# execute_stage

execute_stage/clk_routes.png
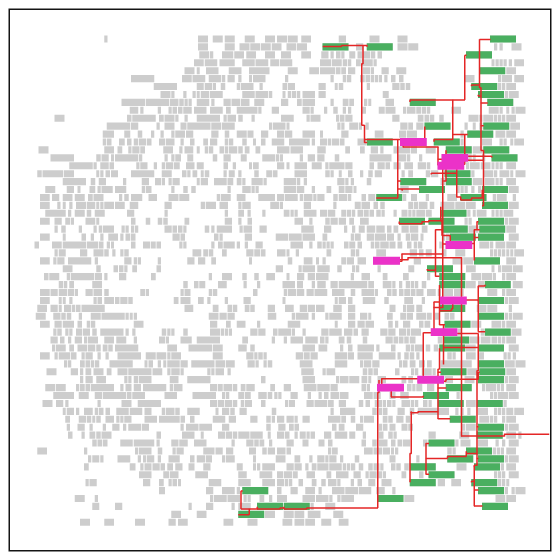

**config.mk**
```make
export PLATFORM = sky130hd
export DESIGN_NAME = execute_stage
export DESIGN_NICKNAME = d
export VERILOG_FILES = /design/src/rtl/execute_stage.sv
export SDC_FILE = /design/constraint.sdc
export NUM_CORES = 1
export LEC_CHECK = 0
export CORE_MARGIN = 8
export CORE_UTILIZATION = 40
export DETAILED_ROUTE_END_ITERATION = 16
export PLACE_DENSITY = 0.74
export SLEW_MARGIN = 20
export SYNTH_ARGS = -nofsm -noshare
export SYNTH_HDL_FRONTEND = slang
export SYNTH_SLANG_ARGS = --single-unit
```
**constraint.sdc**
```tcl
create_clock -name clk -period 4.4 [get_ports clk]
set_input_delay 0.66 -clock clk [delete_from_list [all_inputs] [get_ports clk]]
set_output_delay 0.66 -clock clk [all_outputs]
set_load 0.02 [all_outputs]
```
**src/rtl/execute_stage.sv**
```systemverilog
// Execute stage: single-cycle ALU with registered results and pass-through toward the memory stage.
// Define EXEC_MUL_EN to build the 32-cycle iterative shift-add multiplier (MUL op, IDLE/BUSY FSM).
module execute_stage #(
    parameter int unsigned W = 32
) (
    input  logic         clk,
    input  logic         rst,
    input  logic         flush,
    input  logic         valid_in,
    input  logic [3:0]   ALUOp,
    input  logic [W-1:0] OpA,
    input  logic [W-1:0] OpB,
    input  logic [W-1:0] RdRqIn,
    input  logic         Mem_Write_in,
    input  logic         MemRead_in,
    input  logic         RegWrite_in,
    input  logic [4:0]   WriteReg_in,
    output logic [W-1:0] ALURes,
    output logic [W-1:0] RdRqOut,
    output logic         Mem_Write,
    output logic         MemRead,
    output logic         RegWrite,
    output logic [4:0]   WriteReg,
    output logic         valid_out,
    output logic         stall
);

    localparam logic [3:0] OP_ADD = 4'd0;
    localparam logic [3:0] OP_SUB = 4'd1;
    localparam logic [3:0] OP_AND = 4'd2;
    localparam logic [3:0] OP_OR  = 4'd3;
    localparam logic [3:0] OP_XOR = 4'd4;
    localparam logic [3:0] OP_SLL = 4'd5;
    localparam logic [3:0] OP_SRL = 4'd6;
    localparam logic [3:0] OP_SRA = 4'd7;
    localparam logic [3:0] OP_SLT = 4'd8;
`ifdef EXEC_MUL_EN
    localparam logic [3:0] OP_MUL = 4'd9;
`endif

    logic [W-1:0] alu_val;

    logic [W-1:0] alu_res_q, alu_res_d;
    logic [W-1:0] rd_rq_q, rd_rq_d;
    logic [4:0]   wreg_q, wreg_d;
    logic         valid_q, valid_d;
    logic         mem_write_q, mem_write_d;
    logic         mem_read_q, mem_read_d;
    logic         reg_write_q, reg_write_d;

`ifdef EXEC_MUL_EN
    typedef enum logic {IDLE, BUSY} state_t;

    state_t       state_q, state_d;
    logic [4:0]   cnt_q, cnt_d;
    logic [W-1:0] acc_q, acc_d;
    logic [W-1:0] mcand_q, mcand_d;
    logic [W-1:0] mplier_q, mplier_d;
    logic [W-1:0] l_rd_rq_q, l_rd_rq_d;
    logic [4:0]   l_wreg_q, l_wreg_d;
    logic         l_mw_q, l_mw_d;
    logic         l_mr_q, l_mr_d;
    logic         l_rw_q, l_rw_d;
    logic [W-1:0] step_sum;
    logic         stall_c;
`endif

    // MUL (and reserved codes) fall to zero here; the multiplier path overrides ALURes itself.
    always_comb begin
        alu_val = '0;
        case (ALUOp)
            OP_ADD:  alu_val = OpA + OpB;
            OP_SUB:  alu_val = OpA - OpB;
            OP_AND:  alu_val = OpA & OpB;
            OP_OR:   alu_val = OpA | OpB;
            OP_XOR:  alu_val = OpA ^ OpB;
            OP_SLL:  alu_val = OpA << OpB[4:0];
            OP_SRL:  alu_val = OpA >> OpB[4:0];
            OP_SRA:  alu_val = W'($signed(OpA) >>> OpB[4:0]);
            OP_SLT:  alu_val[0] = ($signed(OpA) < $signed(OpB));
            default: alu_val = '0;
        endcase
    end

    always_comb begin
        alu_res_d   = alu_res_q;
        rd_rq_d     = rd_rq_q;
        wreg_d      = wreg_q;
        valid_d     = valid_q;
        mem_write_d = mem_write_q;
        mem_read_d  = mem_read_q;
        reg_write_d = reg_write_q;
`ifdef EXEC_MUL_EN
        state_d   = state_q;
        cnt_d     = cnt_q;
        acc_d     = acc_q;
        mcand_d   = mcand_q;
        mplier_d  = mplier_q;
        l_rd_rq_d = l_rd_rq_q;
        l_wreg_d  = l_wreg_q;
        l_mw_d    = l_mw_q;
        l_mr_d    = l_mr_q;
        l_rw_d    = l_rw_q;
        stall_c   = 1'b0;
        step_sum  = acc_q + (mplier_q[0] ? mcand_q : '0);
`endif
        if (flush) begin
            valid_d     = 1'b0;
            mem_write_d = 1'b0;
            mem_read_d  = 1'b0;
            reg_write_d = 1'b0;
`ifdef EXEC_MUL_EN
            state_d = IDLE;
            cnt_d   = '0;
`endif
        end
`ifdef EXEC_MUL_EN
        else if (state_q == BUSY) begin
            acc_d       = step_sum;
            mcand_d     = mcand_q << 1;
            mplier_d    = mplier_q >> 1;
            cnt_d       = cnt_q + 5'd1;
            valid_d     = 1'b0;
            mem_write_d = 1'b0;
            mem_read_d  = 1'b0;
            reg_write_d = 1'b0;
            if (cnt_q == 5'd31) begin
                // Last iteration: its sum goes straight to the output, retiring the held MUL.
                state_d     = IDLE;
                cnt_d       = '0;
                alu_res_d   = step_sum;
                rd_rq_d     = l_rd_rq_q;
                wreg_d      = l_wreg_q;
                valid_d     = 1'b1;
                mem_write_d = l_mw_q;
                mem_read_d  = l_mr_q;
                reg_write_d = l_rw_q;
            end else begin
                stall_c = 1'b1;
            end
        end else if (valid_in && (ALUOp == OP_MUL)) begin
            stall_c     = 1'b1;
            state_d     = BUSY;
            cnt_d       = '0;
            acc_d       = '0;
            mcand_d     = OpA;
            mplier_d    = OpB;
            l_rd_rq_d   = RdRqIn;
            l_wreg_d    = WriteReg_in;
            l_mw_d      = Mem_Write_in;
            l_mr_d      = MemRead_in;
            l_rw_d      = RegWrite_in;
            valid_d     = 1'b0;
            mem_write_d = 1'b0;
            mem_read_d  = 1'b0;
            reg_write_d = 1'b0;
        end
`endif
        else if (valid_in) begin
            alu_res_d   = alu_val;
            rd_rq_d     = RdRqIn;
            wreg_d      = WriteReg_in;
            valid_d     = 1'b1;
            mem_write_d = Mem_Write_in;
            mem_read_d  = MemRead_in;
            reg_write_d = RegWrite_in;
        end else begin
            valid_d     = 1'b0;
            mem_write_d = 1'b0;
            mem_read_d  = 1'b0;
            reg_write_d = 1'b0;
        end
    end

    always_ff @(posedge clk or negedge rst) begin
        if (!rst) begin
            alu_res_q   <= '0;
            rd_rq_q     <= '0;
            wreg_q      <= '0;
            valid_q     <= 1'b0;
            mem_write_q <= 1'b0;
            mem_read_q  <= 1'b0;
            reg_write_q <= 1'b0;
`ifdef EXEC_MUL_EN
            state_q   <= IDLE;
            cnt_q     <= '0;
            acc_q     <= '0;
            mcand_q   <= '0;
            mplier_q  <= '0;
            l_rd_rq_q <= '0;
            l_wreg_q  <= '0;
            l_mw_q    <= 1'b0;
            l_mr_q    <= 1'b0;
            l_rw_q    <= 1'b0;
`endif
        end else begin
            alu_res_q   <= alu_res_d;
            rd_rq_q     <= rd_rq_d;
            wreg_q      <= wreg_d;
            valid_q     <= valid_d;
            mem_write_q <= mem_write_d;
            mem_read_q  <= mem_read_d;
            reg_write_q <= reg_write_d;
`ifdef EXEC_MUL_EN
            state_q   <= state_d;
            cnt_q     <= cnt_d;
            acc_q     <= acc_d;
            mcand_q   <= mcand_d;
            mplier_q  <= mplier_d;
            l_rd_rq_q <= l_rd_rq_d;
            l_wreg_q  <= l_wreg_d;
            l_mw_q    <= l_mw_d;
            l_mr_q    <= l_mr_d;
            l_rw_q    <= l_rw_d;
`endif
        end
    end

`ifdef EXEC_MUL_EN
    assign stall = stall_c & rst;
`else
    assign stall = 1'b0;
`endif

    assign ALURes    = alu_res_q;
    assign RdRqOut   = rd_rq_q;
    assign WriteReg  = wreg_q;
    assign valid_out = valid_q;
    assign Mem_Write = mem_write_q;
    assign MemRead   = mem_read_q;
    assign RegWrite  = reg_write_q;

endmodule

```
# instr_fetch_queue

===== config.mk =====
export PLATFORM = sky130hd
export DESIGN_NAME = instr_fetch_queue
export DESIGN_NICKNAME = d
export VERILOG_FILES = /design/src/rtl/instr_fetch_queue.sv
export SDC_FILE = /design/constraint.sdc
export NUM_CORES = 1
export LEC_CHECK = 0
export CORE_AREA = 2 2 133 231
export CTS_CLUSTER_SIZE = 20
export DETAILED_ROUTE_END_ITERATION = 12
export DIE_AREA = 0 0 135 233
export SYNTH_ARGS = -nofsm -noshare
export SYNTH_HDL_FRONTEND = slang
export SYNTH_SLANG_ARGS = --single-unit

===== constraint.sdc =====
create_clock -name clk -period 4.8 [get_ports clk]
set_input_delay 0.96 -clock clk [delete_from_list [all_inputs] [get_ports clk]]
set_output_delay 0.96 -clock clk [all_outputs]
set_load 0.02 [all_outputs]

===== src/rtl/instr_fetch_queue.sv =====
// instr_fetch_queue
//   DEPTH-entry FIFO of {instr, pc} pairs sitting between instruction memory
//   read data and decode. Fetch pushes with a valid/ready handshake, decode
//   pops with a valid/ready handshake, and a flush empties the queue on a
//   taken branch or jump. An entry pushed in one cycle is visible on rd_* the
//   next cycle; there is no same-cycle bypass in either direction.

module instr_fetch_queue #(
   parameter  int XLEN  = 32,
   parameter  int DEPTH = 4,
   localparam int PTR_W = $clog2(DEPTH)
) (
   input  logic             clk,
   input  logic             reset,
   input  logic             flush,
   // fetch side
   input  logic             wr_valid,
   input  logic [XLEN-1:0]  wr_instr,
   input  logic [XLEN-1:0]  wr_pc,
   output logic             wr_ready,
   // decode side
   output logic             rd_valid,
   input  logic             rd_ready,
   output logic [XLEN-1:0]  rd_instr,
   output logic [XLEN-1:0]  rd_pc,
   output logic [PTR_W:0]   count
);

   localparam int             CNT_W    = PTR_W + 1;
   localparam logic [PTR_W:0] FULL_CNT = CNT_W'(DEPTH);
   localparam logic [PTR_W:0] ONE_CNT  = CNT_W'(1);
   localparam logic [PTR_W-1:0] ONE_PTR = PTR_W'(1);

   // Storage is split into two parallel arrays so each maps cleanly onto a
   // plain register file; they are always written together, so a pair can
   // never be split.
   logic [XLEN-1:0]  mem_instr [DEPTH];
   logic [XLEN-1:0]  mem_pc    [DEPTH];

   logic [PTR_W-1:0] head;
   logic [PTR_W-1:0] tail;
   logic [PTR_W:0]   cnt_q;

   logic             push;
   logic             pop;
   logic             clear;

   // Handshake status is derived purely from the occupancy count.
   always_comb begin
      wr_ready = (cnt_q != FULL_CNT);
      rd_valid = (cnt_q != '0);
   end

   // Accepted transfers; reset and flush both discard them.
   always_comb begin
      clear = reset | flush;
      push  = wr_valid & wr_ready & ~clear;
      pop   = rd_valid & rd_ready & ~clear;
   end

   // Head entry drives the outputs only while valid, so decode never sees X
   // from the unreset storage.
   always_comb begin
      // NOTE: every output gets a default before the conditional so no latch is inferred.
      rd_instr = '0;
      rd_pc    = '0;
      if (rd_valid) begin
         rd_instr = mem_instr[head];
         rd_pc    = mem_pc[head];
      end
   end

   assign count = cnt_q;

   // Write the incoming pair into the tail slot.
   // NOTE: the storage array is deliberately not reset; validity is tracked by
   // the pointers and count alone, and rd_* are masked while empty.
   always_ff @(posedge clk) begin
      if (push) begin
         // NOTE: non-blocking assignments for all sequential state.
         mem_instr[tail] <= wr_instr;
         mem_pc[tail]    <= wr_pc;
      end
   end

   // Pointer and occupancy update; reset and flush return to empty.
   always_ff @(posedge clk) begin
      if (reset || flush) begin
         head  <= '0;
         tail  <= '0;
         cnt_q <= '0;
      end else begin
         if (push) begin
            tail <= tail + ONE_PTR;
         end
         if (pop) begin
            head <= head + ONE_PTR;
         end
         unique case ({push, pop})
            2'b10:   cnt_q <= cnt_q + ONE_CNT;
            2'b01:   cnt_q <= cnt_q - ONE_CNT;
            default: cnt_q <= cnt_q;
         endcase
      end
   end

endmodule


# sram_bus_bridge

--- src/rtl/sram_bus_pkg.sv ---
// Shared types and constants for the SRAM slot bridge: FSM states, write
// setup/hold lengths and the byte-lane helper.
package sram_bus_pkg;

    typedef enum logic [2:0] {
        ST_IDLE,
        ST_RD,
        ST_WR_SU,
        ST_WR_PL,
        ST_WR_HD,
        ST_DONE
    } state_t;

    localparam int WR_SETUP_CYC = 1;
    localparam int WR_HOLD_CYC  = 1;

    // Byte enables belonging to one 16-bit half of the 32-bit word.
    function automatic logic [1:0] lane_mask(input logic [3:0] be, input logic half);
        return half ? be[3:2] : be[1:0];
    endfunction

endpackage

--- src/rtl/sram_phase_timer.sv ---
// Loadable 4-bit down-counter that times one SRAM phase; it stops at zero
// rather than wrapping, so the zero flag stays up until the next load.
module sram_phase_timer (
    input  logic       clk,
    input  logic       rst,
    input  logic       load,
    input  logic [3:0] load_val,
    output logic       zero
);

    logic [3:0] count_reg;

    always_ff @(posedge clk) begin
        if (!rst) begin
            count_reg <= 4'd0;
        end else if (load) begin
            count_reg <= load_val;
        end else if (count_reg != 4'd0) begin
            count_reg <= count_reg - 4'd1;
        end
    end

    assign zero = (count_reg == 4'd0);

endmodule

--- src/rtl/sram_bus_bridge.sv ---
// 32-bit bus slot to 16-bit asynchronous SRAM bridge, two halfword phases per word.
// Define SRAM_POSTED_WRITE_EN to acknowledge writes immediately and run them in the background.
module sram_bus_bridge
    import sram_bus_pkg::*;
#(
    parameter int SRAM_AW  = 21,
    parameter int WAIT_CYC = 2
) (
    input  logic               clk,
    input  logic               rst,
    input  logic               en,
    input  logic [21:0]        addr,
    input  logic               we,
    input  logic [3:0]         be,
    input  logic [31:0]        wdata,
    output logic [31:0]        rdata,
    output logic               nak,
    output logic [SRAM_AW-1:0] sram_addr,
    output logic               sram_ce_n,
    output logic               sram_oe_n,
    output logic               sram_we_n,
    output logic               sram_ub_n,
    output logic               sram_lb_n,
    output logic [15:0]        sram_dq_o,
    output logic               sram_dq_oe,
    input  logic [15:0]        sram_dq_i
);

    localparam int WORD_AW = SRAM_AW - 1;

    state_t               state_reg;
    logic                 half_reg;
    logic [WORD_AW-1:0]   word_addr_reg;
    logic [3:0]           be_reg;
    logic [31:0]          wdata_reg;
    logic [31:0]          rdata_reg;
    logic                 nak_reg;
    logic [SRAM_AW-1:0]   sram_addr_reg;
    logic                 ce_n_reg;
    logic                 oe_n_reg;
    logic                 we_n_reg;
    logic                 ub_n_reg;
    logic                 lb_n_reg;
    logic [15:0]          dq_o_reg;
    logic                 dq_oe_reg;
`ifdef SRAM_POSTED_WRITE_EN
    logic                 posted_reg;
`endif

    logic                 tmr_load;
    logic [3:0]           tmr_val;
    logic                 tmr_zero;
    logic                 first_half;
    logic                 unused_addr;

    assign unused_addr = ^addr[1:0];
    // A write whose low byte pair is empty starts directly on the high half.
    assign first_half  = (lane_mask(be, 1'b0) == 2'b00);

    // Every timed phase ends when the counter reaches zero; load it on entry.
    always_comb begin
        tmr_load = 1'b0;
        tmr_val  = 4'(WAIT_CYC - 1);
        case (state_reg)
            ST_IDLE, ST_DONE: begin
                tmr_load = 1'b1;
                if (we) tmr_val = 4'(WR_SETUP_CYC - 1);
            end
            ST_RD:    tmr_load = tmr_zero;
            ST_WR_SU: tmr_load = tmr_zero;
            ST_WR_PL: begin
                tmr_load = tmr_zero;
                tmr_val  = 4'(WR_HOLD_CYC - 1);
            end
            ST_WR_HD: begin
                tmr_load = tmr_zero;
                tmr_val  = 4'(WR_SETUP_CYC - 1);
            end
            default: ;
        endcase
    end

    sram_phase_timer u_timer (
        .clk      (clk),
        .rst      (rst),
        .load     (tmr_load),
        .load_val (tmr_val),
        .zero     (tmr_zero)
    );

    always_ff @(posedge clk) begin
        if (!rst) begin
            state_reg     <= ST_IDLE;
            half_reg      <= 1'b0;
            word_addr_reg <= '0;
            be_reg        <= 4'd0;
            wdata_reg     <= 32'd0;
            rdata_reg     <= 32'd0;
            nak_reg       <= 1'b0;
            sram_addr_reg <= '0;
            ce_n_reg      <= 1'b1;
            oe_n_reg      <= 1'b1;
            we_n_reg      <= 1'b1;
            ub_n_reg      <= 1'b1;
            lb_n_reg      <= 1'b1;
            dq_o_reg      <= 16'd0;
            dq_oe_reg     <= 1'b0;
`ifdef SRAM_POSTED_WRITE_EN
            posted_reg    <= 1'b0;
`endif
        end else begin
            case (state_reg)
                ST_IDLE, ST_DONE: begin
                    state_reg <= ST_IDLE;
                    nak_reg   <= 1'b0;
                    ce_n_reg  <= 1'b1;
                    oe_n_reg  <= 1'b1;
                    we_n_reg  <= 1'b1;
                    ub_n_reg  <= 1'b1;
                    lb_n_reg  <= 1'b1;
                    dq_oe_reg <= 1'b0;
`ifdef SRAM_POSTED_WRITE_EN
                    // Completion of a posted write is internal: a waiting master keeps nak.
                    if (state_reg == ST_DONE && posted_reg) begin
                        posted_reg <= 1'b0;
                        nak_reg    <= nak_reg;
                    end else
`endif
                    if (en) begin
                        word_addr_reg <= addr[WORD_AW+1:2];
                        be_reg        <= be;
                        wdata_reg     <= wdata;
                        if (!we) begin
                            state_reg     <= ST_RD;
                            half_reg      <= 1'b0;
                            sram_addr_reg <= {addr[WORD_AW+1:2], 1'b0};
                            ce_n_reg      <= 1'b0;
                            oe_n_reg      <= 1'b0;
                            ub_n_reg      <= 1'b0;
                            lb_n_reg      <= 1'b0;
                            nak_reg       <= 1'b1;
                        end else if (be == 4'b0000) begin
                            state_reg <= ST_DONE;
                        end else begin
                            state_reg     <= ST_WR_SU;
                            half_reg      <= first_half;
                            sram_addr_reg <= {addr[WORD_AW+1:2], first_half};
                            dq_o_reg      <= first_half ? wdata[31:16] : wdata[15:0];
                            dq_oe_reg     <= 1'b1;
                            ce_n_reg      <= 1'b0;
`ifdef SRAM_POSTED_WRITE_EN
                            posted_reg    <= 1'b1;
                            nak_reg       <= 1'b0;
`else
                            nak_reg       <= 1'b1;
`endif
                        end
                    end
                end

                ST_RD: begin
                    if (tmr_zero) begin
                        if (!half_reg) begin
                            rdata_reg[15:0] <= sram_dq_i;
                            half_reg        <= 1'b1;
                            sram_addr_reg   <= {word_addr_reg, 1'b1};
                        end else begin
                            rdata_reg[31:16] <= sram_dq_i;
                            state_reg        <= ST_DONE;
                            nak_reg          <= 1'b0;
                            ce_n_reg         <= 1'b1;
                            oe_n_reg         <= 1'b1;
                            ub_n_reg         <= 1'b1;
                            lb_n_reg         <= 1'b1;
                        end
                    end
                end

                ST_WR_SU: begin
                    if (tmr_zero) begin
                        state_reg            <= ST_WR_PL;
                        we_n_reg             <= 1'b0;
                        {ub_n_reg, lb_n_reg} <= ~lane_mask(be_reg, half_reg);
                    end
                end

                ST_WR_PL: begin
                    if (tmr_zero) begin
                        state_reg <= ST_WR_HD;
                        we_n_reg  <= 1'b1;
                        ub_n_reg  <= 1'b1;
                        lb_n_reg  <= 1'b1;
                    end
                end

                ST_WR_HD: begin
                    if (tmr_zero) begin
                        if (!half_reg && lane_mask(be_reg, 1'b1) != 2'b00) begin
                            state_reg     <= ST_WR_SU;
                            half_reg      <= 1'b1;
                            sram_addr_reg <= {word_addr_reg, 1'b1};
                            dq_o_reg      <= wdata_reg[31:16];
                        end else begin
                            state_reg <= ST_DONE;
                            nak_reg   <= 1'b0;
                            ce_n_reg  <= 1'b1;
                            dq_oe_reg <= 1'b0;
                        end
                    end
                end

                default: state_reg <= ST_IDLE;
            endcase
`ifdef SRAM_POSTED_WRITE_EN
            // A new request arriving behind a posted write waits for it to drain.
            if (posted_reg && en && state_reg != ST_IDLE && state_reg != ST_DONE) begin
                nak_reg <= 1'b1;
            end
`endif
        end
    end

    assign rdata      = rdata_reg;
    assign nak        = nak_reg;
    assign sram_addr  = sram_addr_reg;
    assign sram_ce_n  = ce_n_reg;
    assign sram_oe_n  = oe_n_reg;
    assign sram_we_n  = we_n_reg;
    assign sram_ub_n  = ub_n_reg;
    assign sram_lb_n  = lb_n_reg;
    assign sram_dq_o  = dq_o_reg;
    assign sram_dq_oe = dq_oe_reg;

endmodule
--- config.mk ---
export PLATFORM = sky130hd
export DESIGN_NAME = sram_bus_bridge
export DESIGN_NICKNAME = d
export VERILOG_FILES = /design/src/rtl/sram_bus_pkg.sv /design/src/rtl/sram_phase_timer.sv /design/src/rtl/sram_bus_bridge.sv
export SDC_FILE = /design/constraint.sdc
export NUM_CORES = 1
export LEC_CHECK = 0
export CORE_ASPECT_RATIO = 0.9
export CORE_UTILIZATION = 35
export CTS_CLUSTER_DIAMETER = 200
export CTS_CLUSTER_SIZE = 25
export DETAILED_ROUTE_END_ITERATION = 10
export PLACE_DENSITY = 0.59
export SETUP_SLACK_MARGIN = 0.02
export SYNTH_ARGS = -nofsm -noshare
export SYNTH_HDL_FRONTEND = slang
export SYNTH_SLANG_ARGS = --single-unit
--- constraint.sdc ---
create_clock -name clk -period 2.4 [get_ports clk]
set_input_delay 0.36 -clock clk [delete_from_list [all_inputs] [get_ports clk]]
set_output_delay 0.36 -clock clk [all_outputs]
set_load 0.05 [all_outputs]
sram_bus_bridge/congestion.png
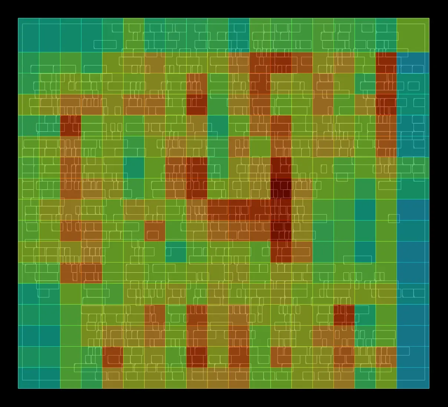
GRT met2 Usage: 32.76%
met3 Resource Use GR: 5.368%
grt peak-use layer: met2

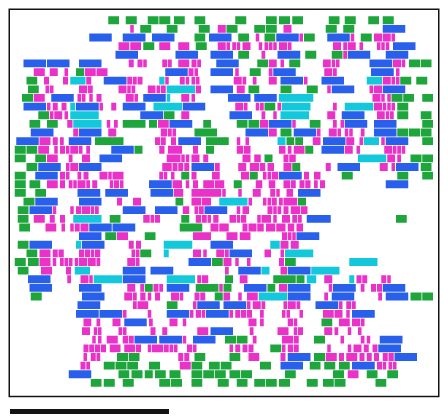
sram_bus_bridge/placement_by_type.png
Scale bar: 50 µm.
- blue: sequential cells (cells 124; share of their area 32%)
- magenta: combinational and other logic (cells 520; share of their area 37%)
- cyan: clock drivers and dummy loads (cells 32; share of their area 7.4%)
- green: remaining buffers and delay cells (cells 180; share of their area 24%)
total core area: 15440 µm²
fin util: 51.75%
floorplan row count: 43
finished layout cell area: 7991 µm²
fraction of area in registers: 31.08%

==> flow_summary_export.csv, sram_bus_bridge <==
group,metric,value,unit
timing,tightest_slew_margin_relative_to_the_limit,62.05,%
final_layout,final_layout_top_logic_cell,"nand2_1",
final_layout,inverters,5,
pwr,combinationalPowerShare,46.2,%
final_layout,fillerInstances,1445,
global_route,gr-usage-all-layers,19.41,%
global_route,gr-usage-met1,23.76,%
final_layout,final_cells,1058,
pwr,p_int,5.803,mW
critical_path,critical_path.startpoint,"u_timer.count_reg[0]$_SDFFE_PN0P_",
detailed_routing,initialDrtViolationCount,285,
final_layout,comb_area_share,35.60,%
timing,finalClockPeriodUsage,93.93,%
timing,fin_crit,2.254,ns
synth,post-synth-top-area-cell,"dfxtp_1",
clocking,clock-root-buffer,"clkbuf_16",
run_status,run_status,"finished, final reports clean",
final_layout,buffers,180,
detailed_routing,drt_wl_total,15380,µm
sram_bus_bridge: metrics by stage:
step	power, mW	setup slack [ns]
final	9.905	0.1456
after global routing	10.55	0.04639
after CTS	9.882	0.1441
after detailed placement	7.383	0.08651
after global placement	7.311	0.1003
after floorplan	5.885	0.2318
sram_bus_bridge: power groups by stage:
stage | Combinational (mW) | Clock (mW) | Sequential (mW)
floorplan | 2.15 | 0 | 3.73
global placement | 4.42 | 0 | 2.89
detailed placement | 4.47 | 0 | 2.91
CTS | 4.50 | 2.51 | 2.87
global route | 5.01 | 2.61 | 2.93
finish | 4.58 | 2.45 | 2.87
sram_bus_bridge: cells by family after synthesis:
family / count (synthesis) / share of synthesized area (%)
buffers and inverters: 60 / 4.637
adders and majority gates: 1 / 0.2251
and+or+nand+nor: 297 / 22.36
DFF: 124 / 44.66
AOI/OAI and AO/OA: 195 / 24.25
xor gates and xnor gates: 4 / 0.6305
muxes: 18 / 3.242
sram_bus_bridge: final timing paths:
check	end	cells after the start
max reg2reg	sram_dq_o[1]$_SDFFE_PN0P_	9
min reg2reg	sram_dq_o[13]$_SDFFE_PN0P_	2
max	sram_dq_o[1]$_SDFFE_PN0P_	9
min	sram_ce_n$_SDFFE_PN1P_	2
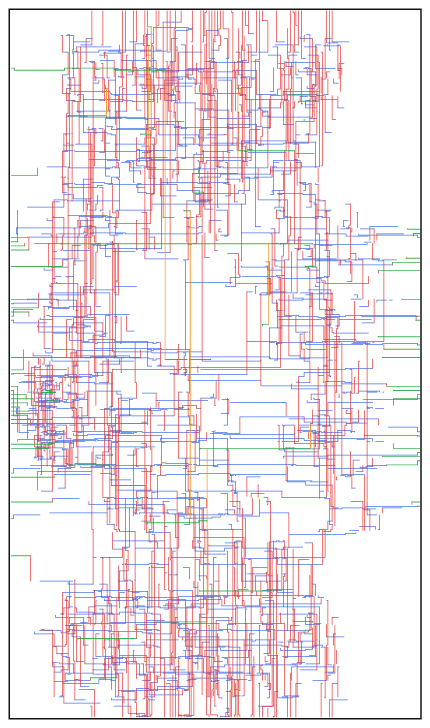
instr_fetch_queue/wires.png
- red: metal 2 (wire length 11100 µm)
- orange: metal 4 (wire length 435 µm)
- blue: metal 1 (wire length 7740 µm)
- green: metal 3 (wire length 871 µm)
count of vias placed by the detailed router: 4807
average routed wire per standard cell: 20.25 µm
detailed-route wire length: 20170 µm

==> flow_summary_export.csv, instr_fetch_queue <==
group,metric,value,unit
run_status,run_status,"finished, final reports clean",
synth,post_synth_and_or_nand_nor_area_fraction,5.034,%
synth,seq_cells_post_synth,265,
critical_path,worst_setup_path_end_kind,"output port",
die,dieArea,31460,µm²
pwr,sequentialPowerShare,55.2,%
hold_path,hold-path-cell-count,2,
critical_path,critical_path_class,"register to output port",
final_layout,stdcell_area,12700,µm²
timing,timing.final.setup_violations,0,
synth,yosys.area.top_type_share,75.26,%
pwr,power-per-cell-area,366.0,nW/µm²
hold_path,hold_path_class,"register to register",
die,die-height,233,µm
pwr,pwr.group.sequential,2.56,mW
synth,synth.top_cells.by_count,"edfxtp_1, and2_1, mux4_2",
place,dp_hpwl,11670,µm
detailed_routing,vias_per_cell,4.826,
timing,timing_worst_slew_pin_value,1.185,ns
final_layout,inverters,5,
pwr,vdd_drop_max,0.2043,mV
timing,final-hold-violation-count,0,
synth,postSynth.topFlopCell,"edfxtp_1",
pwr,p_sw_share,18.57,%
place,placed_cells,957,
synth,ys_chip_area,10210,µm²
synth,post_synth_mux_area_share,14.26,%
timing,final-max-slew-violation-count,0,
critical_path,critPathCapture,"rd_pc[1]",
clocking,postCtsSetupRepairBufs,0,
synth,async_reset_ff_share,0,%
synth,ys_cells,458,
clocking,cts_buffer_depth,3,
die,die_w,135,µm
die,core_area,29490,µm²
final_layout,fillerInstances,2595,
pwr,clockNetworkPower,1.92,mW
timing,fin_skew,0.009746,ns
timing,max_clock_freq,259.4,MHz
synth,synthesis.instances,458,
synth,yosys_warnings,0,
instr_fetch_queue: metal layers:
| layer | GRT usage [%] | wire [µm] | vias up |
|---|---|---|---|
| met1 | 14.53 | 7737 | 2538 |
| met4 | 4.297 | 435 | 0 |
| met2 | 24.48 | 11130 | 111 |
| met5 | 0 | 0 | - |
| li1 | - | - | 2130 |
| met3 | 2.397 | 870 | 28 |
instr_fetch_queue: worst max-delay path, stage by stage (launching register included):
cell             delay (ns)
dfxtp_1                0.46
or3_2                  0.97
and2_1                 0.31
clkdlybuf4s50_1        0.63
instr_fetch_queue: registers in the layout, summed over array words and instances (netlist names), named ones only:
register,count
head,2
tail,2
mem_instr,128
count,3
mem_pc,128
instr_fetch_queue: stage by stage:
step	power [mW]	hold slack, ns	util [%]	setup slack, ns
final	4.647	0.5310	43.05	0.9448
after CTS	4.696	0.5342	43.05	0.8356
after global placement	2.771	0.4796	40.43	1.395
after floorplan	2.672	0.4701	-	1.522
after global routing	4.790	0.5716	43.05	0.7290
after detailed placement	2.780	0.5101	40.43	1.389
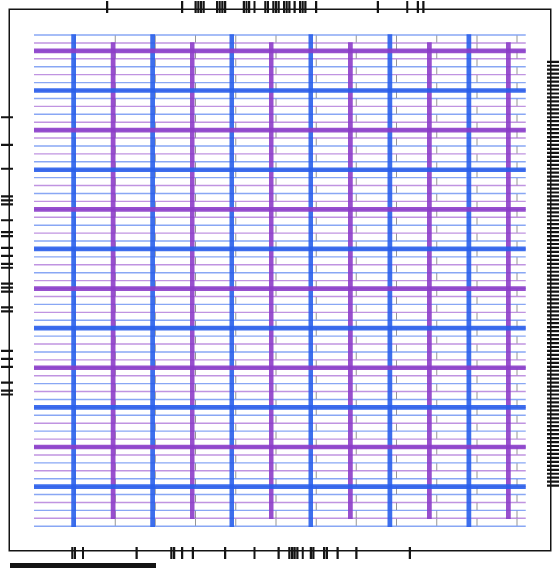
execute_stage/power_grid.png
Scale bar: 50 µm. Pins as bars on the die edge. Tap cells in grey.
- purple: VDD
- blue: VSS
- rows: 62
- met4 straps: 12
die height: 185.4 µm
die width: 185.4 µm
total core area: 28470 µm²
peak ir drop on the vdd network: 0.1720 mV

## Picture notes: execute_stage/clk_routes.png
- red: clock wires (length 1060 µm)
- magenta: clock drivers (count 9)
- green: flip-flops (count 73)
- routed clock nets: 10
- flops lie: a vertical strip on the right
Setup Skew: 0 ns
clk ins delay skew pair: 0.32 ns

==> flow_summary_export.csv, execute_stage <==
group,metric,value,unit
run_status,run_status,"finished, final reports clean",
timing,fin_crit,4.052,ns
critical_path,timing.rr.start,"ALURes[31]$_DFFE_PN0P_",
timing,timing_worst_slew_pin_value,0.9221,ns
detailed_routing,vias_per_cell,6.275,
synth,ys_chip_area,11480,µm²
job,tool_warnings,94,
detailed_routing,drt_wl_total,51820,µm
detailed_routing,dr_wl_met3,6178,µm
final_layout,final_layout_top_logic_cell,"nand2_1",
hold_path,hold_path_class,"input port to asynchronous set/reset pin",
pwr,totalPowerFinal,3.374,mW
global_route,grt_remaining_overflow,0,
detailed_routing,postRouteAntennaNets,0,
place,rd_place_congestion,1.054,
final_layout,final_cells,2158,
synth,synthesis.instances,1602,
clocking,postCtsSetupRepairBufs,0,
synth,avgSynthCellArea,7.165,µm²
timing,finalWorstSetupSlack,0.3477,ns
clocking,clock-root-buffer,"clkbuf_16",
synth,synth.lib_cells_used.distinct,90,
clocking,cts_made_buffers,9,
clocking,clock-sinks,73,
synth,async_reset_ff_share,100.0,%
critical_path,cp_data_arrival_time,4.22,ns
timing,max_clock_freq,246.8,MHz
synth,ys_cells,1602,
final_layout,stdcell_area,14410,µm²
final_layout,finalCoreUtilization,50.60,%
detailed_routing,wl_met2,22800,µm
synth,post-synth-top-area-cell,"dfrtp_1",
place,dp_hpwl,41540,µm
detailed_routing,remaining_drc_errors,0,
global_route,grt_antenna_before_repair,3,
synth,postSynth.topFlopCell,"dfrtp_1",
final_layout,layout_top_cells_excl_fill_tap,"nand2_1, clkdlybuf4s50_1, nor2_1, a21oi_1, o21ai_0",
place,buffer_ports.inserted,184,
## execute_stage: cell families (layout without fill, tap and decap cells)
family	Yosys count	after routing	share of synthesized area, %
buffers and inverters	221	393	7.837
other	1	1	0.03267
AOI/OAI and AO/OA	544	544	31.73
xor gates and xnor gates	10	10	0.7631
DFF	73	73	15.91
adders and majority gates	102	102	11.25
and+or+nand+nor	557	557	20.68
muxes	94	94	11.79
## execute_stage: area by class of cell
class	count	area (µm²)	share of cell area, %
multi-input combinational	1308	8783	60.97
timing repair buffer	281	2625	18.22
sequential	73	1827	12.68
tap	384	480.5	3.335
inverter	96	360.3	2.502
clock buffer	10	239.0	1.659
clock inverter	6	90.09	0.6254
## execute_stage: critical path, stage by stage
cell	delay (ns)
clkdlybuf4s50_1	0.46
buf_4	0.18
ha_1	0.25
fa_1	0.43
nand3_1	0.14
a211oi_1	0.13
o311ai_1	0.35
a21oi_1	0.17
a41oi_1	0.42
nor2_1	0.13
o41ai_1	0.35
mux2i_1	0.14
a211oi_1	0.26
a31oi_1	0.12
## execute_stage: registers in the layout (all words and copies together) (netlist names)
register and cells:
RdRqOut 32, MemRead 1, ALURes 32, WriteReg 5, Mem_Write 1, valid_out 1
RegWrite 1

# alu_mac_sequencer

alu_mac_sequencer/power_grid.png
Scale bar: 20 µm. Pins as bars on the die edge. Tap cells in grey.
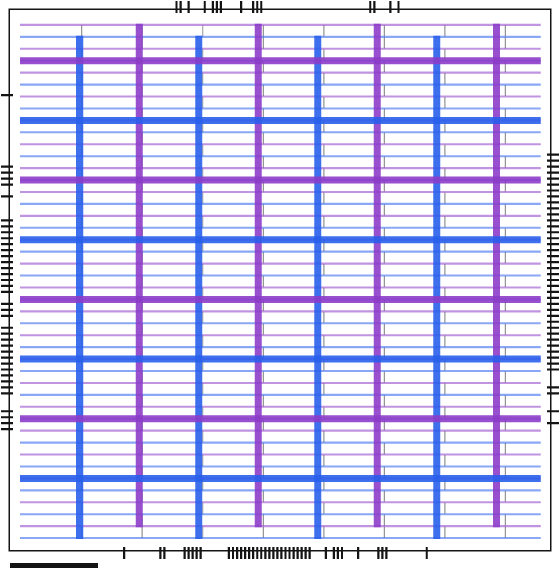

File: config.mk
export PLATFORM = sky130hd
export DESIGN_NAME = alu_mac_sequencer
export DESIGN_NICKNAME = d
export VERILOG_FILES = /design/src/rtl/alu_mac_sequencer.sv
export SDC_FILE = /design/constraint.sdc
export NUM_CORES = 1
export LEC_CHECK = 0
export ABC_AREA = 1
export CORE_MARGIN = 2
export CORE_UTILIZATION = 30
export CTS_BUF_LIST = sky130_fd_sc_hd__clkbuf_8
export CTS_CLUSTER_DIAMETER = 120
export CTS_CLUSTER_SIZE = 16
export DETAILED_ROUTE_END_ITERATION = 8
export PLACE_DENSITY = 0.62
export SLEW_MARGIN = 10
export SYNTH_ARGS = -nofsm -noshare
export SYNTH_HDL_FRONTEND = slang
export SYNTH_SLANG_ARGS = --single-unit
File: constraint.sdc
create_clock -name clk -period 1.7 [get_ports clk]
set_input_delay 0.255 -clock clk [delete_from_list [all_inputs] [get_ports clk]]
set_output_delay 0.255 -clock clk [all_outputs]
set_load 0.1 [all_outputs]
File: src/rtl/alu_mac_sequencer.sv
// alu_mac_sequencer: steps a shared combinational ALU through one neuron
// pre-activation, y = bias +/- sum(w[i]*x[i]). Each term is fetched over a
// ready/valid request port, multiplied in one cycle and accumulated in the
// next. The block only routes 16-bit words; all arithmetic lives in the ALU.
module alu_mac_sequencer #(
    parameter int N_MAX  = 16,
    parameter int IDX_W  = 4,
    parameter int DATA_W = 16
) (
    input  logic              clk,
    input  logic              rst,
    input  logic              start,
    input  logic [IDX_W:0]    num_terms,
    input  logic [DATA_W-1:0] bias,
    input  logic              mode,
    output logic              busy,
    output logic              done,
    output logic [DATA_W-1:0] y,
    output logic              req_valid,
    output logic [IDX_W-1:0]  req_idx,
    input  logic              resp_valid,
    input  logic [DATA_W-1:0] w_in,
    input  logic [DATA_W-1:0] x_in,
    output logic [DATA_W-1:0] alu_op1,
    output logic [DATA_W-1:0] alu_op2,
    output logic              alu_en,
    output logic [1:0]        alu_op_sel,
    input  logic [DATA_W-1:0] alu_result
);

    typedef enum logic [2:0] {
        S_IDLE,
        S_FETCH,
        S_MULT,
        S_ACC,
        S_DONE
    } state_t;

    localparam logic [IDX_W:0]   N_MAX_L = (IDX_W+1)'(N_MAX);
    localparam logic [IDX_W:0]   ONE_N   = (IDX_W+1)'(1);
    localparam logic [IDX_W-1:0] ONE_I   = IDX_W'(1);
    localparam logic [1:0]       OP_ADD  = 2'b00;
    localparam logic [1:0]       OP_SUB  = 2'b01;
    localparam logic [1:0]       OP_MUL  = 2'b10;

    // Term counts above the array depth saturate at N_MAX.
    function automatic logic [IDX_W:0] clamp_terms(input logic [IDX_W:0] n);
        return (n > N_MAX_L) ? N_MAX_L : n;
    endfunction

    state_t              state_q, state_d;
    logic [IDX_W:0]      n_q, n_d;
    logic                mode_q, mode_d;
    logic [IDX_W-1:0]    idx_q, idx_d;
    logic [DATA_W-1:0]   acc_q, acc_d;
    logic [DATA_W-1:0]   prod_q, prod_d;
    logic [DATA_W-1:0]   w_q, w_d;
    logic [DATA_W-1:0]   x_q, x_d;
    logic [DATA_W-1:0]   y_q, y_d;
    logic [IDX_W:0]      n_start;
    logic                last_term;

    assign n_start   = clamp_terms(num_terms);
    assign last_term = ({1'b0, idx_q} == (n_q - ONE_N));
    assign busy      = (state_q != S_IDLE);
    assign done      = (state_q == S_DONE);
    assign y         = y_q;

    // Next-state, datapath capture and ALU/request port drive.
    always_comb begin
        state_d    = state_q;
        n_d        = n_q;
        mode_d     = mode_q;
        idx_d      = idx_q;
        acc_d      = acc_q;
        prod_d     = prod_q;
        w_d        = w_q;
        x_d        = x_q;
        y_d        = y_q;
        req_valid  = 1'b0;
        req_idx    = '0;
        alu_en     = 1'b0;
        alu_op_sel = OP_ADD;
        alu_op1    = '0;
        alu_op2    = '0;
        case (state_q)
            S_IDLE: begin
                if (start) begin
                    n_d    = n_start;
                    mode_d = mode;
                    acc_d  = bias;
                    idx_d  = '0;
                    if (n_start == '0) begin
                        // Empty sum: the result is the bias itself.
                        y_d     = bias;
                        state_d = S_DONE;
                    end else begin
                        state_d = S_FETCH;
                    end
                end
            end
            S_FETCH: begin
                req_valid = 1'b1;
                req_idx   = idx_q;
                if (resp_valid) begin
                    w_d     = w_in;
                    x_d     = x_in;
                    state_d = S_MULT;
                end
            end
            S_MULT: begin
                alu_en     = 1'b1;
                alu_op_sel = OP_MUL;
                alu_op1    = w_q;
                alu_op2    = x_q;
                prod_d     = alu_result;
                state_d    = S_ACC;
            end
            S_ACC: begin
                alu_en     = 1'b1;
                alu_op_sel = mode_q ? OP_SUB : OP_ADD;
                alu_op1    = acc_q;
                alu_op2    = prod_q;
                acc_d      = alu_result;
                if (last_term) begin
                    // Load y on entry to DONE so it is valid with the pulse.
                    y_d     = alu_result;
                    state_d = S_DONE;
                end else begin
                    idx_d   = idx_q + ONE_I;
                    state_d = S_FETCH;
                end
            end
            S_DONE: begin
                state_d = S_IDLE;
            end
            default: begin
                state_d = S_IDLE;
            end
        endcase
    end

    // State and datapath registers; reset aborts any evaluation in flight.
    always_ff @(posedge clk) begin
        if (rst) begin
            state_q <= S_IDLE;
            n_q     <= '0;
            mode_q  <= 1'b0;
            idx_q   <= '0;
            acc_q   <= '0;
            prod_q  <= '0;
            w_q     <= '0;
            x_q     <= '0;
            y_q     <= '0;
        end else begin
            state_q <= state_d;
            n_q     <= n_d;
            mode_q  <= mode_d;
            idx_q   <= idx_d;
            acc_q   <= acc_d;
            prod_q  <= prod_d;
            w_q     <= w_d;
            x_q     <= x_d;
            y_q     <= y_d;
        end
    end

endmodule

# lcd_fill_writer

## src/rtl/lcd_fill_writer.sv

```systemverilog
// Producer for the 17-bit {RS, DATA} LCD command FIFO: optional panel init, then rectangle fills.
// Define INIT_SEQ_EN to emit the Sleep Out / pixel format / MADCTL / Display On sequence after reset.
module lcd_fill_writer #(
    parameter int         WIDTH        = 240,
    parameter int         HEIGHT       = 320,
    parameter int         DELAY_CYCLES = 6000000,
    parameter logic [7:0] MADCTL_VAL   = 8'h48
) (
    input  logic        clk,
    input  logic        rst_n,
    input  logic        req_valid,
    output logic        req_ready,
    input  logic [8:0]  req_x0,
    input  logic [8:0]  req_y0,
    input  logic [8:0]  req_x1,
    input  logic [8:0]  req_y1,
    input  logic [15:0] req_color,
    output logic        req_err,
    output logic        init_done,
    output logic        busy,
    input  logic        wfull,
    output logic        winc,
    output logic [16:0] wdata
);

    typedef enum logic [3:0] {
        INIT_CMD, INIT_DLY, IDLE, CASET, CA_P, PASET, PA_P, RAMWR, PIXEL
    } state_t;

    localparam logic [9:0] WIDTH_L  = 10'(WIDTH);
    localparam logic [9:0] HEIGHT_L = 10'(HEIGHT);
    localparam int         DW       = (DELAY_CYCLES > 1) ? $clog2(DELAY_CYCLES) : 1;

`ifdef INIT_SEQ_EN
    localparam state_t RST_STATE = INIT_CMD;
`else
    localparam state_t RST_STATE = IDLE;
`endif

    state_t      state;
    logic [16:0] pend;
    logic        pend_v;
    logic [1:0]  pidx;
    logic [16:0] cnt;
    logic [8:0]  x0_q, y0_q, x1_q, y1_q;
    logic [15:0] color_q;
    logic        init_done_q;
    logic        req_err_q;
    logic        accept;
    logic        req_ok;
    logic [8:0]  span_x, span_y;

`ifdef INIT_SEQ_EN
    logic [2:0]    iidx;
    logic [DW-1:0] dly;
`endif

    function automatic logic [16:0] init_word(input logic [2:0] i);
        case (i)
            3'd0:    init_word = {1'b0, 16'h0011};
            3'd1:    init_word = {1'b0, 16'h003A};
            3'd2:    init_word = {1'b1, 16'h0055};
            3'd3:    init_word = {1'b0, 16'h0036};
            3'd4:    init_word = {1'b1, 8'h00, MADCTL_VAL};
            3'd5:    init_word = {1'b0, 16'h0029};
            default: init_word = '0;
        endcase
    endfunction

    // Four address parameters: start hi, start lo, end hi, end lo.
    function automatic logic [16:0] coord_word(input logic [1:0] idx,
                                               input logic [8:0] a, input logic [8:0] b);
        case (idx)
            2'd0:    coord_word = {1'b1, 15'b0, a[8]};
            2'd1:    coord_word = {1'b1, 8'h00, a[7:0]};
            2'd2:    coord_word = {1'b1, 15'b0, b[8]};
            default: coord_word = {1'b1, 8'h00, b[7:0]};
        endcase
    endfunction

    assign winc      = pend_v & ~wfull;
    assign wdata     = pend;
    assign req_ready = (state == IDLE) & init_done_q;
    assign accept    = req_valid & req_ready;
    assign req_ok    = (req_x0 <= req_x1) && (req_y0 <= req_y1) &&
                       ({1'b0, req_x1} < WIDTH_L) && ({1'b0, req_y1} < HEIGHT_L);
    assign req_err   = req_err_q;
    assign init_done = init_done_q;
    assign busy      = (state inside {CASET, CA_P, PASET, PA_P, RAMWR, PIXEL}) | (accept & req_ok);
    assign span_x    = x1_q - x0_q + 9'd1;
    assign span_y    = y1_q - y0_q + 9'd1;

    always_ff @(posedge clk or negedge rst_n) begin
        if (!rst_n) begin
            state       <= RST_STATE;
            pend        <= '0;
            pend_v      <= 1'b0;
            pidx        <= '0;
            cnt         <= '0;
            x0_q        <= '0;
            y0_q        <= '0;
            x1_q        <= '0;
            y1_q        <= '0;
            color_q     <= '0;
            init_done_q <= 1'b0;
            req_err_q   <= 1'b0;
`ifdef INIT_SEQ_EN
            iidx        <= '0;
            dly         <= '0;
`endif
        end else begin
            req_err_q <= 1'b0;
`ifndef INIT_SEQ_EN
            init_done_q <= 1'b1;
`endif
            case (state)
`ifdef INIT_SEQ_EN
                INIT_CMD: begin
                    if (!pend_v) begin
                        pend   <= init_word(iidx);
                        pend_v <= 1'b1;
                    end else if (winc) begin
                        if (iidx == 3'd0) begin
                            pend_v <= 1'b0;
                            dly    <= DW'(DELAY_CYCLES - 1);
                            state  <= INIT_DLY;
                        end else if (iidx == 3'd5) begin
                            pend_v      <= 1'b0;
                            init_done_q <= 1'b1;
                            state       <= IDLE;
                        end else begin
                            iidx <= iidx + 3'd1;
                            pend <= init_word(iidx + 3'd1);
                        end
                    end
                end
                // Next word is preloaded on the last wait cycle so the gap is exactly DELAY_CYCLES.
                INIT_DLY: begin
                    if (dly == '0) begin
                        iidx   <= 3'd1;
                        pend   <= init_word(3'd1);
                        pend_v <= 1'b1;
                        state  <= INIT_CMD;
                    end else begin
                        dly <= dly - 1'b1;
                    end
                end
`endif
                IDLE: begin
                    if (accept) begin
                        x0_q    <= req_x0;
                        y0_q    <= req_y0;
                        x1_q    <= req_x1;
                        y1_q    <= req_y1;
                        color_q <= req_color;
                        if (req_ok) begin
                            pend   <= {1'b0, 16'h002A};
                            pend_v <= 1'b1;
                            state  <= CASET;
                        end else begin
                            req_err_q <= 1'b1;
                        end
                    end
                end
                CASET: if (winc) begin
                    pend  <= coord_word(2'd0, x0_q, x1_q);
                    pidx  <= '0;
                    state <= CA_P;
                end
                CA_P: if (winc) begin
                    pidx <= pidx + 2'd1;
                    if (pidx == 2'd3) begin
                        pend  <= {1'b0, 16'h002B};
                        state <= PASET;
                    end else begin
                        pend <= coord_word(pidx + 2'd1, x0_q, x1_q);
                    end
                end
                PASET: if (winc) begin
                    pend  <= coord_word(2'd0, y0_q, y1_q);
                    pidx  <= '0;
                    state <= PA_P;
                end
                PA_P: if (winc) begin
                    pidx <= pidx + 2'd1;
                    if (pidx == 2'd3) begin
                        pend  <= {1'b0, 16'h002C};
                        state <= RAMWR;
                    end else begin
                        pend <= coord_word(pidx + 2'd1, y0_q, y1_q);
                    end
                end
                RAMWR: if (winc) begin
                    pend  <= {1'b1, color_q};
                    cnt   <= {8'b0, span_x} * {8'b0, span_y};
                    state <= PIXEL;
                end
                PIXEL: if (winc) begin
                    if (cnt == 17'd1) begin
                        pend_v <= 1'b0;
                        state  <= IDLE;
                    end else begin
                        cnt <= cnt - 17'd1;
                    end
                end
                default: state <= IDLE;
            endcase
        end
    end

endmodule

```

## config.mk

```make
export PLATFORM = sky130hd
export DESIGN_NAME = lcd_fill_writer
export DESIGN_NICKNAME = d
export VERILOG_FILES = /design/src/rtl/lcd_fill_writer.sv
export SDC_FILE = /design/constraint.sdc
export NUM_CORES = 1
export LEC_CHECK = 0
export ABC_AREA = 1
export CORE_MARGIN = 8
export CORE_UTILIZATION = 59
export DETAILED_ROUTE_END_ITERATION = 10
export PLACE_DENSITY = 0.81
export SYNTH_ARGS = -nofsm -noshare
export SYNTH_HDL_FRONTEND = slang
export SYNTH_SLANG_ARGS = --single-unit
```

## constraint.sdc

```tcl
create_clock -name clk -period 11.8 [get_ports clk]
set_input_delay 2.95 -clock clk [delete_from_list [all_inputs] [get_ports clk]]
set_output_delay 2.95 -clock clk [all_outputs]
set_load 0.01 [all_outputs]
```

# tri_side_sqrt_flat

`src/rtl/tri_side_sqrt_if.sv`:
```
// Handshake and data bundle for the triangle side square-root stage.
// Carries the squared-length request (valid/ready) and the root result (valid/ready).
// Ports: in_valid/in_ready/sq_* upstream side; out_valid/out_ready/side_*/side_exact/busy downstream side.
interface tri_side_sqrt_if #(
    parameter int SQ_W = 16
);
    localparam int RT_W = SQ_W / 2;

    logic            in_valid;
    logic            in_ready;
    logic [SQ_W-1:0] sq_ab;
    logic [SQ_W-1:0] sq_bc;
    logic [SQ_W-1:0] sq_ca;
    logic            out_valid;
    logic            out_ready;
    logic [RT_W-1:0] side_ab;
    logic [RT_W-1:0] side_bc;
    logic [RT_W-1:0] side_ca;
    logic [2:0]      side_exact;
    logic            busy;

    // Producer of squared lengths / consumer of roots.
    modport master (
        output in_valid, sq_ab, sq_bc, sq_ca, out_ready,
        input  in_ready, out_valid, side_ab, side_bc, side_ca, side_exact, busy
    );

    // The root engine itself.
    modport slave (
        input  in_valid, sq_ab, sq_bc, sq_ca, out_ready,
        output in_ready, out_valid, side_ab, side_bc, side_ca, side_exact, busy
    );
endinterface

```
`src/rtl/tri_side_sqrt.sv`:
```
// Floor square root of three squared side lengths on one shared bit-serial engine.
// Latency 3*RT_W cycles from accept to out_valid; initiation interval 3*RT_W+2.
// Backpressure: results held in DONE until out_ready; in_ready low outside IDLE.
// Ports: clk, rst_n (async active-low), bus (tri_side_sqrt_if.slave).
module tri_side_sqrt #(
    parameter int SQ_W = 16
) (
    input  logic          clk,
    input  logic          rst_n,
    tri_side_sqrt_if.slave bus
);
    localparam int RT_W = SQ_W / 2;
    localparam int IT_W = (RT_W > 2) ? $clog2(RT_W) : 1;
    localparam logic [IT_W-1:0] ITER_LAST = IT_W'(RT_W - 1);

    typedef enum logic [1:0] {IDLE, CALC, DONE} state_t;

    state_t          state_q, state_d;
    logic [1:0]      idx_q, idx_d;
    logic [IT_W-1:0] iter_q, iter_d;
    logic [RT_W+1:0] rem_q, rem_d;
    logic [RT_W-1:0] root_q, root_d;
    logic [SQ_W-1:0] rad_q, rad_d;
    logic [SQ_W-1:0] hold_bc_q, hold_bc_d;
    logic [SQ_W-1:0] hold_ca_q, hold_ca_d;
    logic [RT_W-1:0] side_ab_q, side_ab_d;
    logic [RT_W-1:0] side_bc_q, side_bc_d;
    logic [RT_W-1:0] side_ca_q, side_ca_d;
    logic [2:0]      exact_q, exact_d;

    // One restoring-root step. The top two bits of rem_q are always zero
    // before the shift (rem <= 2*root with a partial root), so dropping them
    // keeps the shifted remainder within RT_W+2 bits without loss.
    logic [RT_W+1:0] rem_sh;
    logic [RT_W+1:0] trial;
    logic            take;
    logic [RT_W+1:0] rem_nx;
    logic [RT_W-1:0] root_nx;

    always_comb begin
        rem_sh  = {rem_q[RT_W-1:0], rad_q[SQ_W-1 -: 2]};
        trial   = {root_q, 2'b01};
        take    = (rem_sh >= trial);
        rem_nx  = take ? (rem_sh - trial) : rem_sh;
        root_nx = {root_q[RT_W-2:0], take};
    end

    always_ff @(posedge clk or negedge rst_n) begin
        if (!rst_n) begin
            state_q   <= IDLE;
            idx_q     <= '0;
            iter_q    <= '0;
            rem_q     <= '0;
            root_q    <= '0;
            rad_q     <= '0;
            hold_bc_q <= '0;
            hold_ca_q <= '0;
            side_ab_q <= '0;
            side_bc_q <= '0;
            side_ca_q <= '0;
            exact_q   <= '0;
        end else begin
            state_q   <= state_d;
            idx_q     <= idx_d;
            iter_q    <= iter_d;
            rem_q     <= rem_d;
            root_q    <= root_d;
            rad_q     <= rad_d;
            hold_bc_q <= hold_bc_d;
            hold_ca_q <= hold_ca_d;
            side_ab_q <= side_ab_d;
            side_bc_q <= side_bc_d;
            side_ca_q <= side_ca_d;
            exact_q   <= exact_d;
        end
    end

    always_comb begin
        state_d   = state_q;
        idx_d     = idx_q;
        iter_d    = iter_q;
        rem_d     = rem_q;
        root_d    = root_q;
        rad_d     = rad_q;
        hold_bc_d = hold_bc_q;
        hold_ca_d = hold_ca_q;
        side_ab_d = side_ab_q;
        side_bc_d = side_bc_q;
        side_ca_d = side_ca_q;
        exact_d   = exact_q;

        case (state_q)
            IDLE: begin
                if (bus.in_valid) begin
                    rad_d     = bus.sq_ab;
                    hold_bc_d = bus.sq_bc;
                    hold_ca_d = bus.sq_ca;
                    idx_d     = '0;
                    iter_d    = '0;
                    rem_d     = '0;
                    root_d    = '0;
                    state_d   = CALC;
                end
            end
            CALC: begin
                rad_d  = {rad_q[SQ_W-3:0], 2'b00};
                rem_d  = rem_nx;
                root_d = root_nx;
                iter_d = iter_q + 1'b1;
                if (iter_q == ITER_LAST) begin
                    // Radicand finished: commit its root and move to the next one.
                    case (idx_q)
                        2'd0: begin
                            side_ab_d  = root_nx;
                            exact_d[0] = (rem_nx == '0);
                            rad_d      = hold_bc_q;
                        end
                        2'd1: begin
                            side_bc_d  = root_nx;
                            exact_d[1] = (rem_nx == '0);
                            rad_d      = hold_ca_q;
                        end
                        default: begin
                            side_ca_d  = root_nx;
                            exact_d[2] = (rem_nx == '0);
                            state_d    = DONE;
                        end
                    endcase
                    rem_d  = '0;
                    root_d = '0;
                    iter_d = '0;
                    idx_d  = idx_q + 2'd1;
                end
            end
            DONE: begin
                if (bus.out_ready) begin
                    state_d = IDLE;
                end
            end
            default: state_d = IDLE;
        endcase
    end

    // Handshake outputs decode the registered state only.
    assign bus.in_ready   = (state_q == IDLE);
    assign bus.out_valid  = (state_q == DONE);
    assign bus.busy       = (state_q != IDLE);
    assign bus.side_ab    = side_ab_q;
    assign bus.side_bc    = side_bc_q;
    assign bus.side_ca    = side_ca_q;
    assign bus.side_exact = exact_q;
endmodule

```
`src/flat_wrapper.sv`:
```
// flat-port wrapper written by rule: the top's interface ports become plain ports
module tri_side_sqrt_flat 
#(
    parameter int SQ_W = 16
)
  (clk, rst_n, bus_in_valid, bus_sq_ab, bus_sq_bc, bus_sq_ca, bus_out_ready, bus_in_ready, bus_out_valid, bus_side_ab, bus_side_bc, bus_side_ca, bus_side_exact, bus_busy);
  tri_side_sqrt_if #(.SQ_W(SQ_W)) bus_i ();
  input  logic clk;
  input  logic rst_n;
  input wire logic [$bits(bus_i.in_valid)-1:0] bus_in_valid;
  input wire logic [$bits(bus_i.sq_ab)-1:0] bus_sq_ab;
  input wire logic [$bits(bus_i.sq_bc)-1:0] bus_sq_bc;
  input wire logic [$bits(bus_i.sq_ca)-1:0] bus_sq_ca;
  input wire logic [$bits(bus_i.out_ready)-1:0] bus_out_ready;
  output wire logic [$bits(bus_i.in_ready)-1:0] bus_in_ready;
  output wire logic [$bits(bus_i.out_valid)-1:0] bus_out_valid;
  output wire logic [$bits(bus_i.side_ab)-1:0] bus_side_ab;
  output wire logic [$bits(bus_i.side_bc)-1:0] bus_side_bc;
  output wire logic [$bits(bus_i.side_ca)-1:0] bus_side_ca;
  output wire logic [$bits(bus_i.side_exact)-1:0] bus_side_exact;
  output wire logic [$bits(bus_i.busy)-1:0] bus_busy;
  assign bus_i.in_valid = bus_in_valid;
  assign bus_i.sq_ab = bus_sq_ab;
  assign bus_i.sq_bc = bus_sq_bc;
  assign bus_i.sq_ca = bus_sq_ca;
  assign bus_i.out_ready = bus_out_ready;
  assign bus_in_ready = bus_i.in_ready;
  assign bus_out_valid = bus_i.out_valid;
  assign bus_side_ab = bus_i.side_ab;
  assign bus_side_bc = bus_i.side_bc;
  assign bus_side_ca = bus_i.side_ca;
  assign bus_side_exact = bus_i.side_exact;
  assign bus_busy = bus_i.busy;
  tri_side_sqrt #(.SQ_W(SQ_W)) u_core (.clk(clk), .rst_n(rst_n), .bus(bus_i));
endmodule
```
`config.mk`:
```
export PLATFORM = sky130hd
export DESIGN_NAME = tri_side_sqrt_flat
export DESIGN_NICKNAME = d
export VERILOG_FILES = /design/src/rtl/tri_side_sqrt_if.sv /design/src/rtl/tri_side_sqrt.sv /design/src/flat_wrapper.sv
export SDC_FILE = /design/constraint.sdc
export NUM_CORES = 1
export LEC_CHECK = 0
export ABC_AREA = 1
export CAP_MARGIN = 20
export CORE_MARGIN = 10
export CORE_UTILIZATION = 35
export CTS_CLUSTER_DIAMETER = 100
export CTS_CLUSTER_SIZE = 8
export DETAILED_ROUTE_END_ITERATION = 7
export GPL_TIMING_DRIVEN = 1
export HOLD_SLACK_MARGIN = 0.02
export SETUP_SLACK_MARGIN = 0.15
export SYNTH_ARGS = -nofsm -noshare
export SYNTH_HDL_FRONTEND = slang
export SYNTH_SLANG_ARGS = --single-unit
export TNS_END_PERCENT = 10
```
`constraint.sdc`:
```
create_clock -name clk -period 1.8 [get_ports clk]
set_input_delay 0.54 -clock clk [delete_from_list [all_inputs] [get_ports clk]]
set_output_delay 0.54 -clock clk [all_outputs]
set_load 0.005 [all_outputs]
```
# lift_request_scheduler

**src/rtl/lift_pkg.sv**
```systemverilog
// Shared lift types: scheduler states, sweep direction, default sizes.
// Imported by the scheduler, its target picker and the lift controller.
package lift_pkg;

    localparam int NUM_FLOORS_DEF = 16;
    localparam int FLOOR_W_DEF    = 5;

    typedef enum logic [1:0] {
        ST_IDLE   = 2'b00,
        ST_SELECT = 2'b01,
        ST_OFFER  = 2'b10,
        ST_SERVE  = 2'b11
    } state_t;

    typedef enum logic [1:0] {
        DIR_NONE = 2'b00,
        DIR_UP   = 2'b01,
        DIR_DOWN = 2'b10
    } dir_t;

endpackage

```
**src/rtl/lift_target_picker.sv**
```systemverilog
// Combinational sweep picker: chooses the next floor to serve and the
// resulting direction from the pending request bitmaps.
module lift_target_picker
    import lift_pkg::*;
#(
    parameter int NUM_FLOORS = NUM_FLOORS_DEF,
    parameter int FLOOR_W    = FLOOR_W_DEF
) (
    input  logic [NUM_FLOORS-1:0] i_up,
    input  logic [NUM_FLOORS-1:0] i_down,
    input  logic [NUM_FLOORS-1:0] i_car,
    input  logic [FLOOR_W-1:0]    i_curr_floor,
    input  logic [1:0]            i_dir,
    output logic [FLOOR_W-1:0]    o_target,
    output logic [1:0]            o_dir,
    output logic                  o_found
);

    logic [NUM_FLOORS-1:0] w_all;
    logic                  w_at;
    logic                  w_has_a;
    logic                  w_has_b;
    logic [FLOOR_W-1:0]    w_above;
    logic [FLOOR_W-1:0]    w_below;
    logic [FLOOR_W-1:0]    w_da;
    logic [FLOOR_W-1:0]    w_db;

    assign w_all = i_up | i_down | i_car;

    // Descending scan leaves the closest floor above; ascending the closest below.
    always_comb begin
        w_at    = 1'b0;
        w_has_a = 1'b0;
        w_has_b = 1'b0;
        w_above = '0;
        w_below = '0;
        for (int i = NUM_FLOORS - 1; i >= 0; i--) begin
            if (w_all[i] && (FLOOR_W'(i) > i_curr_floor)) begin
                w_has_a = 1'b1;
                w_above = FLOOR_W'(i);
            end
        end
        for (int i = 0; i < NUM_FLOORS; i++) begin
            if (w_all[i] && (FLOOR_W'(i) < i_curr_floor)) begin
                w_has_b = 1'b1;
                w_below = FLOOR_W'(i);
            end
            if (w_all[i] && (FLOOR_W'(i) == i_curr_floor)) begin
                w_at = 1'b1;
            end
        end
    end

    assign w_da = w_above - i_curr_floor;
    assign w_db = i_curr_floor - w_below;

    always_comb begin
        o_target = i_curr_floor;
        o_dir    = i_dir;
        o_found  = 1'b1;
        if (!w_at) begin
            case (i_dir)
                DIR_UP: begin
                    if (w_has_a) begin
                        o_target = w_above;
                    end else if (w_has_b) begin
                        o_target = w_below;
                        o_dir    = DIR_DOWN;
                    end else begin
                        o_found  = 1'b0;
                    end
                end
                DIR_DOWN: begin
                    if (w_has_b) begin
                        o_target = w_below;
                    end else if (w_has_a) begin
                        o_target = w_above;
                        o_dir    = DIR_UP;
                    end else begin
                        o_found  = 1'b0;
                    end
                end
                default: begin
                    // Equal distance favours the upper floor.
                    if (w_has_a && (!w_has_b || (w_da <= w_db))) begin
                        o_target = w_above;
                        o_dir    = DIR_UP;
                    end else if (w_has_b) begin
                        o_target = w_below;
                        o_dir    = DIR_DOWN;
                    end else begin
                        o_found  = 1'b0;
                    end
                end
            endcase
        end
    end

endmodule

```
**src/rtl/lift_request_scheduler.sv**
```systemverilog
// Lift request scheduler: latches hall/car calls, offers the next sweep
// target over a valid/ready handshake and clears calls on arrival.
module lift_request_scheduler
    import lift_pkg::*;
#(
    parameter int NUM_FLOORS = NUM_FLOORS_DEF,
    parameter int FLOOR_W    = FLOOR_W_DEF
) (
    input  logic                  i_clk,
    input  logic                  i_rst,
    input  logic [NUM_FLOORS-1:0] i_hall_up,
    input  logic [NUM_FLOORS-1:0] i_hall_down,
    input  logic [NUM_FLOORS-1:0] i_car_call,
    input  logic [FLOOR_W-1:0]    i_curr_floor,
    input  logic                  i_arrived,
    output logic [FLOOR_W-1:0]    o_target_floor,
    output logic                  o_target_valid,
    input  logic                  i_target_ready,
    output logic [1:0]            o_dir,
    output logic [NUM_FLOORS-1:0] o_pending
);

    localparam logic [NUM_FLOORS-1:0] L_TOP =
        NUM_FLOORS'(1) << (NUM_FLOORS - 1);
    localparam logic [NUM_FLOORS-1:0] L_BOT = NUM_FLOORS'(1);

    state_t                r_state;
    logic [NUM_FLOORS-1:0] r_up;
    logic [NUM_FLOORS-1:0] r_down;
    logic [NUM_FLOORS-1:0] r_car;
    logic [NUM_FLOORS-1:0] r_pending;
    logic [FLOOR_W-1:0]    r_target;
    logic [1:0]            r_dir;
    logic                  r_valid;

    logic [NUM_FLOORS-1:0] w_all;
    logic [NUM_FLOORS-1:0] w_tsel;
    logic [NUM_FLOORS-1:0] w_clr_up;
    logic [NUM_FLOORS-1:0] w_clr_down;
    logic [NUM_FLOORS-1:0] w_clr_car;
    logic [NUM_FLOORS-1:0] w_up_nxt;
    logic [NUM_FLOORS-1:0] w_down_nxt;
    logic [NUM_FLOORS-1:0] w_car_nxt;
    logic                  w_beyond_up;
    logic                  w_beyond_dn;
    logic                  w_arrive;
    logic [FLOOR_W-1:0]    w_pick_floor;
    logic [1:0]            w_pick_dir;
    logic                  w_pick_found;

    assign w_all    = r_up | r_down | r_car;
    assign w_arrive = (r_state == ST_SERVE) && i_arrived;

    lift_target_picker #(
        .NUM_FLOORS (NUM_FLOORS),
        .FLOOR_W    (FLOOR_W)
    ) u_picker (
        .i_up         (r_up),
        .i_down       (r_down),
        .i_car        (r_car),
        .i_curr_floor (i_curr_floor),
        .i_dir        (r_dir),
        .o_target     (w_pick_floor),
        .o_dir        (w_pick_dir),
        .o_found      (w_pick_found)
    );

    always_comb begin
        w_tsel      = '0;
        w_beyond_up = 1'b0;
        w_beyond_dn = 1'b0;
        for (int i = 0; i < NUM_FLOORS; i++) begin
            w_tsel[i] = (FLOOR_W'(i) == r_target);
            if (w_all[i] && (FLOOR_W'(i) > r_target)) w_beyond_up = 1'b1;
            if (w_all[i] && (FLOOR_W'(i) < r_target)) w_beyond_dn = 1'b1;
        end
    end

    // The opposite hall call is also served when the sweep turns here.
    always_comb begin
        w_clr_up   = '0;
        w_clr_down = '0;
        w_clr_car  = '0;
        if (w_arrive) begin
            w_clr_car = w_tsel;
            case (r_dir)
                DIR_UP: begin
                    w_clr_up = w_tsel;
                    if (!w_beyond_up) w_clr_down = w_tsel;
                end
                DIR_DOWN: begin
                    w_clr_down = w_tsel;
                    if (!w_beyond_dn) w_clr_up = w_tsel;
                end
                default: begin
                    w_clr_up   = w_tsel;
                    w_clr_down = w_tsel;
                end
            endcase
        end
    end

    assign w_up_nxt   = (r_up | (i_hall_up & ~L_TOP)) & ~w_clr_up;
    assign w_down_nxt = (r_down | (i_hall_down & ~L_BOT)) & ~w_clr_down;
    assign w_car_nxt  = (r_car | i_car_call) & ~w_clr_car;

    always_ff @(posedge i_clk) begin
        if (i_rst) begin
            r_state   <= ST_IDLE;
            r_up      <= '0;
            r_down    <= '0;
            r_car     <= '0;
            r_pending <= '0;
            r_target  <= '0;
            r_dir     <= DIR_NONE;
            r_valid   <= 1'b0;
        end else begin
            r_up      <= w_up_nxt;
            r_down    <= w_down_nxt;
            r_car     <= w_car_nxt;
            r_pending <= w_up_nxt | w_down_nxt | w_car_nxt;
            unique case (r_state)
                ST_IDLE: begin
                    if (|w_all) r_state <= ST_SELECT;
                end
                ST_SELECT: begin
                    if (w_pick_found) begin
                        r_target <= w_pick_floor;
                        r_dir    <= w_pick_dir;
                        r_valid  <= 1'b1;
                        r_state  <= ST_OFFER;
                    end else begin
                        r_dir    <= DIR_NONE;
                        r_state  <= ST_IDLE;
                    end
                end
                ST_OFFER: begin
                    if (r_valid && i_target_ready) begin
                        r_valid <= 1'b0;
                        r_state <= ST_SERVE;
                    end
                end
                ST_SERVE: begin
                    if (w_arrive) begin
                        if (|(w_up_nxt | w_down_nxt | w_car_nxt)) begin
                            r_state <= ST_SELECT;
                        end else begin
                            r_dir   <= DIR_NONE;
                            r_state <= ST_IDLE;
                        end
                    end
                end
                default: r_state <= ST_IDLE;
            endcase
        end
    end

    assign o_target_floor = r_target;
    assign o_target_valid = r_valid;
    assign o_dir          = r_dir;
    assign o_pending      = r_pending;

endmodule

```
**config.mk**
```make
export PLATFORM = sky130hd
export DESIGN_NAME = lift_request_scheduler
export DESIGN_NICKNAME = d
export VERILOG_FILES = /design/src/rtl/lift_pkg.sv /design/src/rtl/lift_target_picker.sv /design/src/rtl/lift_request_scheduler.sv
export SDC_FILE = /design/constraint.sdc
export NUM_CORES = 1
export LEC_CHECK = 0
export CORE_ASPECT_RATIO = 1.4
export CORE_MARGIN = 2
export CORE_UTILIZATION = 40
export DETAILED_ROUTE_END_ITERATION = 7
export GPL_ROUTABILITY_DRIVEN = 0
export PLACE_DENSITY = 0.67
export SLEW_MARGIN = 20
export SYNTH_ARGS = -nofsm -noshare
export SYNTH_HDL_FRONTEND = slang
export SYNTH_SLANG_ARGS = --single-unit
```
**constraint.sdc**
```tcl
create_clock -name i_clk -period 12.9 [get_ports i_clk]
set_clock_uncertainty 0.15 [all_clocks]
set_input_delay 2.58 -clock i_clk [delete_from_list [all_inputs] [get_ports i_clk]]
set_output_delay 2.58 -clock i_clk [all_outputs]
set_load 0.02 [all_outputs]
```

==> screenshots <==
Clock network drawn from the DEF.
Plate I
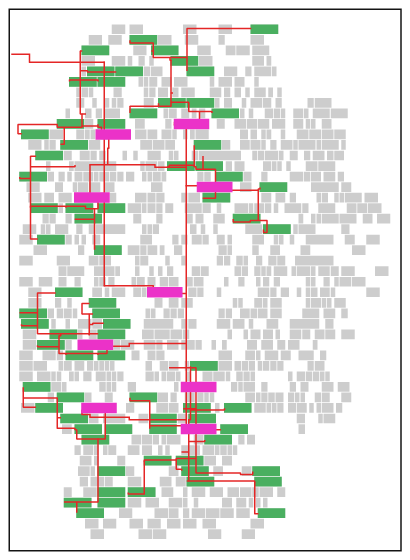
Plate II
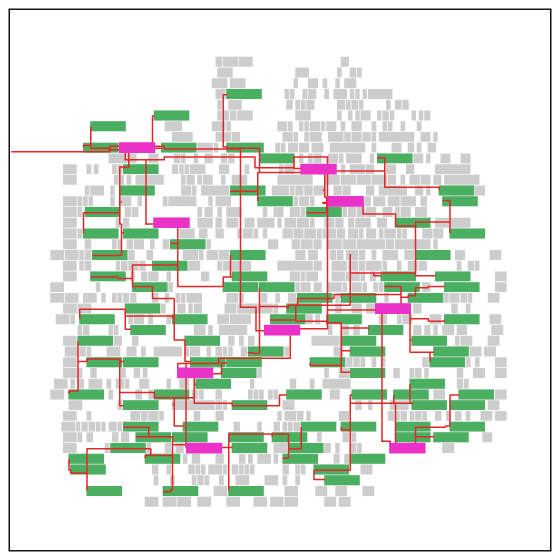
Plate III
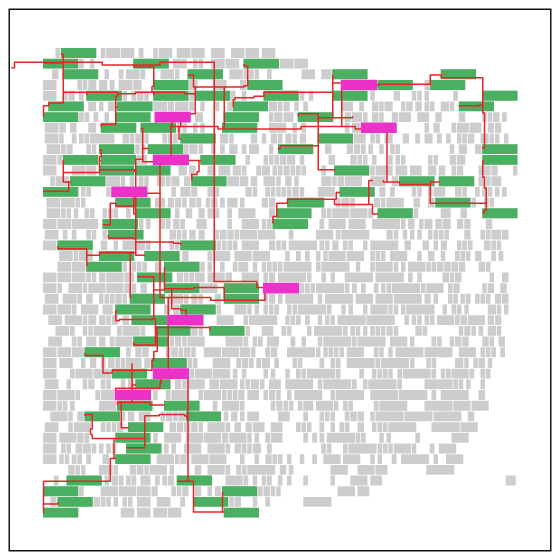
Plate IV
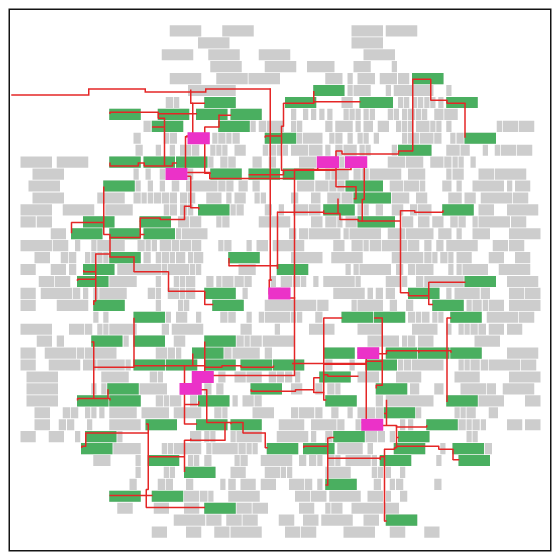
Of these, fewest sequential cells: Plate I
lcd_fill_writer is Plate III.
tri_side_sqrt_flat is Plate II.
alu_mac_sequencer is Plate IV.
lift_request_scheduler is Plate I.

lift_request_scheduler/congestion.png
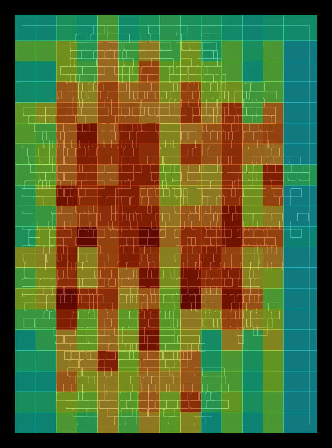
grt peak-use layer: met2
met1 usage in global routing: 29.63%
average routed wire per standard cell: 19.42 µm

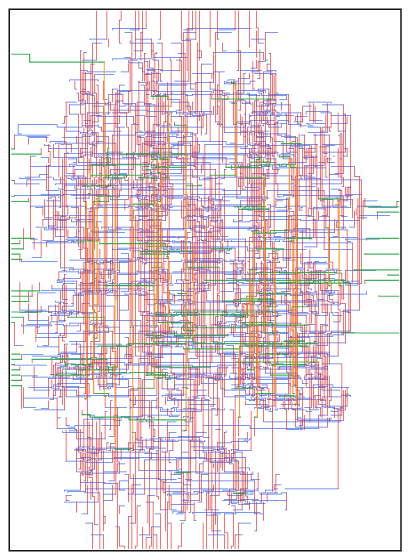
lift_request_scheduler/wires.png
- orange: metal 4 (wire length 970 µm)
- blue: metal 1 (wire length 6910 µm)
- green: metal 3 (wire length 1040 µm)
- red: metal 2 (wire length 8850 µm)
Global Route Usage Sum: 25.11%
detailed-route wire length: 17770 µm
count of vias placed by the detailed router: 5813

==> flow_summary_export.csv, lift_request_scheduler <==
group,metric,value,unit
final_layout,final_layout_top_logic_cell,"nor2_1",
detailed_routing,vias_per_cell,6.353,
synth,postSynth.topFlopCell,"dfxtp_1",
synth,post_synth_mux_area_share,0.1905,%
place,buffer_ports.inserted,78,
die,dieArea,14080,µm²
timing,finalClockPeriodUsage,62.61,%
die,die-height,139.6,µm
die,floorplan.initialDensity,41.01,%
die,core_area,12810,µm²
timing,tightest_slew_margin_relative_to_the_limit,39.21,%
place,dp_hpwl,13270,µm
timing,max_clock_freq,123.8,MHz
detailed_routing,remaining_drc_errors,0,
run_status,run_status,"finished, final reports clean",
synth,yosys.area.top_type_share,28.19,%
[lift_request_scheduler: worst max path at each step]
stage	to	slack, ns	cells past startpoint
finish	o_target_floor[2]$_SDFFE_PP0P_	4.82	22
global route	o_target_floor[2]$_SDFFE_PP0P_	4.43	22
CTS	o_dir[0]$_SDFFE_PP0P_	4.90	22
detailed placement	o_dir[0]$_SDFFE_PP0P_	4.58	22
global placement	o_dir[0]$_SDFFE_PP0P_	4.64	22
floorplan	o_dir[0]$_SDFFE_PP0P_	5.87	24
[lift_request_scheduler: registers in the layout, indices dropped and copies added (netlist names), named ones only]
| name | count |
|---|---|
| o_pending | 16 |
| o_target_floor | 5 |
| o_dir | 2 |
| r_down | 16 |
| r_up | 16 |
| r_state | 1 |
| o_target_valid | 1 |
| r_car | 16 |
[lift_request_scheduler: layout make-up]
| type | count | share of cell area (%) |
|---|---|---|
| inverter | 22 | 1.286 |
| timing repair buffer | 85 | 12.90 |
| sequential | 74 | 23.08 |
| tap | 153 | 2.982 |
| clock inverter | 5 | 1.208 |
| multi-input combinational | 565 | 54.77 |
| clock buffer | 11 | 3.781 |
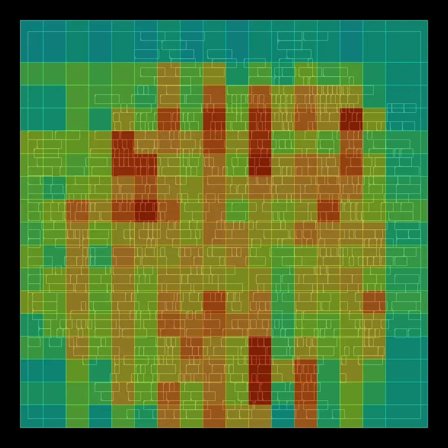
alu_mac_sequencer/congestion.png
average routed wire per standard cell: 15.88 µm
fin util: 55.43%
GRT met2 Usage: 31.98%

Notes on alu_mac_sequencer/power_grid.png above:
- blue: VSS
- purple: VDD
- rows: 43
- met1 rails: 44
- tap cells: 180
- met4 straps: 8
- signal pins: 132

==> flow_summary_export.csv, alu_mac_sequencer <==
group,metric,value,unit
run_status,run_status,"complete, but fails checks",
run_status,failed_checks,"setup timing",
clocking,worst_setup_hold_path_clk_slew,0.10,ns
die,placementRows,43,
die,die-height,123.1,µm
timing,final-max-slew-violation-count,0,
final_layout,fillerInstances,1216,
synth,fa_ha_maj_cells_area_fraction,0.5882,%
timing,timing.final.setup_violations,53,
synth,ys_chip_area,4254,µm²
timing,finalClockPeriodUsage,110.0,%
clocking,clock.latency.late_pin,0.36,ns
detailed_routing,drt_wl_total,15030,µm
timing,timing_worst_slew_pin_value,0.3642,ns
final_layout,stdcell_area,7694,µm²
critical_path,required,1.44,ns
die,floorplan.initialDensity,30.65,%
clocking,clock-sinks,93,
timing,fin_crit,1.870,ns
detailed_routing,vias_per_cell,4.773,
critical_path,critical_path_class,"register to output port",
final_layout,post_route_cells_drive_above_1_share,30.68,%
final_layout,final_cells,946,
clocking,cts-hold-fix-buffers,0,
timing,finalWorstSetupSlack,-0.1698,ns
## alu_mac_sequencer: critical path, delay by kind of cell, from the launching register on
family,cells,cell delay [ns]
buf+inv,4,0.44
flops,1,0.38
simple gates,2,0.27
compound gates,1,0.15
## alu_mac_sequencer: final timing paths
kind | from | slack, ns | cells past startpoint | end
max reg2reg | n_q[0]$_SDFFE_PP0P_ | -0.09 | 13 | y[9]$_SDFFE_PP0P_
min reg2reg | n_q[4]$_SDFFE_PP0P_ | 0.49 | 2 | n_q[4]$_SDFFE_PP0P_
max | state_q[0]$_SDFFE_PP0P_ | -0.17 | 7 | alu_op1[4]
min | n_q[4]$_SDFFE_PP0P_ | 0.49 | 2 | n_q[4]$_SDFFE_PP0P_
## alu_mac_sequencer: area by class of cell
type                       instances  share of cell area, %
sequential                        93                  24.38
tap                              180                  2.927
timing repair buffer             190                  33.08
multi-input combinational        417                  33.05
clock inverter                     5                  1.057
timing repair inverter             2                 0.4228
clock buffer                      11                  1.968
inverter                          48                  3.122
## alu_mac_sequencer: state kept, by name (all words and copies together), names as in the netlist
register,cells
acc_q,16
idx_q,4
mode_q,1
n_q,5
prod_q,16
state_q,3
w_q,16
x_q,16
y,16
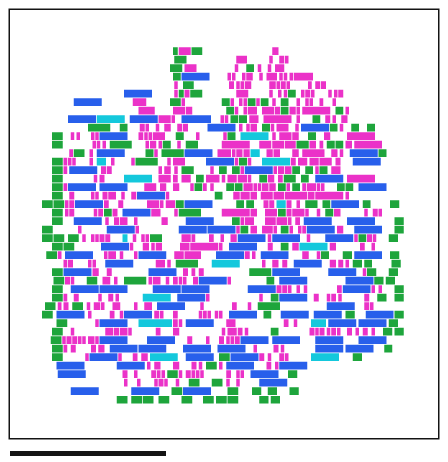
tri_side_sqrt_flat/placement_by_type.png
Scale bar: 50 µm.
- cyan: clock drivers and dummy loads (cells 15; share of their area 4.4%)
- blue: sequential cells (cells 98; share of their area 36%)
- magenta: combinational and other logic (cells 459; share of their area 38%)
- green: remaining buffers and delay cells (cells 160; share of their area 22%)

==> flow_summary_export.csv, tri_side_sqrt_flat <==
group,metric,value,unit
run_status,run_status,"complete, but fails checks",
run_status,failed_checks,"setup timing",
timing,timing.final.setup_violations,12,
synth,synthesis.instances,577,
detailed_routing,vias_per_cell,4.781,
synth,compound_area_share,14.57,%
synth,yosys_warnings,0,
synth,seq_cells_post_synth,98,
place,buffer_ports.inserted,81,
timing,fin_skew,0.01104,ns
global_route,first_pass_grt_wire_length,22190,µm
clocking,cts-hold-fix-buffers,0,
synth,avgSynthCellArea,8.288,µm²
synth,synth_dominant_cell_count,"nand2_1",
job,max_cap_viol_count,0,
synth,synth.top_cells.by_count,"nand2_1, dfrtp_1, inv_1",
synth,synth.yosys.seq_area_share,51.28,%
critical_path,critical-path-top-delay-family,"simple AND/OR/NAND/NOR gates",
final_layout,final_cells,908,
die,core_area,13300,µm²
clocking,ctsResizeCount,66,
critical_path,timing.critical_path.from_type,"register",
clocking,clock_tree.htree_level_count,3,
timing,finalWorstSetupSlack,-0.2319,ns
[tri_side_sqrt_flat: per-stage QoR]
stage	TNS (ns)	instance area, µm²	hold WS (ns)	utilization [%]
after detailed placement	-1.457	6405	0.4368	48.17
after floorplan	-0.08081	4890	0.2444	-
after global placement	-1.440	6405	0.4423	48.17
after global routing	-3.239	7059	0.06506	53.10
final	-1.510	7059	0.05986	53.10
after CTS	-0.4181	6779	0.05866	50.99
[tri_side_sqrt_flat: per-layer routing]
metal,GRT usage [%],vias up,wire [µm]
met3,3.446,14,637
li1,-,2179,-
met2,25.20,89,6813
met5,0,-,0
met4,4.450,0,184
met1,18.27,2059,6205
[tri_side_sqrt_flat: final cells by class]
cell class              instances  area, µm²
multi-input cells             381       2286
inverters                      78      297.8
repair buffers                160       1501
flip-flops and latches         98       2454
well taps                     176      220.2
clock buffers                  10      239.0
fillers                      1275       6236
clock inverters                 5      61.31
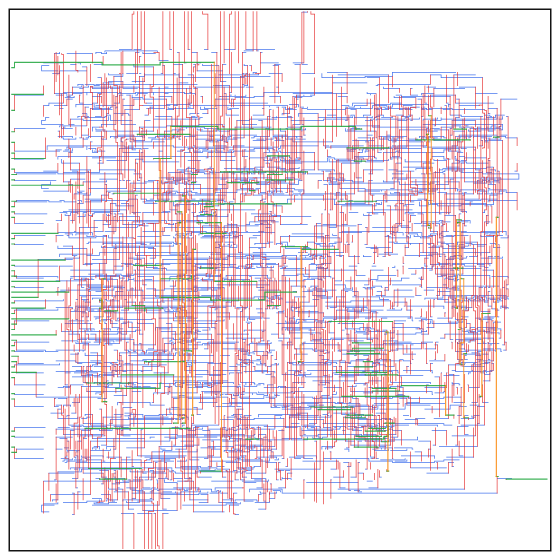
lcd_fill_writer/wires.png
- orange: metal 4 (wire length 697 µm)
- blue: metal 1 (wire length 9700 µm)
- red: metal 2 (wire length 10400 µm)
- green: metal 3 (wire length 878 µm)

==> flow_summary_export.csv, lcd_fill_writer <==
group,metric,value,unit
final_layout,inverters,217,
final_layout,nClkBuffers,9,
synth,ys_chip_area,8696,µm²
final_layout,buffers,80,
die,die-height,137.4,µm
timing,tightest_slew_margin_relative_to_the_limit,39.13,%
synth,synth.top_cells.by_count,"nand2_1, inv_1, nor2_1",
final_layout,final_cells,1431,
clocking,tritoncts,"yes",
critical_path,number_of_cells_on_the_worst_reg_to_reg_path,28,
synth,yosys.area.top_type_share,27.05,%
timing,final.setup.tns,0,ns
synth,avgSynthCellArea,7.369,µm²
detailed_routing,detailedRoute.firstPassIterationCount,5,
synth,ys_cells,1180,
final_layout,antenna_cells,0,
synth,synth.yosys.seq_area_share,27.35,%
timing,final-hold-violation-count,0,
synth,postSynth.topFlopCell,"dfrtp_1",
clocking,clock-root-buffer,"clkbuf_16",
critical_path,critical_path_class,"input port to output port",
run_status,run_status,"finished, final reports clean",
clocking,postCtsSetupRepairBufs,0,
place,placed_cells,1415,
critical_path,minimum_setup_slack_among_reg_to_reg_paths,5.46,ns
final_layout,fillerInstances,1221,
clocking,cts_made_buffers,9,
final_layout,comb_area_share,54.31,%
hold_path,hold-path-cell-count,2,
synth,synth_area,8696,µm²
synth,edf_count,0,
die,placementRows,44,
final_layout,stdcell_area,9878,µm²
place,placement.cell_area,9579,µm²
detailed_routing,initialDrtViolationCount,559,
final_layout,seq_cell_count,95,
synth,async_reset_ff_share,100.0,%
detailed_routing,vias,7772,
clocking,ctsResizeCount,0,
clocking,clock_tree.htree_level_count,3,
timing,finalWorstSetupSlack,3.597,ns
## lcd_fill_writer: sequential cells by signal, indices dropped and copies added (netlist names), 2 cells and up
name and flops:
cnt 17, color_q 16, pidx 2, state 4
wdata 17, x0_q 9, x1_q 9, y0_q 9
y1_q 9
## lcd_fill_writer: kinds of logic (layout without fill, tap and decap cells)
family / after synthesis / in the layout / share of synthesized area [%]
AOI/OAI and AO/OA: 166 / 166 / 10.49
xor gates and xnor gates: 18 / 18 / 1.813
adders and majority gates: 142 / 142 / 24.83
buffers and inverters: 246 / 313 / 10.95
DFF: 95 / 95 / 27.35
other: 1 / 1 / 0.04312
and+or+nand+nor: 512 / 512 / 24.52
## lcd_fill_writer: metal layers
metal	global-route usage, %	share of wire (%)	wire length, µm	up-vias
met4	9.777	3.2	696	0
met5	0	0	0	-
met2	40.06	48	10390	222
met1	30.77	45	9695	3662
li1	-	-	-	3847
met3	3.647	4.0	877	41

# fetch_ctrl_flat

fetch_ctrl_flat/wires.png
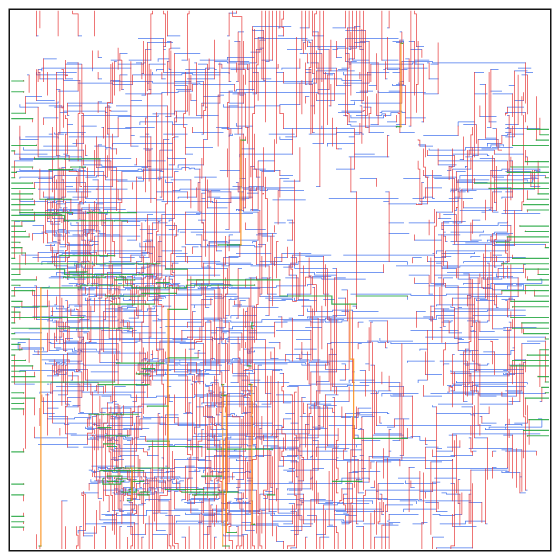

<file path="config.mk">
export PLATFORM = sky130hd
export DESIGN_NAME = fetch_ctrl_flat
export DESIGN_NICKNAME = d
export VERILOG_FILES = /design/src/rtl/fetch_ctrl_if.sv /design/src/rtl/fetch_ctrl.sv /design/src/flat_wrapper.sv
export SDC_FILE = /design/constraint.sdc
export NUM_CORES = 1
export LEC_CHECK = 0
export CAP_MARGIN = 20
export CORE_MARGIN = 2
export CORE_UTILIZATION = 50
export CTS_CLUSTER_SIZE = 20
export DETAILED_ROUTE_END_ITERATION = 10
export PLACE_DENSITY = 0.8
export SYNTH_ARGS = -nofsm -noshare
export SYNTH_HDL_FRONTEND = slang
export SYNTH_SLANG_ARGS = --single-unit
</file>
<file path="constraint.sdc">
create_clock -name clk -period 3.28 [get_ports clk]
set_input_delay 0.656 -clock clk [delete_from_list [all_inputs] [get_ports clk]]
set_output_delay 0.656 -clock clk [all_outputs]
set_load 0.01 [all_outputs]
</file>
<file path="src/rtl/fetch_ctrl_if.sv">
// fetch_ctrl_if: instruction-memory request/response bus between fetch_ctrl and imem
// master (fetch_ctrl): drives imem_req/imem_addr, receives imem_gnt/imem_rvalid/imem_rdata
// slave  (imem):       receives imem_req/imem_addr, drives imem_gnt/imem_rvalid/imem_rdata
interface fetch_ctrl_if;
  logic        imem_req;
  logic [31:0] imem_addr;
  logic        imem_gnt;
  logic        imem_rvalid;
  logic [31:0] imem_rdata;
  modport master (output imem_req, imem_addr, input imem_gnt, imem_rvalid, imem_rdata);
  modport slave  (input imem_req, imem_addr, output imem_gnt, imem_rvalid, imem_rdata);
endinterface

</file>
<file path="src/rtl/fetch_ctrl.sv">
// fetch_ctrl: instruction fetch sequencer with one outstanding imem request and an in-order decode buffer
// Ports: clk, rstn (async active-low); redirect_valid/redirect_pc (branch/jump target);
//   imem (fetch_ctrl_if.master: req/addr/gnt/rvalid/rdata); id_valid/id_instr/id_pc/id_ready (decode);
//   misalign_trap/trap_pc (misaligned redirect report).
// Option: define FETCH_CTRL_ALIGN_CHECK_EN to trap on misaligned redirects and halt fetching until
//   an aligned redirect; otherwise redirect_pc[1:0] is ignored and the trap outputs are tied to 0.
module fetch_ctrl #(
  parameter logic [31:0] RESET_PC  = 32'h0000_0000,
  parameter int          BUF_DEPTH = 2
) (
  input  logic               clk,
  input  logic               rstn,
  input  logic               redirect_valid,
  input  logic [31:0]        redirect_pc,
  fetch_ctrl_if.master       imem,
  output logic               id_valid,
  output logic [31:0]        id_instr,
  output logic [31:0]        id_pc,
  input  logic               id_ready,
  output logic               misalign_trap,
  output logic [31:0]        trap_pc
);
  localparam int PW = $clog2(BUF_DEPTH);
  localparam logic [PW:0] FULL = (PW + 1)'(BUF_DEPTH);
`ifdef FETCH_CTRL_ALIGN_CHECK_EN
  typedef enum logic [1:0] {BOOT, RUN, HALT} state_t;
`else
  typedef enum logic {BOOT, RUN} state_t;
`endif
  state_t        state;
  logic [31:0]   fetch_pc;
  logic [31:0]   req_pc;
  logic          outstanding;
  logic          discard;
  logic [31:0]   buf_pc    [BUF_DEPTH];
  logic [31:0]   buf_instr [BUF_DEPTH];
  logic [PW-1:0] rd_ptr;
  logic [PW-1:0] wr_ptr;
  logic [PW:0]   count;
  logic          grant;
  logic          rsp;
  logic          push;
  logic          pop;
  logic [31:0]   target;
`ifdef FETCH_CTRL_ALIGN_CHECK_EN
  logic          misaligned;
  assign target     = redirect_pc;
  assign misaligned = redirect_valid && (redirect_pc[1:0] != 2'b00);
`else
  assign target        = redirect_pc & 32'hFFFF_FFFC;
  assign misalign_trap = 1'b0;
  assign trap_pc       = '0;
`endif
  assign imem.imem_req  = (state == RUN) && !outstanding && (count < FULL);
  assign imem.imem_addr = fetch_pc;
  assign grant    = imem.imem_req && imem.imem_gnt;
  assign rsp      = imem.imem_rvalid && outstanding;
  // a response arriving alongside a redirect is stale, so it is never buffered
  assign push     = rsp && !discard && !redirect_valid;
  assign pop      = id_valid && id_ready && !redirect_valid;
  assign id_valid = count != '0;
  assign id_pc    = buf_pc[rd_ptr];
  assign id_instr = buf_instr[rd_ptr];
  always_ff @(posedge clk or negedge rstn)
    if (!rstn) begin
      state       <= BOOT;
      fetch_pc    <= RESET_PC;
      req_pc      <= '0;
      outstanding <= 1'b0;
      discard     <= 1'b0;
      rd_ptr      <= '0;
      wr_ptr      <= '0;
      count       <= '0;
      for (int i = 0; i < BUF_DEPTH; i++) begin
        buf_pc[i]    <= '0;
        buf_instr[i] <= '0;
      end
`ifdef FETCH_CTRL_ALIGN_CHECK_EN
      misalign_trap <= 1'b0;
      trap_pc       <= '0;
`endif
    end else begin
`ifdef FETCH_CTRL_ALIGN_CHECK_EN
      state <= redirect_valid ? (misaligned ? HALT : RUN) : (state == BOOT ? RUN : state);
      misalign_trap <= misaligned;
      if (misaligned) trap_pc <= redirect_pc;
`else
      state <= RUN;
`endif
      outstanding <= grant ? 1'b1 : rsp ? 1'b0 : outstanding;
      // a redirect poisons any request still in flight, unless its data lands this very cycle
      discard  <= redirect_valid ? ((outstanding && !rsp) || grant) : rsp ? 1'b0 : discard;
      fetch_pc <= redirect_valid ? target : grant ? fetch_pc + 32'd4 : fetch_pc;
      if (grant) req_pc <= fetch_pc;
      if (push) begin
        buf_pc[wr_ptr]    <= req_pc;
        buf_instr[wr_ptr] <= imem.imem_rdata;
      end
      rd_ptr <= redirect_valid ? '0 : rd_ptr + PW'(pop);
      wr_ptr <= redirect_valid ? '0 : wr_ptr + PW'(push);
      count  <= redirect_valid ? '0 : count + (PW + 1)'(push) - (PW + 1)'(pop);
    end
endmodule

</file>
<file path="src/flat_wrapper.sv">
// flat-port wrapper written by rule: the top's interface ports become plain ports
module fetch_ctrl_flat 
#(
  parameter logic [31:0] RESET_PC  = 32'h0000_0000,
  parameter int          BUF_DEPTH = 2
)
  (clk, rstn, redirect_valid, redirect_pc, id_valid, id_instr, id_pc, id_ready, misalign_trap, trap_pc, imem_imem_req, imem_imem_addr, imem_imem_gnt, imem_imem_rvalid, imem_imem_rdata);
  fetch_ctrl_if imem_i ();
  input  logic clk;
  input  logic rstn;
  input  logic redirect_valid;
  input  logic [31:0] redirect_pc;
  output logic id_valid;
  output logic [31:0] id_instr;
  output logic [31:0] id_pc;
  input  logic id_ready;
  output logic misalign_trap;
  output logic [31:0] trap_pc;
  output wire logic [$bits(imem_i.imem_req)-1:0] imem_imem_req;
  output wire logic [$bits(imem_i.imem_addr)-1:0] imem_imem_addr;
  input wire logic [$bits(imem_i.imem_gnt)-1:0] imem_imem_gnt;
  input wire logic [$bits(imem_i.imem_rvalid)-1:0] imem_imem_rvalid;
  input wire logic [$bits(imem_i.imem_rdata)-1:0] imem_imem_rdata;
  assign imem_imem_req = imem_i.imem_req;
  assign imem_imem_addr = imem_i.imem_addr;
  assign imem_i.imem_gnt = imem_imem_gnt;
  assign imem_i.imem_rvalid = imem_imem_rvalid;
  assign imem_i.imem_rdata = imem_imem_rdata;
  fetch_ctrl #(.RESET_PC(RESET_PC), .BUF_DEPTH(BUF_DEPTH)) u_core (.clk(clk), .rstn(rstn), .redirect_valid(redirect_valid), .redirect_pc(redirect_pc), .imem(imem_i), .id_valid(id_valid), .id_instr(id_instr), .id_pc(id_pc), .id_ready(id_ready), .misalign_trap(misalign_trap), .trap_pc(trap_pc));
endmodule
</file>
# io_port_bridge

<file path="config.mk">
export PLATFORM = sky130hd
export DESIGN_NAME = io_port_bridge
export DESIGN_NICKNAME = d
export VERILOG_FILES = /design/src/rtl/io_port_bridge.sv
export SDC_FILE = /design/constraint.sdc
export NUM_CORES = 1
export LEC_CHECK = 0
export CORE_ASPECT_RATIO = 2
export CORE_MARGIN = 2
export CORE_UTILIZATION = 59
export CTS_CLUSTER_DIAMETER = 60
export CTS_CLUSTER_SIZE = 28
export DETAILED_ROUTE_END_ITERATION = 7
export GPL_TIMING_DRIVEN = 1
export PLACE_DENSITY = 0.85
export SETUP_SLACK_MARGIN = 0.3
export SYNTH_ARGS = -nofsm -noshare
export SYNTH_HDL_FRONTEND = slang
export SYNTH_SLANG_ARGS = --single-unit
</file>
<file path="constraint.sdc">
create_clock -name clock -period 3.8 [get_ports clock]
set_clock_uncertainty 0.2 [all_clocks]
set_input_delay 0.38 -clock clock [delete_from_list [all_inputs] [get_ports clock]]
set_output_delay 0.38 -clock clock [all_outputs]
set_load 0.01 [all_outputs]
</file>
<file path="src/rtl/io_port_bridge.sv">
// Host-side bridge for the processor read_in/write_out interface.
// An input FIFO feeds read_in and an output FIFO captures write_out; the host drains it.
module io_port_bridge #(
    parameter int unsigned DATA_W = 16,
    parameter int unsigned DEPTH  = 4,
    parameter int unsigned AW     = 2
) (
    input  logic              clock,
    input  logic              rst,
    input  logic [DATA_W-1:0] host_in_data,
    input  logic              host_in_valid,
    output logic              host_in_ready,
    output logic [DATA_W-1:0] read_in,
    output logic              read_in_valid,
    input  logic              in_consume,
    input  logic [DATA_W-1:0] write_out,
    input  logic              out_we,
    output logic [DATA_W-1:0] host_out_data,
    output logic              host_out_valid,
    input  logic              host_out_ready,
    output logic [AW:0]       in_count,
    output logic [AW:0]       out_count,
    output logic              overflow,
    output logic              underflow
);

    localparam logic [AW:0]   DepthCnt = (AW+1)'(DEPTH);
    localparam logic [AW:0]   CntOne   = (AW+1)'(1);
    localparam logic [AW-1:0] PtrOne   = AW'(1);

    logic [DATA_W-1:0] in_mem  [DEPTH];
    logic [DATA_W-1:0] out_mem [DEPTH];

    logic [AW-1:0] in_wptr_q, in_wptr_d, in_rptr_q, in_rptr_d;
    logic [AW-1:0] out_wptr_q, out_wptr_d, out_rptr_q, out_rptr_d;
    logic [AW:0]   in_cnt_q, in_cnt_d, out_cnt_q, out_cnt_d;
    logic          overflow_q, overflow_d, underflow_q, underflow_d;

    logic in_push, in_pop, out_push, out_pop, out_full;

    assign host_in_ready  = (in_cnt_q != DepthCnt);
    assign read_in_valid  = (in_cnt_q != '0);
    assign host_out_valid = (out_cnt_q != '0);
    assign out_full       = (out_cnt_q == DepthCnt);

    assign in_push  = host_in_valid & host_in_ready;
    assign in_pop   = in_consume & read_in_valid;
    assign out_pop  = host_out_valid & host_out_ready;
    // A full output FIFO still accepts a word when the host frees a slot this cycle.
    assign out_push = out_we & (~out_full | out_pop);

    assign read_in       = read_in_valid  ? in_mem[in_rptr_q]   : '0;
    assign host_out_data = host_out_valid ? out_mem[out_rptr_q] : '0;
    assign in_count      = in_cnt_q;
    assign out_count     = out_cnt_q;
    assign overflow      = overflow_q;
    assign underflow     = underflow_q;

    always_comb begin
        in_wptr_d   = in_wptr_q;
        in_rptr_d   = in_rptr_q;
        in_cnt_d    = in_cnt_q;
        out_wptr_d  = out_wptr_q;
        out_rptr_d  = out_rptr_q;
        out_cnt_d   = out_cnt_q;
        overflow_d  = overflow_q | (out_we & out_full & ~out_pop);
        underflow_d = underflow_q | (in_consume & ~read_in_valid);

        if (in_push)  in_wptr_d  = in_wptr_q + PtrOne;
        if (in_pop)   in_rptr_d  = in_rptr_q + PtrOne;
        if (out_push) out_wptr_d = out_wptr_q + PtrOne;
        if (out_pop)  out_rptr_d = out_rptr_q + PtrOne;

        case ({in_push, in_pop})
            2'b10:   in_cnt_d = in_cnt_q + CntOne;
            2'b01:   in_cnt_d = in_cnt_q - CntOne;
            default: in_cnt_d = in_cnt_q;
        endcase

        case ({out_push, out_pop})
            2'b10:   out_cnt_d = out_cnt_q + CntOne;
            2'b01:   out_cnt_d = out_cnt_q - CntOne;
            default: out_cnt_d = out_cnt_q;
        endcase
    end

    always_ff @(posedge clock) begin
        if (rst) begin
            in_wptr_q   <= '0;
            in_rptr_q   <= '0;
            in_cnt_q    <= '0;
            out_wptr_q  <= '0;
            out_rptr_q  <= '0;
            out_cnt_q   <= '0;
            overflow_q  <= 1'b0;
            underflow_q <= 1'b0;
        end else begin
            in_wptr_q   <= in_wptr_d;
            in_rptr_q   <= in_rptr_d;
            in_cnt_q    <= in_cnt_d;
            out_wptr_q  <= out_wptr_d;
            out_rptr_q  <= out_rptr_d;
            out_cnt_q   <= out_cnt_d;
            overflow_q  <= overflow_d;
            underflow_q <= underflow_d;
        end
    end

    // Storage is not reset; the pointers alone define what is valid.
    always_ff @(posedge clock) begin
        if (!rst && in_push)  in_mem[in_wptr_q]   <= host_in_data;
        if (!rst && out_push) out_mem[out_wptr_q] <= write_out;
    end

endmodule

</file>
# posit_weight_serializer_flat

$ cat config.mk
export PLATFORM = sky130hd
export DESIGN_NAME = posit_weight_serializer_flat
export DESIGN_NICKNAME = d
export VERILOG_FILES = /design/src/rtl/posit_weight_serializer_if.sv /design/src/rtl/posit_weight_serializer.sv /design/src/flat_wrapper.sv
export SDC_FILE = /design/constraint.sdc
export NUM_CORES = 1
export LEC_CHECK = 0
export CAP_MARGIN = 20
export CORE_AREA = 2 2 80 102
export DETAILED_ROUTE_END_ITERATION = 6
export DIE_AREA = 0 0 82 104
export GPL_ROUTABILITY_DRIVEN = 0
export PLACE_DENSITY = 0.56
export SYNTH_ARGS = -nofsm -noshare
export SYNTH_HDL_FRONTEND = slang
export SYNTH_SLANG_ARGS = --single-unit
$ cat constraint.sdc
create_clock -name clk -period 2.93 [get_ports clk]
set_clock_uncertainty 0.15 [all_clocks]
set_input_delay 0.586 -clock clk [delete_from_list [all_inputs] [get_ports clk]]
set_output_delay 0.586 -clock clk [all_outputs]
set_load 0.03 [all_outputs]
$ cat src/rtl/posit_weight_serializer_if.sv
// Parallel weight write port for posit_weight_serializer: valid/ready handshake
// carrying one right-aligned posit weight per accepted transfer.
interface posit_weight_serializer_if #(
  parameter int MAX_PREC = 8
);
  logic                in_valid;
  logic                in_ready;
  logic [MAX_PREC-1:0] in_posit;

  modport master (output in_valid, output in_posit, input  in_ready);
  modport slave  (input  in_valid, input  in_posit, output in_ready);
endinterface

$ cat src/rtl/posit_weight_serializer.sv
// Buffers parallel posit weights (es = 0) in a FIFO and streams them MSB-first, one bit per cycle.
// Optional feature macro POSIT_SER_STATS_EN adds saturating zero / NaR word counters.
module posit_weight_serializer #(
  parameter int MAX_PREC   = 8,
  parameter int FIFO_DEPTH = 4
) (
  input  logic                     clk,
  input  logic                     rst,
  input  logic                     cfg_set,
  input  logic [3:0]               cfg_precision,
  posit_weight_serializer_if.slave in_if,
  output logic                     w_out,
  output logic                     valid_out,
  output logic                     last_out,
  output logic                     set_out,
  output logic [3:0]               precision_out,
  output logic                     busy
`ifdef POSIT_SER_STATS_EN
  ,
  output logic [15:0]              zero_cnt,
  output logic [15:0]              nar_cnt
`endif
);

  localparam int CW = (MAX_PREC > 1) ? $clog2(MAX_PREC) : 1;
  localparam int PW = (FIFO_DEPTH > 1) ? $clog2(FIFO_DEPTH) : 1;
  localparam int NW = PW + 1;

  typedef enum logic {
    IDLE,
    SHIFT
  } state_t;

  state_t              state_q, state_d;
  logic [MAX_PREC-1:0] mem_q [FIFO_DEPTH];
  logic [MAX_PREC-1:0] mem_d [FIFO_DEPTH];
  logic [PW-1:0]       wr_ptr_q, wr_ptr_d;
  logic [PW-1:0]       rd_ptr_q, rd_ptr_d;
  logic [NW-1:0]       count_q, count_d;
  logic [MAX_PREC-1:0] shreg_q, shreg_d;
  logic [CW-1:0]       bit_cnt_q, bit_cnt_d;
  logic                w_out_q, w_out_d;
  logic                valid_out_q, valid_out_d;
  logic                last_out_q, last_out_d;
  logic                set_out_q, set_out_d;
  logic                busy_q, busy_d;
  logic                in_ready_q, in_ready_d;
  logic [3:0]          prec_q, prec_d;

  logic                push;
  logic                pop;
  logic [MAX_PREC-1:0] prec_mask;
  logic [MAX_PREC-1:0] head;
  logic [MAX_PREC-1:0] nar_word;
  logic [CW-1:0]       load_idx;
  logic [3:0]          cfg_clamped;

  // Precision-derived helpers: storage mask, MSB index and the NaR pattern
  always_comb begin
    prec_mask = '0;
    for (int i = 0; i < MAX_PREC; i++) begin
      prec_mask[i] = (i < int'(prec_q));
    end
    load_idx = CW'(prec_q - 4'd1);
    nar_word = {{(MAX_PREC-1){1'b0}}, 1'b1} << load_idx;
    head     = mem_q[rd_ptr_q];
    if (cfg_precision < 4'd2) begin
      cfg_clamped = 4'd2;
    end else if (cfg_precision > 4'(MAX_PREC)) begin
      cfg_clamped = 4'(MAX_PREC);
    end else begin
      cfg_clamped = cfg_precision;
    end
  end

  always_comb begin
    state_d     = state_q;
    mem_d       = mem_q;
    wr_ptr_d    = wr_ptr_q;
    rd_ptr_d    = rd_ptr_q;
    shreg_d     = shreg_q;
    bit_cnt_d   = bit_cnt_q;
    w_out_d     = w_out_q;
    valid_out_d = valid_out_q;
    last_out_d  = last_out_q;
    prec_d      = prec_q;
    set_out_d   = 1'b0;
    pop         = 1'b0;
    push        = in_if.in_valid && in_ready_q;

    // busy also covers a non-empty FIFO, so precision can never change under a queued word
    if (cfg_set && !busy_q) begin
      prec_d    = cfg_clamped;
      set_out_d = 1'b1;
    end

    case (state_q)
      IDLE: begin
        if (count_q != '0) begin
          pop = 1'b1;
        end
      end
      SHIFT: begin
        if (bit_cnt_q == '0) begin
          if (count_q != '0) begin
            pop = 1'b1;
          end else begin
            state_d     = IDLE;
            valid_out_d = 1'b0;
            w_out_d     = 1'b0;
            last_out_d  = 1'b0;
          end
        end else begin
          bit_cnt_d  = bit_cnt_q - 1'b1;
          w_out_d    = shreg_q[bit_cnt_q - 1'b1];
          last_out_d = (bit_cnt_q == CW'(1));
        end
      end
      default: begin
        state_d = IDLE;
      end
    endcase

    // The popped word's MSB is registered on the pop edge itself, giving one-cycle latency
    if (pop) begin
      state_d     = SHIFT;
      shreg_d     = head;
      bit_cnt_d   = load_idx;
      w_out_d     = head[load_idx];
      valid_out_d = 1'b1;
      last_out_d  = 1'b0;
      rd_ptr_d    = rd_ptr_q + 1'b1;
    end

    if (push) begin
      mem_d[wr_ptr_q] = in_if.in_posit & prec_mask;
      wr_ptr_d        = wr_ptr_q + 1'b1;
    end

    count_d    = count_q + NW'(push) - NW'(pop);
    in_ready_d = (count_d != NW'(FIFO_DEPTH)) && !set_out_d;
    busy_d     = (count_d != '0) || (state_d == SHIFT);
  end

  always_ff @(posedge clk) begin
    if (rst) begin
      state_q     <= IDLE;
      for (int i = 0; i < FIFO_DEPTH; i++) begin
        mem_q[i] <= '0;
      end
      wr_ptr_q    <= '0;
      rd_ptr_q    <= '0;
      count_q     <= '0;
      shreg_q     <= '0;
      bit_cnt_q   <= '0;
      w_out_q     <= 1'b0;
      valid_out_q <= 1'b0;
      last_out_q  <= 1'b0;
      set_out_q   <= 1'b0;
      busy_q      <= 1'b0;
      in_ready_q  <= 1'b0;
      prec_q      <= 4'(MAX_PREC);
    end else begin
      state_q     <= state_d;
      mem_q       <= mem_d;
      wr_ptr_q    <= wr_ptr_d;
      rd_ptr_q    <= rd_ptr_d;
      count_q     <= count_d;
      shreg_q     <= shreg_d;
      bit_cnt_q   <= bit_cnt_d;
      w_out_q     <= w_out_d;
      valid_out_q <= valid_out_d;
      last_out_q  <= last_out_d;
      set_out_q   <= set_out_d;
      busy_q      <= busy_d;
      in_ready_q  <= in_ready_d;
      prec_q      <= prec_d;
    end
  end

  assign in_if.in_ready = in_ready_q;
  assign w_out          = w_out_q;
  assign valid_out      = valid_out_q;
  assign last_out       = last_out_q;
  assign set_out        = set_out_q;
  assign precision_out  = prec_q;
  assign busy           = busy_q;

`ifdef POSIT_SER_STATS_EN
  logic [15:0] zero_cnt_q, zero_cnt_d;
  logic [15:0] nar_cnt_q, nar_cnt_d;

  // Stored words are already masked to prec bits, so the head compares directly
  always_comb begin
    zero_cnt_d = zero_cnt_q;
    nar_cnt_d  = nar_cnt_q;
    if (set_out_d) begin
      zero_cnt_d = '0;
      nar_cnt_d  = '0;
    end else if (pop) begin
      if (head == '0 && zero_cnt_q != 16'hFFFF) begin
        zero_cnt_d = zero_cnt_q + 16'd1;
      end
      if (head == nar_word && nar_cnt_q != 16'hFFFF) begin
        nar_cnt_d = nar_cnt_q + 16'd1;
      end
    end
  end

  always_ff @(posedge clk) begin
    if (rst) begin
      zero_cnt_q <= '0;
      nar_cnt_q  <= '0;
    end else begin
      zero_cnt_q <= zero_cnt_d;
      nar_cnt_q  <= nar_cnt_d;
    end
  end

  assign zero_cnt = zero_cnt_q;
  assign nar_cnt  = nar_cnt_q;
`endif

endmodule

$ cat src/flat_wrapper.sv
// flat-port wrapper written by rule: the top's interface ports become plain ports
module posit_weight_serializer_flat 
#(
  parameter int MAX_PREC   = 8,
  parameter int FIFO_DEPTH = 4
)
  (clk, rst, cfg_set, cfg_precision, w_out, valid_out, last_out, set_out, precision_out, busy, in_if_in_valid, in_if_in_posit, in_if_in_ready);
  posit_weight_serializer_if #(.MAX_PREC(MAX_PREC)) in_if_i ();
  input  logic clk;
  input  logic rst;
  input  logic cfg_set;
  input  logic [3:0] cfg_precision;
  output logic w_out;
  output logic valid_out;
  output logic last_out;
  output logic set_out;
  output logic [3:0] precision_out;
  output logic busy;
  input wire logic [$bits(in_if_i.in_valid)-1:0] in_if_in_valid;
  input wire logic [$bits(in_if_i.in_posit)-1:0] in_if_in_posit;
  output wire logic [$bits(in_if_i.in_ready)-1:0] in_if_in_ready;
  assign in_if_i.in_valid = in_if_in_valid;
  assign in_if_i.in_posit = in_if_in_posit;
  assign in_if_in_ready = in_if_i.in_ready;
  posit_weight_serializer #(.MAX_PREC(MAX_PREC), .FIFO_DEPTH(FIFO_DEPTH)) u_core (.clk(clk), .rst(rst), .cfg_set(cfg_set), .cfg_precision(cfg_precision), .in_if(in_if_i), .w_out(w_out), .valid_out(valid_out), .last_out(last_out), .set_out(set_out), .precision_out(precision_out), .busy(busy));
endmodule
# time_display_scan_flat

`config.mk`:
```
export PLATFORM = sky130hd
export DESIGN_NAME = time_display_scan_flat
export DESIGN_NICKNAME = d
export VERILOG_FILES = /design/src/rtl/time_display_scan_if.sv /design/src/rtl/time_display_scan.sv /design/src/flat_wrapper.sv
export SDC_FILE = /design/constraint.sdc
export NUM_CORES = 1
export LEC_CHECK = 0
export CAP_MARGIN = 20
export CORE_UTILIZATION = 40
export CTS_CLUSTER_DIAMETER = 50
export CTS_CLUSTER_SIZE = 14
export DETAILED_ROUTE_END_ITERATION = 7
export PLACE_DENSITY = 0.71
export SLEW_MARGIN = 5
export SYNTH_ARGS = -nofsm -noshare
export SYNTH_HDL_FRONTEND = slang
export SYNTH_SLANG_ARGS = --single-unit
export TNS_END_PERCENT = 30
```
`constraint.sdc`:
```
create_clock -name clk -period 3.82 [get_ports clk]
set_input_delay 0.382 -clock clk [delete_from_list [all_inputs] [get_ports clk]]
set_output_delay 0.382 -clock clk [all_outputs]
set_load 0.01 [all_outputs]
```
`src/rtl/time_display_scan_if.sv`:
```
// Time-field and display-drive bundle between the timekeeping block and the
// multiplexed 7-segment scanner. The timekeeper side is the master; the
// scanner consumes the time fields and drives the display lines.
interface time_display_scan_if;
    logic [5:0] hours;
    logic [5:0] mins;
    logic [5:0] secs;
    logic [1:0] mode;
    logic [5:0] an;
    logic [6:0] seg;
    logic       dp;

    modport master (
        output hours,
        output mins,
        output secs,
        output mode,
        input  an,
        input  seg,
        input  dp
    );

    modport slave (
        input  hours,
        input  mins,
        input  secs,
        input  mode,
        output an,
        output seg,
        output dp
    );
endinterface

```
`src/rtl/time_display_scan.sv`:
```
// Six-digit HH.MM.SS multiplexed 7-segment scanner.
// Snapshots the time fields once per frame so a digit pair never tears,
// converts each field to BCD, blinks the field selected for setting and
// drives one digit at a time through a registered output stage.
module time_display_scan #(
    parameter int SCAN_DIV   = 50_000,
    parameter int BLINK_DIV  = 25_000_000,
    parameter int ACTIVE_LOW = 1
) (
    input logic                 clk,
    input logic                 reset,
    time_display_scan_if.slave  bus
);

    localparam int SCAN_W  = (SCAN_DIV  > 1) ? $clog2(SCAN_DIV)  : 1;
    localparam int BLINK_W = (BLINK_DIV > 1) ? $clog2(BLINK_DIV) : 1;

    localparam logic [SCAN_W-1:0]  SCAN_LAST  = SCAN_W'(SCAN_DIV - 1);
    localparam logic [BLINK_W-1:0] BLINK_LAST = BLINK_W'(BLINK_DIV - 1);

    // Output polarity: XOR mask applied only at the output register.
    localparam logic POL = (ACTIVE_LOW != 0);

    localparam logic [6:0] SEG_DASH  = 7'h40;
    localparam logic [6:0] SEG_BLANK = 7'h00;

    // Scan / blink timing state.
    logic [SCAN_W-1:0]  scan_cnt_q,  scan_cnt_d;
    logic [2:0]         idx_q,       idx_d;
    logic [BLINK_W-1:0] blink_cnt_q, blink_cnt_d;
    logic               blink_ph_q,  blink_ph_d;

    // Frame snapshot of the time fields.
    logic [5:0] snap_h_q, snap_h_d;
    logic [5:0] snap_m_q, snap_m_d;
    logic [5:0] snap_s_q, snap_s_d;

    // Registered display drive (already in pin polarity).
    logic [5:0] an_q,  an_d;
    logic [6:0] seg_q, seg_d;
    logic       dp_q,  dp_d;

    logic scan_wrap;
    logic blink_wrap;
    logic frame_end;

    // Decode intermediates for the currently scanned digit.
    logic [5:0] field_val;
    logic       field_bad;
    logic [7:0] field_bcd;
    logic [3:0] digit;
    logic       blank;
    logic [5:0] an_raw;
    logic [6:0] seg_raw;
    logic       dp_raw;

    // Binary 0..63 to packed {tens, ones}; only meaningful for 0..59.
    function automatic logic [7:0] to_bcd(input logic [5:0] v);
        int tens;
        int ones;
        tens = int'(v) / 10;
        ones = int'(v) % 10;
        return {4'(tens), 4'(ones)};
    endfunction

    // Active-high segment pattern {g,f,e,d,c,b,a} for a decimal digit.
    function automatic logic [6:0] seg_code(input logic [3:0] d);
        logic [6:0] s;
        case (d)
            4'd0:    s = 7'h3F;
            4'd1:    s = 7'h06;
            4'd2:    s = 7'h5B;
            4'd3:    s = 7'h4F;
            4'd4:    s = 7'h66;
            4'd5:    s = 7'h6D;
            4'd6:    s = 7'h7D;
            4'd7:    s = 7'h07;
            4'd8:    s = 7'h7F;
            4'd9:    s = 7'h6F;
            default: s = SEG_BLANK;
        endcase
        return s;
    endfunction

    // Digit-hold counter, digit index and the frame-boundary snapshot.
    always_comb begin
        scan_wrap  = (scan_cnt_q == SCAN_LAST);
        frame_end  = scan_wrap && (idx_q == 3'd5);

        scan_cnt_d = scan_wrap ? '0 : scan_cnt_q + 1'b1;

        idx_d = idx_q;
        if (scan_wrap) begin
            idx_d = (idx_q == 3'd5) ? 3'd0 : idx_q + 3'd1;
        end

        snap_h_d = snap_h_q;
        snap_m_d = snap_m_q;
        snap_s_d = snap_s_q;
        if (frame_end) begin
            snap_h_d = bus.hours;
            snap_m_d = bus.mins;
            snap_s_d = bus.secs;
        end
    end

    // Free-running blink half-period timer and phase.
    always_comb begin
        blink_wrap  = (blink_cnt_q == BLINK_LAST);
        blink_cnt_d = blink_wrap ? '0 : blink_cnt_q + 1'b1;
        blink_ph_d  = blink_wrap ? ~blink_ph_q : blink_ph_q;
    end

    // Select the field for the scanned digit, decode it and apply blanking.
    always_comb begin
        field_val = snap_s_q;
        field_bad = 1'b0;
        case (idx_q)
            3'd0, 3'd1: begin
                field_val = snap_s_q;
                field_bad = (snap_s_q > 6'd59);
            end
            3'd2, 3'd3: begin
                field_val = snap_m_q;
                field_bad = (snap_m_q > 6'd59);
            end
            3'd4, 3'd5: begin
                field_val = snap_h_q;
                field_bad = (snap_h_q > 6'd23);
            end
            default: begin
                field_val = 6'd0;
                field_bad = 1'b0;
            end
        endcase

        field_bcd = to_bcd(field_val);
        digit     = idx_q[0] ? field_bcd[7:4] : field_bcd[3:0];

        // Field number is idx/2 (0 secs, 1 mins, 2 hours); mode selects field+1.
        blank = blink_ph_q && (bus.mode != 2'b00) &&
                (bus.mode == 2'(idx_q[2:1] + 2'd1));

        an_raw  = 6'b000001 << idx_q;
        seg_raw = field_bad ? SEG_DASH : seg_code(digit);
        dp_raw  = (idx_q == 3'd2) || (idx_q == 3'd4);

        if (blank) begin
            an_raw  = 6'b000000;
            seg_raw = SEG_BLANK;
            dp_raw  = 1'b0;
        end

        an_d  = an_raw  ^ {6{POL}};
        seg_d = seg_raw ^ {7{POL}};
        dp_d  = dp_raw  ^ POL;
    end

    // State and output registers; synchronous reset leaves the display dark.
    always_ff @(posedge clk) begin
        if (reset) begin
            scan_cnt_q  <= '0;
            idx_q       <= 3'd0;
            blink_cnt_q <= '0;
            blink_ph_q  <= 1'b0;
            snap_h_q    <= 6'd0;
            snap_m_q    <= 6'd0;
            snap_s_q    <= 6'd0;
            an_q        <= {6{POL}};
            seg_q       <= {7{POL}};
            dp_q        <= POL;
        end else begin
            scan_cnt_q  <= scan_cnt_d;
            idx_q       <= idx_d;
            blink_cnt_q <= blink_cnt_d;
            blink_ph_q  <= blink_ph_d;
            snap_h_q    <= snap_h_d;
            snap_m_q    <= snap_m_d;
            snap_s_q    <= snap_s_d;
            an_q        <= an_d;
            seg_q       <= seg_d;
            dp_q        <= dp_d;
        end
    end

    assign bus.an  = an_q;
    assign bus.seg = seg_q;
    assign bus.dp  = dp_q;

endmodule

```
`src/flat_wrapper.sv`:
```
// flat-port wrapper written by rule: the top's interface ports become plain ports
module time_display_scan_flat 
#(
    parameter int SCAN_DIV   = 50_000,
    parameter int BLINK_DIV  = 25_000_000,
    parameter int ACTIVE_LOW = 1
)
  (clk, reset, bus_hours, bus_mins, bus_secs, bus_mode, bus_an, bus_seg, bus_dp);
  time_display_scan_if bus_i ();
  input logic clk;
  input logic reset;
  input wire logic [$bits(bus_i.hours)-1:0] bus_hours;
  input wire logic [$bits(bus_i.mins)-1:0] bus_mins;
  input wire logic [$bits(bus_i.secs)-1:0] bus_secs;
  input wire logic [$bits(bus_i.mode)-1:0] bus_mode;
  output wire logic [$bits(bus_i.an)-1:0] bus_an;
  output wire logic [$bits(bus_i.seg)-1:0] bus_seg;
  output wire logic [$bits(bus_i.dp)-1:0] bus_dp;
  assign bus_i.hours = bus_hours;
  assign bus_i.mins = bus_mins;
  assign bus_i.secs = bus_secs;
  assign bus_i.mode = bus_mode;
  assign bus_an = bus_i.an;
  assign bus_seg = bus_i.seg;
  assign bus_dp = bus_i.dp;
  time_display_scan #(.SCAN_DIV(SCAN_DIV), .BLINK_DIV(BLINK_DIV), .ACTIVE_LOW(ACTIVE_LOW)) u_core (.clk(clk), .reset(reset), .bus(bus_i));
endmodule
```
posit_weight_serializer_flat/placement_by_type.png
Scale bar: 20 µm.
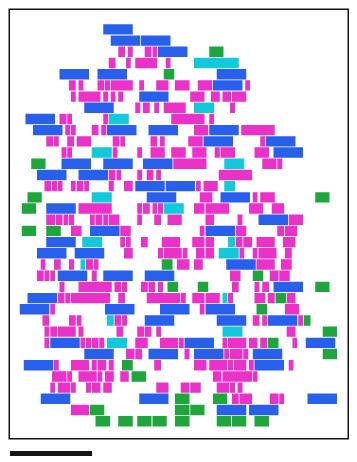
- magenta: combinational and other logic (cells 249; share of their area 49%)
- blue: sequential cells (cells 61; share of their area 36%)
- green: remaining buffers and delay cells (cells 34; share of their area 9.3%)
- cyan: clock drivers and dummy loads (cells 16; share of their area 5.7%)
total core area: 7567 µm²
floorplan row count: 36
fraction of area in registers: 35.07%
fin util: 46.02%
finished layout cell area: 3482 µm²

==> flow_summary_export.csv, posit_weight_serializer_flat <==
group,metric,value,unit
run_status,run_status,"finished, final reports clean",
clocking,cts-hold-fix-buffers,0,
pwr,combinationalPowerShare,37.8,%
synth,synth.lib_cells_used.distinct,43,
critical_path,critical-path-top-delay-family,"adder cells",
clocking,clock-root-buffer,"clkbuf_8",
pwr,vdd_drop_max,0.3269,mV
global_route,grt_busiest_layer,"met2",
final_layout,max_flop_register,"u_core.mem_q",
synth,post-synth-top-area-cell,"dfxtp_1",
die,pin_count,26,
place,buffer_ports.inserted,25,
final_layout,synthToLayoutAreaGrowth,17.82,%
critical_path,timing.critical_path.slowest_cell_delay,0.37,ns
detailed_routing,highest_layer,"met4",
clocking,tritoncts,"yes",
place,placement.cell_area,3289,µm²
global_route,gr-usage-met1,22.27,%
detailed_routing,routed_wire_length_per_instance,15.57,µm
clocking,cts_made_buffers,9,
synth,ys_cells,329,
synth,yosys.area.top_type_share,41.32,%
clocking,cts_buffer_depth,2,
timing,fin_hold_ws,0.3039,ns
synth,avgSynthCellArea,8.983,µm²
final_layout,comb_area_share,45.06,%
final_layout,nClkBuffers,12,
posit_weight_serializer_flat: cell families (layout without fill, tap and decap cells):
kind of cell	Yosys count	in the layout	synth area share, %
and+or+nand+nor	119	119	17.74
DFF	61	61	41.32
AOI/OAI and AO/OA	60	60	12.53
buffers and inverters	37	68	5.589
muxes	31	31	14.69
adders and majority gates	13	13	5.758
xor gates and xnor gates	8	8	2.371
posit_weight_serializer_flat: worst paths after layout:
kind | depth (start not counted) | slack (ns) | to
setup / recovery | 12 | 0.35 | u_core.busy$_SDFF_PP0_
hold / removal | 2 | 0.30 | u_core.mem_q[25]$_SDFFE_PP0P_
setup reg to reg | 12 | 0.35 | u_core.busy$_SDFF_PP0_
hold reg to reg | 2 | 0.30 | u_core.mem_q[25]$_SDFFE_PP0P_
posit_weight_serializer_flat: placed cells by master (no fill, tap or decap), types with 7 or more instances in the layout:
cell / count
ha_1: 12
nor2_1: 17
clkbuf_8: 10
a21oi_1: 40
mux4_2: 7
mux2i_1: 19
buf_4: 9
clkdlybuf4s50_1: 24
inv_1: 18
nand2_1: 69
dfxtp_1: 61
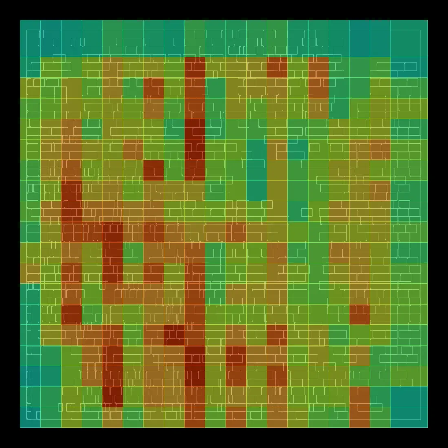
fetch_ctrl_flat/congestion.png
average routed wire per standard cell: 18.55 µm
met1 usage in global routing: 28.39%

Notes on fetch_ctrl_flat/wires.png above:
- red: metal 2 (wire length 9950 µm)
- blue: metal 1 (wire length 8340 µm)
- green: metal 3 (wire length 1150 µm)
- orange: metal 4 (wire length 302 µm)

==> flow_summary_export.csv, fetch_ctrl_flat <==
group,metric,value,unit
run_status,run_status,"finished, final reports clean",
synth,synth.area.top_cells,"dfrtp_1, mux2_2, buf_4, clkbuf_1, or4_1",
global_route,grt_remaining_overflow,0,
hold_path,hold_path_class,"input port to asynchronous set/reset pin",
place,placement.cell_area,10580,µm²
global_route,number_of_global_route_vias_before_repair,6133,
pwr,totalPowerFinal,7.798,mW
final_layout,antenna_cells,0,
final_layout,comb.multi_input.count,432,
die,placementRows,48,
detailed_routing,vias_per_cell,5.482,
synth,post_synth_main_logic_family,"multiplexers",
final_layout,largest_reg_flops,64,
final_layout,fillerInstances,1242,
critical_path,critPathCapture,"id_instr[19]",
critical_path,minimum_setup_slack_among_reg_to_reg_paths,1.05,ns
job,tool_warnings,29,
synth,compound_area_share,3.813,%
timing,finalWorstSetupSlack,0.3484,ns
critical_path,timing.critical_path.from_type,"register",
synth,synth_dominant_cell_count,"mux2_2",
timing,final.setup.tns,0,ns
final_layout,area.combinational,3701,µm²
synth,synth.top_cells.by_count,"mux2_2, dfrtp_1, buf_4",
timing,max_clock_freq,341.1,MHz
critical_path,timing.critical_path.slowest_cell_delay,0.59,ns
pwr,comb-power,2.43,mW
synth,ys_sh_xor,0.9959,%
clocking,clock-sinks,191,
pwr,p_sw_share,27.46,%
pwr,pwr.group.sequential,3.37,mW
-- fetch_ctrl_flat: routing by layer --
| metal | share of wire, % | vias to the layer above |
|---|---|---|
| li1 | - | 2652 |
| met5 | 0 | - |
| met2 | 50 | 224 |
| met3 | 5.8 | 20 |
| met1 | 42 | 2937 |
| met4 | 1.5 | 0 |
-- fetch_ctrl_flat: cells in the final DEF, fill, tap and decap left out, types with 2 or more instances in the layout --
master,Yosys,routed
a21oi_1,2,2
a31oi_1,17,17
and2_1,2,2
and3_1,2,2
and4_1,6,6
buf_12,0,5
buf_4,37,10
clkbuf_16,0,17
clkbuf_8,0,6
clkdlybuf4s50_1,0,160
clkinv_2,0,5
conb_1,2,38
dfrtp_1,191,190
ha_1,5,3
ha_4,0,2
inv_1,8,8
mux2_2,216,216
nand2_1,25,25
nand3_1,14,14
nand4_1,9,9
nor2_1,23,23
nor4_1,3,3
o211ai_1,2,2
o21ai_0,13,13
o31a_1,2,2
o31ai_1,14,14
or4_1,16,16
xnor2_1,3,3
xor2_1,7,7
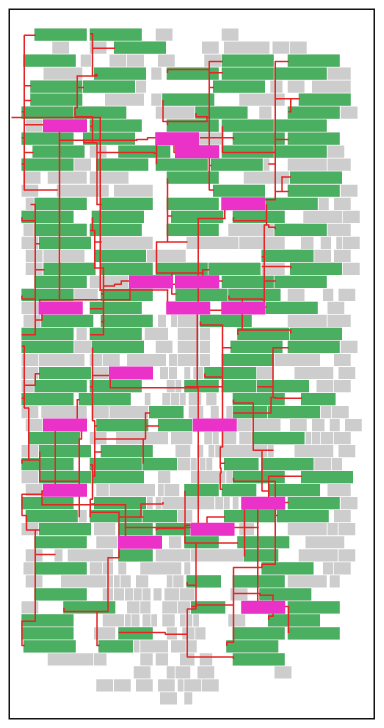
io_port_bridge/clk_routes.png
- red: clock wires (length 1480 µm)
- magenta: clock drivers (count 17)
- green: flip-flops (count 148)
- routed clock nets: 18

==> flow_summary_export.csv, io_port_bridge <==
group,metric,value,unit
die,pin_count,81,
die,die-height,147.9,µm
timing,final-hold-violation-count,0,
critical_path,required,3.22,ns
synth,seq_cells_post_synth,148,
critical_path,cp_data_arrival_time,2.59,ns
die,floorplan.initialDensity,60.60,%
die,tapcell.inserted,135,
global_route,grt.met2_usage,36.96,%
clocking,cts_buffer_depth,2,
final_layout,bufAreaShareNonClock,11.20,%
critical_path,timing.critical_path.depth,4,
final_layout,layout_top_cells_excl_fill_tap,"edfxtp_1, clkdlybuf4s50_1, mux4_2, dfxtp_1",
clocking,postCtsSetupRepairBufs,0,
timing,fin_crit,3.167,ns
clocking,tritoncts,"yes",
final_layout,synthToLayoutAreaGrowth,25.76,%
synth,compound_area_share,2.498,%
timing,final.setup.tns,0,ns
final_layout,fillerInstances,563,
global_route,grt_busiest_layer,"met2",
pwr,power-per-cell-area,658.6,nW/µm²
detailed_routing,initialDrtViolationCount,159,
clocking,cts-hold-fix-buffers,0,
final_layout,final_layout_top_logic_cell,"edfxtp_1",
detailed_routing,vias,3133,
detailed_routing,detailedRoute.firstPassIterationCount,4,
hold_path,hp-start,"overflow$_SDFF_PP0_",
timing,grt_setup_unrepaired,"no",
timing,fin_hold_ws,0.2853,ns
global_route,number_of_global_route_vias_before_repair,3370,
clocking,clock-sinks,148,
clocking,ctsResizeCount,0,
pwr,vdd_drop_max,0.5851,mV
clocking,clock.latency.late_pin,0.40,ns
pwr,totalPowerFinal,5.061,mW
place,dp_hpwl,7121,µm
run_status,run_status,"finished, final reports clean",
global_route,grt_start_max_net_pins,18,
timing,timing_worst_slew_pin_value,0.8245,ns
timing,timing.final.setup_violations,0,
[io_port_bridge: cells in the mapped netlist (all sizes together)]
cell       n  share of area, %
o31ai      3              0.37
nor3b      1              0.12
nand2b     1              0.10
inv       16              0.98
buf       14               2.1
ha         9               1.8
o311ai     2              0.29
o211ai     1              0.12
dfxtp     20               6.6
or3        3              0.31
mux4      32                13
o2111ai    2              0.29
a21oi      8              0.66
and2       8              0.82
clkbuf     3              0.27
fa         2              0.66
and2b      7              0.86
nand3      5              0.41
o21ai      5              0.41
a31oi      1              0.10
nand3b     2              0.25
xor2       8               1.1
nor3       4              0.70
nor2b     25               3.5
edfxtp   128                63
or2        1              0.10
o21bai     1              0.12
nor2      14              0.86
a221oi     1              0.14
nor4b      1              0.39
nand2      1             0.061
[io_port_bridge: state kept, by name (all words and copies together), names as in the netlist, named ones only]
signal,count
out_mem,64
in_wptr_q,2
overflow,1
in_rptr_q,2
out_rptr_q,2
in_count,3
underflow,1
out_wptr_q,2
out_count,3
in_mem,64
[io_port_bridge: report_power, final]
| group | internal, mW | switching (mW) |
|---|---|---|
| logic | 0.680 | 0.492 |
| clock network | 1.33 | 0.582 |
| registers | 1.86 | 0.113 |
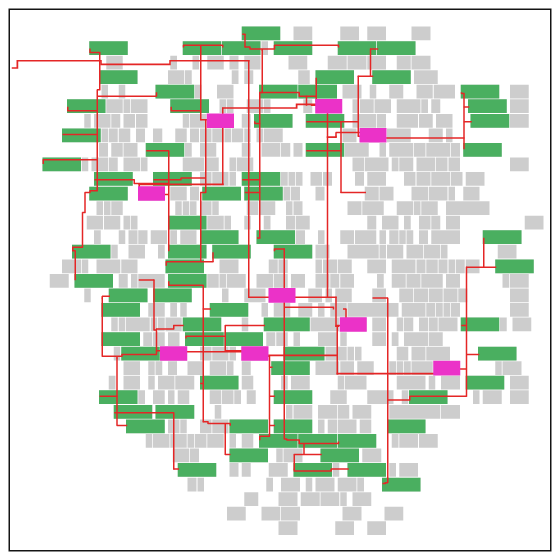
time_display_scan_flat/clk_routes.png
- green: flip-flops (count 77)
- magenta: clock drivers (count 9)
- red: clock wires (length 1020 µm)
- flops lie: all over the die

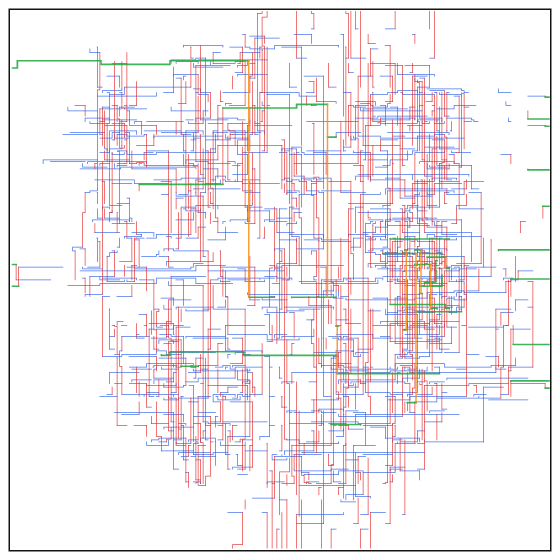
time_display_scan_flat/wires.png
- green: metal 3 (wire length 269 µm)
- blue: metal 1 (wire length 3560 µm)
- red: metal 2 (wire length 4290 µm)
- orange: metal 4 (wire length 150 µm)

==> flow_summary_export.csv, time_display_scan_flat <==
group,metric,value,unit
die,core_area,9371,µm²
detailed_routing,remaining_drc_errors,0,
hold_path,hold-path-cell-count,1,
hold_path,hp-start,"u_core.scan_cnt_q[0]$_SDFF_PP0_",
synth,postSynth.topFlopCell,"dfxtp_1",
pwr,p_int,1.100,mW
hold_path,hold_path_class,"register to register",
critical_path,timing.rr.start,"u_core.idx_q[1]$_SDFFE_PP0P_",
detailed_routing,vias_per_cell,5.189,
pwr,power.group.top,"registers",
timing,fin_hold_ws,0.4601,ns
synth,post_synth_and_or_nand_nor_area_fraction,22.04,%
die,dieArea,10190,µm²
run_status,run_status,"finished, final reports clean",
place,dp_hpwl,6008,µm
critical_path,critical_path_class,"register to register",
clocking,cts_buffer_depth,2,
detailed_routing,detailedRoute.firstPassIterationCount,4,
pwr,comb-power,0.0618,mW
final_layout,layout_top_cells_excl_fill_tap,"nor2_1, dfxtp_1, clkdlybuf4s50_1, mux2i_1, nand2_1",
[time_display_scan_flat: Yosys cell counts, types with 2 or more instances]
| library cell | count |
|---|---|
| o21ai_1 | 5 |
| a21o_1 | 4 |
| nand4_1 | 9 |
| xor2_1 | 21 |
| and2_1 | 6 |
| a221o_1 | 2 |
| nor4b_1 | 3 |
| o21ai_0 | 8 |
| o221ai_1 | 2 |
| inv_1 | 14 |
| a22oi_1 | 2 |
| nand3_1 | 20 |
| a211oi_1 | 5 |
| dfxtp_1 | 77 |
| o221a_2 | 2 |
| or3_1 | 6 |
| or4_1 | 2 |
| nor3_1 | 3 |
| xnor2_1 | 15 |
| mux2i_1 | 28 |
| nor2_1 | 77 |
| nor3b_1 | 2 |
| nor2b_1 | 4 |
| clkbuf_1 | 9 |
| ha_1 | 12 |
| inv_2 | 5 |
| a21oi_1 | 16 |
| nand2b_1 | 3 |
| mux2_1 | 2 |
| buf_1 | 3 |
| buf_6 | 2 |
| a221oi_1 | 2 |
| buf_2 | 2 |
| a32oi_1 | 3 |
| and3_1 | 8 |
| nand2_1 | 27 |
| o221ai_4 | 2 |


==> layout pictures side by side <==
Power grid.
picture 1
Scale bar: 20 µm. Pins as bars on the die edge. Tap cells in grey.
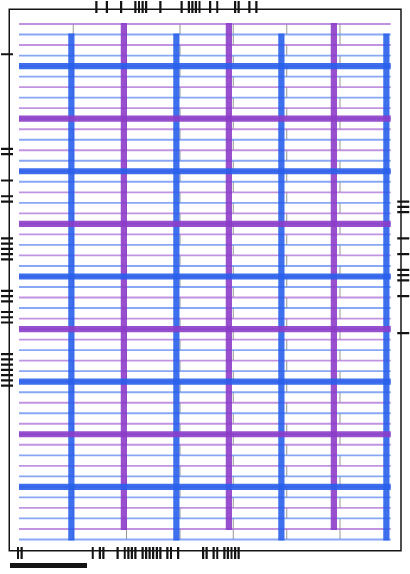
picture 2
Scale bar: 20 µm. Pins as bars on the die edge. Tap cells in grey.
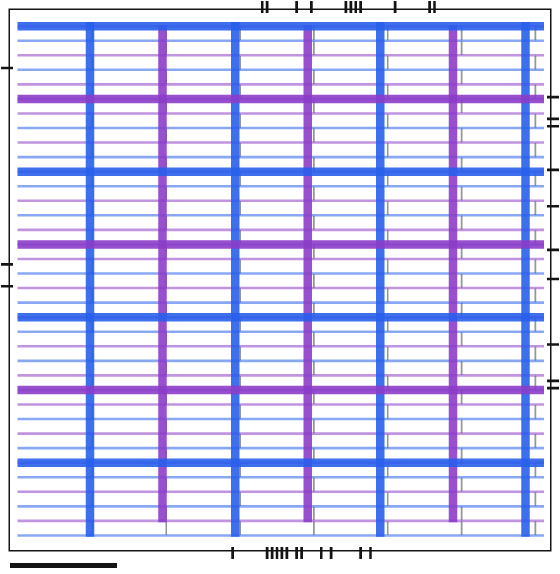
picture 3
Scale bar: 50 µm. Pins as bars on the die edge. Tap cells in grey.
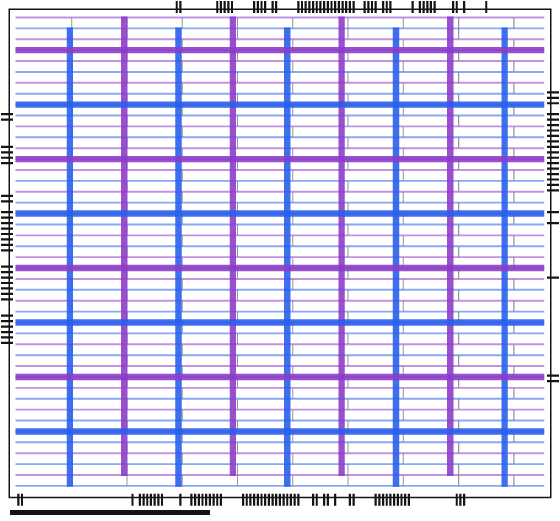
picture 4
Scale bar: 20 µm. Pins as bars on the die edge. Tap cells in grey.
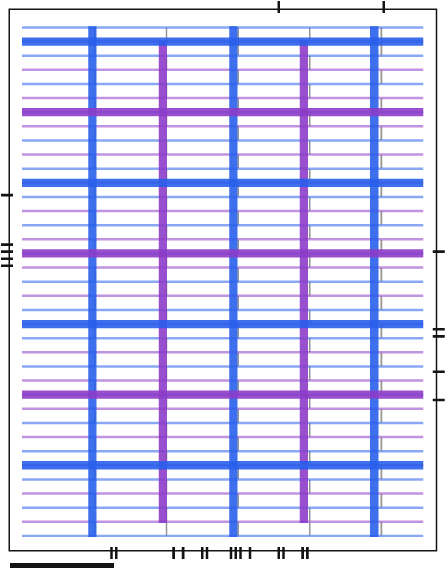
picture 5
Scale bar: 50 µm. Pins as bars on the die edge. Tap cells in grey.
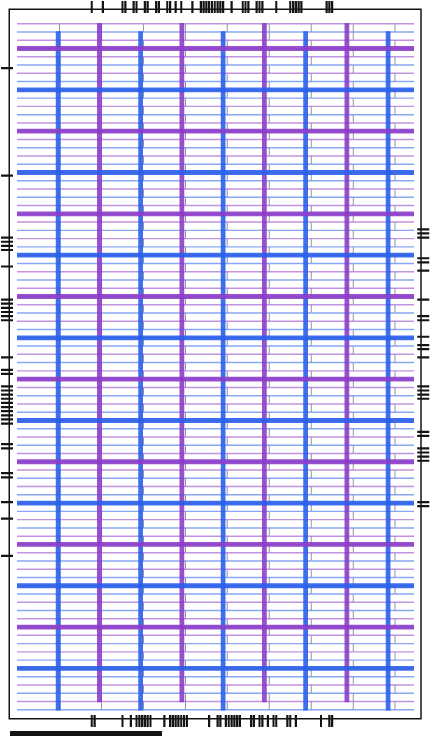
picture 6
Scale bar: 50 µm. Pins as bars on the die edge. Tap cells in grey.
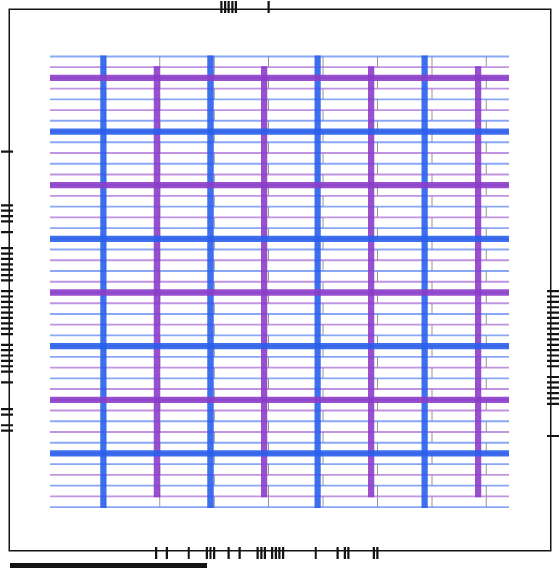
- instr_fetch_queue = picture 5
- tri_side_sqrt_flat = picture 6
- time_display_scan_flat = picture 2
- lift_request_scheduler = picture 1
- posit_weight_serializer_flat = picture 4
- sram_bus_bridge = picture 3
The one with the smallest die is picture 4.
The one with the largest die is picture 5.

Key to picture 6:
- blue: VSS
- purple: VDD
- tap cells: 176
- met4 straps: 8
- signal pins: 82


## Gallery

Cells coloured by class.
panel A
Scale bar: 50 µm.
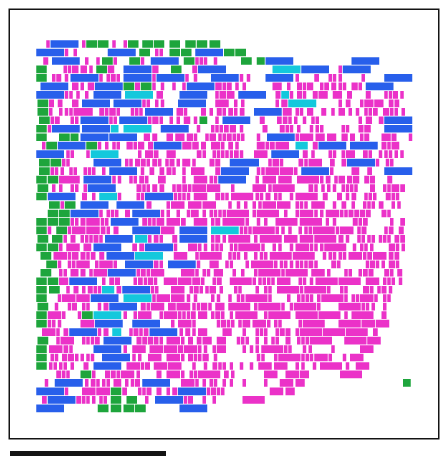
panel B
Scale bar: 20 µm.
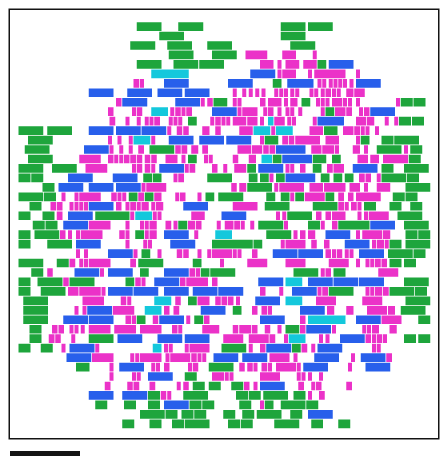
panel C
Scale bar: 50 µm.
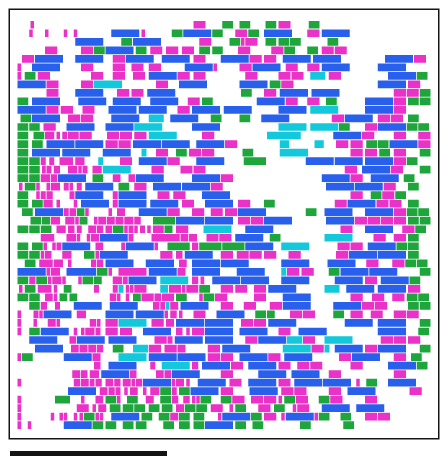
panel D
Scale bar: 20 µm.
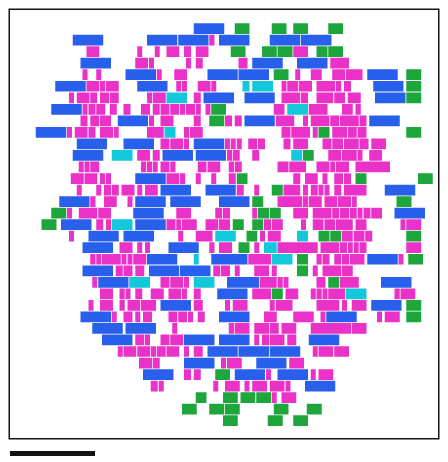
panel E
Scale bar: 50 µm.
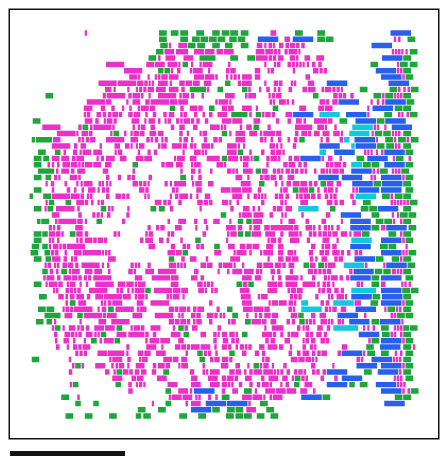
panel F
Scale bar: 20 µm.
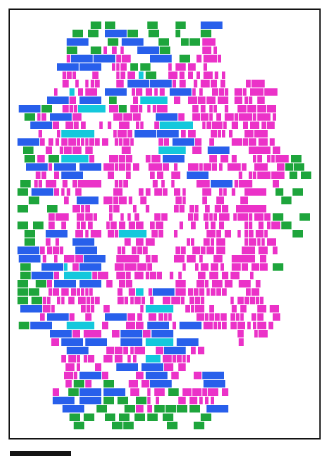
panel E: execute_stage
panel A: lcd_fill_writer
panel B: alu_mac_sequencer
panel D: time_display_scan_flat
panel C: fetch_ctrl_flat
panel F: lift_request_scheduler
- most sequential cells: panel C
- fewest cells: panel D

No activity file was given, so power comes from the tool's default toggle rates.
